# design 1

## config.mk

```make
export PLATFORM = sky130hd
export DESIGN_NAME = atm_session_ctrl
export DESIGN_NICKNAME = d
export VERILOG_FILES = /design/src/rtl/atm_pkg.sv /design/src/rtl/atm_timeout_ctr.sv /design/src/rtl/atm_session_ctrl.sv
export SDC_FILE = /design/constraint.sdc
export NUM_CORES = 1
export LEC_CHECK = 0
export CORE_ASPECT_RATIO = 0.6
export CORE_UTILIZATION = 48
export CTS_CLUSTER_SIZE = 14
export DETAILED_ROUTE_END_ITERATION = 16
export PLACE_DENSITY_LB_ADDON = 0.1
export SYNTH_ARGS = -nofsm -noshare
export SYNTH_HDL_FRONTEND = slang
export SYNTH_SLANG_ARGS = --single-unit
```

## constraint.sdc

```tcl
create_clock -name clk -period 2.5 [get_ports clk]
set_clock_uncertainty 0.05 [all_clocks]
set_input_delay 0.375 -clock clk [delete_from_list [all_inputs] [get_ports clk]]
set_output_delay 0.375 -clock clk [all_outputs]
set_load 0.02 [all_outputs]
```

## src/rtl/atm_pkg.sv

```systemverilog
// atm_pkg: shared state codes, menu op encodings and error codes for the ATM session controller
package atm_pkg;
  typedef enum logic [3:0] {
    S_IDLE    = 4'd0,
    S_SCAN    = 4'd1,
    S_PIN     = 4'd2,
    S_MENU    = 4'd3,
    S_WDRAW   = 4'd4,
    S_DEPOSIT = 4'd5,
    S_BALSHOW = 4'd6,
    S_MORE    = 4'd7
  } state_t;
  localparam logic [1:0] OP_NONE  = 2'b00;
  localparam logic [1:0] OP_BAL   = 2'b01;
  localparam logic [1:0] OP_WDRAW = 2'b10;
  localparam logic [1:0] OP_DEP   = 2'b11;
  localparam logic [2:0] ERR_NONE    = 3'd0;
  localparam logic [2:0] ERR_PIN     = 3'd1;
  localparam logic [2:0] ERR_FUNDS   = 3'd2;
  localparam logic [2:0] ERR_OP      = 3'd3;
  localparam logic [2:0] ERR_DEP     = 3'd4;
  localparam logic [2:0] ERR_TIMEOUT = 3'd5;
  localparam logic [2:0] ERR_LOCKED  = 3'd6;
  localparam logic [2:0] ERR_CARD    = 3'd7;
endpackage

```

## src/rtl/atm_timeout_ctr.sv

```systemverilog
// atm_timeout_ctr: idle-cycle counter; expired asserts in the last allowed idle cycle of a wait state
module atm_timeout_ctr #(
  parameter int TIMEOUT_CYC = 1000
) (
  input  logic clk,
  input  logic rst,
  input  logic en,
  input  logic clr,
  output logic expired
);
  localparam int CW = $clog2(TIMEOUT_CYC + 1);
  logic [CW-1:0] cnt;
  assign expired = en && (cnt == CW'(TIMEOUT_CYC - 1));
  always_ff @(posedge clk or negedge rst)
    if (!rst) cnt <= '0;
    else cnt <= (!en || clr) ? '0 : cnt + 1'b1;
endmodule

```

## src/rtl/atm_session_ctrl.sv

```systemverilog
// atm_session_ctrl: ATM session FSM with PIN lockout, held balance with write-back,
// inactivity timeout and explicit error codes.
module atm_session_ctrl
  import atm_pkg::*;
#(
  parameter int PIN_W = 4,
  parameter int AMT_W = 16,
  parameter int MAX_TRIES = 3,
  parameter int TIMEOUT_CYC = 1000,
  parameter logic [AMT_W-1:0] MAX_DEP = {AMT_W{1'b1}}
) (
  input  logic             clk,
  input  logic             rst,
  input  logic             card_in,
  input  logic             card_ok,
  input  logic [PIN_W-1:0] acct_pin,
  input  logic [AMT_W-1:0] acct_bal,
  input  logic             pin_valid,
  input  logic [PIN_W-1:0] pin_in,
  input  logic             op_valid,
  input  logic [1:0]       op,
  input  logic             amt_valid,
  input  logic [AMT_W-1:0] amt,
  input  logic             more_valid,
  input  logic             more,
  output logic [3:0]       state_o,
  output logic [AMT_W-1:0] bal_o,
  output logic             show_bal,
  output logic             dispense,
  output logic [AMT_W-1:0] dispense_amt,
  output logic             bal_wr,
  output logic             err_valid,
  output logic [2:0]       err_code,
  output logic             card_retain
);
  localparam int TW = $clog2(MAX_TRIES + 1);
  state_t state;
  logic [PIN_W-1:0] pin_q;
  logic [TW-1:0] tries;
  logic [AMT_W:0] sum;
  logic waiting, consumed, expired;
  assign state_o = state;
  assign sum = {1'b0, bal_o} + {1'b0, amt};
  assign waiting = state inside {S_PIN, S_MENU, S_WDRAW, S_DEPOSIT, S_MORE};
  assign consumed = (state == S_PIN && pin_valid) || (state == S_MENU && op_valid) ||
                    ((state == S_WDRAW || state == S_DEPOSIT) && amt_valid) ||
                    (state == S_MORE && more_valid);
  atm_timeout_ctr #(.TIMEOUT_CYC(TIMEOUT_CYC)) u_tmo (
    .clk(clk),
    .rst(rst),
    .en(waiting),
    .clr(consumed),
    .expired(expired)
  );
  always_ff @(posedge clk or negedge rst) begin
    if (!rst) begin
      state        <= S_IDLE;
      pin_q        <= '0;
      bal_o        <= '0;
      tries        <= '0;
      show_bal     <= 1'b0;
      dispense     <= 1'b0;
      dispense_amt <= '0;
      bal_wr       <= 1'b0;
      err_valid    <= 1'b0;
      err_code     <= ERR_NONE;
      card_retain  <= 1'b0;
    end else begin
      show_bal    <= 1'b0;
      dispense    <= 1'b0;
      bal_wr      <= 1'b0;
      err_valid   <= 1'b0;
      card_retain <= 1'b0;
      // Card removal outranks timeout, which outranks any strobe
      if (state != S_IDLE && !card_in) begin
        err_valid <= 1'b1;
        err_code  <= ERR_CARD;
        state     <= S_IDLE;
      end else if (expired) begin
        err_valid <= 1'b1;
        err_code  <= ERR_TIMEOUT;
        state     <= S_IDLE;
      end else begin
        case (state)
          S_IDLE: if (card_in) state <= S_SCAN;
          S_SCAN:
            if (card_ok) begin
              pin_q <= acct_pin;
              bal_o <= acct_bal;
              tries <= '0;
              state <= S_PIN;
            end else state <= S_IDLE;
          S_PIN:
            if (pin_valid) begin
              if (pin_in == pin_q) state <= S_MENU;
              else begin
                tries     <= tries + 1'b1;
                err_valid <= 1'b1;
                if (tries == TW'(MAX_TRIES - 1)) begin
                  err_code    <= ERR_LOCKED;
                  card_retain <= 1'b1;
                  state       <= S_IDLE;
                end else err_code <= ERR_PIN;
              end
            end
          S_MENU:
            if (op_valid) begin
              if (op == OP_BAL) state <= S_BALSHOW;
              else if (op == OP_WDRAW) state <= S_WDRAW;
              else if (op == OP_DEP) state <= S_DEPOSIT;
              else begin
                err_valid <= 1'b1;
                err_code  <= ERR_OP;
              end
            end
          S_WDRAW:
            if (amt_valid) begin
              if (amt != '0 && amt <= bal_o) begin
                bal_o        <= bal_o - amt;
                dispense     <= 1'b1;
                dispense_amt <= amt;
                bal_wr       <= 1'b1;
                state        <= S_MORE;
              end else begin
                err_valid <= 1'b1;
                err_code  <= ERR_FUNDS;
                state     <= S_MENU;
              end
            end
          S_DEPOSIT:
            if (amt_valid) begin
              if (amt <= MAX_DEP && !sum[AMT_W]) begin
                bal_o  <= sum[AMT_W-1:0];
                bal_wr <= 1'b1;
                state  <= S_MORE;
              end else begin
                err_valid <= 1'b1;
                err_code  <= ERR_DEP;
                state     <= S_MENU;
              end
            end
          S_BALSHOW: begin
            show_bal <= 1'b1;
            state    <= S_MORE;
          end
          S_MORE: if (more_valid) state <= more ? S_MENU : S_IDLE;
          default: state <= S_IDLE;
        endcase
      end
    end
  end
endmodule

```

Fig. 1: design 1, routed clock nets over the placement
Drawn at 3 px/um.
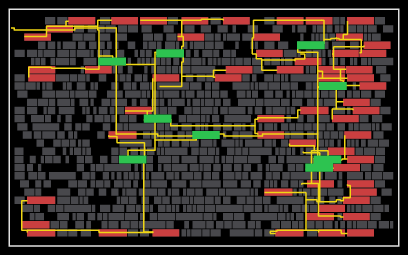
Red stands for flip-flops, count 59. Green stands for clock drivers, count 9. Yellow stands for clock wires, length 980 um.
Position of the flops: spread over the die. There are 10 routed clock nets.
Clk network pwr share: 14.3%
Insertion Delay late pin: 340 ps
Clock Power: 1.33 mW

==> reports/qor.yml <==
global_route_met1_utilization_pct: 53.47
final_critical_path_setup_slack_ps: -318.5
num_antenna_cells: 0
post_layout_nonfiller_instances: 934
drt-met1-wl_um: 8100
boundaryPins: 95
required_ps: 2670
finalSetupViolCount: 36
cts_max_path_buffers: 2
root_buffer: "sky130_fd_sc_hd__clkbuf_16"
period_minus_slack_ps: 2818
r2r_slack_ps: -320
run_status: "complete, but fails checks"
number_of_fillers_in_the_final_layout: 555
fin_nets: 894
sum_of_met3_wire_segment_lengths_after_detailed_routing_um: 2091
violations_in_the_final_reports: "negative setup slack"
p_seq_mw: 1.49
dr_total_vias: 5459
p_per_area_nw_per_um2: 1215
top_cells_by_area: "sky130_fd_sc_hd__dfrtp_1 (32%), sky130_fd_sc_hd__ha_1 (11%), sky130_fd_sc_hd__nor2_1 (4.4%), sky130_fd_sc_hd__nand2_1 (4.3%), sky130_fd_sc_hd__o21ai_0 (3.9%)"
worst_pin_slew_ps: 646.5
-- registers in the layout, summed over array words and instances (netlist names), 2 cells and up --
signal and count:
bal_o 16, dispense_amt 16, u_tmo.cnt 10, pin_q 4, err_code 3, state_o 3
tries 2
-- cells by family after synthesis --
| logic type | share of synthesized area [%] |
|---|---|
| other | 0.08035 |
| adder cells (fa/ha/maj) | 12.12 |
| buffers and inverters | 7.158 |
| XOR/XNOR | 5.067 |
| flip-flops | 31.64 |
| multiplexers | 3.700 |
| AND/OR/NAND/NOR | 19.25 |
| AND-OR/OR-AND | 20.99 |

# design 2

--- config.mk ---
export PLATFORM = sky130hd
export DESIGN_NAME = io_bank_hs
export DESIGN_NICKNAME = d
export VERILOG_FILES = /design/src/rtl/io_bank_hs.sv
export SDC_FILE = /design/constraint.sdc
export NUM_CORES = 1
export LEC_CHECK = 0
export CAP_MARGIN = 10
export CORE_MARGIN = 2
export CORE_UTILIZATION = 30
export DETAILED_ROUTE_END_ITERATION = 10
export SYNTH_ARGS = -nofsm -noshare
export SYNTH_HDL_FRONTEND = slang
export SYNTH_SLANG_ARGS = --single-unit
--- constraint.sdc ---
create_clock -name clk -period 2.8 [get_ports clk]
set_input_delay 0.42 -clock clk [delete_from_list [all_inputs] [get_ports clk]]
set_output_delay 0.42 -clock clk [all_outputs]
set_load 0.1 [all_outputs]
--- src/rtl/io_bank_hs.sv ---
// Bit-addressable I/O bank: synchronised inputs, latched outputs and scratch bits behind a four-phase req/ack handshake.
// Optional IO_BANK_ACCESS_CNT_EN adds a saturating 16-bit count of completed transactions.
module io_bank_hs #(
    parameter int ADDR_WIDTH   = 8,
    parameter int INPUT_SIZE   = 8,
    parameter int OUTPUT_SIZE  = 8,
    parameter int SCRATCH_SIZE = 16,
    parameter int SYNC_STAGES  = 2
) (
    input  logic                    clk,
    input  logic                    reset,
    input  logic                    req_i,
    output logic                    ack_o,
    input  logic                    write_i,
    input  logic [ADDR_WIDTH-1:0]   address_i,
    input  logic                    data_i,
    output logic                    data_o,
    input  logic [INPUT_SIZE-1:0]   input_pins,
    output logic [OUTPUT_SIZE-1:0]  output_pins,
    output logic                    err_o
`ifdef IO_BANK_ACCESS_CNT_EN
    ,
    output logic [15:0]             access_count
`endif
);

    localparam logic [ADDR_WIDTH-1:0] OUT_BASE = ADDR_WIDTH'(INPUT_SIZE);
    localparam logic [ADDR_WIDTH-1:0] SCR_BASE = ADDR_WIDTH'(INPUT_SIZE + OUTPUT_SIZE);
    localparam logic [ADDR_WIDTH-1:0] SCR_END  = ADDR_WIDTH'(INPUT_SIZE + OUTPUT_SIZE + SCRATCH_SIZE);
    localparam logic [ADDR_WIDTH-1:0] RESERVED = '1;
    localparam logic [OUTPUT_SIZE-1:0]  OUT_ONE = OUTPUT_SIZE'(1);
    localparam logic [SCRATCH_SIZE-1:0] SCR_ONE = SCRATCH_SIZE'(1);

    if (longint'(INPUT_SIZE + OUTPUT_SIZE + SCRATCH_SIZE) >= (longint'(1) << ADDR_WIDTH) - 1) begin : g_bad_map
        $fatal(1, "io_bank_hs: address map does not fit below the reserved all-ones address");
    end
    if (SYNC_STAGES < 1) begin : g_bad_sync
        $fatal(1, "io_bank_hs: SYNC_STAGES must be at least 1");
    end

    typedef enum logic [1:0] {IDLE, EXEC, ACK} state_t;

    state_t                   state_q;
    logic                     req_q;
    logic                     wr_q;
    logic                     din_q;
    logic [ADDR_WIDTH-1:0]    addr_q;
    logic                     ack_q;
    logic                     rdata_q;
    logic                     err_q;
    logic [OUTPUT_SIZE-1:0]   output_q;
    logic [SCRATCH_SIZE-1:0]  scratch_q;
    logic [INPUT_SIZE-1:0]    sync_q [SYNC_STAGES];

    for (genvar gi = 0; gi < SYNC_STAGES; gi++) begin : g_sync
        always_ff @(posedge clk or posedge reset) begin
            if (reset) begin
                sync_q[gi] <= '0;
            end else if (gi == 0) begin
                sync_q[gi] <= input_pins;
            end else begin
                sync_q[gi] <= sync_q[(gi > 0) ? gi - 1 : 0];
            end
        end
    end

    // Decode of the captured address; only consulted in EXEC.
    logic                     read_bit;
    logic                     out_hit;
    logic                     scr_hit;
    logic                     unmapped;
    logic [ADDR_WIDTH-1:0]    out_off;
    logic [ADDR_WIDTH-1:0]    scr_off;
    logic [INPUT_SIZE-1:0]    in_shift;
    logic [OUTPUT_SIZE-1:0]   out_shift;
    logic [SCRATCH_SIZE-1:0]  scr_shift;
    logic [OUTPUT_SIZE-1:0]   output_d;
    logic [SCRATCH_SIZE-1:0]  scratch_d;

    always_comb begin
        out_off   = addr_q - OUT_BASE;
        scr_off   = addr_q - SCR_BASE;
        in_shift  = sync_q[SYNC_STAGES-1] >> addr_q;
        out_shift = output_q >> out_off;
        scr_shift = scratch_q >> scr_off;
        read_bit  = 1'b0;
        out_hit   = 1'b0;
        scr_hit   = 1'b0;
        unmapped  = 1'b0;
        if (addr_q < OUT_BASE) begin
            read_bit = in_shift[0];
        end else if (addr_q < SCR_BASE) begin
            read_bit = out_shift[0];
            out_hit  = 1'b1;
        end else if (addr_q < SCR_END) begin
            read_bit = scr_shift[0];
            scr_hit  = 1'b1;
        end else if (addr_q != RESERVED) begin
            unmapped = 1'b1;
        end
        output_d  = din_q ? (output_q | (OUT_ONE << out_off)) : (output_q & ~(OUT_ONE << out_off));
        scratch_d = din_q ? (scratch_q | (SCR_ONE << scr_off)) : (scratch_q & ~(SCR_ONE << scr_off));
    end

    always_ff @(posedge clk or posedge reset) begin
        if (reset) begin
            state_q   <= IDLE;
            req_q     <= 1'b0;
            wr_q      <= 1'b0;
            din_q     <= 1'b0;
            addr_q    <= '0;
            ack_q     <= 1'b0;
            rdata_q   <= 1'b0;
            err_q     <= 1'b0;
            output_q  <= '0;
            scratch_q <= '0;
        end else begin
            req_q <= req_i;
            case (state_q)
                IDLE: begin
                    // Rising edge of req only: a request still held from the last transaction is not new.
                    if (req_i && !req_q) begin
                        wr_q    <= write_i;
                        addr_q  <= address_i;
                        din_q   <= data_i;
                        state_q <= EXEC;
                    end
                end
                EXEC: begin
                    rdata_q <= wr_q ? 1'b0 : read_bit;
                    ack_q   <= 1'b1;
                    if (wr_q && out_hit) output_q <= output_d;
                    if (wr_q && scr_hit) scratch_q <= scratch_d;
                    if (unmapped) err_q <= 1'b1;
                    state_q <= ACK;
                end
                ACK: begin
                    if (!req_i) begin
                        ack_q   <= 1'b0;
                        state_q <= IDLE;
                    end
                end
                default: state_q <= IDLE;
            endcase
        end
    end

    assign ack_o       = ack_q;
    assign data_o      = rdata_q;
    assign err_o       = err_q;
    assign output_pins = output_q;

`ifdef IO_BANK_ACCESS_CNT_EN
    logic [15:0] access_count_q;

    always_ff @(posedge clk or posedge reset) begin
        if (reset) begin
            access_count_q <= '0;
        end else if (state_q == ACK && !req_i && access_count_q != 16'hFFFF) begin
            access_count_q <= access_count_q + 16'd1;
        end
    end

    assign access_count = access_count_q;
`endif

endmodule

Fig. 2: design 2, routing congestion map
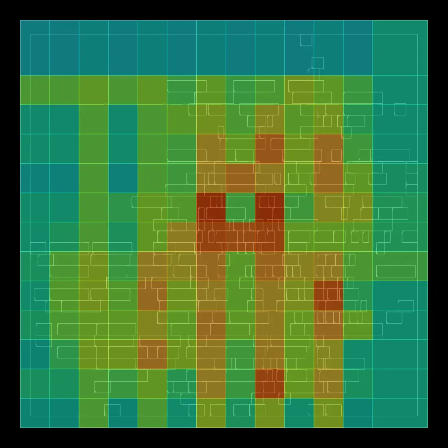
overall global routing resource usage: 11.84%
GR met2 Demand/Resource: 19.06%

==> reports/qor.yml <==
run_status: "completed"
crit_path_top_delay_cell: "sky130_fd_sc_hd__or4_1"
post_synth.cell_area_avg_um2: 12.81
final.hold.worst_slack_ps: 359.0
yosys.stat.seqShare_pct: 55.53
ff2ff_path_depth: 7
maxUsedRoutingLayer: "met4"
critical-path-max-stage-delay_ps: 600
met2_length_um: 2344
top_cells_by_area: "sky130_fd_sc_hd__dfrtp_1 (56%), sky130_fd_sc_hd__mux2_2 (13%), sky130_fd_sc_hd__mux4_1 (4.2%), sky130_fd_sc_hd__nor2_1 (3.4%), sky130_fd_sc_hd__nand2b_1 (2.2%)"
totalPowerFinal_mw: 1.921
initialDrtViolationCount: 79
global_route_met1_utilization_pct: 15.84
layer_with_the_highest_usage: "met2"
cell_area_synth_um2: 2524
worstSetupStartpointType: "flop"
holdBufCountCts: 0
placement.setup.worst_slack_ps: 373.9
vias_per_cell: 4.798
worstSetupEndpointType: "flop"
layout_top_cell_excl_fill_tap: "sky130_fd_sc_hd__dfrtp_1"
power_frac_clock_pct: 24.6
cts.repair.resized: 0
dieWidth_um: 95.72
first_pass_grt_wire_length_um: 8259
number_of_warning_messages_in_the_logs: 28
grt_pass1_vias: 1655
combinationalPower_mw: 0.456
postPlaceCellArea_um2: 2925
root_buffer: "sky130_fd_sc_hd__clkbuf_8"
yosys.area.top_type: "sky130_fd_sc_hd__dfrtp_1"
gp_congestion: 0.8768
layout-drive-gt1-share_pct: 26.41
drt.antenna.violating_nets: 0
port_buffers: 31
synthArstFlopShare_pct: 100.0
combPwrFrac_pct: 23.7
synth.most_common_cell: "sky130_fd_sc_hd__dfrtp_1"
chip_area_um2: 9162
Fig. 3: design 2, zoomed window
Window x 62 to 82, y 14 to 34 um. Cells in grey, sequential cells in the stronger grey; small squares are vias.
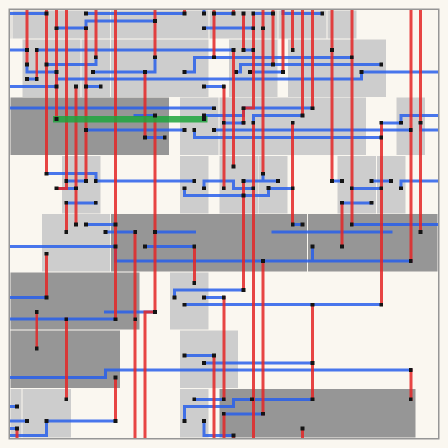
Blue stands for metal 1. Red stands for metal 2. Green stands for metal 3.
Most frequent: dfrtp_1 (6), o21ai_0 (4), nand2_1 (3). 25 logic cells have their middle in the window. Netlist names of flops here include `addr_q` (3), `state_q` (2). Sequential cells in the window: 6.

layout make-up:
cell class                 count  share of cell area [%]
clock buffer                   5                   2.276
sequential                    56                   46.36
timing repair buffer          34                   10.51
inverter                       8                  0.9934
tap                          105                   4.346
multi-input combinational    125                   34.56
clock inverter                 3                  0.9520
kinds of logic after synthesis:
group	share of synthesized area, %
AND-OR/OR-AND	6.198
XOR/XNOR	0.3471
adder cells (fa/ha/maj)	1.983
buffers and inverters	3.074
flip-flops	55.53
multiplexers	20.13
AND/OR/NAND/NOR	12.74

# design 3

Fig. 4: design 3, where the registers sit
Drawn at 4 px/um.
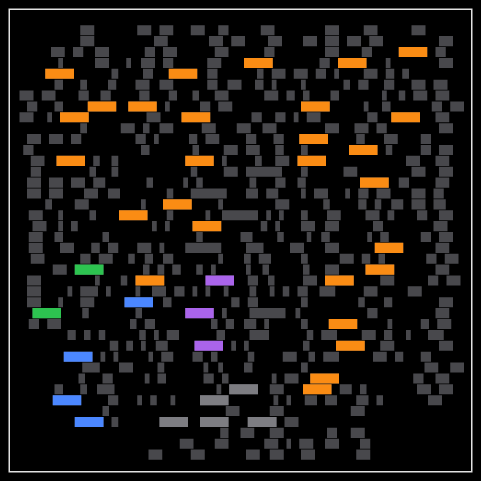
Fig. 5: design 3, metal layers overlaid
Drawn at 3 px/um.
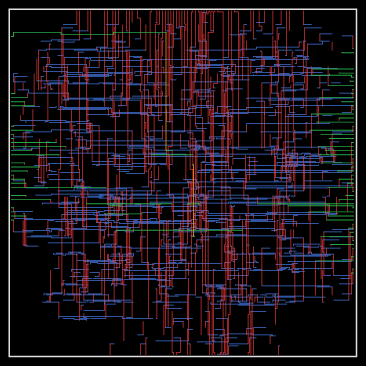
[config.mk]
export PLATFORM = sky130hd
export DESIGN_NAME = dnn_seq_ctrl
export DESIGN_NICKNAME = d
export VERILOG_FILES = /design/src/rtl/dnn_pkg.sv /design/src/rtl/dnn_requant.sv /design/src/rtl/dnn_seq_ctrl.sv
export SDC_FILE = /design/constraint.sdc
export NUM_CORES = 1
export LEC_CHECK = 0
export CAP_MARGIN = 0
export CELL_PAD_IN_SITES_DETAIL_PLACEMENT = 2
export CELL_PAD_IN_SITES_GLOBAL_PLACEMENT = 2
export CORE_UTILIZATION = 19
export DETAILED_ROUTE_END_ITERATION = 10
export GPL_TIMING_DRIVEN = 0
export PLACE_DENSITY_LB_ADDON = 0.1
export SLEW_MARGIN = 15
export SYNTH_ARGS = -nofsm -noshare
export SYNTH_HDL_FRONTEND = slang
export SYNTH_SLANG_ARGS = --single-unit
[constraint.sdc]
create_clock -name clk -period 2.4 [get_ports clk]
set_input_delay 0.36 -clock clk [delete_from_list [all_inputs] [get_ports clk]]
set_output_delay 0.36 -clock clk [all_outputs]
set_load 0.02 [all_outputs]
[src/rtl/dnn_pkg.sv]
// dnn_pkg: shared definitions for the DNN layer sequencer.
//   - default activation / MAC result widths
//   - FSM state encoding
//   - saturation bound helpers and default bound constants
package dnn_pkg;

  localparam int DNN_IN_SIZE  = 7;
  localparam int DNN_OUT_SIZE = 17;

  typedef enum logic [2:0] {
    ST_IDLE  = 3'd0,
    ST_ISSUE = 3'd1,
    ST_WAIT  = 3'd2,
    ST_OUT   = 3'd3,
    ST_ABORT = 3'd4
  } dnn_state_e;

  // Largest value representable in a signed field of width w.
  function automatic int sat_max(input int w);
    return (32'sd1 <<< (w - 32'sd1)) - 32'sd1;
  endfunction

  // Smallest value representable in a signed field of width w.
  function automatic int sat_min(input int w);
    return -(32'sd1 <<< (w - 32'sd1));
  endfunction

  localparam int DNN_SAT_MAX = sat_max(DNN_IN_SIZE);
  localparam int DNN_SAT_MIN = sat_min(DNN_IN_SIZE);

endpackage

[src/rtl/dnn_requant.sv]
// dnn_requant: single-lane requantizer (combinational).
//   y    : wide signed MAC result
//   last : 1 on the final layer (no ReLU, symmetric clip), 0 on hidden layers
//   q    : y >>> SHIFT, ReLU on hidden layers, saturated to IN_SIZE signed
module dnn_requant
  import dnn_pkg::*;
#(
  parameter int IN_SIZE  = DNN_IN_SIZE,
  parameter int OUT_SIZE = DNN_OUT_SIZE,
  parameter int SHIFT    = 5
) (
  input  logic signed [OUT_SIZE-1:0] y,
  input  logic                       last,
  output logic signed [IN_SIZE-1:0]  q
);

  localparam logic signed [OUT_SIZE-1:0] HI_Q = OUT_SIZE'(sat_max(IN_SIZE));
  localparam logic signed [OUT_SIZE-1:0] LO_Q = OUT_SIZE'(sat_min(IN_SIZE));

  logic signed [OUT_SIZE-1:0] shifted_s;
  logic                       neg_s;

  // Arithmetic shift floors toward negative infinity; no rounding term.
  assign shifted_s = y >>> SHIFT;
  assign neg_s     = shifted_s[OUT_SIZE-1];

  // ReLU on hidden layers, then clip into the narrow signed range.
  always_comb begin
    q = '0;
    if (shifted_s > HI_Q) begin
      q = HI_Q[IN_SIZE-1:0];
    end else if (neg_s && !last) begin
      q = '0;
    end else if (shifted_s < LO_Q) begin
      q = LO_Q[IN_SIZE-1:0];
    end else begin
      q = shifted_s[IN_SIZE-1:0];
    end
  end

endmodule

[src/rtl/dnn_seq_ctrl.sv]
// dnn_seq_ctrl: runs one 4-lane activation vector through NUM_LAYERS passes
// of a shared 4x4 MAC datapath, requantizing between passes.
// Ports:
//   clk, rst_n           : clock, synchronous active-low reset
//   in_valid/in_rdy/in_vec    : input vector handshake (x0 in LSBs)
//   mac_start/mac_x/layer_sel : pass request to datapath + weight bank select
//   mac_done/mac_y            : datapath completion and 4 wide results
//   out_valid/out_ready/out_vec : result handshake
//   busy : not idle;  err : one-cycle pulse on MAC timeout abort
module dnn_seq_ctrl
  import dnn_pkg::*;
#(
  parameter int IN_SIZE    = DNN_IN_SIZE,
  parameter int OUT_SIZE   = DNN_OUT_SIZE,
  parameter int NUM_LAYERS = 3,
  parameter int SHIFT      = 5,
  parameter int TIMEOUT    = 15,
  parameter int LW         = (NUM_LAYERS > 1) ? $clog2(NUM_LAYERS) : 1
) (
  input  logic                    clk,
  input  logic                    rst_n,
  input  logic                    in_valid,
  output logic                    in_rdy,
  input  logic [4*IN_SIZE-1:0]    in_vec,
  output logic                    mac_start,
  output logic [4*IN_SIZE-1:0]    mac_x,
  output logic [LW-1:0]           layer_sel,
  input  logic                    mac_done,
  input  logic [4*OUT_SIZE-1:0]   mac_y,
  output logic                    out_valid,
  input  logic                    out_ready,
  output logic [4*IN_SIZE-1:0]    out_vec,
  output logic                    busy,
  output logic                    err
);

  localparam int CW = $clog2(TIMEOUT + 1);

  localparam logic [2:0] S_IDLE  = ST_IDLE;
  localparam logic [2:0] S_ISSUE = ST_ISSUE;
  localparam logic [2:0] S_WAIT  = ST_WAIT;
  localparam logic [2:0] S_OUT   = ST_OUT;
  localparam logic [2:0] S_ABORT = ST_ABORT;

  localparam logic [LW-1:0] LAST_LAYER = LW'(NUM_LAYERS - 1);
  localparam logic [CW-1:0] TO_LIMIT   = CW'(TIMEOUT);

  logic [2:0]           state_r, state_nxt_s;
  logic [4*IN_SIZE-1:0] act_r, act_nxt_s;
  logic [LW-1:0]        layer_r, layer_nxt_s;
  logic [CW-1:0]        cnt_r, cnt_nxt_s, cnt_inc_s;
  logic                 in_rdy_r, mac_start_r, out_valid_r, busy_r, err_r;
  logic                 last_s;
  logic [4*IN_SIZE-1:0] rq_vec_s;

  assign last_s    = (layer_r == LAST_LAYER);
  assign cnt_inc_s = cnt_r + CW'(1);

  // Four identical requantizer lanes share the current layer's last flag.
  for (genvar g = 0; g < 4; g++) begin : g_rq
    dnn_requant #(
      .IN_SIZE  (IN_SIZE),
      .OUT_SIZE (OUT_SIZE),
      .SHIFT    (SHIFT)
    ) u_rq (
      .y    (mac_y[g*OUT_SIZE +: OUT_SIZE]),
      .last (last_s),
      .q    (rq_vec_s[g*IN_SIZE +: IN_SIZE])
    );
  end

  // Next-state and datapath-register update logic.
  always_comb begin
    state_nxt_s = state_r;
    act_nxt_s   = act_r;
    layer_nxt_s = layer_r;
    cnt_nxt_s   = cnt_r;
    case (state_r)
      S_IDLE: begin
        if (in_valid) begin
          act_nxt_s   = in_vec;
          layer_nxt_s = '0;
          state_nxt_s = S_ISSUE;
        end else begin
          state_nxt_s = S_IDLE;
        end
      end
      S_ISSUE: begin
        cnt_nxt_s   = '0;
        state_nxt_s = S_WAIT;
      end
      S_WAIT: begin
        if (mac_done) begin
          act_nxt_s = rq_vec_s;
          if (last_s) begin
            state_nxt_s = S_OUT;
          end else begin
            layer_nxt_s = layer_r + LW'(1);
            state_nxt_s = S_ISSUE;
          end
        end else begin
          cnt_nxt_s = cnt_inc_s;
          if (cnt_inc_s == TO_LIMIT) begin
            state_nxt_s = S_ABORT;
          end else begin
            state_nxt_s = S_WAIT;
          end
        end
      end
      S_OUT: begin
        if (out_ready) begin
          state_nxt_s = S_IDLE;
        end else begin
          state_nxt_s = S_OUT;
        end
      end
      S_ABORT: begin
        act_nxt_s   = '0;
        state_nxt_s = S_IDLE;
      end
      default: begin
        act_nxt_s   = '0;
        layer_nxt_s = '0;
        cnt_nxt_s   = '0;
        state_nxt_s = S_IDLE;
      end
    endcase
  end

  // State registers; handshake flags are decoded from the next state so
  // they are flops that line up exactly with the state they describe.
  always_ff @(posedge clk) begin
    if (!rst_n) begin
      state_r     <= S_IDLE;
      act_r       <= '0;
      layer_r     <= '0;
      cnt_r       <= '0;
      in_rdy_r    <= 1'b1;
      mac_start_r <= 1'b0;
      out_valid_r <= 1'b0;
      busy_r      <= 1'b0;
      err_r       <= 1'b0;
    end else begin
      state_r     <= state_nxt_s;
      act_r       <= act_nxt_s;
      layer_r     <= layer_nxt_s;
      cnt_r       <= cnt_nxt_s;
      in_rdy_r    <= (state_nxt_s == S_IDLE);
      mac_start_r <= (state_nxt_s == S_ISSUE);
      out_valid_r <= (state_nxt_s == S_OUT);
      busy_r      <= (state_nxt_s != S_IDLE);
      err_r       <= (state_nxt_s == S_ABORT);
    end
  end

  assign in_rdy    = in_rdy_r;
  assign mac_start = mac_start_r;
  assign mac_x     = act_r;
  assign layer_sel = layer_r;
  assign out_valid = out_valid_r;
  assign out_vec   = act_r;
  assign busy      = busy_r;
  assign err       = err_r;

endmodule

==> reports/qor.yml <==
run_status: "completed"
combAreaFraction_pct: 30.20
power_switching_mw: 0.7302
holdBufCountCts: 0
critPathLaunch: "layer_sel[0]$_SDFFE_PN0P_"
synth-area-yosys_um2: 2436
worst_hold_path_type: "reg2reg"
final_hold_viol_count: 0
number_of_warning_messages_in_the_logs: 47
cts_max_path_buffers: 2
timing.critical_path.arrival_ps: 2330
crit_path_top_delay_cell: "sky130_fd_sc_hd__o21ai_1"
first_pass_grt_wire_length_um: 17020
worst_r2r_startpoint: "layer_sel[0]$_SDFFE_PN0P_"
power.group.top: "combinational logic"
commonest_cells_after_routing_fill_and_taps_aside: "sky130_fd_sc_hd__clkdlybuf4s50_1 (143), sky130_fd_sc_hd__dfxtp_1 (42), sky130_fd_sc_hd__o21ai_0 (34)"
vdd_ir_drop_max_mv: 0.2185
tapcell.inserted: 168
area_dominant_cell_class_after_layout: "buffers"
inv_count: 7
crit_path_end: "mac_x[4]$_SDFFE_PN0P_"
p_per_area_nw_per_um2: 552.2
dp_hpwl_um: 8904
timing.max_cap.violations: 0
About Fig. 4:
Green stands for `layer_sel`, sequential cells 2. Purple stands for `state_r`, sequential cells 3. Orange stands for `mac_x`, sequential cells 28. Blue stands for `cnt_r`, sequential cells 4, where lower left.
final core utilization: 34.47%
fraction of area in registers: 19.89%
total area of sequential cells: 840.8 um2
power dissipated in sequential cells: 0.808 mW

About Fig. 5:
Blue stands for metal 1, wire length 5030 um. Green stands for metal 3, wire length 655 um. Orange stands for metal 4, wire length 63.2 um. Red stands for metal 2, wire length 5350 um.
Routed WL: 11100 um
overall global routing resource usage: 16.76%
total via count in the routed design: 2864
detail-routed net length per standard cell: 17.75 um

-- layer usage --
| metal | global-route usage [%] | wire length, um |
|---|---|---|
| met5 | 0 | 0 |
| met4 | 3.117 | 63 |
| met3 | 2.899 | 655 |
| met2 | 28.55 | 5351 |
| met1 | 22.25 | 5025 |
-- logic make-up after synthesis --
| group | after synthesis |
|---|---|
| buffers and inverters | 55 |
| AOI/OAI and AO/OA | 113 |
| adders and majority gates | 3 |
| and+or+nand+nor | 87 |
| muxes | 6 |
| DFF | 42 |

# design 4

Fig. 6: design 4, routed clock nets over the placement
Drawn at 3 px/um.
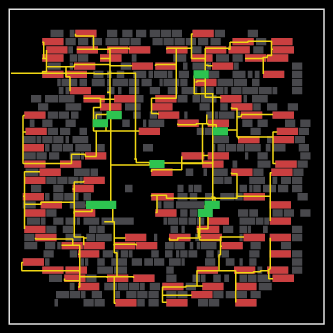
[src/rtl/pc_load_sequencer_if.sv]
// Preset/clear drive bundle between a PC register loader and its control path.
// The slave modport is the sequencer side; the master modport is the control path / register side.
interface pc_load_sequencer_if #(
  parameter int unsigned WIDTH = 32
);
  logic             load_req;
  logic [WIDTH-1:0] load_value;
  logic [WIDTH-1:0] q_in;
  logic [WIDTH-1:0] preset_out;
  logic [WIDTH-1:0] clear_out;
  logic             busy;
  logic             load_ack;
  logic             load_err;

  modport master (
    output load_req,
    output load_value,
    output q_in,
    input  preset_out,
    input  clear_out,
    input  busy,
    input  load_ack,
    input  load_err
  );

  modport slave (
    input  load_req,
    input  load_value,
    input  q_in,
    output preset_out,
    output clear_out,
    output busy,
    output load_ack,
    output load_err
  );
endinterface

[src/rtl/pc_load_sequencer.sv]
// Loads the preset/clear PC register: boot load of RESET_VECTOR, then req/ack loads.
// Define PC_LOAD_VERIFY_EN to enable readback comparison into load_err.
module pc_load_sequencer #(
  parameter int unsigned      WIDTH         = 32,
  parameter int unsigned      PULSE_CYCLES  = 2,
  parameter int unsigned      SETTLE_CYCLES = 1,
  parameter logic [WIDTH-1:0] RESET_VECTOR  = '0
) (
  input logic             clock,
  input logic             clear_n,
  pc_load_sequencer_if.slave bus
);
  localparam int unsigned CNT_MAX = (PULSE_CYCLES > SETTLE_CYCLES) ? PULSE_CYCLES : SETTLE_CYCLES;
  localparam int unsigned CNT_W   = (CNT_MAX > 1) ? $clog2(CNT_MAX) : 1;
  localparam logic [CNT_W-1:0] PULSE_LOAD  = CNT_W'(PULSE_CYCLES - 1);
  localparam logic [CNT_W-1:0] SETTLE_LOAD = CNT_W'((SETTLE_CYCLES > 0) ? SETTLE_CYCLES - 1 : 0);

  typedef enum logic [2:0] {
    ST_BOOT,
    ST_IDLE,
    ST_PULSE,
    ST_SETTLE,
    ST_CHECK
  } state_t;

  state_t           state_reg, state_next;
  logic [WIDTH-1:0] value_reg, value_next;
  logic             boot_reg, boot_next;
  logic [CNT_W-1:0] cnt_reg, cnt_next;

  logic [WIDTH-1:0] preset_reg, preset_next;
  logic [WIDTH-1:0] clear_reg, clear_next;
  logic             busy_reg, busy_next;
  logic             ack_reg, ack_next;
  logic             err_reg, err_next;

  always_ff @(posedge clock) begin
    if (!clear_n) begin
      state_reg  <= ST_BOOT;
      value_reg  <= RESET_VECTOR;
      boot_reg   <= 1'b1;
      cnt_reg    <= '0;
      preset_reg <= '0;
      clear_reg  <= '0;
      busy_reg   <= 1'b1;
      ack_reg    <= 1'b0;
      err_reg    <= 1'b0;
    end else begin
      state_reg  <= state_next;
      value_reg  <= value_next;
      boot_reg   <= boot_next;
      cnt_reg    <= cnt_next;
      preset_reg <= preset_next;
      clear_reg  <= clear_next;
      busy_reg   <= busy_next;
      ack_reg    <= ack_next;
      err_reg    <= err_next;
    end
  end

  always_comb begin
    state_next = state_reg;
    value_next = value_reg;
    boot_next  = boot_reg;
    cnt_next   = cnt_reg;
    unique case (state_reg)
      ST_BOOT: begin
        state_next = ST_PULSE;
        value_next = RESET_VECTOR;
        boot_next  = 1'b1;
        cnt_next   = PULSE_LOAD;
      end
      ST_IDLE: begin
        if (bus.load_req) begin
          state_next = ST_PULSE;
          value_next = bus.load_value;
          boot_next  = 1'b0;
          cnt_next   = PULSE_LOAD;
        end
      end
      ST_PULSE: begin
        if (cnt_reg != '0) begin
          cnt_next = cnt_reg - CNT_W'(1);
        end else if (SETTLE_CYCLES == 0) begin
          state_next = ST_CHECK;
        end else begin
          state_next = ST_SETTLE;
          cnt_next   = SETTLE_LOAD;
        end
      end
      ST_SETTLE: begin
        if (cnt_reg != '0) begin
          cnt_next = cnt_reg - CNT_W'(1);
        end else begin
          state_next = ST_CHECK;
        end
      end
      ST_CHECK: state_next = ST_IDLE;
      default:  state_next = ST_BOOT;
    endcase
  end

  // Outputs are decoded from the upcoming state so every output leaves a flop.
  always_comb begin
    preset_next = '0;
    clear_next  = '0;
    busy_next   = (state_next != ST_IDLE);
    ack_next    = (state_next == ST_CHECK) && !boot_next;
    if (state_next == ST_PULSE) begin
      preset_next = value_next;
      clear_next  = ~value_next;
    end
`ifdef PC_LOAD_VERIFY_EN
    err_next = err_reg;
    if (state_next == ST_CHECK) begin
      err_next = (bus.q_in != value_reg);
    end
`else
    err_next = 1'b0;
`endif
  end

`ifndef PC_LOAD_VERIFY_EN
  logic unused_q_in;
  assign unused_q_in = ^bus.q_in;
`endif

  assign bus.preset_out = preset_reg;
  assign bus.clear_out  = clear_reg;
  assign bus.busy       = busy_reg;
  assign bus.load_ack   = ack_reg;
  assign bus.load_err   = err_reg;
endmodule

[src/flat_wrapper.sv]
// flat-port wrapper written by rule: the top's interface ports become plain ports
module pc_load_sequencer_flat 
#(
  parameter int unsigned      WIDTH         = 32,
  parameter int unsigned      PULSE_CYCLES  = 2,
  parameter int unsigned      SETTLE_CYCLES = 1,
  parameter logic [WIDTH-1:0] RESET_VECTOR  = '0
)
  (clock, clear_n, bus_load_req, bus_load_value, bus_q_in, bus_preset_out, bus_clear_out, bus_busy, bus_load_ack, bus_load_err);
  pc_load_sequencer_if #(.WIDTH(WIDTH)) bus_i ();
  input logic clock;
  input logic clear_n;
  input wire logic [$bits(bus_i.load_req)-1:0] bus_load_req;
  input wire logic [$bits(bus_i.load_value)-1:0] bus_load_value;
  input wire logic [$bits(bus_i.q_in)-1:0] bus_q_in;
  output wire logic [$bits(bus_i.preset_out)-1:0] bus_preset_out;
  output wire logic [$bits(bus_i.clear_out)-1:0] bus_clear_out;
  output wire logic [$bits(bus_i.busy)-1:0] bus_busy;
  output wire logic [$bits(bus_i.load_ack)-1:0] bus_load_ack;
  output wire logic [$bits(bus_i.load_err)-1:0] bus_load_err;
  assign bus_i.load_req = bus_load_req;
  assign bus_i.load_value = bus_load_value;
  assign bus_i.q_in = bus_q_in;
  assign bus_preset_out = bus_i.preset_out;
  assign bus_clear_out = bus_i.clear_out;
  assign bus_busy = bus_i.busy;
  assign bus_load_ack = bus_i.load_ack;
  assign bus_load_err = bus_i.load_err;
  pc_load_sequencer #(.WIDTH(WIDTH), .PULSE_CYCLES(PULSE_CYCLES), .SETTLE_CYCLES(SETTLE_CYCLES), .RESET_VECTOR(RESET_VECTOR)) u_core (.clock(clock), .clear_n(clear_n), .bus(bus_i));
endmodule
[config.mk]
export PLATFORM = sky130hd
export DESIGN_NAME = pc_load_sequencer_flat
export DESIGN_NICKNAME = d
export VERILOG_FILES = /design/src/rtl/pc_load_sequencer_if.sv /design/src/rtl/pc_load_sequencer.sv /design/src/flat_wrapper.sv
export SDC_FILE = /design/constraint.sdc
export NUM_CORES = 1
export LEC_CHECK = 0
export CORE_MARGIN = 4
export CORE_UTILIZATION = 45
export CTS_CLUSTER_SIZE = 16
export DETAILED_ROUTE_END_ITERATION = 6
export PLACE_DENSITY = 0.83
export RECOVER_POWER = 25
export SLEW_MARGIN = 20
export SYNTH_ARGS = -nofsm -noshare
export SYNTH_HDL_FRONTEND = slang
export SYNTH_SLANG_ARGS = --single-unit
[constraint.sdc]
create_clock -name clock -period 2.7 [get_ports clock]
set_input_delay 0.54 -clock clock [delete_from_list [all_inputs] [get_ports clock]]
set_output_delay 0.54 -clock clock [all_outputs]
set_load 0.01 [all_outputs]
==> reports/qor.yml <==
routedWlPerCell_um: 16.90
cts.repair.resized: 0
timing.max_cap.violations: 0
final_core_util_pct: 60.44
run_status: "completed"
worstSetupEndpointType: "flop"
groute.layer.met2.usage_pct: 30.49
grt-ovfl-total: 0
root_buffer: "sky130_fd_sc_hd__clkbuf_8"
sum_of_met3_wire_segment_lengths_after_detailed_routing_um: 476
groute.layer.met3.usage_pct: 4.035
initialDrtViolationCount: 92
r2r_slack_ps: 650
met2_length_um: 4673
synthArstFlopShare_pct: 0
synth-main-ff-cell: "sky130_fd_sc_hd__dfxtp_1"
drtPass1Iterations: 4
holdBufCountCts: 0
post_synth.cell_area_avg_um2: 11.55
## Picture notes: Fig. 6
Red stands for flip-flops, count 103. Yellow stands for clock wires, length 1120 um. Green stands for clock drivers, count 9.
There are 10 routed clock nets. Position of the flops: spread over the die.
maximum clock skew at final layout: 12.26 ps
Clock Power: 0.971 mW
Clk network pwr share: 30.5%

[worst reg2reg max path, delay by kind of cell, from the launching register on]
| kind | cells | cell delay (ps) |
|---|---|---|
| flops | 1 | 820 |
| buf+inv | 1 | 480 |
| simple gates | 2 | 360 |
| compound gates | 1 | 330 |
[power breakdown]
group | switching (mW) | total (mW) | internal (mW)
clock | 0.533 | 0.971 | 0.437
sequential | 0.0551 | 1.66 | 1.60
combinational | 0.283 | 0.551 | 0.267
total | 0.872 | 3.18 | 2.31

# design 5

==> src/rtl/lcd_win_ctrl_if.sv <==
// Host/LCD-side bundle for lcd_win_ctrl: command port, load data and window output stream.
interface lcd_win_ctrl_if #(
  parameter int unsigned DW = 8
);
  logic [DW-1:0] datain;
  logic [2:0]    cmd;
  logic          cmd_valid;
  logic [DW-1:0] dataout;
  logic          output_valid;
  logic          busy;

  // Host side: issues commands and load data, consumes the window stream.
  modport master (
    output datain,
    output cmd,
    output cmd_valid,
    input  dataout,
    input  output_valid,
    input  busy
  );

  // Controller side.
  modport slave (
    input  datain,
    input  cmd,
    input  cmd_valid,
    output dataout,
    output output_valid,
    output busy
  );
endinterface

==> src/rtl/lcd_win_ctrl.sv <==
// lcd_win_ctrl: loads an IMG_W x IMG_H raster into a buffer and streams a WIN x WIN window,
// either subsampled (fit) or 1:1 with a shiftable origin (zoom).
// Optional feature: define MIRROR_EN to make cmd 7 toggle right-to-left row output;
// without it cmd 7 is a one-cycle no-op.
module lcd_win_ctrl #(
  parameter int unsigned DW    = 8,
  parameter int unsigned IMG_W = 12,
  parameter int unsigned IMG_H = 9,
  parameter int unsigned WIN   = 4
) (
  input logic           clk,
  input logic           reset,
  lcd_win_ctrl_if.slave bus
);

  localparam int unsigned N      = IMG_W * IMG_H;
  localparam int unsigned AW     = $clog2(N);
  localparam int unsigned NB     = WIN * WIN;
  localparam int unsigned BW     = $clog2(NB + 1);
  localparam int unsigned RW     = $clog2(WIN);
  localparam int unsigned SX     = IMG_W / WIN;
  localparam int unsigned SY     = IMG_H / WIN;
  localparam int unsigned OX_MAX = IMG_W - WIN;
  localparam int unsigned OY_MAX = IMG_H - WIN;
  localparam int unsigned OX_C   = (IMG_W - WIN + 1) / 2;
  localparam int unsigned OY_C   = (IMG_H - WIN + 1) / 2;

  localparam logic [2:0] CmdLoad   = 3'd0;
  localparam logic [2:0] CmdZoomIn = 3'd1;
  localparam logic [2:0] CmdFit    = 3'd2;
  localparam logic [2:0] CmdRight  = 3'd3;
  localparam logic [2:0] CmdLeft   = 3'd4;
  localparam logic [2:0] CmdUp     = 3'd5;
  localparam logic [2:0] CmdDown   = 3'd6;
  localparam logic [2:0] CmdMirror = 3'd7;

  typedef enum logic [1:0] {StIdle, StLoad, StPrep, StOut} state_e;

  state_e          state_q, state_d;
  logic            zoom_q, zoom_d;
  logic            loaded_q, loaded_d;
  logic            mirror_q, mirror_d;
  logic            skip_q, skip_d;
  logic [AW-1:0]   ox_q, ox_d;
  logic [AW-1:0]   oy_q, oy_d;
  logic [AW-1:0]   lcnt_q, lcnt_d;
  logic [BW-1:0]   bcnt_q, bcnt_d;
  logic [RW-1:0]   row_q, row_d;
  logic [RW-1:0]   col_q, col_d;
  logic [DW-1:0]   dataout_q, dataout_d;
  logic            ovalid_q, ovalid_d;

  // Pixel buffer: deliberately not reset; loaded_q says whether it holds a valid image.
  logic [DW-1:0]   mem_q [N];

  logic [AW-1:0]   row_a, col_a, addr;

  // Buffer address of the current beat for the active mode and mirror setting.
  always_comb begin
    row_a = AW'(row_q);
    col_a = mirror_q ? (AW'(WIN - 1) - AW'(col_q)) : AW'(col_q);
    if (zoom_q) begin
      addr = (oy_q + row_a) * AW'(IMG_W) + ox_q + col_a;
    end else begin
      addr = (AW'(SY / 2) + row_a * AW'(SY)) * AW'(IMG_W) + AW'(SX / 2) + col_a * AW'(SX);
    end
  end

  // Buffer write port, active only while a LOAD is streaming in.
  always_ff @(posedge clk) begin
    if (state_q == StLoad) begin
      mem_q[lcnt_q] <= bus.datain;
    end
  end

  // Sequencer next state, view-state updates and output beat generation.
  always_comb begin
    state_d   = state_q;
    zoom_d    = zoom_q;
    loaded_d  = loaded_q;
    mirror_d  = mirror_q;
    skip_d    = skip_q;
    ox_d      = ox_q;
    oy_d      = oy_q;
    lcnt_d    = lcnt_q;
    bcnt_d    = bcnt_q;
    row_d     = row_q;
    col_d     = col_q;
    dataout_d = dataout_q;
    ovalid_d  = ovalid_q;

    unique case (state_q)
      StIdle: begin
        if (bus.cmd_valid) begin
          skip_d  = 1'b0;
          state_d = StPrep;
          unique case (bus.cmd)
            CmdLoad: begin
              state_d = StLoad;
              lcnt_d  = '0;
            end
            CmdZoomIn: begin
              // Entering zoom recentres; re-issuing in zoom keeps the origin.
              if (!zoom_q) begin
                zoom_d = 1'b1;
                ox_d   = AW'(OX_C);
                oy_d   = AW'(OY_C);
              end
            end
            CmdFit: zoom_d = 1'b0;
            CmdRight: if (zoom_q && ox_q != AW'(OX_MAX)) ox_d = ox_q + 1'b1;
            CmdLeft:  if (zoom_q && ox_q != '0) ox_d = ox_q - 1'b1;
            CmdUp:    if (zoom_q && oy_q != '0) oy_d = oy_q - 1'b1;
            CmdDown:  if (zoom_q && oy_q != AW'(OY_MAX)) oy_d = oy_q + 1'b1;
            CmdMirror: begin
`ifdef MIRROR_EN
              mirror_d = ~mirror_q;
`else
              skip_d = 1'b1;
`endif
            end
            default: ;
          endcase
        end
      end
      StLoad: begin
        if (lcnt_q == AW'(N - 1)) begin
          loaded_d = 1'b1;
          zoom_d   = 1'b0;
          mirror_d = 1'b0;
          state_d  = StPrep;
        end else begin
          lcnt_d = lcnt_q + 1'b1;
        end
      end
      StPrep: begin
        bcnt_d  = '0;
        row_d   = '0;
        col_d   = '0;
        state_d = skip_q ? StIdle : StOut;
      end
      StOut: begin
        if (bcnt_q == BW'(NB)) begin
          // busy and output_valid drop on the same edge.
          ovalid_d = 1'b0;
          state_d  = StIdle;
        end else begin
          dataout_d = loaded_q ? mem_q[addr] : '0;
          ovalid_d  = 1'b1;
          bcnt_d    = bcnt_q + 1'b1;
          if (col_q == RW'(WIN - 1)) begin
            col_d = '0;
            row_d = row_q + 1'b1;
          end else begin
            col_d = col_q + 1'b1;
          end
        end
      end
      default: state_d = StIdle;
    endcase
  end

  // State registers; reset discards any partial load and recentres the zoom origin.
  always_ff @(posedge clk or posedge reset) begin
    if (reset) begin
      state_q   <= StIdle;
      zoom_q    <= 1'b0;
      loaded_q  <= 1'b0;
      mirror_q  <= 1'b0;
      skip_q    <= 1'b0;
      ox_q      <= AW'(OX_C);
      oy_q      <= AW'(OY_C);
      lcnt_q    <= '0;
      bcnt_q    <= '0;
      row_q     <= '0;
      col_q     <= '0;
      dataout_q <= '0;
      ovalid_q  <= 1'b0;
    end else begin
      state_q   <= state_d;
      zoom_q    <= zoom_d;
      loaded_q  <= loaded_d;
      mirror_q  <= mirror_d;
      skip_q    <= skip_d;
      ox_q      <= ox_d;
      oy_q      <= oy_d;
      lcnt_q    <= lcnt_d;
      bcnt_q    <= bcnt_d;
      row_q     <= row_d;
      col_q     <= col_d;
      dataout_q <= dataout_d;
      ovalid_q  <= ovalid_d;
    end
  end

  assign bus.dataout      = dataout_q;
  assign bus.output_valid = ovalid_q;
  assign bus.busy         = (state_q != StIdle);

endmodule

==> src/flat_wrapper.sv <==
// flat-port wrapper written by rule: the top's interface ports become plain ports
module lcd_win_ctrl_flat 
#(
  parameter int unsigned DW    = 8,
  parameter int unsigned IMG_W = 12,
  parameter int unsigned IMG_H = 9,
  parameter int unsigned WIN   = 4
)
  (clk, reset, bus_datain, bus_cmd, bus_cmd_valid, bus_dataout, bus_output_valid, bus_busy);
  lcd_win_ctrl_if #(.DW(DW)) bus_i ();
  input logic clk;
  input logic reset;
  input wire logic [$bits(bus_i.datain)-1:0] bus_datain;
  input wire logic [$bits(bus_i.cmd)-1:0] bus_cmd;
  input wire logic [$bits(bus_i.cmd_valid)-1:0] bus_cmd_valid;
  output wire logic [$bits(bus_i.dataout)-1:0] bus_dataout;
  output wire logic [$bits(bus_i.output_valid)-1:0] bus_output_valid;
  output wire logic [$bits(bus_i.busy)-1:0] bus_busy;
  assign bus_i.datain = bus_datain;
  assign bus_i.cmd = bus_cmd;
  assign bus_i.cmd_valid = bus_cmd_valid;
  assign bus_dataout = bus_i.dataout;
  assign bus_output_valid = bus_i.output_valid;
  assign bus_busy = bus_i.busy;
  lcd_win_ctrl #(.DW(DW), .IMG_W(IMG_W), .IMG_H(IMG_H), .WIN(WIN)) u_core (.clk(clk), .reset(reset), .bus(bus_i));
endmodule
==> config.mk <==
export PLATFORM = sky130hd
export DESIGN_NAME = lcd_win_ctrl_flat
export DESIGN_NICKNAME = d
export VERILOG_FILES = /design/src/rtl/lcd_win_ctrl_if.sv /design/src/rtl/lcd_win_ctrl.sv /design/src/flat_wrapper.sv
export SDC_FILE = /design/constraint.sdc
export NUM_CORES = 1
export LEC_CHECK = 0
export CAP_MARGIN = 15
export CORE_ASPECT_RATIO = 0.9
export CORE_UTILIZATION = 40
export DETAILED_ROUTE_END_ITERATION = 6
export SETUP_SLACK_MARGIN = 0.3
export SYNTH_ARGS = -nofsm -noshare
export SYNTH_HDL_FRONTEND = slang
export SYNTH_SLANG_ARGS = --single-unit
==> constraint.sdc <==
create_clock -name clk -period 6.7 [get_ports clk]
set_input_delay 1.005 -clock clk [delete_from_list [all_inputs] [get_ports clk]]
set_output_delay 1.005 -clock clk [all_outputs]
set_load 0.02 [all_outputs]
Fig. 7: design 5, routing congestion map
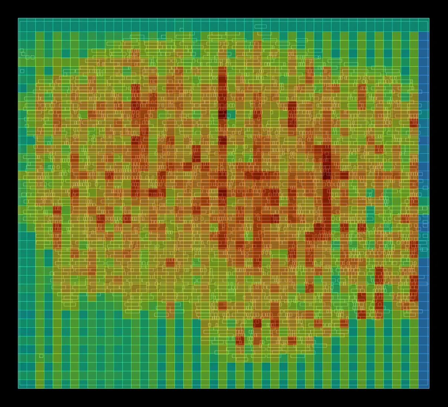
met3 GRT Util: 3.451%
overall global routing resource usage: 21.05%
GR met2 Demand/Resource: 32.18%
final core utilization: 45.02%

Fig. 8: design 5, routed clock nets over the placement
Drawn at 1 px/um.
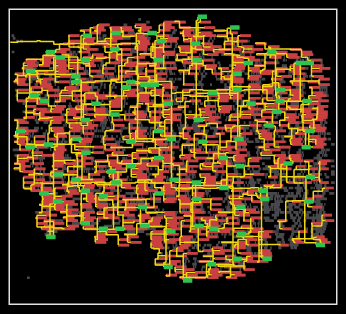
Green stands for clock drivers, count 91. Yellow stands for clock wires, length 10500 um. Red stands for flip-flops, count 908.
Position of the flops: spread over the die.
maximum clock skew at final layout: 42.26 ps
Insertion Delay late pin: 670 ps

Fig. 9: design 5, metal 4
Drawn at 1 px/um. Cells faint in the background.
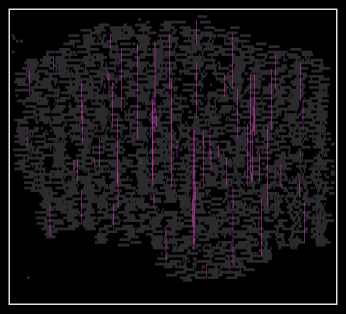
The longest straight run is 120 um. The layer holds 2.5% of the routed length.
total via count in the routed design: 23820
Routed WL: 101200 um

==> stage by stage <==
step	worst slack, ps
floorplan	2627
global route	1125
finish	1321
CTS	1472
detailed placement	1472
global placement	1526
==> reports/qor.yml <==
chipHeight_um: 293.6
timing_worst_setup_path_type: "reg2reg"
cp_top_family: "simple AND/OR/NAND/NOR gates"
layer_with_the_highest_usage: "met2"
layout-drive-gt1-share_pct: 7.475
chip_area_um2: 95710
critical_path.n_buffers_inverters: 1
run_status: "completed"
cts.repair.resized: 0
num_antenna_cells: 0
cp_common_cell: "sky130_fd_sc_hd__ha_1"
vias_per_cell: 5.691
hold-path-cell-count: 1
synth-simple-area-share_pct: 15.57
post_synth.cell_area_avg_um2: 13.10
critPathLaunch: "u_core.oy_q[0]$_DFFE_PP1P_"
timing.max_cap.violations: 0
post_synth_xor_area_fraction_pct: 0.7184
worstSetupStartpointType: "flop"

# design 6

Fig. 10: design 6, routing congestion map
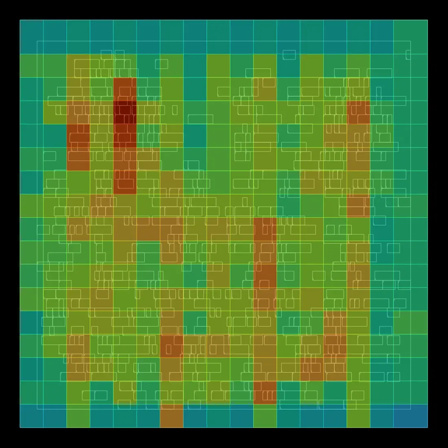
Fig. 11: design 6, routed clock nets over the placement
Drawn at 2 px/um.
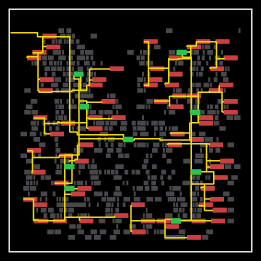
## config.mk

```make
export PLATFORM = sky130hd
export DESIGN_NAME = score_display_bcd
export DESIGN_NICKNAME = d
export VERILOG_FILES = /design/src/rtl/score_display_bcd.sv
export SDC_FILE = /design/constraint.sdc
export NUM_CORES = 1
export LEC_CHECK = 0
export CORE_MARGIN = 5
export CORE_UTILIZATION = 35
export CTS_BUF_LIST = sky130_fd_sc_hd__clkbuf_2 sky130_fd_sc_hd__clkbuf_4 sky130_fd_sc_hd__clkbuf_8
export CTS_CLUSTER_SIZE = 30
export DETAILED_ROUTE_END_ITERATION = 8
export PLACE_DENSITY_LB_ADDON = 0.05
export SLEW_MARGIN = 20
export SYNTH_ARGS = -nofsm -noshare
export SYNTH_HDL_FRONTEND = slang
export SYNTH_SLANG_ARGS = --single-unit
```

## constraint.sdc

```tcl
create_clock -name clk -period 4.9 [get_ports clk]
set_clock_uncertainty 0.05 [all_clocks]
set_input_delay 0.98 -clock clk [delete_from_list [all_inputs] [get_ports clk]]
set_output_delay 0.98 -clock clk [all_outputs]
set_load 0.005 [all_outputs]
```

## src/rtl/score_display_bcd.sv

```systemverilog
// BCD score keeper with high-score latch and a multiplexed, active-low
// 7-segment driver with leading-zero blanking.
module score_display_bcd #(
  parameter int unsigned DIGITS = 4,
  parameter int unsigned POINTS = 10,
  parameter int unsigned DWELL  = 50000
) (
  input  logic                  clk,
  input  logic                  reset_n,
  input  logic                  hit,
  input  logic                  clear_score,
  input  logic                  game_over,
  input  logic                  show_high,
  output logic [7:0]            seg,
  output logic [DIGITS-1:0]     an,
  output logic [4*DIGITS-1:0]   score_bcd,
  output logic [4*DIGITS-1:0]   high_bcd,
  output logic                  busy,
  output logic                  overflow
);

  localparam int unsigned SW = 4 * DIGITS;
  localparam int unsigned CW = $clog2(DWELL);
  localparam int unsigned IW = (DIGITS > 1) ? $clog2(DIGITS) : 1;
  localparam logic [CW-1:0] CNT_MAX = CW'(DWELL - 1);
  localparam logic [IW-1:0] IDX_MAX = IW'(DIGITS - 1);

  logic [7:0]        pending;
  logic [9:0]        pend_sum;
  logic [7:0]        pend_next;
  logic [SW-1:0]     score_inc;
  logic              all_nines;
  logic              carry;
  logic [3:0]        dig;
  logic [CW-1:0]     dwell_cnt;
  logic [IW-1:0]     digit_idx;
  logic [SW-1:0]     src;
  logic [DIGITS-1:0] lit;
  logic              above_nz;
  logic [3:0]        cur_digit;
  logic              cur_lit;
  logic [7:0]        seg_next;
  logic [DIGITS-1:0] an_next;

  function automatic logic [6:0] seg7(input logic [3:0] d);
    case (d)
      4'd0:    seg7 = 7'h40;
      4'd1:    seg7 = 7'h79;
      4'd2:    seg7 = 7'h24;
      4'd3:    seg7 = 7'h30;
      4'd4:    seg7 = 7'h19;
      4'd5:    seg7 = 7'h12;
      4'd6:    seg7 = 7'h02;
      4'd7:    seg7 = 7'h78;
      4'd8:    seg7 = 7'h00;
      4'd9:    seg7 = 7'h10;
      default: seg7 = 7'h7F;
    endcase
  endfunction

  // Pending credit: drain one per cycle, add POINTS on hit, saturate at 255.
  always_comb begin
    pend_sum  = 10'(pending) - 10'(pending != 8'd0) + (hit ? 10'(POINTS) : 10'd0);
    pend_next = (pend_sum > 10'd255) ? 8'hFF : pend_sum[7:0];
  end

  // BCD ripple increment of the score; flags the all-nines ceiling.
  always_comb begin
    carry     = 1'b1;
    all_nines = 1'b1;
    dig       = 4'd0;
    score_inc = score_bcd;
    for (int i = 0; i < int'(DIGITS); i++) begin
      dig = score_bcd[4*i +: 4];
      if (dig != 4'd9) all_nines = 1'b0;
      if (carry) begin
        if (dig == 4'd9) begin
          score_inc[4*i +: 4] = 4'd0;
        end else begin
          score_inc[4*i +: 4] = dig + 4'd1;
          carry               = 1'b0;
        end
      end
    end
  end

  // Score, pending, overflow and high-score registers.
  always_ff @(posedge clk) begin
    if (!reset_n) begin
      score_bcd <= '0;
      high_bcd  <= '0;
      pending   <= 8'd0;
      busy      <= 1'b0;
      overflow  <= 1'b0;
    end else begin
      if (game_over && (score_bcd > high_bcd)) high_bcd <= score_bcd;
      if (clear_score) begin
        score_bcd <= '0;
        pending   <= 8'd0;
        busy      <= 1'b0;
        overflow  <= 1'b0;
      end else begin
        pending <= pend_next;
        busy    <= (pend_next != 8'd0);
        if (pending != 8'd0) begin
          if (all_nines) overflow  <= 1'b1;
          else           score_bcd <= score_inc;
        end
      end
    end
  end

  // Display source select, leading-zero blanking and segment decode.
  always_comb begin
    src      = show_high ? high_bcd : score_bcd;
    above_nz = 1'b0;
    lit      = '0;
    for (int i = int'(DIGITS) - 1; i >= 0; i--) begin
      above_nz = above_nz | (src[4*i +: 4] != 4'd0);
      lit[i]   = (i == 0) || above_nz;
    end
    cur_digit = 4'd0;
    cur_lit   = 1'b0;
    for (int i = 0; i < int'(DIGITS); i++) begin
      if (IW'(i) == digit_idx) begin
        cur_digit = src[4*i +: 4];
        cur_lit   = lit[i];
      end
    end
    seg_next = cur_lit ? {1'b1, seg7(cur_digit)} : 8'hFF;
    an_next  = cur_lit ? ~(DIGITS'(1) << digit_idx) : '1;
  end

  // Scan timer, digit index and registered seg/an pins.
  always_ff @(posedge clk) begin
    if (!reset_n) begin
      dwell_cnt <= '0;
      digit_idx <= '0;
      seg       <= 8'hFF;
      an        <= '1;
    end else begin
      seg <= seg_next;
      an  <= an_next;
      if (dwell_cnt == CNT_MAX) begin
        dwell_cnt <= '0;
        digit_idx <= (digit_idx == IDX_MAX) ? '0 : digit_idx + IW'(1);
      end else begin
        dwell_cnt <= dwell_cnt + CW'(1);
      end
    end
  end

endmodule

```

==> reports/qor.yml <==
max-slew-margin-rel_pct: 50.21
hold-path-cell-count: 1
topCombFamilyByArea: "simple AND/OR/NAND/NOR gates"
initialDrtViolationCount: 137
power.static_leakage_nw: 1.876
reg_top3: "dwell_cnt: 16 flops, high_bcd: 16 flops, score_bcd: 16 flops"
finalSetupViolCount: 0
dieWidth_um: 120.5
power.group.top: "combinational logic"
critPathLaunch: "pending[4]$_SDFF_PP0_"
max_clock_freq_mhz: 263.1
num_antenna_cells: 0
run_status: "completed"
number_of_fillers_in_the_final_layout: 1276
dp_hpwl_um: 7326
synth-simple-area-share_pct: 23.23
yosys_warnings: 0
timing.critical_path.arrival_ps: 3980
synth_nets: 553
synth-area-yosys_um2: 4272
root_buffer: "sky130_fd_sc_hd__clkbuf_8"
commonest_cells_after_routing_fill_and_taps_aside: "sky130_fd_sc_hd__dfxtp_1 (71), sky130_fd_sc_hd__nand2_1 (64), sky130_fd_sc_hd__clkdlybuf4s50_1 (50)"
cp_cell_sequence: "or4_4, nor2_1, inv_1, ha_1, ha_1, xor2_1, ha_1, a21oi_1, a2111oi_0, o21ai_0, xor2_1, a21oi_2, a31oi_1"
post_synth_xor_area_fraction_pct: 6.356
final_max_slew_viol_count: 0
worstSetupEndpointType: "flop"
worstSetupStartpointType: "flop"
cell_area_synth_um2: 4272
seq_power_share_pct: 33.4
post_synth.cell_area_avg_um2: 8.278
number_of_placement_rows: 40
grt.total_usage_pct: 14.68
## Picture notes: Fig. 10
met3 GRT Util: 3.508%
global-route met1 utilization: 20.36%

## Picture notes: Fig. 11
Red stands for flip-flops, count 71. Green stands for clock drivers, count 9. Yellow stands for clock wires, length 1040 um.
Position of the flops: spread over the die. There are 10 routed clock nets.
Insertion Delay late pin: 360 ps
Clk network pwr share: 25.8%
Clock Power: 0.511 mW

## cell type report
type | count | area, um2 | area share [%]
multi-input cells | 380 | 2587 | 51.01
flip-flops and latches | 71 | 1421 | 28.02
repair buffers | 54 | 530.5 | 10.46
well taps | 147 | 183.9 | 3.626
inverters | 37 | 138.9 | 2.738
clock buffers | 9 | 123.9 | 2.442
clock inverters | 6 | 86.33 | 1.702
## metrics by stage
step,hold WS [ps],cell area (um2),instances
CTS,423.0,5072,704
detailed placement,404.6,4862,689
global placement,396.1,4862,689
finish,416.4,5072,704
global route,444.7,5072,704
floorplan,379.9,4272,516

# design 7

Fig. 12: design 7, metal 4
Drawn at 3 px/um. Cells faint in the background.
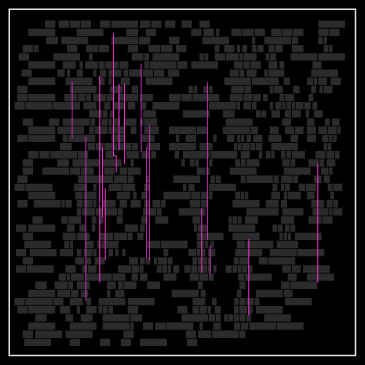
Fig. 13: design 7, metal layers overlaid
Drawn at 3 px/um.
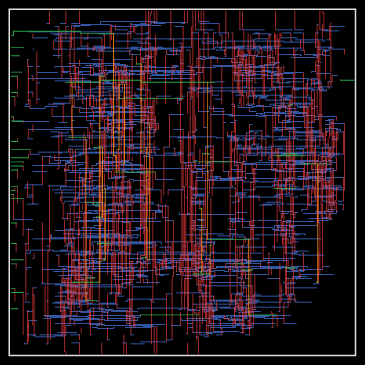
Fig. 14: design 7, routed clock nets over the placement
Drawn at 2 px/um.
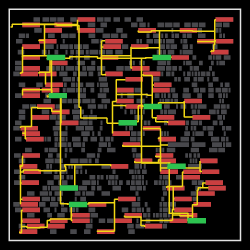
`src/rtl/delay_meter_pkg.sv`:
```
// delay_meter_pkg: FSM states, delay-line tap table and select-code decision boundaries
package delay_meter_pkg;
  typedef enum logic [2:0] {S_IDLE, S_WAIT_REF, S_COUNT, S_ACCUM, S_DONE} state_t;
  localparam int N_TAPS = 6;
  localparam int TAPS [N_TAPS] = '{4, 8, 12, 16, 19, 23};
  localparam int SEL_BND [N_TAPS-1] = '{6, 10, 14, 17, 21};
  // Code is the number of boundaries strictly below d, so a tie lands on the lower code
  function automatic logic [2:0] sel_of(input int d);
    logic [2:0] s;
    s = '0;
    for (int i = 0; i < N_TAPS - 1; i++) s = (d > SEL_BND[i]) ? s + 3'd1 : s;
    return s;
  endfunction
endpackage

```
`src/rtl/delay_meter_crossing_det.sv`:
```
// crossing_det: rising threshold crossing detector with hysteresis re-arm
module crossing_det #(
  parameter int DW   = 14,
  parameter int HYST = 64
) (
  input  logic          clk,
  input  logic          rst,
  input  logic [DW-1:0] i_thr,
  input  logic [DW-1:0] i_sample,
  output logic          o_fire
);
  logic          r_armed;
  logic [DW-1:0] w_lo;
  assign w_lo   = (i_thr >= DW'(HYST)) ? i_thr - DW'(HYST) : '0;
  assign o_fire = r_armed && (i_sample >= i_thr);
  always_ff @(posedge clk or posedge rst)
    if (rst) r_armed <= 1'b0;
    else if (o_fire) r_armed <= 1'b0;
    else if (i_sample < w_lo) r_armed <= 1'b1;
endmodule

```
`src/rtl/delay_meter.sv`:
```
// delay_meter: times N ref-to-delayed threshold crossings and reports the rounded mean
// delay, the nearest delay-select code, and a timeout flag for a dead delayed path.
module delay_meter
  import delay_meter_pkg::*;
#(
  parameter int DW       = 14,
  parameter int CNT_W    = 8,
  parameter int AVG_LOG2 = 2,
  parameter int HYST     = 64,
  parameter int TIMEOUT  = 255
) (
  input  logic             clk,
  input  logic             rst,
  input  logic             start,
  input  logic [DW-1:0]    threshold,
  input  logic [DW-1:0]    ref_data,
  input  logic [DW-1:0]    dly_data,
  output logic             busy,
  output logic             done,
  output logic [CNT_W-1:0] delay_cycles,
  output logic [2:0]       sel_est,
  output logic             timeout_err
);
  localparam int SW = CNT_W + AVG_LOG2;
  localparam logic [CNT_W-1:0] TO = CNT_W'(TIMEOUT);
  state_t              r_state;
  logic [DW-1:0]       r_ref, r_dly, r_thr;
  logic [CNT_W-1:0]    r_cnt, r_sample;
  logic [SW-1:0]       r_sum;
  logic [AVG_LOG2-1:0] r_idx;
  logic [DW-1:0]       w_thr;
  logic                w_ref_fire, w_dly_fire;
  logic [SW-1:0]       w_sum, w_rnd;
  logic [CNT_W-1:0]    w_avg;
  // Detectors follow the live threshold while idle so they are already armed at start
  assign w_thr = (r_state == S_IDLE) ? threshold : r_thr;
  assign w_sum = r_sum + SW'(r_sample);
  assign w_rnd = w_sum + SW'(2 ** (AVG_LOG2 - 1));
  assign w_avg = w_rnd[SW-1:AVG_LOG2];
  crossing_det #(.DW(DW), .HYST(HYST)) u_ref_det (
    .clk(clk), .rst(rst), .i_thr(w_thr), .i_sample(r_ref), .o_fire(w_ref_fire)
  );
  crossing_det #(.DW(DW), .HYST(HYST)) u_dly_det (
    .clk(clk), .rst(rst), .i_thr(w_thr), .i_sample(r_dly), .o_fire(w_dly_fire)
  );
  // r_cnt counts wait cycles in WAIT_REF and cycles since the ref crossing in COUNT
  always_ff @(posedge clk or posedge rst)
    if (rst) begin
      r_state      <= S_IDLE;
      r_ref        <= '0;
      r_dly        <= '0;
      r_thr        <= '0;
      r_cnt        <= '0;
      r_sample     <= '0;
      r_sum        <= '0;
      r_idx        <= '0;
      busy         <= 1'b0;
      done         <= 1'b0;
      delay_cycles <= '0;
      sel_est      <= '0;
      timeout_err  <= 1'b0;
    end else begin
      r_ref <= ref_data;
      r_dly <= dly_data;
      done  <= 1'b0;
      case (r_state)
        S_IDLE:
          if (start) begin
            r_thr       <= threshold;
            r_sum       <= '0;
            r_idx       <= '0;
            r_cnt       <= '0;
            timeout_err <= 1'b0;
            busy        <= 1'b1;
            r_state     <= S_WAIT_REF;
          end
        S_WAIT_REF:
          if (w_ref_fire && w_dly_fire) begin
            r_sample <= '0;
            r_state  <= S_ACCUM;
          end else if (w_ref_fire) begin
            r_cnt   <= CNT_W'(1);
            r_state <= S_COUNT;
          end else if (r_cnt == TO - CNT_W'(1)) begin
            done        <= 1'b1;
            busy        <= 1'b0;
            timeout_err <= 1'b1;
            r_state     <= S_DONE;
          end else r_cnt <= r_cnt + CNT_W'(1);
        S_COUNT:
          if (w_dly_fire) begin
            r_sample <= r_cnt;
            r_state  <= S_ACCUM;
          end else if (r_cnt == TO) begin
            done        <= 1'b1;
            busy        <= 1'b0;
            timeout_err <= 1'b1;
            r_state     <= S_DONE;
          end else r_cnt <= r_cnt + CNT_W'(1);
        S_ACCUM: begin
          r_sum <= w_sum;
          r_idx <= r_idx + AVG_LOG2'(1);
          r_cnt <= '0;
          if (&r_idx) begin
            done         <= 1'b1;
            busy         <= 1'b0;
            delay_cycles <= w_avg;
            sel_est      <= sel_of(int'(w_avg));
            r_state      <= S_DONE;
          end else r_state <= S_WAIT_REF;
        end
        S_DONE:  r_state <= S_IDLE;
        default: r_state <= S_IDLE;
      endcase
    end
endmodule

```
`config.mk`:
```
export PLATFORM = sky130hd
export DESIGN_NAME = delay_meter
export DESIGN_NICKNAME = d
export VERILOG_FILES = /design/src/rtl/delay_meter_pkg.sv /design/src/rtl/delay_meter_crossing_det.sv /design/src/rtl/delay_meter.sv
export SDC_FILE = /design/constraint.sdc
export NUM_CORES = 1
export LEC_CHECK = 0
export ABC_CLOCK_PERIOD_IN_PS = 16610
export CAP_MARGIN = 20
export CORE_MARGIN = 1
export CORE_UTILIZATION = 45
export CTS_CLUSTER_SIZE = 28
export DETAILED_ROUTE_END_ITERATION = 7
export PLACE_DENSITY_LB_ADDON = 0.05
export RECOVER_POWER = 25
export SETUP_SLACK_MARGIN = 0.3
export SYNTH_ARGS = -nofsm -noshare
export SYNTH_HDL_FRONTEND = slang
export SYNTH_SLANG_ARGS = --single-unit
```
`constraint.sdc`:
```
create_clock -name clk -period 16.61 [get_ports clk]
set_input_delay 3.322 -clock clk [delete_from_list [all_inputs] [get_ports clk]]
set_output_delay 3.322 -clock clk [all_outputs]
set_load 0.01 [all_outputs]
```
==> reports/qor.yml <==
run_status: "completed"
vias_per_cell: 5.600
period_minus_slack_ps: 7599
final.hold.worst_slack_ps: 486.6
root_buffer: "sky130_fd_sc_hd__clkbuf_16"
synth_top_area_share_pct: 38.84
dp_hpwl_um: 10640
finalWirelength_um: 13680
cp_num_cells: 18
worstSetupEndpointType: "flop"
ys_seq_elements: 89
power.static_leakage_nw: 3.093
final_critical_path_setup_slack_ps: 9011
max_clock_freq_mhz: 131.6
routedWlPerCell_um: 17.10
tns_ps: 0
synth.most_common_cell: "sky130_fd_sc_hd__dfrtp_1"
number_of_placement_rows: 40
## Picture notes: Fig. 12
The wires run mostly vertical. The layer holds 4.0% of the routed length. The longest straight run is 54.4 um. 14 nets have wire on it. The layer carries 542 um of wire.

## Picture notes: Fig. 13
Red stands for metal 2, wire length 6660 um. Blue stands for metal 1, wire length 6130 um. Orange stands for metal 4, wire length 542 um. Green stands for metal 3, wire length 342 um.

## Picture notes: Fig. 14
Red stands for flip-flops, count 89. Yellow stands for clock wires, length 1220 um. Green stands for clock drivers, count 9.
There are 10 routed clock nets. Position of the flops: spread over the die.

-- cells by family (layout without fill, tap and decap cells) --
kind of cell | count (synthesis) | in the layout | share of synthesized area (%)
compound gates | 144 | 144 | 16.91
xor+xnor | 21 | 21 | 3.208
fa+ha+maj | 73 | 73 | 16.06
buf+inv | 39 | 97 | 2.618
flops | 89 | 89 | 38.84
mux | 35 | 35 | 6.480
simple gates | 173 | 173 | 15.88
-- power by group --
group | internal (mW) | total (mW) | switching, mW | leakage [nW]
registers | 0.266 | 0.305 | 0.0397 | 1.13
logic | 0.339 | 0.767 | 0.427 | 1.83
clock network | 0.115 | 0.198 | 0.0829 | 0.135

# design 8

===== src/rtl/pattern_tester.sv =====
// pattern_tester: walks the pattern ROM, writes each memory word with its
// rotated pattern, reads every word back and records mismatches over 64 passes.
module pattern_tester #(
    parameter int ADDR_WIDTH = 18,
    parameter int MEM_WORDS  = 262144
) (
    input  logic                  clk,
    input  logic                  reset,
    input  logic                  start,
    output logic [5:0]            pattern_addr,
    input  logic [15:0]           pattern_data,
    output logic                  mem_req,
    output logic                  mem_we,
    output logic [ADDR_WIDTH-1:0] mem_addr,
    output logic [15:0]           mem_wdata,
    input  logic                  mem_ack,
    input  logic [15:0]           mem_rdata,
    output logic                  busy,
    output logic                  done,
    output logic [5:0]            pass_num,
    output logic [15:0]           error_count,
    output logic                  fail,
    output logic [ADDR_WIDTH-1:0] fail_addr,
    output logic [15:0]           fail_expected,
    output logic [15:0]           fail_actual
);

    localparam logic [ADDR_WIDTH-1:0] LAST_WORD = ADDR_WIDTH'(MEM_WORDS - 1);

    typedef enum logic [2:0] {
        IDLE,
        W_FETCH,
        W_LATCH,
        W_WAIT,
        R_FETCH,
        R_LATCH,
        R_WAIT,
        DONE
    } state_t;

    state_t                state_q;
    logic [ADDR_WIDTH-1:0] wordAddr_q;
    logic [ADDR_WIDTH-1:0] wordAddr_d;
    logic [5:0]            patternAddr_q;
    logic                  memReq_q;
    logic                  memWe_q;
    logic [ADDR_WIDTH-1:0] memAddr_q;
    logic [15:0]           memWdata_q;
    logic [15:0]           expected_q;
    logic [5:0]            passNum_q;
    logic [5:0]            passNum_d;
    logic [15:0]           errorCount_q;
    logic [15:0]           errorCount_d;
    logic                  fail_q;
    logic [ADDR_WIDTH-1:0] failAddr_q;
    logic [15:0]           failExpected_q;
    logic [15:0]           failActual_q;
    logic                  lastWord;
    logic                  mismatch;

    // The pattern for a word rotates by one ROM entry per pass; the 6-bit add wraps.
    function automatic logic [5:0] patIndex(input logic [ADDR_WIDTH-1:0] addr,
                                            input logic [5:0]            pass);
        return 6'(addr) + pass;
    endfunction

    // Next word address, next pass number, read comparison and saturating error count.
    always_comb begin
        lastWord     = (wordAddr_q == LAST_WORD);
        wordAddr_d   = lastWord ? '0 : wordAddr_q + 1'b1;
        passNum_d    = passNum_q + 6'd1;
        mismatch     = (mem_rdata != expected_q);
        errorCount_d = (errorCount_q == 16'hFFFF) ? errorCount_q : errorCount_q + 16'd1;
    end

    // Sequencer: fetch pattern, latch it, run one memory handshake, repeat per word and pass.
    always_ff @(posedge clk or posedge reset) begin
        if (reset) begin
            state_q        <= IDLE;
            wordAddr_q     <= '0;
            patternAddr_q  <= '0;
            memReq_q       <= 1'b0;
            memWe_q        <= 1'b0;
            memAddr_q      <= '0;
            memWdata_q     <= '0;
            expected_q     <= '0;
            passNum_q      <= '0;
            errorCount_q   <= '0;
            fail_q         <= 1'b0;
            failAddr_q     <= '0;
            failExpected_q <= '0;
            failActual_q   <= '0;
        end else begin
            case (state_q)
                IDLE, DONE: begin
                    if (start) begin
                        state_q        <= W_FETCH;
                        wordAddr_q     <= '0;
                        patternAddr_q  <= '0;
                        passNum_q      <= '0;
                        errorCount_q   <= '0;
                        fail_q         <= 1'b0;
                        failAddr_q     <= '0;
                        failExpected_q <= '0;
                        failActual_q   <= '0;
                    end
                end
                W_FETCH: begin
                    state_q <= W_LATCH;
                end
                W_LATCH: begin
                    memWdata_q <= pattern_data;
                    memAddr_q  <= wordAddr_q;
                    memWe_q    <= 1'b1;
                    memReq_q   <= 1'b1;
                    state_q    <= W_WAIT;
                end
                W_WAIT: begin
                    if (mem_ack) begin
                        memReq_q      <= 1'b0;
                        wordAddr_q    <= wordAddr_d;
                        patternAddr_q <= patIndex(wordAddr_d, passNum_q);
                        state_q       <= lastWord ? R_FETCH : W_FETCH;
                    end
                end
                R_FETCH: begin
                    state_q <= R_LATCH;
                end
                R_LATCH: begin
                    expected_q <= pattern_data;
                    memAddr_q  <= wordAddr_q;
                    memWe_q    <= 1'b0;
                    memReq_q   <= 1'b1;
                    state_q    <= R_WAIT;
                end
                R_WAIT: begin
                    if (mem_ack) begin
                        memReq_q   <= 1'b0;
                        wordAddr_q <= wordAddr_d;
                        if (mismatch) begin
                            errorCount_q <= errorCount_d;
                            if (!fail_q) begin
                                fail_q         <= 1'b1;
                                failAddr_q     <= memAddr_q;
                                failExpected_q <= expected_q;
                                failActual_q   <= mem_rdata;
                            end
                        end
                        if (!lastWord) begin
                            patternAddr_q <= patIndex(wordAddr_d, passNum_q);
                            state_q       <= R_FETCH;
                        end else if (passNum_q == 6'd63) begin
                            state_q <= DONE;
                        end else begin
                            passNum_q     <= passNum_d;
                            patternAddr_q <= patIndex(wordAddr_d, passNum_d);
                            state_q       <= W_FETCH;
                        end
                    end
                end
                default: begin
                    state_q  <= IDLE;
                    memReq_q <= 1'b0;
                end
            endcase
        end
    end

    assign pattern_addr  = patternAddr_q;
    assign mem_req       = memReq_q;
    assign mem_we        = memWe_q;
    assign mem_addr      = memAddr_q;
    assign mem_wdata     = memWdata_q;
    assign busy          = (state_q != IDLE) && (state_q != DONE);
    assign done          = (state_q == DONE);
    assign pass_num      = passNum_q;
    assign error_count   = errorCount_q;
    assign fail          = fail_q;
    assign fail_addr     = failAddr_q;
    assign fail_expected = failExpected_q;
    assign fail_actual   = failActual_q;

endmodule

===== config.mk =====
export PLATFORM = sky130hd
export DESIGN_NAME = pattern_tester
export DESIGN_NICKNAME = d
export VERILOG_FILES = /design/src/rtl/pattern_tester.sv
export SDC_FILE = /design/constraint.sdc
export NUM_CORES = 1
export LEC_CHECK = 0
export CAP_MARGIN = 10
export CORE_MARGIN = 10
export CORE_UTILIZATION = 35
export DETAILED_ROUTE_END_ITERATION = 16
export PLACE_DENSITY = 0.59
export SYNTH_ARGS = -nofsm -noshare
export SYNTH_HDL_FRONTEND = slang
export SYNTH_SLANG_ARGS = --single-unit

===== constraint.sdc =====
create_clock -name clk -period 6.3 [get_ports clk]
set_clock_uncertainty 0.15 [all_clocks]
set_input_delay 0.63 -clock clk [delete_from_list [all_inputs] [get_ports clk]]
set_output_delay 0.63 -clock clk [all_outputs]
set_load 0.05 [all_outputs]

Fig. 15: design 8, routing congestion map
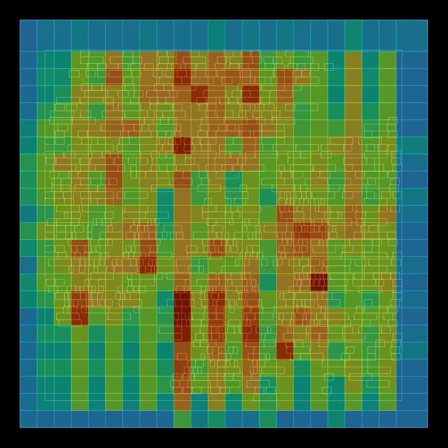
global-route met1 utilization: 19.20%
met3 GRT Util: 4.879%

Fig. 16: design 8, routed clock nets over the placement
Drawn at 1.5 px/um.
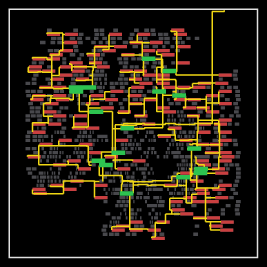
Green stands for clock drivers, count 17. Yellow stands for clock wires, length 2060 um. Red stands for flip-flops, count 152.
Position of the flops: spread over the die.

==> reports/qor.yml <==
run_status: "completed"
worstSetupStartpointType: "flop"
required_ps: 6450
final_core_util_pct: 47.41
cts_inserted_buffers: 17
holdBufCountCts: 0
critical-path-max-stage-delay_ps: 680
cts.repair.resized: 0
area.combinational_um2: 3298
initialDrtViolationCount: 307
clock_buffers: 18
drtPass1Iterations: 4
critPathLaunch: "wordAddr_q[0]$_DFFE_PP0P_"
routedWlPerCell_um: 19.16
synth-main-ff-cell: "sky130_fd_sc_hd__dfrtp_1"
p_per_area_nw_per_um2: 360.9
grt_pass1_vias: 5872
tns_ps: 0
post_synth.cell_area_avg_um2: 11.34
syn-instance-count: 644
final.hold.worst_slack_ps: 335.9
setup_fix_bufs_post_cts: 0
chipHeight_um: 164.5
non_clock_buffer_count: 156
port_buffers: 152
cell_area_synth_um2: 7305
synth.yosys.num_cells: 644
numSequentialCells: 152
worst_pin_slew_ps: 1220
boundaryPins: 153
Fig. 17: design 8, metal layers overlaid
Drawn at 2 px/um.
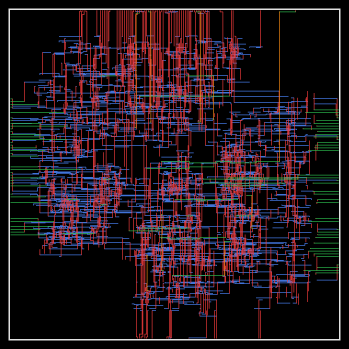
Red stands for metal 2, wire length 9780 um. Orange stands for metal 4, wire length 345 um. Green stands for metal 3, wire length 1340 um. Blue stands for metal 1, wire length 9100 um.

==> cells by family after synthesis <==
group           Yosys count  synth area share (%)
flops                   152                 52.07
xor+xnor                 35                 4.197
fa+ha+maj                17                 3.118
simple gates            176                 13.40
compound gates          164                 15.90
mux                      55                 8.410
buf+inv                  45                 2.912
==> where the power goes <==
| group | switching (mW) | internal [mW] | total (mW) |
|---|---|---|---|
| logic | 0.753 | 0.436 | 1.19 |
| clock network | 0.435 | 0.605 | 1.04 |
| registers | 0.145 | 1.11 | 1.26 |

# design 9

Fig. 18: design 9, metal layers overlaid
Drawn at 3 px/um.
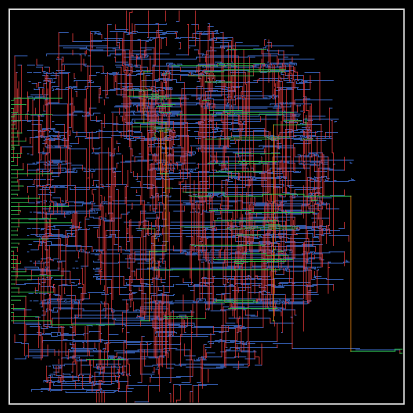
Fig. 19: design 9, zoomed window
Window x 88 to 108, y 23 to 43 um. Cells in grey, sequential cells in the stronger grey; small squares are vias.
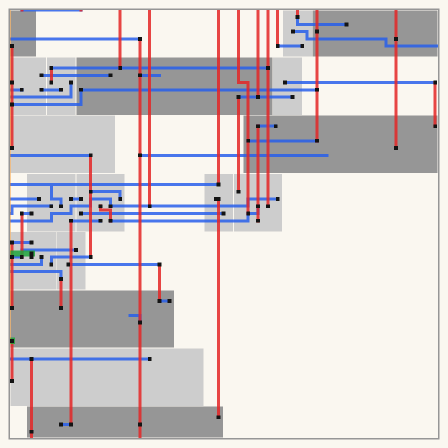
## src/rtl/average_sliding_scheduler.sv

```systemverilog
// Round-robin scheduler sharing one exponential sliding-average datapath
// between channel_count sample requesters, one accumulator per channel.
module average_sliding_scheduler #(
    parameter int channel_count             = 4,
    parameter int bitwidth_sample           = 12,
    parameter int shift                     = 4,
    parameter int initial_accumulator_value = 0
) (
    input  logic                                       trigger,
    input  logic                                       reset,
    input  logic [channel_count-1:0]                   request,
    input  logic [channel_count*bitwidth_sample-1:0]   sample_values,
    input  logic                                       flush,
    output logic [channel_count-1:0]                   grant,
    output logic [bitwidth_sample-1:0]                 averaged_value,
    output logic [$clog2(channel_count)-1:0]           averaged_channel,
    output logic                                       averaged_valid,
    output logic                                       busy
);

    localparam int cw = $clog2(channel_count);
    localparam int aw = bitwidth_sample + shift;
    localparam logic [aw-1:0] init_acc =
        aw'(initial_accumulator_value) << shift;

    typedef enum logic [1:0] {
        IDLE,
        UPDATE,
        EMIT
    } state_t;

    state_t                     state;
    state_t                     state_nx;
    logic [aw-1:0]              acc [channel_count];
    logic [bitwidth_sample-1:0] smp_in [channel_count];
    logic [bitwidth_sample-1:0] smp;
    logic [cw-1:0]              ptr;
    logic [cw-1:0]              idx;
    logic [cw-1:0]              pick;
    logic [cw:0]                cand;
    logic                       found;
    logic                       flush_pend;
    logic                       reload;

    assign reload = flush | flush_pend;
    assign busy   = (state != IDLE);

    always_comb begin
        for (int i = 0; i < channel_count; i++) begin
            smp_in[i] = sample_values[i*bitwidth_sample +: bitwidth_sample];
        end
    end

    // Search starts just after the last served channel, wrapping once.
    always_comb begin
        found = 1'b0;
        pick  = '0;
        cand  = '0;
        for (int i = 1; i <= channel_count; i++) begin
            cand = {1'b0, ptr} + (cw+1)'(i);
            if (cand >= (cw+1)'(channel_count)) begin
                cand = cand - (cw+1)'(channel_count);
            end
            if (!found && request[cand[cw-1:0]]) begin
                found = 1'b1;
                pick  = cand[cw-1:0];
            end
        end
    end

    always_ff @(posedge trigger or negedge reset) begin
        if (!reset) begin
            state <= IDLE;
        end else begin
            state <= state_nx;
        end
    end

    always_comb begin
        state_nx = state;
        unique case (state)
            IDLE:    if (!reload && found) state_nx = UPDATE;
            UPDATE:  state_nx = EMIT;
            EMIT:    state_nx = IDLE;
            default: state_nx = IDLE;
        endcase
    end

    always_ff @(posedge trigger or negedge reset) begin
        if (!reset) begin
            grant            <= '0;
            averaged_value   <= '0;
            averaged_channel <= '0;
            averaged_valid   <= 1'b0;
            ptr              <= cw'(channel_count - 1);
            idx              <= '0;
            smp              <= '0;
            flush_pend       <= 1'b0;
            for (int i = 0; i < channel_count; i++) begin
                acc[i] <= init_acc;
            end
        end else begin
            grant          <= '0;
            averaged_valid <= 1'b0;
            unique case (state)
                IDLE: begin
                    if (reload) begin
                        for (int i = 0; i < channel_count; i++) begin
                            acc[i] <= init_acc;
                        end
                        flush_pend <= 1'b0;
                    end else if (found) begin
                        idx         <= pick;
                        smp         <= smp_in[pick];
                        grant[pick] <= 1'b1;
                    end
                end
                UPDATE: begin
                    // Bounded by (2**b-1)<<shift, so aw bits never wrap.
                    acc[idx] <= acc[idx] - (acc[idx] >> shift) + aw'(smp);
                    if (flush) flush_pend <= 1'b1;
                end
                EMIT: begin
                    averaged_value   <= bitwidth_sample'(acc[idx] >> shift);
                    averaged_channel <= idx;
                    averaged_valid   <= 1'b1;
                    ptr              <= idx;
                    if (flush) flush_pend <= 1'b1;
                end
                default: ;
            endcase
        end
    end

endmodule

```

## config.mk

```make
export PLATFORM = sky130hd
export DESIGN_NAME = average_sliding_scheduler
export DESIGN_NICKNAME = d
export VERILOG_FILES = /design/src/rtl/average_sliding_scheduler.sv
export SDC_FILE = /design/constraint.sdc
export NUM_CORES = 1
export LEC_CHECK = 0
export ABC_AREA = 1
export CAP_MARGIN = 20
export CORE_UTILIZATION = 38
export DETAILED_ROUTE_END_ITERATION = 7
export PLACE_DENSITY_LB_ADDON = 0.25
export SLEW_MARGIN = 20
export SYNTH_ARGS = -nofsm -noshare
export SYNTH_HDL_FRONTEND = slang
export SYNTH_SLANG_ARGS = --single-unit
```

## constraint.sdc

```tcl
create_clock -name trigger -period 5 [get_ports trigger]
set_clock_uncertainty 0.2 [all_clocks]
set_input_delay 1.5 -clock trigger [delete_from_list [all_inputs] [get_ports trigger]]
set_output_delay 1.5 -clock trigger [all_outputs]
set_load 0.005 [all_outputs]
```

==> reports/qor.yml <==
synth-simple-area-share_pct: 25.62
grt_pass1_vias: 5365
synth_top_area_share_pct: 39.51
rsz0062_at_grt: "no"
drtPass1Iterations: 7
post_synth.cell_area_avg_um2: 7.603
root_buffer: "sky130_fd_sc_hd__clkbuf_16"
global_route_met1_utilization_pct: 27.59
commonest_cells_after_routing_fill_and_taps_aside: "sky130_fd_sc_hd__nand2_1 (206), sky130_fd_sc_hd__inv_1 (163), sky130_fd_sc_hd__dfrtp_1 (100)"
number_of_placement_rows: 46
final_max_slew_viol_count: 0
layout_top_cell_excl_fill_tap: "sky130_fd_sc_hd__nand2_1"
run_status: "completed"
met2_length_um: 7786
synthToLayoutAreaGrowth_pct: 20.33
mux_share_pct: 0
antenna_found_initial: 0
About Fig. 18:
Orange stands for metal 4, wire length 228 um. Red stands for metal 2, wire length 7790 um. Blue stands for metal 1, wire length 7460 um. Green stands for metal 3, wire length 1160 um.

About Fig. 19:
Blue stands for metal 1. Green stands for metal 3. Orange stands for metal 4. Red stands for metal 2.
17 logic cells have their middle in the window. Sequential cells in the window: 5. Netlist names of flops here include `acc` (5). Most frequent: dfrtp_1 (5), inv_1 (4), o22ai_1 (4).

[sequential cells by signal, summed over array words and instances (netlist names)]
signal,count
averaged_channel,2
averaged_valid,1
smp,12
idx,2
flush_pend,1
state,2
ptr,2
averaged_value,12
acc,64
grant,4
[per-stage QoR]
step	hold WS [ps]
CTS	283.7
detailed placement	265.0
global placement	264.8
finish	279.9
floorplan	248.8
global route	298.8

# design 10

## src/rtl/mmio_uart_tx.sv

```systemverilog
// Memory-mapped 8N1 UART transmitter for the CPU data bus.
// Firmware pushes bytes into a small TX FIFO. A four-state FSM serialises
// them LSB first. Each bit lasts BAUDDIV+1 clocks, and the divider is latched
// per frame. Loads are combinational so the single-cycle core completes
// them in the same cycle.
module mmio_uart_tx #(
  parameter int FIFO_DEPTH  = 8,
  parameter int DEFAULT_DIV = 15
) (
  input  logic        clk,
  input  logic        a_rstn,
  input  logic        sel,
  input  logic        mem_we,
  input  logic        mem_re,
  input  logic [3:0]  addr,
  input  logic [31:0] wdata,
  output logic [31:0] rdata,
  output logic        tx,
  output logic        irq
);
  localparam int AW = $clog2(FIFO_DEPTH);
  localparam logic [AW:0]   CNT_ONE  = (AW+1)'(1);
  localparam logic [AW:0]   CNT_FULL = (AW+1)'(FIFO_DEPTH);
  localparam logic [AW-1:0] PTR_ONE  = AW'(1);

  typedef enum logic [1:0] {IDLE, START, DATA, STOP} state_t;

  state_t        state_q, state_d;
  logic [7:0]    fifo_mem [FIFO_DEPTH];
  logic [AW-1:0] wr_ptr, rd_ptr;
  logic [AW:0]   count;
  logic [15:0]   baud_div;
  logic [15:0]   div_q, div_d;
  logic [15:0]   baud_cnt_q, baud_cnt_d;
  logic [2:0]    bit_cnt_q, bit_cnt_d;
  logic [7:0]    shift_q, shift_d;
  logic          tx_d;
  logic          overflow;
  logic          full, empty, busy;
  logic          push_req, push, pop, ovf_clr, div_we;
  logic [7:0]    cnt_ext;
  logic          unused;

  // mem_re is accepted for bus symmetry only; loads have no side effects.
  assign unused   = ^{mem_re, addr[1:0], wdata[31:16]};

  assign full     = (count == CNT_FULL);
  assign empty    = (count == '0);
  assign busy     = (state_q != IDLE);
  assign irq      = empty & ~busy;
  assign cnt_ext  = {{(7-AW){1'b0}}, count};

  assign push_req = sel & mem_we & (addr[3:2] == 2'd0);
  assign push     = push_req & ~full;   // full is the pre-edge value: a same-edge pop does not make room
  assign pop      = (state_q == IDLE) & ~empty;
  assign ovf_clr  = sel & mem_we & (addr[3:2] == 2'd1) & wdata[3];
  assign div_we   = sel & mem_we & (addr[3:2] == 2'd2);

  // FIFO storage: data only, so it needs no reset
  always_ff @(posedge clk) begin
    if (push) fifo_mem[wr_ptr] <= wdata[7:0];
  end

  // FIFO pointers, occupancy, sticky overflow and the BAUDDIV register
  always_ff @(posedge clk or negedge a_rstn) begin
    if (!a_rstn) begin
      wr_ptr   <= '0;
      rd_ptr   <= '0;
      count    <= '0;
      overflow <= 1'b0;
      baud_div <= 16'(DEFAULT_DIV);
    end else begin
      if (push) wr_ptr <= wr_ptr + PTR_ONE;
      if (pop)  rd_ptr <= rd_ptr + PTR_ONE;
      case ({push, pop})
        2'b10:   count <= count + CNT_ONE;
        2'b01:   count <= count - CNT_ONE;
        default: count <= count;
      endcase
      if (push_req && full) overflow <= 1'b1;
      else if (ovf_clr)     overflow <= 1'b0;
      if (div_we) baud_div <= wdata[15:0];
    end
  end

  // Transmit FSM state register; tx is a flop so it cannot glitch
  always_ff @(posedge clk or negedge a_rstn) begin
    if (!a_rstn) begin
      state_q    <= IDLE;
      div_q      <= '0;
      baud_cnt_q <= '0;
      bit_cnt_q  <= '0;
      shift_q    <= '0;
      tx         <= 1'b1;
    end else begin
      state_q    <= state_d;
      div_q      <= div_d;
      baud_cnt_q <= baud_cnt_d;
      bit_cnt_q  <= bit_cnt_d;
      shift_q    <= shift_d;
      tx         <= tx_d;
    end
  end

  // Next-state logic. tx_d is decoded from the next state so the line
  // changes on the same edge the state does.
  always_comb begin
    state_d    = state_q;
    div_d      = div_q;
    baud_cnt_d = baud_cnt_q;
    bit_cnt_d  = bit_cnt_q;
    shift_d    = shift_q;
    case (state_q)
      IDLE: begin
        if (!empty) begin
          shift_d    = fifo_mem[rd_ptr];
          div_d      = baud_div;
          baud_cnt_d = '0;
          bit_cnt_d  = '0;
          state_d    = START;
        end
      end
      START: begin
        if (baud_cnt_q == div_q) begin
          baud_cnt_d = '0;
          state_d    = DATA;
        end else baud_cnt_d = baud_cnt_q + 16'd1;
      end
      DATA: begin
        if (baud_cnt_q == div_q) begin
          baud_cnt_d = '0;
          shift_d    = shift_q >> 1;
          if (bit_cnt_q == 3'd7) state_d = STOP;
          else bit_cnt_d = bit_cnt_q + 3'd1;
        end else baud_cnt_d = baud_cnt_q + 16'd1;
      end
      default: begin
        if (baud_cnt_q == div_q) begin
          baud_cnt_d = '0;
          state_d    = IDLE;
        end else baud_cnt_d = baud_cnt_q + 16'd1;
      end
    endcase
    case (state_d)
      START:   tx_d = 1'b0;
      DATA:    tx_d = shift_d[0];
      default: tx_d = 1'b1;
    endcase
  end

  // Combinational load data; unselected or unmapped offsets read zero
  always_comb begin
    rdata = '0;
    if (sel) begin
      case (addr[3:2])
        2'd1:    rdata = {16'h0, cnt_ext, 4'h0, overflow, busy, empty, full};
        2'd2:    rdata = {16'h0, baud_div};
        default: rdata = '0;
      endcase
    end
  end
endmodule
```

## config.mk

```make
export PLATFORM = sky130hd
export DESIGN_NAME = mmio_uart_tx
export DESIGN_NICKNAME = d
export VERILOG_FILES = /design/src/rtl/mmio_uart_tx.sv
export SDC_FILE = /design/constraint.sdc
export NUM_CORES = 1
export LEC_CHECK = 0
export CORE_MARGIN = 2
export CORE_UTILIZATION = 30
export CTS_CLUSTER_SIZE = 20
export DETAILED_ROUTE_END_ITERATION = 10
export PLACE_DENSITY_LB_ADDON = 0.05
export SKIP_LAST_GASP = 1
export SLEW_MARGIN = 20
export SYNTH_ARGS = -nofsm -noshare
export SYNTH_HDL_FRONTEND = slang
export SYNTH_SLANG_ARGS = --single-unit
export TNS_END_PERCENT = 5
```

## constraint.sdc

```tcl
create_clock -name clk -period 7.2 [get_ports clk]
set_clock_uncertainty 0.15 [all_clocks]
set_input_delay 0.72 -clock clk [delete_from_list [all_inputs] [get_ports clk]]
set_output_delay 0.72 -clock clk [all_outputs]
set_load 0.02 [all_outputs]
```

Fig. 20: design 10, routing congestion map
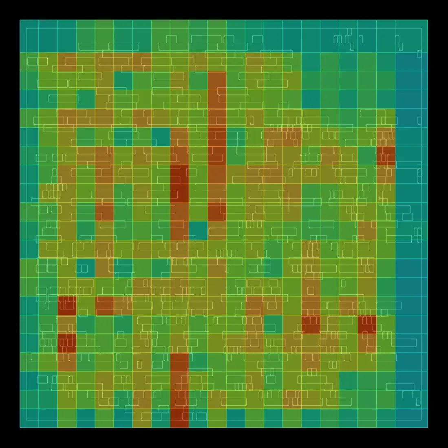
GR met2 Demand/Resource: 20.27%
detail-routed net length per standard cell: 18.11 um
met3 GRT Util: 3.079%
layer with the highest usage: met1

Fig. 21: design 10, metal 4
Drawn at 2 px/um. Cells faint in the background.
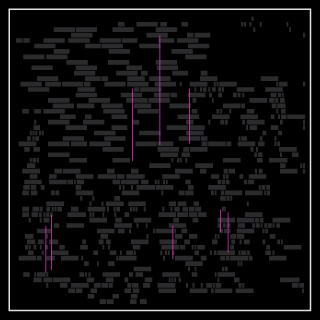
The layer holds 1.4% of the routed length. The longest straight run is 54.4 um. The layer carries 215 um of wire.

==> reports/qor.yml <==
synth.yosys.num_cells: 516
detail_route.drc_violations: 0
grt_pass1_vias: 4004
registers.top_by_ff_count: "fifo_mem"
number_of_fillers_in_the_final_layout: 2111
timing.max_cap.violations: 0
area.combinational_um2: 2386
grt_start_max_net_pins: 74
synth-main-ff-cell: "sky130_fd_sc_hd__dfrtp_1"
port_buffers: 39
max-slew-margin-rel_pct: 31.11
run_status: "completed"
clock_sinks: 137
top_cells_by_area: "sky130_fd_sc_hd__edfxtp_1 (30%), sky130_fd_sc_hd__dfrtp_1 (27%), sky130_fd_sc_hd__mux4_2 (5.6%), sky130_fd_sc_hd__nand2_1 (5.3%), sky130_fd_sc_hd__mux2_2 (2.8%)"
postPlaceCellArea_um2: 6937
global_route_met1_utilization_pct: 21.44
cts_max_path_buffers: 2
Fig. 22: design 10, metal layers overlaid
Drawn at 2 px/um.
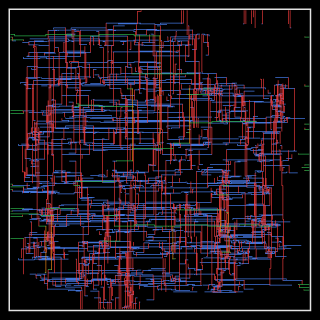
Orange stands for metal 4, wire length 215 um. Green stands for metal 3, wire length 502 um. Red stands for metal 2, wire length 6670 um. Blue stands for metal 1, wire length 7750 um.

## cell type report
cell class | instances | share of cell area [%]
well taps | 275 | 4.537
clock inverters | 15 | 2.557
inverters | 13 | 0.6435
repair buffers | 42 | 5.676
multi-input cells | 337 | 31.46
flip-flops and latches | 137 | 49.51
clock buffers | 17 | 5.610
## worst reg2reg max path: cells and delay by family (launching register included)
kind            cells  cell delay, ps
simple gates        3             780
xor+xnor            2             270
compound gates      2             340
fa+ha+maj           2             570
buf+inv             1             170
flops               1             460

# design 11

Fig. 23: design 11, zoomed window
Window x 44 to 64, y 10 to 30 um. Cells in grey, sequential cells in the stronger grey; small squares are vias.
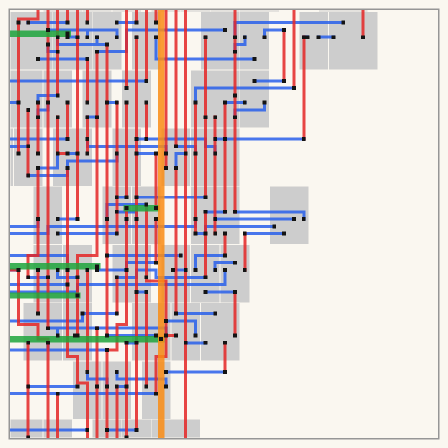
Fig. 24: design 11, routed clock nets over the placement
Drawn at 4 px/um.
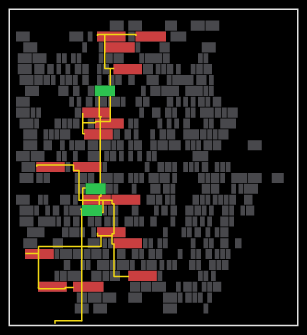
Fig. 25: design 11, gate families picked out
Drawn at 4 px/um.
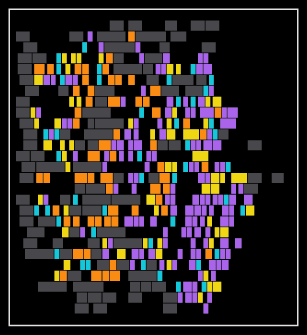
<file path="src/rtl/coord_mover_pkg.sv">
// coord_mover_pkg: shared constants and helpers for the coordinate mover.
// Holds the boundary-mode encodings, the default screen bounds for the
// vertical axis, and a clamp helper used when loading an absolute position.
package coord_mover_pkg;

   // Boundary behaviour encodings
   localparam logic [1:0] MODE_SAT    = 2'd0;
   localparam logic [1:0] MODE_WRAP   = 2'd1;
   localparam logic [1:0] MODE_BOUNCE = 2'd2;

   // Visible area limits for the vertical axis
   localparam int SCREEN_MIN_Y = 18;
   localparam int SCREEN_MAX_Y = 487;

   // Widest coordinate the clamp helper handles; callers zero-extend into it
   localparam int CLAMP_W = 64;

   // Clamp v into [lo, hi]; assumes lo <= hi
   function automatic logic [CLAMP_W-1:0] clamp_pos(
      input logic [CLAMP_W-1:0] v,
      input logic [CLAMP_W-1:0] lo,
      input logic [CLAMP_W-1:0] hi
   );
      logic [CLAMP_W-1:0] r;
      r = v;
      if (v < lo) begin
         r = lo;
      end else if (v > hi) begin
         r = hi;
      end
      return r;
   endfunction

endpackage

</file>
<file path="src/rtl/coord_next_calc.sv">
// coord_next_calc: purely combinational next-position / next-direction logic.
// Given the current registered coordinate, direction and effective step, it
// produces the result of one tick-move for the configured boundary mode.
// All add/subtract compares are done one bit wider than the coordinate so a
// move can never wrap through 0 or 2^WIDTH unnoticed.
module coord_next_calc
   import coord_mover_pkg::*;
#(
   parameter int         WIDTH   = 16,
   parameter int         MIN_POS = SCREEN_MIN_Y,
   parameter int         MAX_POS = SCREEN_MAX_Y,
   parameter logic [1:0] MODE    = MODE_SAT
) (
   input  logic [WIDTH-1:0] pos,
   input  logic             dir,
   input  logic [WIDTH-1:0] step,
   input  logic             up,
   input  logic             dw,
   output logic [WIDTH-1:0] next_pos,
   output logic             next_dir
);

   localparam logic [WIDTH:0]   MIN_X = (WIDTH+1)'(MIN_POS);
   localparam logic [WIDTH:0]   MAX_X = (WIDTH+1)'(MAX_POS);
   localparam logic [WIDTH-1:0] MIN_W = WIDTH'(MIN_POS);
   localparam logic [WIDTH-1:0] MAX_W = WIDTH'(MAX_POS);

   logic [WIDTH:0]   sum;
   logic [WIDTH:0]   floor_x;
   logic [WIDTH-1:0] diff;
   logic             past_max;
   logic             hit_max;
   logic             past_min;
   logic             hit_min;
   logic             move_up;

   // Bound comparisons shared by all modes
   always_comb begin
      sum      = {1'b0, pos} + {1'b0, step};
      floor_x  = MIN_X + {1'b0, step};
      diff     = pos - step;
      past_max = (sum > MAX_X);
      hit_max  = (sum >= MAX_X);
      past_min = ({1'b0, pos} < floor_x);
      hit_min  = ({1'b0, pos} <= floor_x);
   end

   // Mode-specific move selection
   always_comb begin
      next_pos = pos;
      next_dir = dir;
      move_up  = dir;
      if (MODE == MODE_BOUNCE) begin
         // Buttons steer; with both or neither pressed, keep going
         if (up && !dw) begin
            move_up = 1'b1;
         end else if (dw && !up) begin
            move_up = 1'b0;
         end
         // Sitting on a bound always moves away from it
         if (pos == MAX_W && move_up) begin
            move_up = 1'b0;
         end else if (pos == MIN_W && !move_up) begin
            move_up = 1'b1;
         end
         if (move_up) begin
            if (hit_max) begin
               next_pos = MAX_W;
               next_dir = 1'b0;
            end else begin
               next_pos = sum[WIDTH-1:0];
               next_dir = 1'b1;
            end
         end else begin
            if (hit_min) begin
               next_pos = MIN_W;
               next_dir = 1'b1;
            end else begin
               next_pos = diff;
               next_dir = 1'b0;
            end
         end
      end else begin
         if (up && !dw) begin
            next_dir = 1'b1;
            if (past_max) begin
               next_pos = (MODE == MODE_WRAP) ? MIN_W : MAX_W;
            end else begin
               next_pos = sum[WIDTH-1:0];
            end
         end else if (dw && !up) begin
            next_dir = 1'b0;
            if (past_min) begin
               next_pos = (MODE == MODE_WRAP) ? MAX_W : MIN_W;
            end else begin
               next_pos = diff;
            end
         end
      end
   end

endmodule

</file>
<file path="src/rtl/coord_mover.sv">
// coord_mover: one on-screen coordinate axis moved by frame ticks.
// Registers the coordinate and direction, applies reset > load > tick-move
// priority, and derives the boundary flags from the registered position.
// Optional hold acceleration is built only when COORD_MOVER_ACCEL_EN is
// defined; otherwise the step is the constant STEP and no extra state exists.
// Loads are clamped through a 64-bit helper, so WIDTH is limited to 64.
module coord_mover
   import coord_mover_pkg::*;
#(
   parameter int         WIDTH     = 16,
   parameter int         MIN_POS   = SCREEN_MIN_Y,
   parameter int         MAX_POS   = SCREEN_MAX_Y,
   parameter int         RESET_POS = SCREEN_MIN_Y,
   parameter int         STEP      = 1,
   parameter logic [1:0] MODE      = MODE_SAT
) (
   input  logic             clk,
   input  logic             reset,
   input  logic             tick,
   input  logic             UP,
   input  logic             DW,
   input  logic             LD,
   input  logic [WIDTH-1:0] ld_val,
   output logic [WIDTH-1:0] pos,
   output logic             at_max,
   output logic             at_min,
   output logic             dir_up
);

   localparam logic [WIDTH-1:0] MIN_W   = WIDTH'(MIN_POS);
   localparam logic [WIDTH-1:0] MAX_W   = WIDTH'(MAX_POS);
   localparam logic [WIDTH-1:0] RESET_W = WIDTH'(RESET_POS);

   logic [WIDTH-1:0] step_eff;
   logic [WIDTH-1:0] next_pos;
   logic             next_dir;
   logic [WIDTH-1:0] ld_clamped;

`ifdef COORD_MOVER_ACCEL_EN
   // Shifted step is kept wide and capped at the span; any larger step lands
   // on or beyond a bound from every legal position, so results are unchanged.
   localparam logic [WIDTH+2:0] SPAN_X   = (WIDTH+3)'(MAX_POS - MIN_POS);
   localparam logic             ACCEL_OK = (MODE != MODE_BOUNCE);

   logic [2:0]       hold_cnt;
   logic [1:0]       level;
   logic             single;
   logic             same_dir;
   logic [1:0]       eff_level;
   logic [WIDTH+2:0] step_shift;

   // Acceleration applies only while the held button matches the current run
   always_comb begin
      single     = UP ^ DW;
      same_dir   = (UP && dir_up) || (DW && !dir_up);
      eff_level  = (ACCEL_OK && single && same_dir) ? level : 2'd0;
      step_shift = (WIDTH+3)'(STEP) << eff_level;
      step_eff   = (step_shift > SPAN_X) ? SPAN_X[WIDTH-1:0]
                                         : step_shift[WIDTH-1:0];
   end

   // Hold counter and level; a new run counts its first tick as 1
   always_ff @(posedge clk) begin
      if (reset || LD || !single || !ACCEL_OK) begin
         hold_cnt <= 3'd0;
         level    <= 2'd0;
      end else if (tick) begin
         if (!same_dir) begin
            hold_cnt <= 3'd1;
            level    <= 2'd0;
         end else begin
            hold_cnt <= hold_cnt + 3'd1;
            if (hold_cnt == 3'd7 && level != 2'd2) begin
               level <= level + 2'd1;
            end
         end
      end
   end
`else
   // Fixed step
   always_comb begin
      step_eff = WIDTH'(STEP);
   end
`endif

   coord_next_calc #(
      .WIDTH   (WIDTH),
      .MIN_POS (MIN_POS),
      .MAX_POS (MAX_POS),
      .MODE    (MODE)
   ) u_calc (
      .pos      (pos),
      .dir      (dir_up),
      .step     (step_eff),
      .up       (UP),
      .dw       (DW),
      .next_pos (next_pos),
      .next_dir (next_dir)
   );

   // Load value forced into the legal range
   always_comb begin
      ld_clamped = WIDTH'(clamp_pos(CLAMP_W'(ld_val), CLAMP_W'(MIN_POS),
                                    CLAMP_W'(MAX_POS)));
   end

   // Coordinate and direction registers: reset > load > tick-move > hold
   always_ff @(posedge clk) begin
      if (reset) begin
         pos    <= RESET_W;
         dir_up <= 1'b1;
      end else if (LD) begin
         pos <= ld_clamped;
      end else if (tick) begin
         pos    <= next_pos;
         dir_up <= next_dir;
      end
   end

   // Boundary flags from the registered coordinate
   always_comb begin
      at_max = (pos == MAX_W);
      at_min = (pos == MIN_W);
   end

endmodule
</file>
<file path="config.mk">
export PLATFORM = sky130hd
export DESIGN_NAME = coord_mover
export DESIGN_NICKNAME = d
export VERILOG_FILES = /design/src/rtl/coord_mover_pkg.sv /design/src/rtl/coord_next_calc.sv /design/src/rtl/coord_mover.sv
export SDC_FILE = /design/constraint.sdc
export NUM_CORES = 1
export LEC_CHECK = 0
export ABC_AREA = 1
export CORE_ASPECT_RATIO = 1.1
export CORE_UTILIZATION = 35
export CTS_CLUSTER_SIZE = 24
export DETAILED_ROUTE_END_ITERATION = 6
export PLACE_DENSITY_LB_ADDON = 0.3
export SYNTH_ARGS = -nofsm -noshare
export SYNTH_HDL_FRONTEND = slang
export SYNTH_SLANG_ARGS = --single-unit
</file>
<file path="constraint.sdc">
create_clock -name clk -period 2.1 [get_ports clk]
set_input_delay 0.21 -clock clk [delete_from_list [all_inputs] [get_ports clk]]
set_output_delay 0.21 -clock clk [all_outputs]
set_load 0.02 [all_outputs]
</file>
==> reports/qor.yml <==
power.group.top: "combinational logic"
drtPass1Iterations: 4
synthArstFlopShare_pct: 0
gp_congestion: 0.8693
initialDrtViolationCount: 171
insertion_delay_late_pin_ps: 260
power_switching_mw: 0.4337
worstSetupStartpointType: "flop"
post_layout_nonfiller_instances: 445
dieWidth_um: 71.73
p_seq_mw: 0.389
num_antenna_cells: 0
period_minus_slack_ps: 1959
run_status: "completed"
synth_nets: 360
yosys_warnings: 0
dp_hpwl_um: 4589
cp_common_cell: "sky130_fd_sc_hd__nand2_1"
yosys.area.top_type: "sky130_fd_sc_hd__dfxtp_1"
About Fig. 23:
Red stands for metal 2. Green stands for metal 3. Blue stands for metal 1. Orange stands for metal 4.
Sequential cells in the window: 0. 38 logic cells have their middle in the window. Most frequent: nand2_1 (17), nand3_1 (8), nor2_1 (4).

About Fig. 24:
Red stands for flip-flops, count 17. Green stands for clock drivers, count 3. Yellow stands for clock wires, length 226 um.
There are 4 routed clock nets.
Clock Power: 0.246 mW
maximum clock skew at final layout: 11.96 ps

About Fig. 25:
Cyan stands for inverters, cells 44. Yellow stands for NOR gates, cells 57. Purple stands for NAND gates, cells 130. Orange stands for inverting AOI/OAI gates, cells 59.

-- metal layers --
metal | routed length (um) | vias to the layer above | track usage (%)
li1 | - | 1186 | -
met1 | 2414 | 978 | 27.38
met2 | 2738 | 74 | 35.94
met3 | 307 | 9 | 1.269
met4 | 99 | 0 | 7.059
met5 | 0 | - | 0
-- per-stage QoR --
step	TNS (ps)	setup slack, ps
5_1_grt	-1.583	-1.583
3_5_place_dp	0	99.25
6_report	0	141.2
3_3_place_gp	0	146.7
2_1_floorplan	0	178.0
4_1_cts	0	100.7

# design 12

Fig. 26: design 12, routed clock nets over the placement
Drawn at 4 px/um.
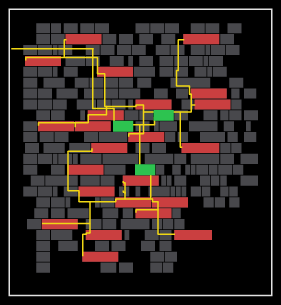
Fig. 27: design 12, routing congestion map
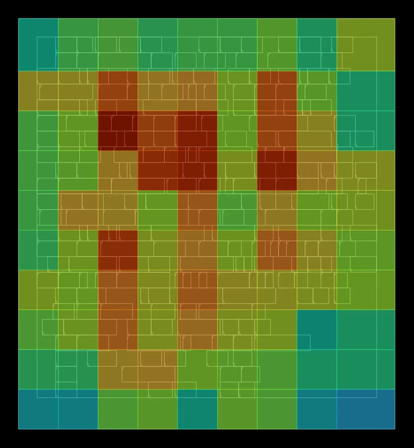
File: src/rtl/compmag_arb.sv
// Round-robin sharing of one external magnitude comparator among NREQ requesters; optional flag checker via COMPMAG_ARB_CHECK_EN.
// Latency: grant edge -> SETTLE cycle -> ACK cycle (one compare per 3 cycles); requesters are held off by holding req until ack.
module compmag_arb #(
    parameter int WIDTH = 7,
    parameter int NREQ  = 4
) (
    input  logic                  clk,
    input  logic                  rst_n,
    input  logic [NREQ-1:0]       req,
    input  logic [NREQ*WIDTH-1:0] a_in,
    input  logic [NREQ*WIDTH-1:0] b_in,
    output logic [NREQ-1:0]       ack,
    output logic                  res_eq,
    output logic                  res_gt,
    output logic                  res_lt,
    output logic                  busy,
    output logic [WIDTH-1:0]      cmp_a,
    output logic [WIDTH-1:0]      cmp_b,
    input  logic                  cmp_aeqb,
    input  logic                  cmp_agtb,
    input  logic                  cmp_altb
`ifdef COMPMAG_ARB_CHECK_EN
    ,
    output logic                  err,
    output logic [7:0]            err_cnt
`endif
);

    localparam int PW = (NREQ > 1) ? $clog2(NREQ) : 1;

    typedef enum logic [1:0] {
        IDLE   = 2'd0,
        SETTLE = 2'd1,
        ACK    = 2'd2
    } state_t;

    state_t           state_q, state_d;
    logic [PW-1:0]    ptr_q, ptr_d;
    logic [PW-1:0]    gnt_q, gnt_d;
    logic [WIDTH-1:0] cmp_a_q, cmp_a_d;
    logic [WIDTH-1:0] cmp_b_q, cmp_b_d;
    logic [2:0]       res_q, res_d;

    logic [WIDTH-1:0] a_arr [NREQ];
    logic [WIDTH-1:0] b_arr [NREQ];

    for (genvar i = 0; i < NREQ; i++) begin : g_unpack
        assign a_arr[i] = a_in[i*WIDTH +: WIDTH];
        assign b_arr[i] = b_in[i*WIDTH +: WIDTH];
    end

    // Search starts one past the last grant, so the most recently served requester is lowest priority.
    logic          gnt_found;
    logic [PW-1:0] gnt_idx;
    int            idx;
    logic [PW-1:0] idx_w;

    always_comb begin
        gnt_found = 1'b0;
        gnt_idx   = ptr_q;
        idx       = 0;
        idx_w     = '0;
        for (int off = 1; off <= NREQ; off++) begin
            idx = int'(ptr_q) + off;
            if (idx >= NREQ) idx = idx - NREQ;
            idx_w = PW'(idx);
            if (!gnt_found && req[idx_w]) begin
                gnt_found = 1'b1;
                gnt_idx   = idx_w;
            end
        end
    end

    always_comb begin
        state_d = state_q;
        ptr_d   = ptr_q;
        gnt_d   = gnt_q;
        cmp_a_d = cmp_a_q;
        cmp_b_d = cmp_b_q;
        res_d   = res_q;
        case (state_q)
            IDLE: begin
                if (gnt_found) begin
                    gnt_d   = gnt_idx;
                    ptr_d   = gnt_idx;
                    cmp_a_d = a_arr[gnt_idx];
                    cmp_b_d = b_arr[gnt_idx];
                    state_d = SETTLE;
                end
            end
            SETTLE: begin
                res_d   = {cmp_aeqb, cmp_agtb, cmp_altb};
                state_d = ACK;
            end
            ACK:     state_d = IDLE;
            default: state_d = IDLE;
        endcase
    end

    always_ff @(posedge clk or negedge rst_n) begin
        if (!rst_n) begin
            state_q <= IDLE;
            ptr_q   <= PW'(NREQ - 1);
            gnt_q   <= '0;
            cmp_a_q <= '0;
            cmp_b_q <= '0;
            res_q   <= '0;
        end else begin
            state_q <= state_d;
            ptr_q   <= ptr_d;
            gnt_q   <= gnt_d;
            cmp_a_q <= cmp_a_d;
            cmp_b_q <= cmp_b_d;
            res_q   <= res_d;
        end
    end

    always_comb begin
        ack = '0;
        if (state_q == ACK) ack[gnt_q] = 1'b1;
    end

    assign busy   = (state_q != IDLE);
    assign cmp_a  = cmp_a_q;
    assign cmp_b  = cmp_b_q;
    assign res_eq = res_q[2];
    assign res_gt = res_q[1];
    assign res_lt = res_q[0];

`ifdef COMPMAG_ARB_CHECK_EN
    logic       err_q, err_d;
    logic [7:0] err_cnt_q, err_cnt_d;
    logic [2:0] ref_flags;
    logic       flag_bad;

    // The reference is always one-hot, so any mismatch also covers non-one-hot comparator flags.
    always_comb begin
        ref_flags = {cmp_a_q == cmp_b_q, cmp_a_q > cmp_b_q, cmp_a_q < cmp_b_q};
        flag_bad  = ({cmp_aeqb, cmp_agtb, cmp_altb} != ref_flags);
        err_d     = err_q;
        err_cnt_d = err_cnt_q;
        if (state_q == SETTLE && flag_bad) begin
            err_d = 1'b1;
            if (err_cnt_q != 8'hFF) err_cnt_d = err_cnt_q + 8'd1;
        end
    end

    always_ff @(posedge clk or negedge rst_n) begin
        if (!rst_n) begin
            err_q     <= 1'b0;
            err_cnt_q <= '0;
        end else begin
            err_q     <= err_d;
            err_cnt_q <= err_cnt_d;
        end
    end

    assign err     = err_q;
    assign err_cnt = err_cnt_q;
`endif

endmodule

File: config.mk
export PLATFORM = sky130hd
export DESIGN_NAME = compmag_arb
export DESIGN_NICKNAME = d
export VERILOG_FILES = /design/src/rtl/compmag_arb.sv
export SDC_FILE = /design/constraint.sdc
export NUM_CORES = 1
export LEC_CHECK = 0
export CAP_MARGIN = 5
export CORE_ASPECT_RATIO = 1.1
export CORE_MARGIN = 3
export CORE_UTILIZATION = 38
export CTS_CLUSTER_SIZE = 40
export DETAILED_ROUTE_END_ITERATION = 10
export PLACE_DENSITY = 0.81
export SYNTH_ARGS = -nofsm -noshare
export SYNTH_HDL_FRONTEND = slang
export SYNTH_SLANG_ARGS = --single-unit
File: constraint.sdc
create_clock -name clk -period 2 [get_ports clk]
set_input_delay 0.6 -clock clk [delete_from_list [all_inputs] [get_ports clk]]
set_output_delay 0.6 -clock clk [all_outputs]
set_load 0.005 [all_outputs]
==> reports/qor.yml <==
postPlaceCellArea_um2: 2462
final_min_period_over_clock_period_pct: 96.08
synth_cell_types: 31
topCombFamilyByArea: "multiplexers"
met2_length_um: 2818
vdd_ir_drop_max_mv: 0.6679
synthToLayoutAreaGrowth_pct: 79.22
power_frac_clock_pct: 8.4
cts_tree: "built"
run_status: "completed"
core_area_um2: 3684
power.group.top: "combinational logic"
global_route_met1_utilization_pct: 24.10
worst_r2r_endpoint: "cmp_a[2]$_DFFE_PN0P_"
post-place-cells: 269
Notes on Fig. 26 above:
Green stands for clock drivers, count 3. Yellow stands for clock wires, length 295 um. Red stands for flip-flops, count 23.
There are 4 routed clock nets.

Notes on Fig. 27 above:
layer with the highest usage: met2
detail-routed net length per standard cell: 17.75 um
final core utilization: 71.47%

[through the flow]
step                power (mW)  hold WS [ps]  setup slack [ps]  setup TNS (ps)
floorplan                2.125         304.4             282.1               0
CTS                      3.456         508.5             2.999               0
global route             3.757         526.8            0.7259               0
detailed placement       3.020         488.5            -313.0           -4151
global placement         2.916         476.0            -218.2           -3304
finish                   3.546         509.5             78.48               0
[flip-flops by register name, summed over array words and instances (netlist names)]
register  count
cmp_a         7
cmp_b         7
gnt_q         2
ptr_q         2
res_q         3
state_q       2

# design 13

<file path="config.mk">
export PLATFORM = sky130hd
export DESIGN_NAME = controlador_entrada
export DESIGN_NICKNAME = d
export VERILOG_FILES = /design/src/rtl/controlador_entrada.sv
export SDC_FILE = /design/constraint.sdc
export NUM_CORES = 1
export LEC_CHECK = 0
export CORE_UTILIZATION = 50
export DETAILED_ROUTE_END_ITERATION = 10
export PLACE_DENSITY = 0.66
export SKIP_CTS_REPAIR_TIMING = 1
export SLEW_MARGIN = 20
export SYNTH_ARGS = -nofsm -noshare
export SYNTH_HDL_FRONTEND = slang
export SYNTH_SLANG_ARGS = --single-unit
export TNS_END_PERCENT = 5
</file>
<file path="constraint.sdc">
create_clock -name clk -period 3.03 [get_ports clk]
set_input_delay 0.4545 -clock clk [delete_from_list [all_inputs] [get_ports clk]]
set_output_delay 0.4545 -clock clk [all_outputs]
set_load 0.005 [all_outputs]
</file>
<file path="src/rtl/controlador_entrada.sv">
// Button input conditioning: 2-FF synchroniser, debounce and classification of
// each press into single-cycle short, long and two-button combo events.
module controlador_entrada #(
  parameter int DEBOUNCE_CYCLES = 270000,
  parameter int LONG_CYCLES     = 27000000
) (
  input  logic clk,
  input  logic rst_n,
  input  logic b1,
  input  logic b2,
  output logic b1_nivel,
  output logic b2_nivel,
  output logic b1_curto,
  output logic b2_curto,
  output logic b1_longo,
  output logic b2_longo,
  output logic ambos
);

  localparam int DW = $clog2(DEBOUNCE_CYCLES + 1);
  localparam int HW = $clog2(LONG_CYCLES);
  localparam logic [DW-1:0] DEB_LAST  = DW'(DEBOUNCE_CYCLES - 1);
  localparam logic [HW-1:0] HOLD_LAST = HW'(LONG_CYCLES - 1);

  typedef enum logic [1:0] {
    SOLTO,
    PRESSIONADO,
    LONGO,
    INIBIDO
  } estado_t;

  logic [1:0] w_pin;
  logic [1:0] w_nivel;
  logic [1:0] w_livre;
  logic [1:0] w_curto;
  logic [1:0] w_longo;
  logic       w_combo;
  logic       w_soltos;
  logic       r_ambos;

  assign w_pin    = {b2, b1};
  // A combo needs both buttons down while neither is already committed to
  // a long hold or an earlier combo.
  assign w_combo  = (&w_nivel) & (&w_livre);
  assign w_soltos = ~(|w_nivel);

  for (genvar gi = 0; gi < 2; gi++) begin : g_botao
    logic          r_sync1;
    logic          r_sync2;
    logic          r_nivel;
    logic [DW-1:0] r_deb_cnt;
    estado_t       r_estado;
    estado_t       w_estado_next;
    logic [HW-1:0] r_hold;
    logic [HW-1:0] w_hold_next;
    logic          r_curto;
    logic          r_longo;
    logic          w_curto_next;
    logic          w_longo_next;

    always_ff @(posedge clk or negedge rst_n) begin
      if (!rst_n) begin
        r_sync1 <= 1'b0;
        r_sync2 <= 1'b0;
      end else begin
        r_sync1 <= ~w_pin[gi];
        r_sync2 <= r_sync1;
      end
    end

    always_ff @(posedge clk or negedge rst_n) begin
      if (!rst_n) begin
        r_nivel   <= 1'b0;
        r_deb_cnt <= '0;
      end else if (r_sync2 == r_nivel) begin
        r_deb_cnt <= '0;
      end else if (r_deb_cnt == DEB_LAST) begin
        r_nivel   <= ~r_nivel;
        r_deb_cnt <= '0;
      end else begin
        r_deb_cnt <= r_deb_cnt + DW'(1);
      end
    end

    always_ff @(posedge clk or negedge rst_n) begin
      if (!rst_n) begin
        r_estado <= SOLTO;
        r_hold   <= '0;
        r_curto  <= 1'b0;
        r_longo  <= 1'b0;
      end else begin
        r_estado <= w_estado_next;
        r_hold   <= w_hold_next;
        r_curto  <= w_curto_next;
        r_longo  <= w_longo_next;
      end
    end

    always_comb begin
      w_estado_next = r_estado;
      w_hold_next   = r_hold;
      w_curto_next  = 1'b0;
      w_longo_next  = 1'b0;
      if (w_combo) begin
        // Combo takes precedence over a long threshold reached this cycle.
        w_estado_next = INIBIDO;
      end else begin
        case (r_estado)
          SOLTO: begin
            if (r_nivel) begin
              w_estado_next = PRESSIONADO;
              w_hold_next   = '0;
            end
          end
          PRESSIONADO: begin
            if (!r_nivel) begin
              w_curto_next  = 1'b1;
              w_estado_next = SOLTO;
            end else if (r_hold == HOLD_LAST) begin
              w_longo_next  = 1'b1;
              w_estado_next = LONGO;
            end else begin
              w_hold_next = r_hold + HW'(1);
            end
          end
          LONGO: begin
            if (!r_nivel) w_estado_next = SOLTO;
          end
          INIBIDO: begin
            // Stay silent until both buttons are up, so neither can report
            // a press that started as part of the combo.
            if (w_soltos) w_estado_next = SOLTO;
          end
          default: w_estado_next = SOLTO;
        endcase
      end
    end

    assign w_nivel[gi] = r_nivel;
    assign w_livre[gi] = (r_estado == SOLTO) || (r_estado == PRESSIONADO);
    assign w_curto[gi] = r_curto;
    assign w_longo[gi] = r_longo;
  end

  always_ff @(posedge clk or negedge rst_n) begin
    if (!rst_n) r_ambos <= 1'b0;
    else        r_ambos <= w_combo;
  end

  assign b1_nivel = w_nivel[0];
  assign b2_nivel = w_nivel[1];
  assign b1_curto = w_curto[0];
  assign b2_curto = w_curto[1];
  assign b1_longo = w_longo[0];
  assign b2_longo = w_longo[1];
  assign ambos    = r_ambos;

endmodule
</file>
Fig. 28: design 13, routing congestion map
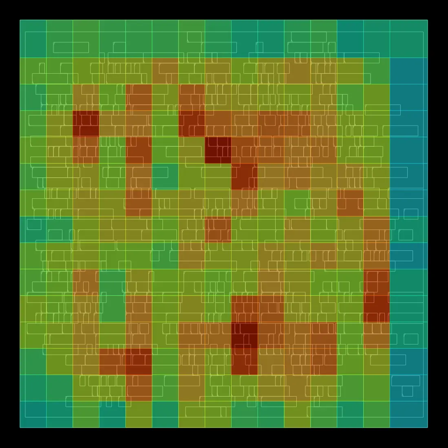
overall global routing resource usage: 21.30%
GR met2 Demand/Resource: 32.19%
met3 GRT Util: 6.254%
detail-routed net length per standard cell: 15.11 um
global-route met1 utilization: 29.73%

Fig. 29: design 13, routed clock nets over the placement
Drawn at 2 px/um.
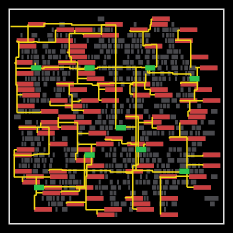
Red stands for flip-flops, count 103. Green stands for clock drivers, count 9. Yellow stands for clock wires, length 1240 um.
There are 10 routed clock nets.

==> reports/qor.yml <==
run_status: "completed"
drt-met1-wl_um: 5364
period_minus_slack_ps: 2292
boundaryPins: 11
max_clock_freq_mhz: 436.2
syn-instance-count: 591
yosys.area.top_type: "sky130_fd_sc_hd__dfrtp_1"
final_hold_viol_count: 0
maximum_clock_skew_at_final_layout_ps: 12.49
timing.critical_path.arrival_ps: 2550
chipHeight_um: 106.5
yosys.stat.seqShare_pct: 47.25
vdd_ir_drop_max_mv: 0.4007
worst_pin_slew_ps: 718.2
inv_count: 16
synth-main-ff-cell: "sky130_fd_sc_hd__dfrtp_1"
core_area_um2: 10460
floorplanUtilization_pct: 52.14
synth.most_common_cell: "sky130_fd_sc_hd__dfrtp_1"
cts_max_path_buffers: 2
dr_total_vias: 4325
post_synth_xor_area_fraction_pct: 8.028
yosys_warnings: 0
numSequentialCells: 103
fin_nets: 598
required_ps: 3290
layout_top_cell_excl_fill_tap: "sky130_fd_sc_hd__dfrtp_1"
finalWirelength_um: 11050
synth-simple-area-share_pct: 29.38
post_synth.cell_area_avg_um2: 9.231
critPathLaunch: "b2_nivel$_DFFE_PN0P_"
p_per_area_nw_per_um2: 391.6
ys_seq_elements: 103
finalSetupViolCount: 0
layout.comb_gates.multi_input: 447
ff2ff_path_depth: 5
mux_share_pct: 1.491
initialDrtViolationCount: 260
through the flow:
step | instances | hold WS [ps] | power, mW | utilization [%]
floorplan | 591 | 158.9 | 1.435 | -
global placement | 715 | 337.0 | 1.471 | 53.79
detailed placement | 715 | 340.1 | 1.473 | 53.79
CTS | 731 | 132.7 | 2.321 | 55.58
global route | 731 | 146.5 | 2.384 | 55.58
finish | 731 | 105.9 | 2.277 | 55.58
where the power goes:
part,switching (mW),total [mW],internal [mW]
logic,0.0397,0.0528,0.0131
clock network,0.516,0.834,0.319
registers,0.00755,1.39,1.38
total,0.563,2.28,1.71

# design 14

**config.mk**
```make
export PLATFORM = sky130hd
export DESIGN_NAME = weight_streamer_flat
export DESIGN_NICKNAME = d
export VERILOG_FILES = /design/src/rtl/weight_streamer_if.sv /design/src/rtl/weight_streamer.sv /design/src/flat_wrapper.sv
export SDC_FILE = /design/constraint.sdc
export NUM_CORES = 1
export LEC_CHECK = 0
export CAP_MARGIN = 20
export CORE_MARGIN = 1.5
export CORE_UTILIZATION = 30
export DETAILED_ROUTE_END_ITERATION = 10
export GPL_TIMING_DRIVEN = 0
export HOLD_SLACK_MARGIN = 0.15
export PLACE_DENSITY = 0.52
export SLEW_MARGIN = 0
export SYNTH_ARGS = -nofsm -noshare
export SYNTH_HDL_FRONTEND = slang
export SYNTH_SLANG_ARGS = --single-unit
```
**constraint.sdc**
```tcl
create_clock -name clk -period 8.1 [get_ports clk]
set_clock_uncertainty 0.2 [all_clocks]
set_input_delay 1.62 -clock clk [delete_from_list [all_inputs] [get_ports clk]]
set_output_delay 1.62 -clock clk [all_outputs]
set_load 0.05 [all_outputs]
```
**src/rtl/weight_streamer_if.sv**
```systemverilog
// Handshake bundle for weight_streamer: config request, memory read port, weight stream.
// weight_tlast is present only when WSTREAM_TLAST_EN is defined.
interface weight_streamer_if #(
  parameter int DATA_WIDTH = 32,
  parameter int ADDR_WIDTH = 10
) ();
  logic                  cfg_valid;
  logic                  cfg_ready;
  logic [DATA_WIDTH-1:0] cfg_addr;
  logic [15:0]           cfg_length;

  logic                  mem_rd_en;
  logic [ADDR_WIDTH-1:0] mem_rd_addr;
  logic [DATA_WIDTH-1:0] mem_rd_data;

  logic                  weight_tvalid;
  logic                  weight_tready;
  logic [DATA_WIDTH-1:0] weight_tdata;
`ifdef WSTREAM_TLAST_EN
  logic                  weight_tlast;
`endif

  modport master (
    input  cfg_valid,
    output cfg_ready,
    input  cfg_addr,
    input  cfg_length,
    output mem_rd_en,
    output mem_rd_addr,
    input  mem_rd_data,
    output weight_tvalid,
    input  weight_tready,
`ifdef WSTREAM_TLAST_EN
    output weight_tlast,
`endif
    output weight_tdata
  );

  modport slave (
    output cfg_valid,
    input  cfg_ready,
    output cfg_addr,
    output cfg_length,
    input  mem_rd_en,
    input  mem_rd_addr,
    output mem_rd_data,
    input  weight_tvalid,
    output weight_tready,
`ifdef WSTREAM_TLAST_EN
    input  weight_tlast,
`endif
    input  weight_tdata
  );
endinterface

```
**src/rtl/weight_streamer.sv**
```systemverilog
// Streams a window of weight memory out as valid/ready beats via a 2-entry buffer.
// Optional WSTREAM_TLAST_EN adds weight_tlast on the final beat of the window.
module weight_streamer #(
  parameter int DATA_WIDTH  = 32,
  parameter int MAX_WEIGHTS = 1024
) (
  input  logic                clk,
  input  logic                reset,
  weight_streamer_if.master   bus,
  output logic                busy,
  output logic                done,
  output logic [15:0]         weights_sent,
  output logic                error
);
  localparam int ADDR_WIDTH = $clog2(MAX_WEIGHTS);
  localparam int SW = DATA_WIDTH + 1;

  typedef enum logic [1:0] {
    IDLE,
    STREAM,
    DONE
  } state_t;

  state_t                state;
  logic                  cfg_ready_q;
  logic [ADDR_WIDTH-1:0] rd_addr;
  logic [15:0]           rd_remaining;
  logic [15:0]           len_q;
  logic                  inflight;
  logic [1:0]            count;
  logic [DATA_WIDTH-1:0] fifo0;
  logic [DATA_WIDTH-1:0] fifo1;

  logic                  pop;
  logic                  issue;
  logic [2:0]            level;
  logic [SW-1:0]         cfg_sum;
  logic                  cfg_ok;
  logic                  last_beat;

  always_comb begin
    pop   = bus.weight_tvalid && bus.weight_tready;
    // occupancy after this cycle's pop, counting the read already in flight
    level = {1'b0, count} + {2'b0, inflight} - {2'b0, pop};
    issue = (state == STREAM) && (rd_remaining != 16'd0)
            && (level < 3'd2);
    cfg_sum = {1'b0, bus.cfg_addr} + SW'(bus.cfg_length);
    cfg_ok  = (bus.cfg_length != 16'd0)
              && (cfg_sum <= SW'(MAX_WEIGHTS));
    last_beat = pop && (weights_sent == len_q - 16'd1);
  end

  assign bus.cfg_ready     = cfg_ready_q;
  assign bus.mem_rd_en     = issue;
  assign bus.mem_rd_addr   = rd_addr;
  assign bus.weight_tvalid = (count != 2'd0);
  assign bus.weight_tdata  = fifo0;

`ifdef WSTREAM_TLAST_EN
  assign bus.weight_tlast = bus.weight_tvalid
                            && (weights_sent == len_q - 16'd1);
`endif

  always_ff @(posedge clk or posedge reset) begin
    if (reset) begin
      state        <= IDLE;
      cfg_ready_q  <= 1'b1;
      rd_addr      <= '0;
      rd_remaining <= '0;
      len_q        <= '0;
      inflight     <= 1'b0;
      count        <= 2'd0;
      fifo0        <= '0;
      fifo1        <= '0;
      busy         <= 1'b0;
      done         <= 1'b0;
      weights_sent <= '0;
      error        <= 1'b0;
    end else begin
      done     <= 1'b0;
      inflight <= issue;

      if (issue) begin
        rd_addr      <= rd_addr + 1'b1;
        rd_remaining <= rd_remaining - 16'd1;
      end

      unique case ({inflight, pop})
        2'b10: begin
          if (count == 2'd0) fifo0 <= bus.mem_rd_data;
          else               fifo1 <= bus.mem_rd_data;
          count <= count + 2'd1;
        end
        2'b01: begin
          fifo0 <= fifo1;
          count <= count - 2'd1;
        end
        2'b11: begin
          if (count == 2'd1) fifo0 <= bus.mem_rd_data;
          else begin
            fifo0 <= fifo1;
            fifo1 <= bus.mem_rd_data;
          end
        end
        default: ;
      endcase

      if (pop) weights_sent <= weights_sent + 16'd1;

      unique case (state)
        IDLE: begin
          if (bus.cfg_valid && cfg_ready_q) begin
            if (cfg_ok) begin
              error        <= 1'b0;
              weights_sent <= '0;
              rd_addr      <= bus.cfg_addr[ADDR_WIDTH-1:0];
              rd_remaining <= bus.cfg_length;
              len_q        <= bus.cfg_length;
              busy         <= 1'b1;
              cfg_ready_q  <= 1'b0;
              state        <= STREAM;
            end else begin
              error <= 1'b1;
            end
          end
        end
        STREAM: begin
          if (last_beat) begin
            done  <= 1'b1;
            busy  <= 1'b0;
            state <= DONE;
          end
        end
        DONE: begin
          cfg_ready_q <= 1'b1;
          state       <= IDLE;
        end
        default: state <= IDLE;
      endcase
    end
  end
endmodule

```
**src/flat_wrapper.sv**
```systemverilog
// flat-port wrapper written by rule: the top's interface ports become plain ports
module weight_streamer_flat 
#(
  parameter int DATA_WIDTH  = 32,
  parameter int MAX_WEIGHTS = 1024
)
  (clk, reset, busy, done, weights_sent, error, bus_cfg_valid, bus_cfg_ready, bus_cfg_addr, bus_cfg_length, bus_mem_rd_en, bus_mem_rd_addr, bus_mem_rd_data, bus_weight_tvalid, bus_weight_tready, bus_weight_tdata);
  weight_streamer_if #(.DATA_WIDTH(DATA_WIDTH), .ADDR_WIDTH((10))) bus_i ();
  input  logic clk;
  input  logic reset;
  output logic busy;
  output logic done;
  output logic [15:0] weights_sent;
  output logic error;
  input wire logic [$bits(bus_i.cfg_valid)-1:0] bus_cfg_valid;
  output wire logic [$bits(bus_i.cfg_ready)-1:0] bus_cfg_ready;
  input wire logic [$bits(bus_i.cfg_addr)-1:0] bus_cfg_addr;
  input wire logic [$bits(bus_i.cfg_length)-1:0] bus_cfg_length;
  output wire logic [$bits(bus_i.mem_rd_en)-1:0] bus_mem_rd_en;
  output wire logic [$bits(bus_i.mem_rd_addr)-1:0] bus_mem_rd_addr;
  input wire logic [$bits(bus_i.mem_rd_data)-1:0] bus_mem_rd_data;
  output wire logic [$bits(bus_i.weight_tvalid)-1:0] bus_weight_tvalid;
  input wire logic [$bits(bus_i.weight_tready)-1:0] bus_weight_tready;
  output wire logic [$bits(bus_i.weight_tdata)-1:0] bus_weight_tdata;
  assign bus_i.cfg_valid = bus_cfg_valid;
  assign bus_cfg_ready = bus_i.cfg_ready;
  assign bus_i.cfg_addr = bus_cfg_addr;
  assign bus_i.cfg_length = bus_cfg_length;
  assign bus_mem_rd_en = bus_i.mem_rd_en;
  assign bus_mem_rd_addr = bus_i.mem_rd_addr;
  assign bus_i.mem_rd_data = bus_mem_rd_data;
  assign bus_weight_tvalid = bus_i.weight_tvalid;
  assign bus_i.weight_tready = bus_weight_tready;
  assign bus_weight_tdata = bus_i.weight_tdata;
  weight_streamer #(.DATA_WIDTH(DATA_WIDTH), .MAX_WEIGHTS(MAX_WEIGHTS)) u_core (.clk(clk), .reset(reset), .bus(bus_i), .busy(busy), .done(done), .weights_sent(weights_sent), .error(error));
endmodule
```
Fig. 30: design 14, metal 4
Drawn at 2 px/um. Cells faint in the background.
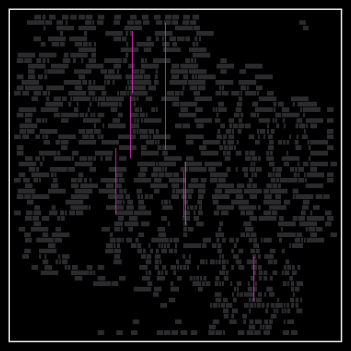
The layer holds 1.0% of the routed length. The longest straight run is 63.2 um.
total via count in the routed design: 6789
Routed WL: 22630 um

Fig. 31: design 14, zoomed window
Window x 114 to 134, y 31 to 51 um. Cells in grey, sequential cells in the stronger grey; small squares are vias.
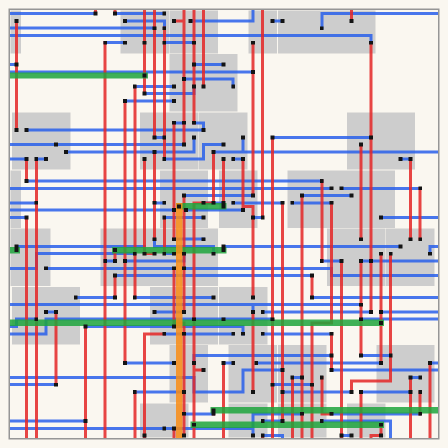
Orange stands for metal 4. Green stands for metal 3. Red stands for metal 2. Blue stands for metal 1.
28 logic cells have their middle in the window. Most frequent: nand4_1 (3), nand3_1 (3). Sequential cells in the window: 0.

[power by group]
part / internal (mW) / leakage (nW) / switching (mW)
sequential: 0.740 / 1.74 / 0.0728
combinational: 0.315 / 2.53 / 0.601
clock: 0.443 / 0.291 / 0.342
total: 1.50 / 4.56 / 1.02
[layout make-up]
| cell class | instances | area share [%] |
|---|---|---|
| Multi-Input combinational cell | 614 | 42.07 |
| Clock buffer | 17 | 4.089 |
| Tap cell | 335 | 4.029 |
| Sequential cell | 131 | 31.52 |
| Clock inverter | 15 | 1.708 |
| Timing Repair Buffer | 144 | 14.02 |
| Inverter | 21 | 0.8058 |
| Buffer | 36 | 1.756 |
==> reports/qor.yml <==
worstHoldEndpoint: "u_core.bus.weight_tdata[28]$_DFFE_PP0P_"
postPlaceCellArea_um2: 9794
maxUsedRoutingLayer: "met4"
met2_length_um: 10350
ys_seq_elements: 131
p_per_area_nw_per_um2: 241.6
grt_start_max_net_pins: 89
number_of_warning_messages_in_the_logs: 29
number_of_placement_rows: 59
post-place-cells: 1281
hp-start: "u_core.bus.weight_tdata[28]$_DFFE_PP0P_"
final_min_period_over_clock_period_pct: 95.96
placement.setup.worst_slack_ps: 124.7
chipHeight_um: 165.4
port_buffers: 143
synth_nets: 913
edf_count: 0
drt-met1-wl_um: 10750
synth-area-yosys_um2: 7911
drtPass1Iterations: 4
cts_inserted_buffers: 17
run_status: "completed"
grt_pass1_vias: 6512

# design 15

Fig. 32: design 15, routed clock nets over the placement
Drawn at 1 px/um.
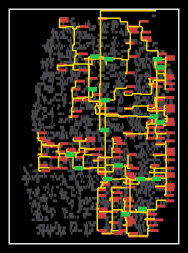
Fig. 33: design 15, zoomed window
Window x 116 to 136, y 48 to 68 um. Cells in grey, sequential cells in the stronger grey; small squares are vias.
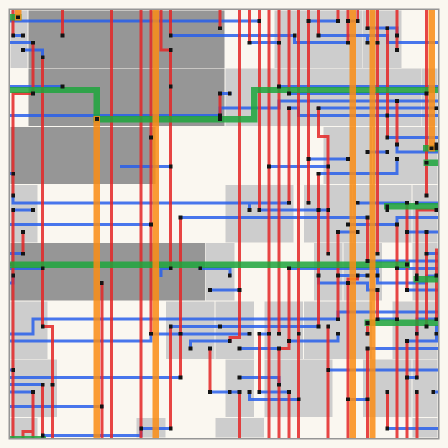
[config.mk]
export PLATFORM = sky130hd
export DESIGN_NAME = mul_div_unit
export DESIGN_NICKNAME = d
export VERILOG_FILES = /design/src/rtl/mul_div_unit.sv
export SDC_FILE = /design/constraint.sdc
export NUM_CORES = 1
export LEC_CHECK = 0
export CAP_MARGIN = 20
export CORE_ASPECT_RATIO = 1.4
export CORE_MARGIN = 3
export CORE_UTILIZATION = 41
export CTS_CLUSTER_DIAMETER = 120
export CTS_CLUSTER_SIZE = 20
export DETAILED_ROUTE_END_ITERATION = 16
export DONT_BUFFER_PORTS = 1
export GPL_TIMING_DRIVEN = 0
export PLACE_DENSITY = 0.66
export SLEW_MARGIN = 20
export SYNTH_ARGS = -nofsm -noshare
export SYNTH_HDL_FRONTEND = slang
export SYNTH_SLANG_ARGS = --single-unit
[constraint.sdc]
create_clock -name clk -period 11.5 [get_ports clk]
set_input_delay 2.3 -clock clk [delete_from_list [all_inputs] [get_ports clk]]
set_output_delay 2.3 -clock clk [all_outputs]
set_load 0.03 [all_outputs]
[src/rtl/mul_div_unit.sv]
// Iterative multiply/divide unit owning the HI/LO registers.
// One result bit per cycle; busy covers the whole operation.
module mul_div_unit #(
  parameter int N = 32
) (
  input  logic         clk,
  input  logic         reset,
  input  logic         start,
  input  logic [1:0]   op,
  input  logic [N-1:0] srcA,
  input  logic [N-1:0] srcB,
  input  logic         hi_we,
  input  logic         lo_we,
  input  logic [N-1:0] wdata,
  output logic         busy,
  output logic         done,
  output logic         div_zero,
  output logic [N-1:0] hi,
  output logic [N-1:0] lo
);

  localparam int CW = $clog2(N + 1);

  typedef enum logic [1:0] {
    IDLE,
    CALC,
    FIN
  } state_t;

  state_t         state_q, state_d;
  logic           div_q, div_d;
  logic           neg_res_q, neg_res_d;
  logic           neg_rem_q, neg_rem_d;
  logic [N-1:0]   m_q, m_d;
  logic [2*N-1:0] acc_q, acc_d;
  logic [CW-1:0]  cnt_q, cnt_d;
  logic [N-1:0]   hi_q, hi_d;
  logic [N-1:0]   lo_q, lo_d;
  logic           done_q, done_d;
  logic           dz_q, dz_d;

  logic           sgn;
  logic [N-1:0]   a_mag, b_mag;
  logic [N:0]     sum;
  logic [N:0]     t;
  logic           ge;
  logic [N-1:0]   r_sub;
  logic [2*N-1:0] prod;
  logic [N-1:0]   quo, rem;

  assign sgn   = ~op[0];
  assign a_mag = (sgn && srcA[N-1]) ? -srcA : srcA;
  assign b_mag = (sgn && srcB[N-1]) ? -srcB : srcB;

  // Multiply: add multiplicand to the upper half, then shift right
  assign sum = {1'b0, acc_q[2*N-1:N]} + {1'b0, m_q};

  // Divide: remainder in the upper half, dividend shifts out of the lower
  assign t     = {acc_q[2*N-1:N], acc_q[N-1]};
  assign ge    = t >= {1'b0, m_q};
  assign r_sub = t[N-1:0] - m_q;

  assign prod = neg_res_q ? -acc_q : acc_q;
  assign quo  = neg_res_q ? -acc_q[N-1:0] : acc_q[N-1:0];
  assign rem  = neg_rem_q ? -acc_q[2*N-1:N] : acc_q[2*N-1:N];

  always_comb begin
    state_d   = state_q;
    div_d     = div_q;
    neg_res_d = neg_res_q;
    neg_rem_d = neg_rem_q;
    m_d       = m_q;
    acc_d     = acc_q;
    cnt_d     = cnt_q;
    hi_d      = hi_q;
    lo_d      = lo_q;
    done_d    = 1'b0;
    dz_d      = 1'b0;
    unique case (state_q)
      IDLE: begin
        if (start) begin
          state_d   = CALC;
          div_d     = op[1];
          neg_res_d = sgn & (srcA[N-1] ^ srcB[N-1]);
          neg_rem_d = sgn & srcA[N-1];
          m_d       = op[1] ? b_mag : a_mag;
          acc_d     = {{N{1'b0}}, op[1] ? a_mag : b_mag};
          cnt_d     = CW'(N);
        end else begin
          if (hi_we) hi_d = wdata;
          if (lo_we) lo_d = wdata;
        end
      end
      CALC: begin
        if (div_q) begin
          acc_d = {ge ? r_sub : t[N-1:0],
                   acc_q[N-2:0], ge};
        end else if (acc_q[0]) begin
          acc_d = {sum, acc_q[N-1:1]};
        end else begin
          acc_d = {1'b0, acc_q[2*N-1:1]};
        end
        cnt_d = cnt_q - CW'(1);
        if (cnt_q == CW'(1)) state_d = FIN;
      end
      FIN: begin
        state_d = IDLE;
        done_d  = 1'b1;
        if (div_q) begin
          // A zero divisor leaves |A| as remainder, so hi already restores A
          dz_d = (m_q == '0);
          lo_d = dz_d ? {N{1'b1}} : quo;
          hi_d = rem;
        end else begin
          {hi_d, lo_d} = prod;
        end
      end
      default: state_d = IDLE;
    endcase
  end

  always_ff @(posedge clk or posedge reset) begin
    if (reset) begin
      state_q   <= IDLE;
      div_q     <= 1'b0;
      neg_res_q <= 1'b0;
      neg_rem_q <= 1'b0;
      m_q       <= '0;
      acc_q     <= '0;
      cnt_q     <= '0;
      hi_q      <= '0;
      lo_q      <= '0;
      done_q    <= 1'b0;
      dz_q      <= 1'b0;
    end else begin
      state_q   <= state_d;
      div_q     <= div_d;
      neg_res_q <= neg_res_d;
      neg_rem_q <= neg_rem_d;
      m_q       <= m_d;
      acc_q     <= acc_d;
      cnt_q     <= cnt_d;
      hi_q      <= hi_d;
      lo_q      <= lo_d;
      done_q    <= done_d;
      dz_q      <= dz_d;
    end
  end

  assign busy     = (state_q != IDLE);
  assign done     = done_q;
  assign div_zero = dz_q;
  assign hi       = hi_q;
  assign lo       = lo_q;

endmodule

==> reports/qor.yml <==
run_status: "completed"
power_frac_clock_pct: 9.9
synthArstFlopShare_pct: 100.0
timing_worst_setup_path_type: "in2reg"
max-slew-margin-rel_pct: 26.61
max_clock_freq_mhz: 203.3
clock_buffers: 20
required_ps: 11820
worstSetupEndpointType: "flop"
dieWidth_um: 168.1
synth_cell_types: 75
post_synth_xor_area_fraction_pct: 9.930
synth.most_common_cell: "sky130_fd_sc_hd__o21ai_0"
grt_start_max_net_pins: 90
non_clock_buffer_count: 127
internal_power_mw: 2.754
number_of_fillers_in_the_final_layout: 3601
finalWirelength_um: 60140
global_route_met1_utilization_pct: 34.64
final_hold_viol_count: 0
fa_ha_area_share_pct: 6.073
placement.setup.worst_slack_ps: 6172
crit_path_max_fanout: 4
mux_share_pct: 6.073
hp-start: "cnt_q[4]$_DFFE_PP0P_"
power.static_leakage_nw: 6.523
critPathLaunch: "srcA[19]"
chipHeight_um: 232.9
yosys.area.top_type: "sky130_fd_sc_hd__dfrtp_1"
r2r_slack_ps: 7040
synth.yosys.num_cells: 1912
boundaryPins: 170
rsz0062_at_grt: "no"
numSequentialCells: 173
worst_pin_slew_ps: 1086
non_clock_buffer_area_share_pct: 3.184
clock_sinks: 173
layer_with_the_highest_usage: "met2"
tns_ps: 0
seq_power_share_pct: 26.2
final_max_slew_viol_count: 0
synth-simple-area-share_pct: 18.15
setup_fix_bufs_post_cts: 0
combPwrFrac_pct: 63.9
grt.total_usage_pct: 30.04
Notes on Fig. 32 above:
Red stands for flip-flops, count 173. Yellow stands for clock wires, length 2480 um. Green stands for clock drivers, count 17.
Position of the flops: spread over the die.

Notes on Fig. 33 above:
Blue stands for metal 1. Red stands for metal 2. Green stands for metal 3. Orange stands for metal 4.
27 logic cells have their middle in the window. Sequential cells in the window: 4. Most frequent: dfrtp_1 (4), nor2b_1 (3), nand2_1 (3). Netlist names of flops here include `acc_q` (4).

==> power by group through the flow <==
stage | clock network, mW | registers, mW | logic, mW
finish | 0.608 | 1.60 | 3.90
global route | 0.632 | 1.63 | 4.27
CTS | 0.610 | 1.58 | 3.82
detailed placement | 0 | 1.59 | 3.80
global placement | 0 | 1.59 | 3.76
floorplan | 0 | 1.39 | 2.85

# design 16

## src/rtl/grid_trace_pkg.sv

```systemverilog
// Shared constants and types for the IR grid trace tracker: cell-count and
// counter-width helpers, default colours and the pixel classification enum.
package grid_trace_pkg;

  localparam int COUNT_W = 7;

  localparam logic [7:0] DEF_LIVE_COLOR  = 8'd15;
  localparam logic [7:0] DEF_TRACE_COLOR = 8'd28;

  typedef enum logic [1:0] {
    PIX_UNLIT  = 2'd0,
    PIX_LIVE   = 2'd1,
    PIX_TRACED = 2'd2
  } pix_class_e;

  typedef struct packed {
    logic       in_box;
    logic [7:0] color;
  } pix_out_t;

  function automatic int cell_count(input int rows, input int cols);
    return rows * cols;
  endfunction

  function automatic int debounce_width(input int debounce);
    return $clog2(debounce + 1);
  endfunction

endpackage

```

## src/rtl/trace_debounce.sv

```systemverilog
// Per-cell debouncer for one active-low IR sensor: counts consecutive low
// cycles, saturating at DEBOUNCE, and flags the cell as pressed once there.
module trace_debounce
  import grid_trace_pkg::*;
#(
  parameter int DEBOUNCE = 4
) (
  input  logic clk,
  input  logic reset,
  input  logic ir,
  output logic pressed
);

  localparam int CW = debounce_width(DEBOUNCE);
  localparam logic [CW-1:0] LIMIT = CW'(DEBOUNCE);

  logic [CW-1:0] count;

  // NOTE: sequential state uses non-blocking assignments so every flop
  // samples pre-edge values regardless of process evaluation order.
  always_ff @(posedge clk or posedge reset) begin
    if (reset) begin
      count <= '0;
    end else if (ir) begin
      count <= '0;
    end else if (count != LIMIT) begin
      count <= count + CW'(1);
    end
  end

  assign pressed = (count == LIMIT);

endmodule

```

## src/rtl/grid_trace_tracker.sv

```systemverilog
// Maps a NUM_ROWS x NUM_COLS IR sensor grid onto screen boxes, latches traced
// cells and produces a registered in-box flag and colour per VGA pixel query.
module grid_trace_tracker
  import grid_trace_pkg::*;
#(
  parameter int         NUM_ROWS    = 4,
  parameter int         NUM_COLS    = 4,
  parameter int         BOX_W       = 100,
  parameter int         BOX_H       = 100,
  parameter int         ORIGIN_X    = 120,
  parameter int         ORIGIN_Y    = 40,
  parameter int         DEBOUNCE    = 4,
  parameter logic [7:0] LIVE_COLOR  = DEF_LIVE_COLOR,
  parameter logic [7:0] TRACE_COLOR = DEF_TRACE_COLOR,
  localparam int        N           = cell_count(NUM_ROWS, NUM_COLS)
) (
  input  logic               clk,
  input  logic               reset,
  input  logic [8:0]         row,
  input  logic [9:0]         col,
  input  logic [N-1:0]       ir_in,
  input  logic               sticky_en,
  input  logic               clear_traced,
  output logic               color_in_box,
  output logic [7:0]         box_color,
  output logic [N-1:0]       traced_mask,
  output logic [COUNT_W-1:0] traced_count,
  output logic               all_traced,
  output logic               hit_pulse,
  output logic [N-1:0]       hit_mask
);

  logic [NUM_ROWS-1:0] in_row;
  logic [NUM_COLS-1:0] in_col;
  logic [N-1:0]        in_cell;
  logic [N-1:0]        pressed;
  logic [N-1:0]        set_mask;
  logic [COUNT_W-1:0]  count_next;
  pix_class_e          pix_class;
  pix_out_t            pix_next;

  logic [31:0] row_w;
  logic [31:0] col_w;
  assign row_w = 32'(row);
  assign col_w = 32'(col);

  // Row and column windows are decoded once and combined per cell; bounds
  // are half-open so adjacent boxes never share a pixel.
  for (genvar r = 0; r < NUM_ROWS; r++) begin : g_row
    localparam int unsigned TOP = ORIGIN_Y + r * BOX_H;
    localparam int unsigned BOT = TOP + BOX_H;
    assign in_row[r] = (row_w >= TOP) && (row_w < BOT);
  end

  for (genvar c = 0; c < NUM_COLS; c++) begin : g_col
    localparam int unsigned LEFT  = ORIGIN_X + c * BOX_W;
    localparam int unsigned RIGHT = LEFT + BOX_W;
    assign in_col[c] = (col_w >= LEFT) && (col_w < RIGHT);
  end

  for (genvar r = 0; r < NUM_ROWS; r++) begin : g_cell_r
    for (genvar c = 0; c < NUM_COLS; c++) begin : g_cell_c
      assign in_cell[r*NUM_COLS + c] = in_row[r] & in_col[c];
    end
  end

  for (genvar i = 0; i < N; i++) begin : g_debounce
    trace_debounce #(
      .DEBOUNCE (DEBOUNCE)
    ) u_debounce (
      .clk     (clk),
      .reset   (reset),
      .ir      (ir_in[i]),
      .pressed (pressed[i])
    );
  end

  // Only cells pressed and not yet latched can set; sticky_en gates new sets.
  assign set_mask = sticky_en ? (pressed & ~traced_mask) : '0;

  always_ff @(posedge clk or posedge reset) begin
    if (reset) begin
      traced_mask <= '0;
      hit_mask    <= '0;
      hit_pulse   <= 1'b0;
    end else if (clear_traced) begin
      traced_mask <= '0;
      hit_mask    <= '0;
      hit_pulse   <= 1'b0;
    end else begin
      traced_mask <= traced_mask | set_mask;
      hit_mask    <= set_mask;
      hit_pulse   <= |set_mask;
    end
  end

  // NOTE: every always_comb output gets a default before any branch or loop,
  // so no path can leave it unassigned and infer a latch.
  always_comb begin
    count_next = '0;
    for (int i = 0; i < N; i++) begin
      count_next = count_next + COUNT_W'(traced_mask[i]);
    end
  end

  // Status lags the mask by one cycle by design.
  always_ff @(posedge clk or posedge reset) begin
    if (reset) begin
      traced_count <= '0;
      all_traced   <= 1'b0;
    end else begin
      traced_count <= count_next;
      all_traced   <= &traced_mask;
    end
  end

  // Cells are disjoint, so at most one bit of in_cell is set per pixel.
  always_comb begin
    pix_class = PIX_UNLIT;
    if (|(in_cell & traced_mask)) begin
      pix_class = PIX_TRACED;
    end else if (|(in_cell & pressed)) begin
      pix_class = PIX_LIVE;
    end
  end

  always_comb begin
    pix_next = '0;
    case (pix_class)
      PIX_TRACED: pix_next = '{in_box: 1'b1, color: TRACE_COLOR};
      PIX_LIVE:   pix_next = '{in_box: 1'b1, color: LIVE_COLOR};
      default:    pix_next = '0;
    endcase
  end

  always_ff @(posedge clk or posedge reset) begin
    if (reset) begin
      color_in_box <= 1'b0;
      box_color    <= '0;
    end else begin
      color_in_box <= pix_next.in_box;
      box_color    <= pix_next.color;
    end
  end

endmodule

```

## config.mk

```make
export PLATFORM = sky130hd
export DESIGN_NAME = grid_trace_tracker
export DESIGN_NICKNAME = d
export VERILOG_FILES = /design/src/rtl/grid_trace_pkg.sv /design/src/rtl/trace_debounce.sv /design/src/rtl/grid_trace_tracker.sv
export SDC_FILE = /design/constraint.sdc
export NUM_CORES = 1
export LEC_CHECK = 0
export ABC_AREA = 1
export CELL_PAD_IN_SITES_DETAIL_PLACEMENT = 0
export CELL_PAD_IN_SITES_GLOBAL_PLACEMENT = 1
export CORE_MARGIN = 8
export CORE_UTILIZATION = 30
export CTS_CLUSTER_SIZE = 10
export DETAILED_ROUTE_END_ITERATION = 7
export GPL_ROUTABILITY_DRIVEN = 0
export MAX_ROUTING_LAYER = met4
export PLACE_DENSITY_LB_ADDON = 0.1
export SLEW_MARGIN = 10
export SYNTH_ARGS = -nofsm -noshare
export SYNTH_HDL_FRONTEND = slang
export SYNTH_SLANG_ARGS = --single-unit
```

## constraint.sdc

```tcl
create_clock -name clk -period 9.7 [get_ports clk]
set_input_delay 1.94 -clock clk [delete_from_list [all_inputs] [get_ports clk]]
set_output_delay 1.94 -clock clk [all_outputs]
set_load 0.01 [all_outputs]
```

Fig. 34: design 16, where the registers sit
Drawn at 3 px/um.
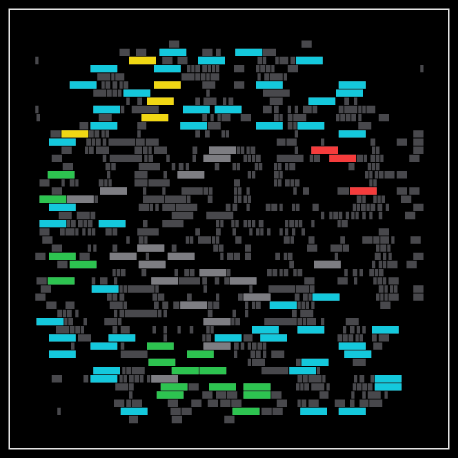
Red stands for `box_color`, sequential cells 3. Yellow stands for `traced_count`, sequential cells 5. Cyan stands for `g_debounce.u_debounce.count`, sequential cells 48, where spread over the die. Green stands for `hit_mask`, sequential cells 16.
power dissipated in sequential cells: 0.556 mW
final core utilization: 38.74%
fraction of area in registers: 35.06%
total area of sequential cells: 2252 um2

Fig. 35: design 16, zoomed window
Window x 100 to 120, y 27 to 47 um. Cells in grey, sequential cells in the stronger grey; small squares are vias.
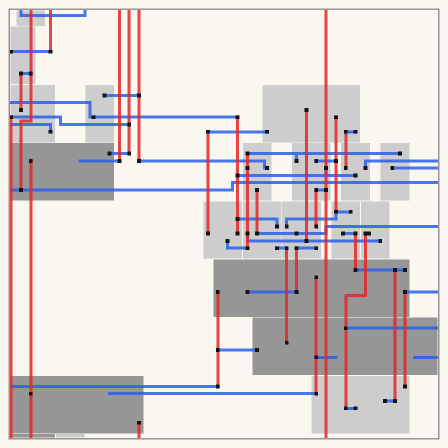
Red stands for metal 2. Blue stands for metal 1.
17 logic cells have their middle in the window. Netlist names of flops here include `g_debounce.u_debounce.count` (4). Sequential cells in the window: 4. Most frequent: inv_1 (4), dfrtp_1 (4).

-- power by group --
group | internal (mW) | leakage, nW | total, mW | switching [mW]
clock network | 0.253 | 0.167 | 0.405 | 0.152
registers | 0.482 | 1.21 | 0.556 | 0.0742
logic | 0.207 | 1.86 | 0.481 | 0.274
total | 0.942 | 3.24 | 1.44 | 0.501
-- layer usage --
metal | routed length [um] | vias to the layer above | GRT usage, %
met5 | 0 | - | -
met4 | 97 | 0 | 4.070
met3 | 538 | 8 | 3.090
met2 | 6314 | 85 | 21.35
met1 | 6641 | 1941 | 17.48
li1 | - | 2068 | -
==> reports/qor.yml <==
maximum_clock_skew_at_final_layout_ps: 13.35
edf_count: 0
critical-path-max-stage-delay_ps: 640
post-place-cells: 896
top_cells_by_count: "sky130_fd_sc_hd__inv_1 (120), sky130_fd_sc_hd__nand2_1 (92), sky130_fd_sc_hd__dfrtp_1 (90)"
syn-instance-count: 605
yosys.stat.seqShare_pct: 44.40
holdBufCountCts: 0
synthArstFlopShare_pct: 100.0
run_status: "completed"
cts_tree: "built"
post_synth.cell_area_avg_um2: 8.384
synth.yosys.num_cells: 605
worst_hold_path_type: "reg2reg"
detail_route.drc_violations: 0
number_of_warning_messages_in_the_logs: 47
timing_worst_setup_path_type: "in2reg"
cts.repair.resized: 0
final_critical_path_setup_slack_ps: 6042
drt.antenna.violating_nets: 0
fa_ha_area_share_pct: 13.32
post_layout_nonfiller_instances: 912
synth.most_common_cell: "sky130_fd_sc_hd__inv_1"
cell_area_synth_um2: 5072
registers.top_by_ff_count: "g_debounce.u_debounce.count"
layout.comb_gates.multi_input: 384
period_minus_slack_ps: 3658
cp_common_cell: "sky130_fd_sc_hd__inv_1"
synth-simple-area-share_pct: 21.34
p_per_area_nw_per_um2: 224.6
finish.instance_area_um2: 6424
numSequentialCells: 90
non_clock_buffer_area_share_pct: 12.43
non_clock_buffer_count: 80
finalWirelength_um: 13590
largest_register_ff_count: 48
critical_path.n_buffers_inverters: 3
crit_path_max_fanout: 9
vdd_ir_drop_max_mv: 0.08269

# design 17

Fig. 36: design 17, zoomed window
Window x 52 to 72, y 6 to 26 um. Cells in grey, sequential cells in the stronger grey; small squares are vias.
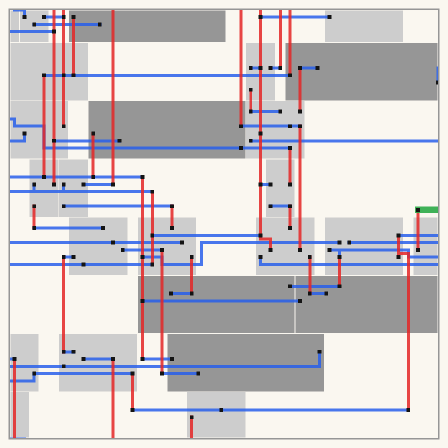
Fig. 37: design 17, routing congestion map
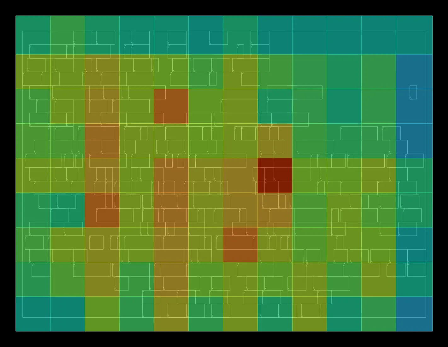
===== config.mk =====
export PLATFORM = sky130hd
export DESIGN_NAME = sprite_memory_loader
export DESIGN_NICKNAME = d
export VERILOG_FILES = /design/src/rtl/sprite_mem_pkg.sv /design/src/rtl/sprite_clear_counter.sv /design/src/rtl/sprite_memory_loader.sv
export SDC_FILE = /design/constraint.sdc
export NUM_CORES = 1
export LEC_CHECK = 0
export CORE_ASPECT_RATIO = 0.75
export CORE_UTILIZATION = 34
export CTS_CLUSTER_DIAMETER = 80
export DETAILED_ROUTE_END_ITERATION = 8
export HOLD_SLACK_MARGIN = 0.15
export PLACE_DENSITY = 0.7
export SLEW_MARGIN = 0
export SYNTH_ARGS = -nofsm -noshare
export SYNTH_HDL_FRONTEND = slang
export SYNTH_SLANG_ARGS = --single-unit

===== constraint.sdc =====
create_clock -name clock -period 3.4 [get_ports clock]
set_input_delay 0.34 -clock clock [delete_from_list [all_inputs] [get_ports clock]]
set_output_delay 0.34 -clock clock [all_outputs]
set_load 0.01 [all_outputs]

===== src/rtl/sprite_mem_pkg.sv =====
// Shared sprite colour memory constants, loader state type and wrap helper.
// Used by the loader, the sprite memory and the pixel-fetch stage.
package sprite_mem_pkg;

  localparam int ADDR_WIDTH = 14;
  localparam int DATA_WIDTH = 9;
  localparam int DEPTH      = 16384;

  localparam logic [DATA_WIDTH-1:0] CLEAR_COLOR = 9'h000;

  typedef enum logic {
    CLEAR,
    READY
  } loader_state_t;

  function automatic logic [ADDR_WIDTH-1:0] wrap_inc(
    input logic [ADDR_WIDTH-1:0] x,
    input int unsigned           depth
  );
    logic [31:0] v;
    v = 32'(x) + 32'd1;
    return (v >= depth) ? '0 : v[ADDR_WIDTH-1:0];
  endfunction

endpackage


===== src/rtl/sprite_clear_counter.sv =====
// Modulo-DEPTH address counter: enable, synchronous clear, load-plus-one
// and terminal-count flag.
module sprite_clear_counter
  import sprite_mem_pkg::*;
#(
  parameter int unsigned DEPTH = sprite_mem_pkg::DEPTH
) (
  input  logic                  i_clk,
  input  logic                  i_clr,
  input  logic                  i_en,
  input  logic                  i_load,
  input  logic [ADDR_WIDTH-1:0] i_load_val,
  output logic [ADDR_WIDTH-1:0] o_q,
  output logic                  o_tc
);

  localparam logic [ADDR_WIDTH-1:0] LP_LAST =
    ADDR_WIDTH'(DEPTH - 1);

  logic [ADDR_WIDTH-1:0] r_q;

  // Load stores the location after i_load_val, ready for the next use.
  always_ff @(posedge i_clk) begin
    if (i_clr) begin
      r_q <= '0;
    end else if (i_load) begin
      r_q <= wrap_inc(i_load_val, DEPTH);
    end else if (i_en) begin
      r_q <= wrap_inc(r_q, DEPTH);
    end
  end

  assign o_q  = r_q;
  assign o_tc = (r_q == LP_LAST);

endmodule


===== src/rtl/sprite_memory_loader.sv =====
// Sprite colour memory write front end: clear sweep, then processor writes.
// Optional SPRITE_MEMORY_LOADER_AUTOINC_EN adds wr_auto and a write pointer.
module sprite_memory_loader
  import sprite_mem_pkg::*;
#(
  parameter int unsigned            DEPTH       = sprite_mem_pkg::DEPTH,
  parameter logic [DATA_WIDTH-1:0]  CLEAR_COLOR = sprite_mem_pkg::CLEAR_COLOR
) (
  input  logic                  clock,
  input  logic                  reset,
  input  logic                  clear_req,
  input  logic                  wr_valid,
  output logic                  wr_ready,
  input  logic [ADDR_WIDTH-1:0] wr_address,
  input  logic [DATA_WIDTH-1:0] wr_data,
`ifdef SPRITE_MEMORY_LOADER_AUTOINC_EN
  input  logic                  wr_auto,
`endif
  output logic [ADDR_WIDTH-1:0] mem_address,
  output logic [DATA_WIDTH-1:0] mem_data,
  output logic                  mem_wren,
  output logic                  reset_done,
  output logic                  wr_error
);

  localparam logic [ADDR_WIDTH:0] LP_DEPTH =
    (ADDR_WIDTH + 1)'(DEPTH);

  loader_state_t r_state;
  loader_state_t w_state_nxt;

  logic [ADDR_WIDTH-1:0] w_cnt;
  logic                  w_cnt_tc;
  logic [ADDR_WIDTH-1:0] w_addr;
  logic                  w_sweep;
  logic                  w_accept;
  logic                  w_in_range;

  logic [ADDR_WIDTH-1:0] r_mem_address;
  logic [DATA_WIDTH-1:0] r_mem_data;
  logic                  r_mem_wren;
  logic                  r_reset_done;
  logic                  r_wr_error;

  assign wr_ready   = (r_state == READY) && !clear_req;
  assign w_accept   = wr_valid && wr_ready;
  // A clear request in READY issues the first sweep write immediately.
  assign w_sweep    = (r_state == CLEAR) ||
                      ((r_state == READY) && clear_req);
  assign w_in_range = ({1'b0, w_addr} < LP_DEPTH);

  sprite_clear_counter #(
    .DEPTH (DEPTH)
  ) u_clear_cnt (
    .i_clk      (clock),
    .i_clr      (reset),
    .i_en       (w_sweep),
    .i_load     (1'b0),
    .i_load_val ('0),
    .o_q        (w_cnt),
    .o_tc       (w_cnt_tc)
  );

`ifdef SPRITE_MEMORY_LOADER_AUTOINC_EN
  logic [ADDR_WIDTH-1:0] w_ptr;

  sprite_clear_counter #(
    .DEPTH (DEPTH)
  ) u_ptr_cnt (
    .i_clk      (clock),
    .i_clr      (reset || ((r_state == CLEAR) && w_cnt_tc)),
    .i_en       (w_accept && wr_auto),
    .i_load     (w_accept && !wr_auto),
    .i_load_val (wr_address),
    .o_q        (w_ptr),
    .o_tc       ()
  );

  assign w_addr = wr_auto ? w_ptr : wr_address;
`else
  assign w_addr = wr_address;
`endif

  always_comb begin
    w_state_nxt = r_state;
    unique case (r_state)
      CLEAR:   if (w_cnt_tc)  w_state_nxt = READY;
      READY:   if (clear_req) w_state_nxt = CLEAR;
      default: w_state_nxt = CLEAR;
    endcase
  end

  always_ff @(posedge clock) begin
    if (reset) begin
      r_state <= CLEAR;
    end else begin
      r_state <= w_state_nxt;
    end
  end

  always_ff @(posedge clock) begin
    if (reset) begin
      r_mem_address <= '0;
      r_mem_data    <= '0;
      r_mem_wren    <= 1'b0;
      r_reset_done  <= 1'b0;
      r_wr_error    <= 1'b0;
    end else begin
      r_reset_done <= (w_state_nxt == READY);
      r_wr_error   <= w_accept && !w_in_range;
      r_mem_wren   <= 1'b0;
      if (w_sweep) begin
        r_mem_wren    <= 1'b1;
        r_mem_address <= w_cnt;
        r_mem_data    <= CLEAR_COLOR;
      end else if (w_accept && w_in_range) begin
        r_mem_wren    <= 1'b1;
        r_mem_address <= w_addr;
        r_mem_data    <= wr_data;
      end
    end
  end

  assign mem_address = r_mem_address;
  assign mem_data    = r_mem_data;
  assign mem_wren    = r_mem_wren;
  assign reset_done  = r_reset_done;
  assign wr_error    = r_wr_error;

endmodule


==> reports/qor.yml <==
r2r_slack_ps: 1280
met2_length_um: 1477
grt-ovfl-total: 0
run_status: "completed"
root_buffer: "sky130_fd_sc_hd__clkbuf_8"
cp_common_cell: "sky130_fd_sc_hd__clkdlybuf4s50_1"
worst_r2r_startpoint: "reset_done$_SDFF_PP0_"
critPathLaunch: "clear_req"
crit_path_end: "wr_ready"
worst_r2r_endpoint: "u_clear_cnt.o_q[13]$_SDFFE_PP0P_"
clock_buffers: 6
numSequentialCells: 39
chipHeight_um: 62.88
cts_inserted_buffers: 5
num_antenna_cells: 0
cell_area_synth_um2: 1680
post-place-cells: 277
drt.antenna.violating_nets: 0
tapcell.inserted: 57
totalPowerFinal_mw: 1.002
drt-met1-wl_um: 1836
postPlaceCellArea_um2: 2240
worst_pin_slew_ps: 783.7
final_max_slew_viol_count: 0
cts.repair.resized: 0
ff2ff_path_depth: 5
cts_max_path_buffers: 2
clock_cell_area_share_pct: 5.591
worstHoldEndpoint: "mem_data[8]$_SDFFE_PP0P_"
grt.total_usage_pct: 14.48
core_area_um2: 4598
port_buffers: 52
first_pass_grt_wire_length_um: 6141
non_clock_buffer_count: 54
sum_of_met3_wire_segment_lengths_after_detailed_routing_um: 255
period_minus_slack_ps: 2515
final_min_period_over_clock_period_pct: 73.98
combAreaFraction_pct: 35.60
edf_count: 0
tns_ps: 0
yosys.area.top_type: "sky130_fd_sc_hd__dfxtp_1"
worst_setup_hold_path_clk_slew_ps: 70
total_area_of_sequential_cells_um2: 780.7
rsz0062_at_grt: "no"
layer_with_the_highest_usage: "met2"
About Fig. 36:
Blue stands for metal 1. Red stands for metal 2. Green stands for metal 3.
Sequential cells in the window: 6. Most frequent: dfxtp_1 (6), nor2_1 (5), a211oi_1 (4). 21 logic cells have their middle in the window. Netlist names of flops here include `mem_address` (4), `u_clear_cnt.o_q` (2).

About Fig. 37:
global-route met1 utilization: 19.11%
met3 GRT Util: 5.020%
detail-routed net length per standard cell: 12.66 um
final core utilization: 51.59%

## cell usage in the layout (no fill, tap or decap), drive strengths merged
master,instances
clkdlybuf4s50,52
or4,3
o21ai,2
nor4,1
o31ai,3
nand2b,3
nor3,1
conb,1
xor2,5
nand2,9
or3,2
buf,2
and4,1
a21oi,7
nor4b,1
a211oi,14
dfxtp,39
nand3,4
xnor2,2
inv,2
or4b,1
nand4,6
mux2i,23
a2bb2oi,1
nor2,33
clkbuf,6
ha,1
bufinv,2
o41ai,1
## critical path, delay by kind of cell
family,cells,cell delay (ps)
AND/OR/NAND/NOR,1,280
buffers and inverters,4,1540

# design 18

Fig. 38: design 18, routed clock nets over the placement
Drawn at 1.5 px/um.
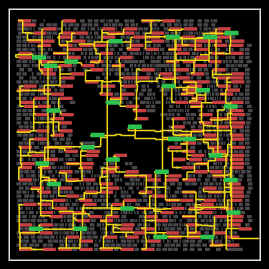
Fig. 39: design 18, zoomed window
Window x 115 to 135, y 32 to 52 um. Cells in grey, sequential cells in the stronger grey; small squares are vias.
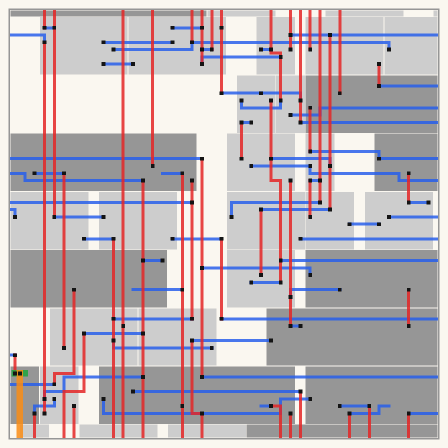
### src/rtl/y86_seq_stage_controller.sv
// Sequencer for the SEQ Y86-64 core: owns the architectural PC, walks each
// instruction through FETCH..PC_UPDATE with one-hot stage enables, handshakes
// with data memory, and tracks status, retired-instruction and busy-cycle counts.
//
// Ports:
//   clk, reset          rising-edge clock, asynchronous active-high reset
//   start               leave IDLE and begin fetching at pc
//   icode, ifun         fetched instruction/function codes
//   instr_invalid       fetch flagged an illegal icode/ifun
//   imem_error          fetch flagged an illegal instruction address
//   valC, valP          constant word and fall-through PC from fetch
//   valM                data returned by memory (taken with mem_ready)
//   cnd                 branch/cmov condition from execute
//   mem_ready           data memory completes the access
//   dmem_error          data memory address fault (valid with mem_ready)
//   pc                  current PC
//   fetch_en..wb_en     one-hot stage enables
//   mem_req             data memory request
//   stat                1=AOK 2=HLT 3=ADR 4=INS
//   busy                executing (not IDLE/HALTED/FAULT)
//   retired, cycles     completed instructions, clocks spent busy
module y86_seq_stage_controller #(
  parameter int unsigned      PC_W     = 64,
  parameter int unsigned      CNT_W    = 64,
  parameter logic [PC_W-1:0]  RESET_PC = '0,
  parameter logic [PC_W-1:0]  MAX_PC   = PC_W'(2400)
) (
  input  logic             clk,
  input  logic             reset,
  input  logic             start,
  input  logic [3:0]       icode,
  input  logic [3:0]       ifun,
  input  logic             instr_invalid,
  input  logic             imem_error,
  input  logic [PC_W-1:0]  valC,
  input  logic [PC_W-1:0]  valP,
  input  logic [PC_W-1:0]  valM,
  input  logic             cnd,
  input  logic             mem_ready,
  input  logic             dmem_error,
  output logic [PC_W-1:0]  pc,
  output logic             fetch_en,
  output logic             decode_en,
  output logic             exec_en,
  output logic             mem_en,
  output logic             wb_en,
  output logic             mem_req,
  output logic [2:0]       stat,
  output logic             busy,
  output logic [CNT_W-1:0] retired,
  output logic [CNT_W-1:0] cycles
);

  localparam logic [2:0] STAT_AOK = 3'd1;
  localparam logic [2:0] STAT_HLT = 3'd2;
  localparam logic [2:0] STAT_ADR = 3'd3;
  localparam logic [2:0] STAT_INS = 3'd4;

  localparam logic [3:0] I_HALT  = 4'h0;
  localparam logic [3:0] I_JXX   = 4'h7;
  localparam logic [3:0] I_CALL  = 4'h8;
  localparam logic [3:0] I_RET   = 4'h9;

  typedef enum logic [3:0] {
    S_IDLE,
    S_FETCH,
    S_DECODE,
    S_EXECUTE,
    S_MEMORY,
    S_WRITEBACK,
    S_PC_UPDATE,
    S_HALTED,
    S_FAULT
  } state_t;

  state_t            state, state_d;
  logic [PC_W-1:0]   pc_d;
  logic [2:0]        stat_d;
  logic              retire_inc;
  logic              cnd_q, cnd_d;
  logic [PC_W-1:0]   valm_q, valm_d;
  logic              is_mem;
  logic              unused_ifun;

  // ifun only matters to fetch/execute; the sequencer does not decode it
  assign unused_ifun = ^ifun;

  // Instructions that touch data memory: rmmovq, mrmovq, call, ret, pushq, popq
  always_comb begin
    is_mem = 1'b0;
    case (icode)
      4'h4, 4'h5, 4'h8, 4'h9, 4'hA, 4'hB: is_mem = 1'b1;
      default:                            is_mem = 1'b0;
    endcase
  end

  // Next-state, next-PC and status selection
  always_comb begin
    state_d    = state;
    pc_d       = pc;
    stat_d     = stat;
    retire_inc = 1'b0;
    cnd_d      = cnd_q;
    valm_d     = valm_q;
    case (state)
      S_IDLE: begin
        if (start) state_d = S_FETCH;
      end
      S_FETCH: begin
        if ((pc > MAX_PC) || imem_error) begin
          stat_d  = STAT_ADR;
          state_d = S_FAULT;
        end else if (instr_invalid) begin
          stat_d  = STAT_INS;
          state_d = S_FAULT;
        end else if (icode == I_HALT) begin
          stat_d     = STAT_HLT;
          state_d    = S_HALTED;
          retire_inc = 1'b1;
        end else begin
          state_d = S_DECODE;
        end
      end
      S_DECODE: state_d = S_EXECUTE;
      S_EXECUTE: begin
        cnd_d   = cnd;
        state_d = S_MEMORY;
      end
      S_MEMORY: begin
        if (!is_mem) begin
          state_d = S_WRITEBACK;
        end else if (mem_ready) begin
          if (dmem_error) begin
            stat_d  = STAT_ADR;
            state_d = S_FAULT;
          end else begin
            valm_d  = valM;
            state_d = S_WRITEBACK;
          end
        end
      end
      S_WRITEBACK: state_d = S_PC_UPDATE;
      S_PC_UPDATE: begin
        if (icode == I_CALL)                pc_d = valC;
        else if ((icode == I_JXX) && cnd_q) pc_d = valC;
        else if (icode == I_RET)            pc_d = valm_q;
        else                                pc_d = valP;
        retire_inc = 1'b1;
        state_d    = S_FETCH;
      end
      S_HALTED: state_d = S_HALTED;
      S_FAULT:  state_d = S_FAULT;
      default:  state_d = S_IDLE;
    endcase
  end

  // State, architectural registers and registered outputs
  always_ff @(posedge clk or posedge reset) begin
    if (reset) begin
      state     <= S_IDLE;
      pc        <= RESET_PC;
      stat      <= STAT_AOK;
      cnd_q     <= 1'b0;
      valm_q    <= '0;
      fetch_en  <= 1'b0;
      decode_en <= 1'b0;
      exec_en   <= 1'b0;
      mem_en    <= 1'b0;
      wb_en     <= 1'b0;
      mem_req   <= 1'b0;
      busy      <= 1'b0;
      retired   <= '0;
      cycles    <= '0;
    end else begin
      state     <= state_d;
      pc        <= pc_d;
      stat      <= stat_d;
      cnd_q     <= cnd_d;
      valm_q    <= valm_d;
      fetch_en  <= (state_d == S_FETCH);
      decode_en <= (state_d == S_DECODE);
      exec_en   <= (state_d == S_EXECUTE);
      mem_en    <= (state_d == S_MEMORY);
      wb_en     <= (state_d == S_WRITEBACK);
      // Held from MEMORY entry until the mem_ready cycle, which moves state_d on
      mem_req   <= (state_d == S_MEMORY) && is_mem;
      busy      <= !((state_d == S_IDLE) || (state_d == S_HALTED) ||
                     (state_d == S_FAULT));
      if (retire_inc) retired <= retired + CNT_W'(1);
      if (busy)       cycles  <= cycles + CNT_W'(1);
    end
  end

endmodule

### config.mk
export PLATFORM = sky130hd
export DESIGN_NAME = y86_seq_stage_controller
export DESIGN_NICKNAME = d
export VERILOG_FILES = /design/src/rtl/y86_seq_stage_controller.sv
export SDC_FILE = /design/constraint.sdc
export NUM_CORES = 1
export LEC_CHECK = 0
export CAP_MARGIN = 20
export CORE_MARGIN = 4
export CORE_UTILIZATION = 50
export CTS_BUF_LIST = sky130_fd_sc_hd__clkbuf_16
export CTS_CLUSTER_DIAMETER = 150
export DETAILED_ROUTE_END_ITERATION = 6
export PLACE_DENSITY = 0.86
export SYNTH_ARGS = -nofsm -noshare
export SYNTH_HDL_FRONTEND = slang
export SYNTH_SLANG_ARGS = --single-unit
export TNS_END_PERCENT = 1
### constraint.sdc
create_clock -name clk -period 15.3 [get_ports clk]
set_clock_uncertainty 0.15 [all_clocks]
set_input_delay 3.06 -clock clk [delete_from_list [all_inputs] [get_ports clk]]
set_output_delay 3.06 -clock clk [all_outputs]
set_load 0.02 [all_outputs]
==> reports/qor.yml <==
ff2ff_path_depth: 7
p_clk_mw: 0.653
cts.repair.resized: 0
worst_pin_slew_ps: 1139
top_cells_by_count: "sky130_fd_sc_hd__dfrtp_1 (270), sky130_fd_sc_hd__nand2_1 (188), sky130_fd_sc_hd__o21ai_0 (130)"
final_critical_path_setup_slack_ps: 9193
worst_setup_hold_path_clk_slew_ps: 60
power.group.top: "registers"
maxUsedRoutingLayer: "met4"
number_of_warning_messages_in_the_logs: 32
insertion_delay_late_pin_ps: 530
run_status: "completed"
tns_ps: 0
syn-instance-count: 1184
p_per_area_nw_per_um2: 131.4
seq_power_share_pct: 44.0
fa_ha_area_share_pct: 0.1997
mux_share_pct: 11.13
synth_top_area_share_pct: 53.92
swShare_pct: 32.28
final.hold.worst_slack_ps: 316.6
layer_with_the_highest_usage: "met2"
met2_length_um: 18530
p_seq_mw: 1.03
groute.layer.met2.usage_pct: 44.96
worst_r2r_startpoint: "pc[16]$_DFFE_PP0N_"
crit_path_top_delay_cell: "sky130_fd_sc_hd__nor3_1"
combinationalPower_mw: 0.655
synthToLayoutAreaGrowth_pct: 41.83
vdd_ir_drop_max_mv: 0.1108
non_clock_buffer_count: 413
About Fig. 38:
Yellow stands for clock wires, length 3320 um. Red stands for flip-flops, count 271. Green stands for clock drivers, count 29.
There are 30 routed clock nets.

About Fig. 39:
Blue stands for metal 1. Orange stands for metal 4. Green stands for metal 3. Red stands for metal 2.
Sequential cells in the window: 7. Most frequent: dfrtp_1 (7), clkdlybuf4s50_1 (6), xnor2_1 (3). Netlist names of flops here include `cycles` (5). 25 logic cells have their middle in the window.

[cells in the final DEF (no fill, tap or decap), drive strengths merged, types with 2 or more instances in the layout]
master,count
clkdlybuf4s50,405
dfrtp,270
nand2,188
o21ai,130
xnor2,92
mux2,67
mux2i,64
nand3,57
nor2,49
nand4,36
xor2,34
clkbuf,29
inv,28
nor3,23
and3,16
nor4,15
clkinv,12
a21oi,10
and4,8
buf,8
diode,7
and2,7
a211oi,7
or2,5
nor2b,4
or3,4
or4,3
nor4b,2
o2111ai,2
a2111oi,2
a21o,2
nand2b,2
ha,2
clkinvlp,2
bufinv,2


==> notes/layouts.md <==
Pictures saved along the way, in no particular order.

Zoomed window.
(a)
Window x 234 to 254, y 63 to 83 um. Cells in grey, sequential cells in the stronger grey; small squares are vias.
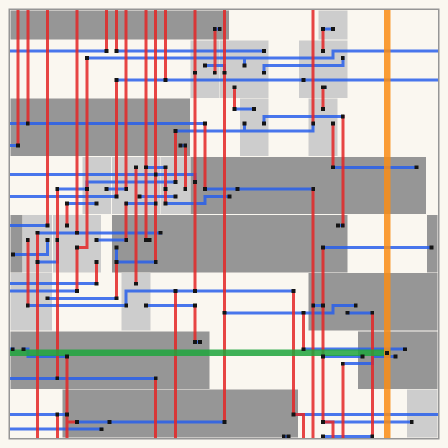
(b)
Window x 76 to 96, y 19 to 39 um. Cells in grey, sequential cells in the stronger grey; small squares are vias.
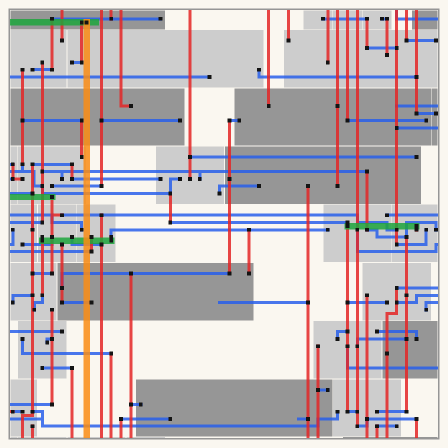
(c)
Window x 80 to 100, y 20 to 40 um. Cells in grey, sequential cells in the stronger grey; small squares are vias.
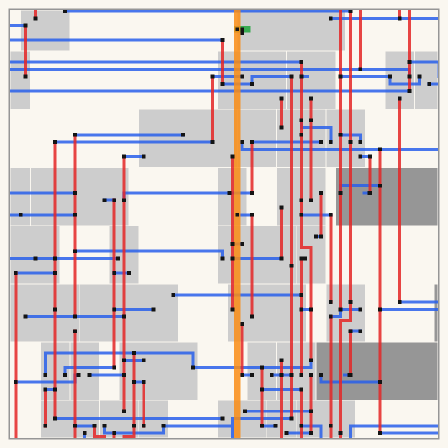
(d)
Window x 70 to 90, y 17 to 37 um. Cells in grey, sequential cells in the stronger grey; small squares are vias.
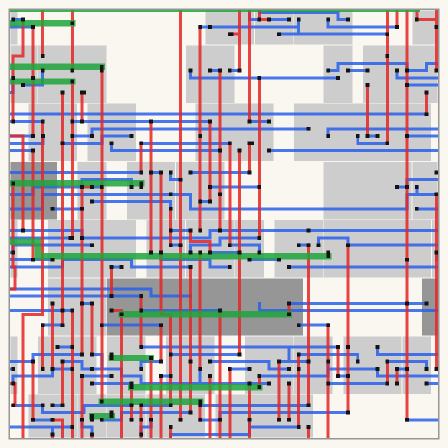
(e)
Window x 76 to 96, y 19 to 39 um. Cells in grey, sequential cells in the stronger grey; small squares are vias.
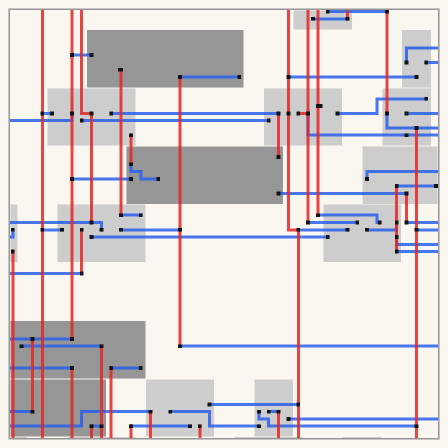
(f)
Window x 87 to 107, y 10 to 30 um. Cells in grey, sequential cells in the stronger grey; small squares are vias.
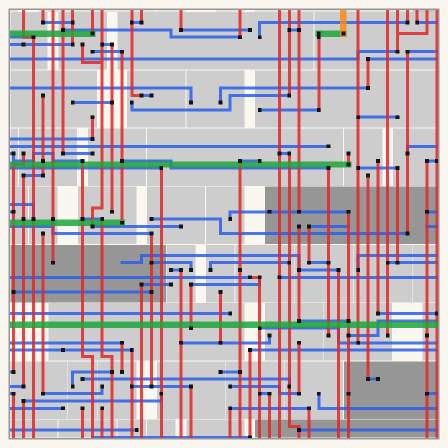
(e): design 3
(a): design 5
(f): design 1
(b): design 7
(c): design 6
(d): design 13


==> gallery <==
Metal 4.
panel A
Drawn at 3 px/um. Cells faint in the background.
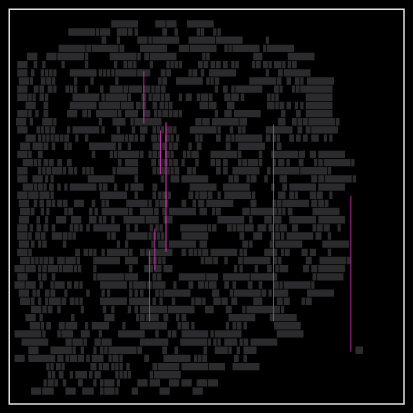
panel B
Drawn at 2 px/um. Cells faint in the background.
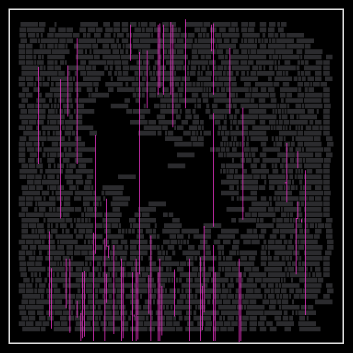
panel C
Drawn at 3 px/um. Cells faint in the background.
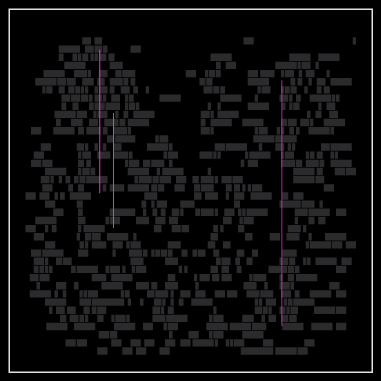
panel D
Drawn at 1.5 px/um. Cells faint in the background.
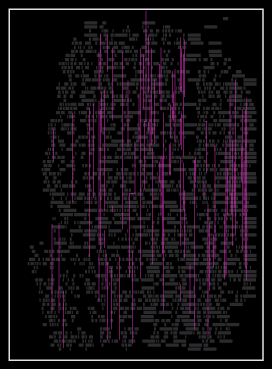
panel E
Drawn at 2 px/um. Cells faint in the background.
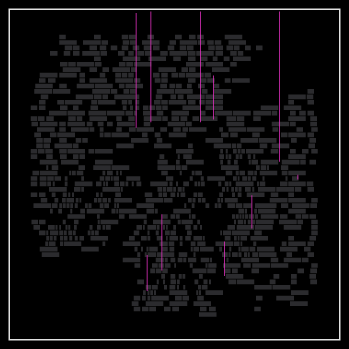
panel F
Drawn at 4 px/um. Cells faint in the background.
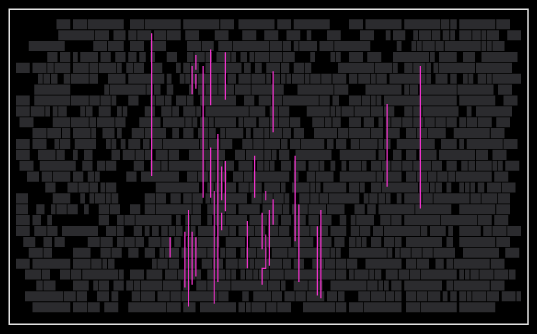
design 1 -> panel F
design 8 -> panel E
design 15 -> panel D
design 6 -> panel C
design 9 -> panel A
design 18 -> panel B
Of these, largest die: panel D
Of these, smallest die: panel F

Key to panel B:
The longest straight run is 111 um. The layer carries 2090 um of wire. The wires run mostly vertical. The layer holds 5.5% of the routed length. 49 nets have wire on it.

Power and IR drop assume default switching activity.
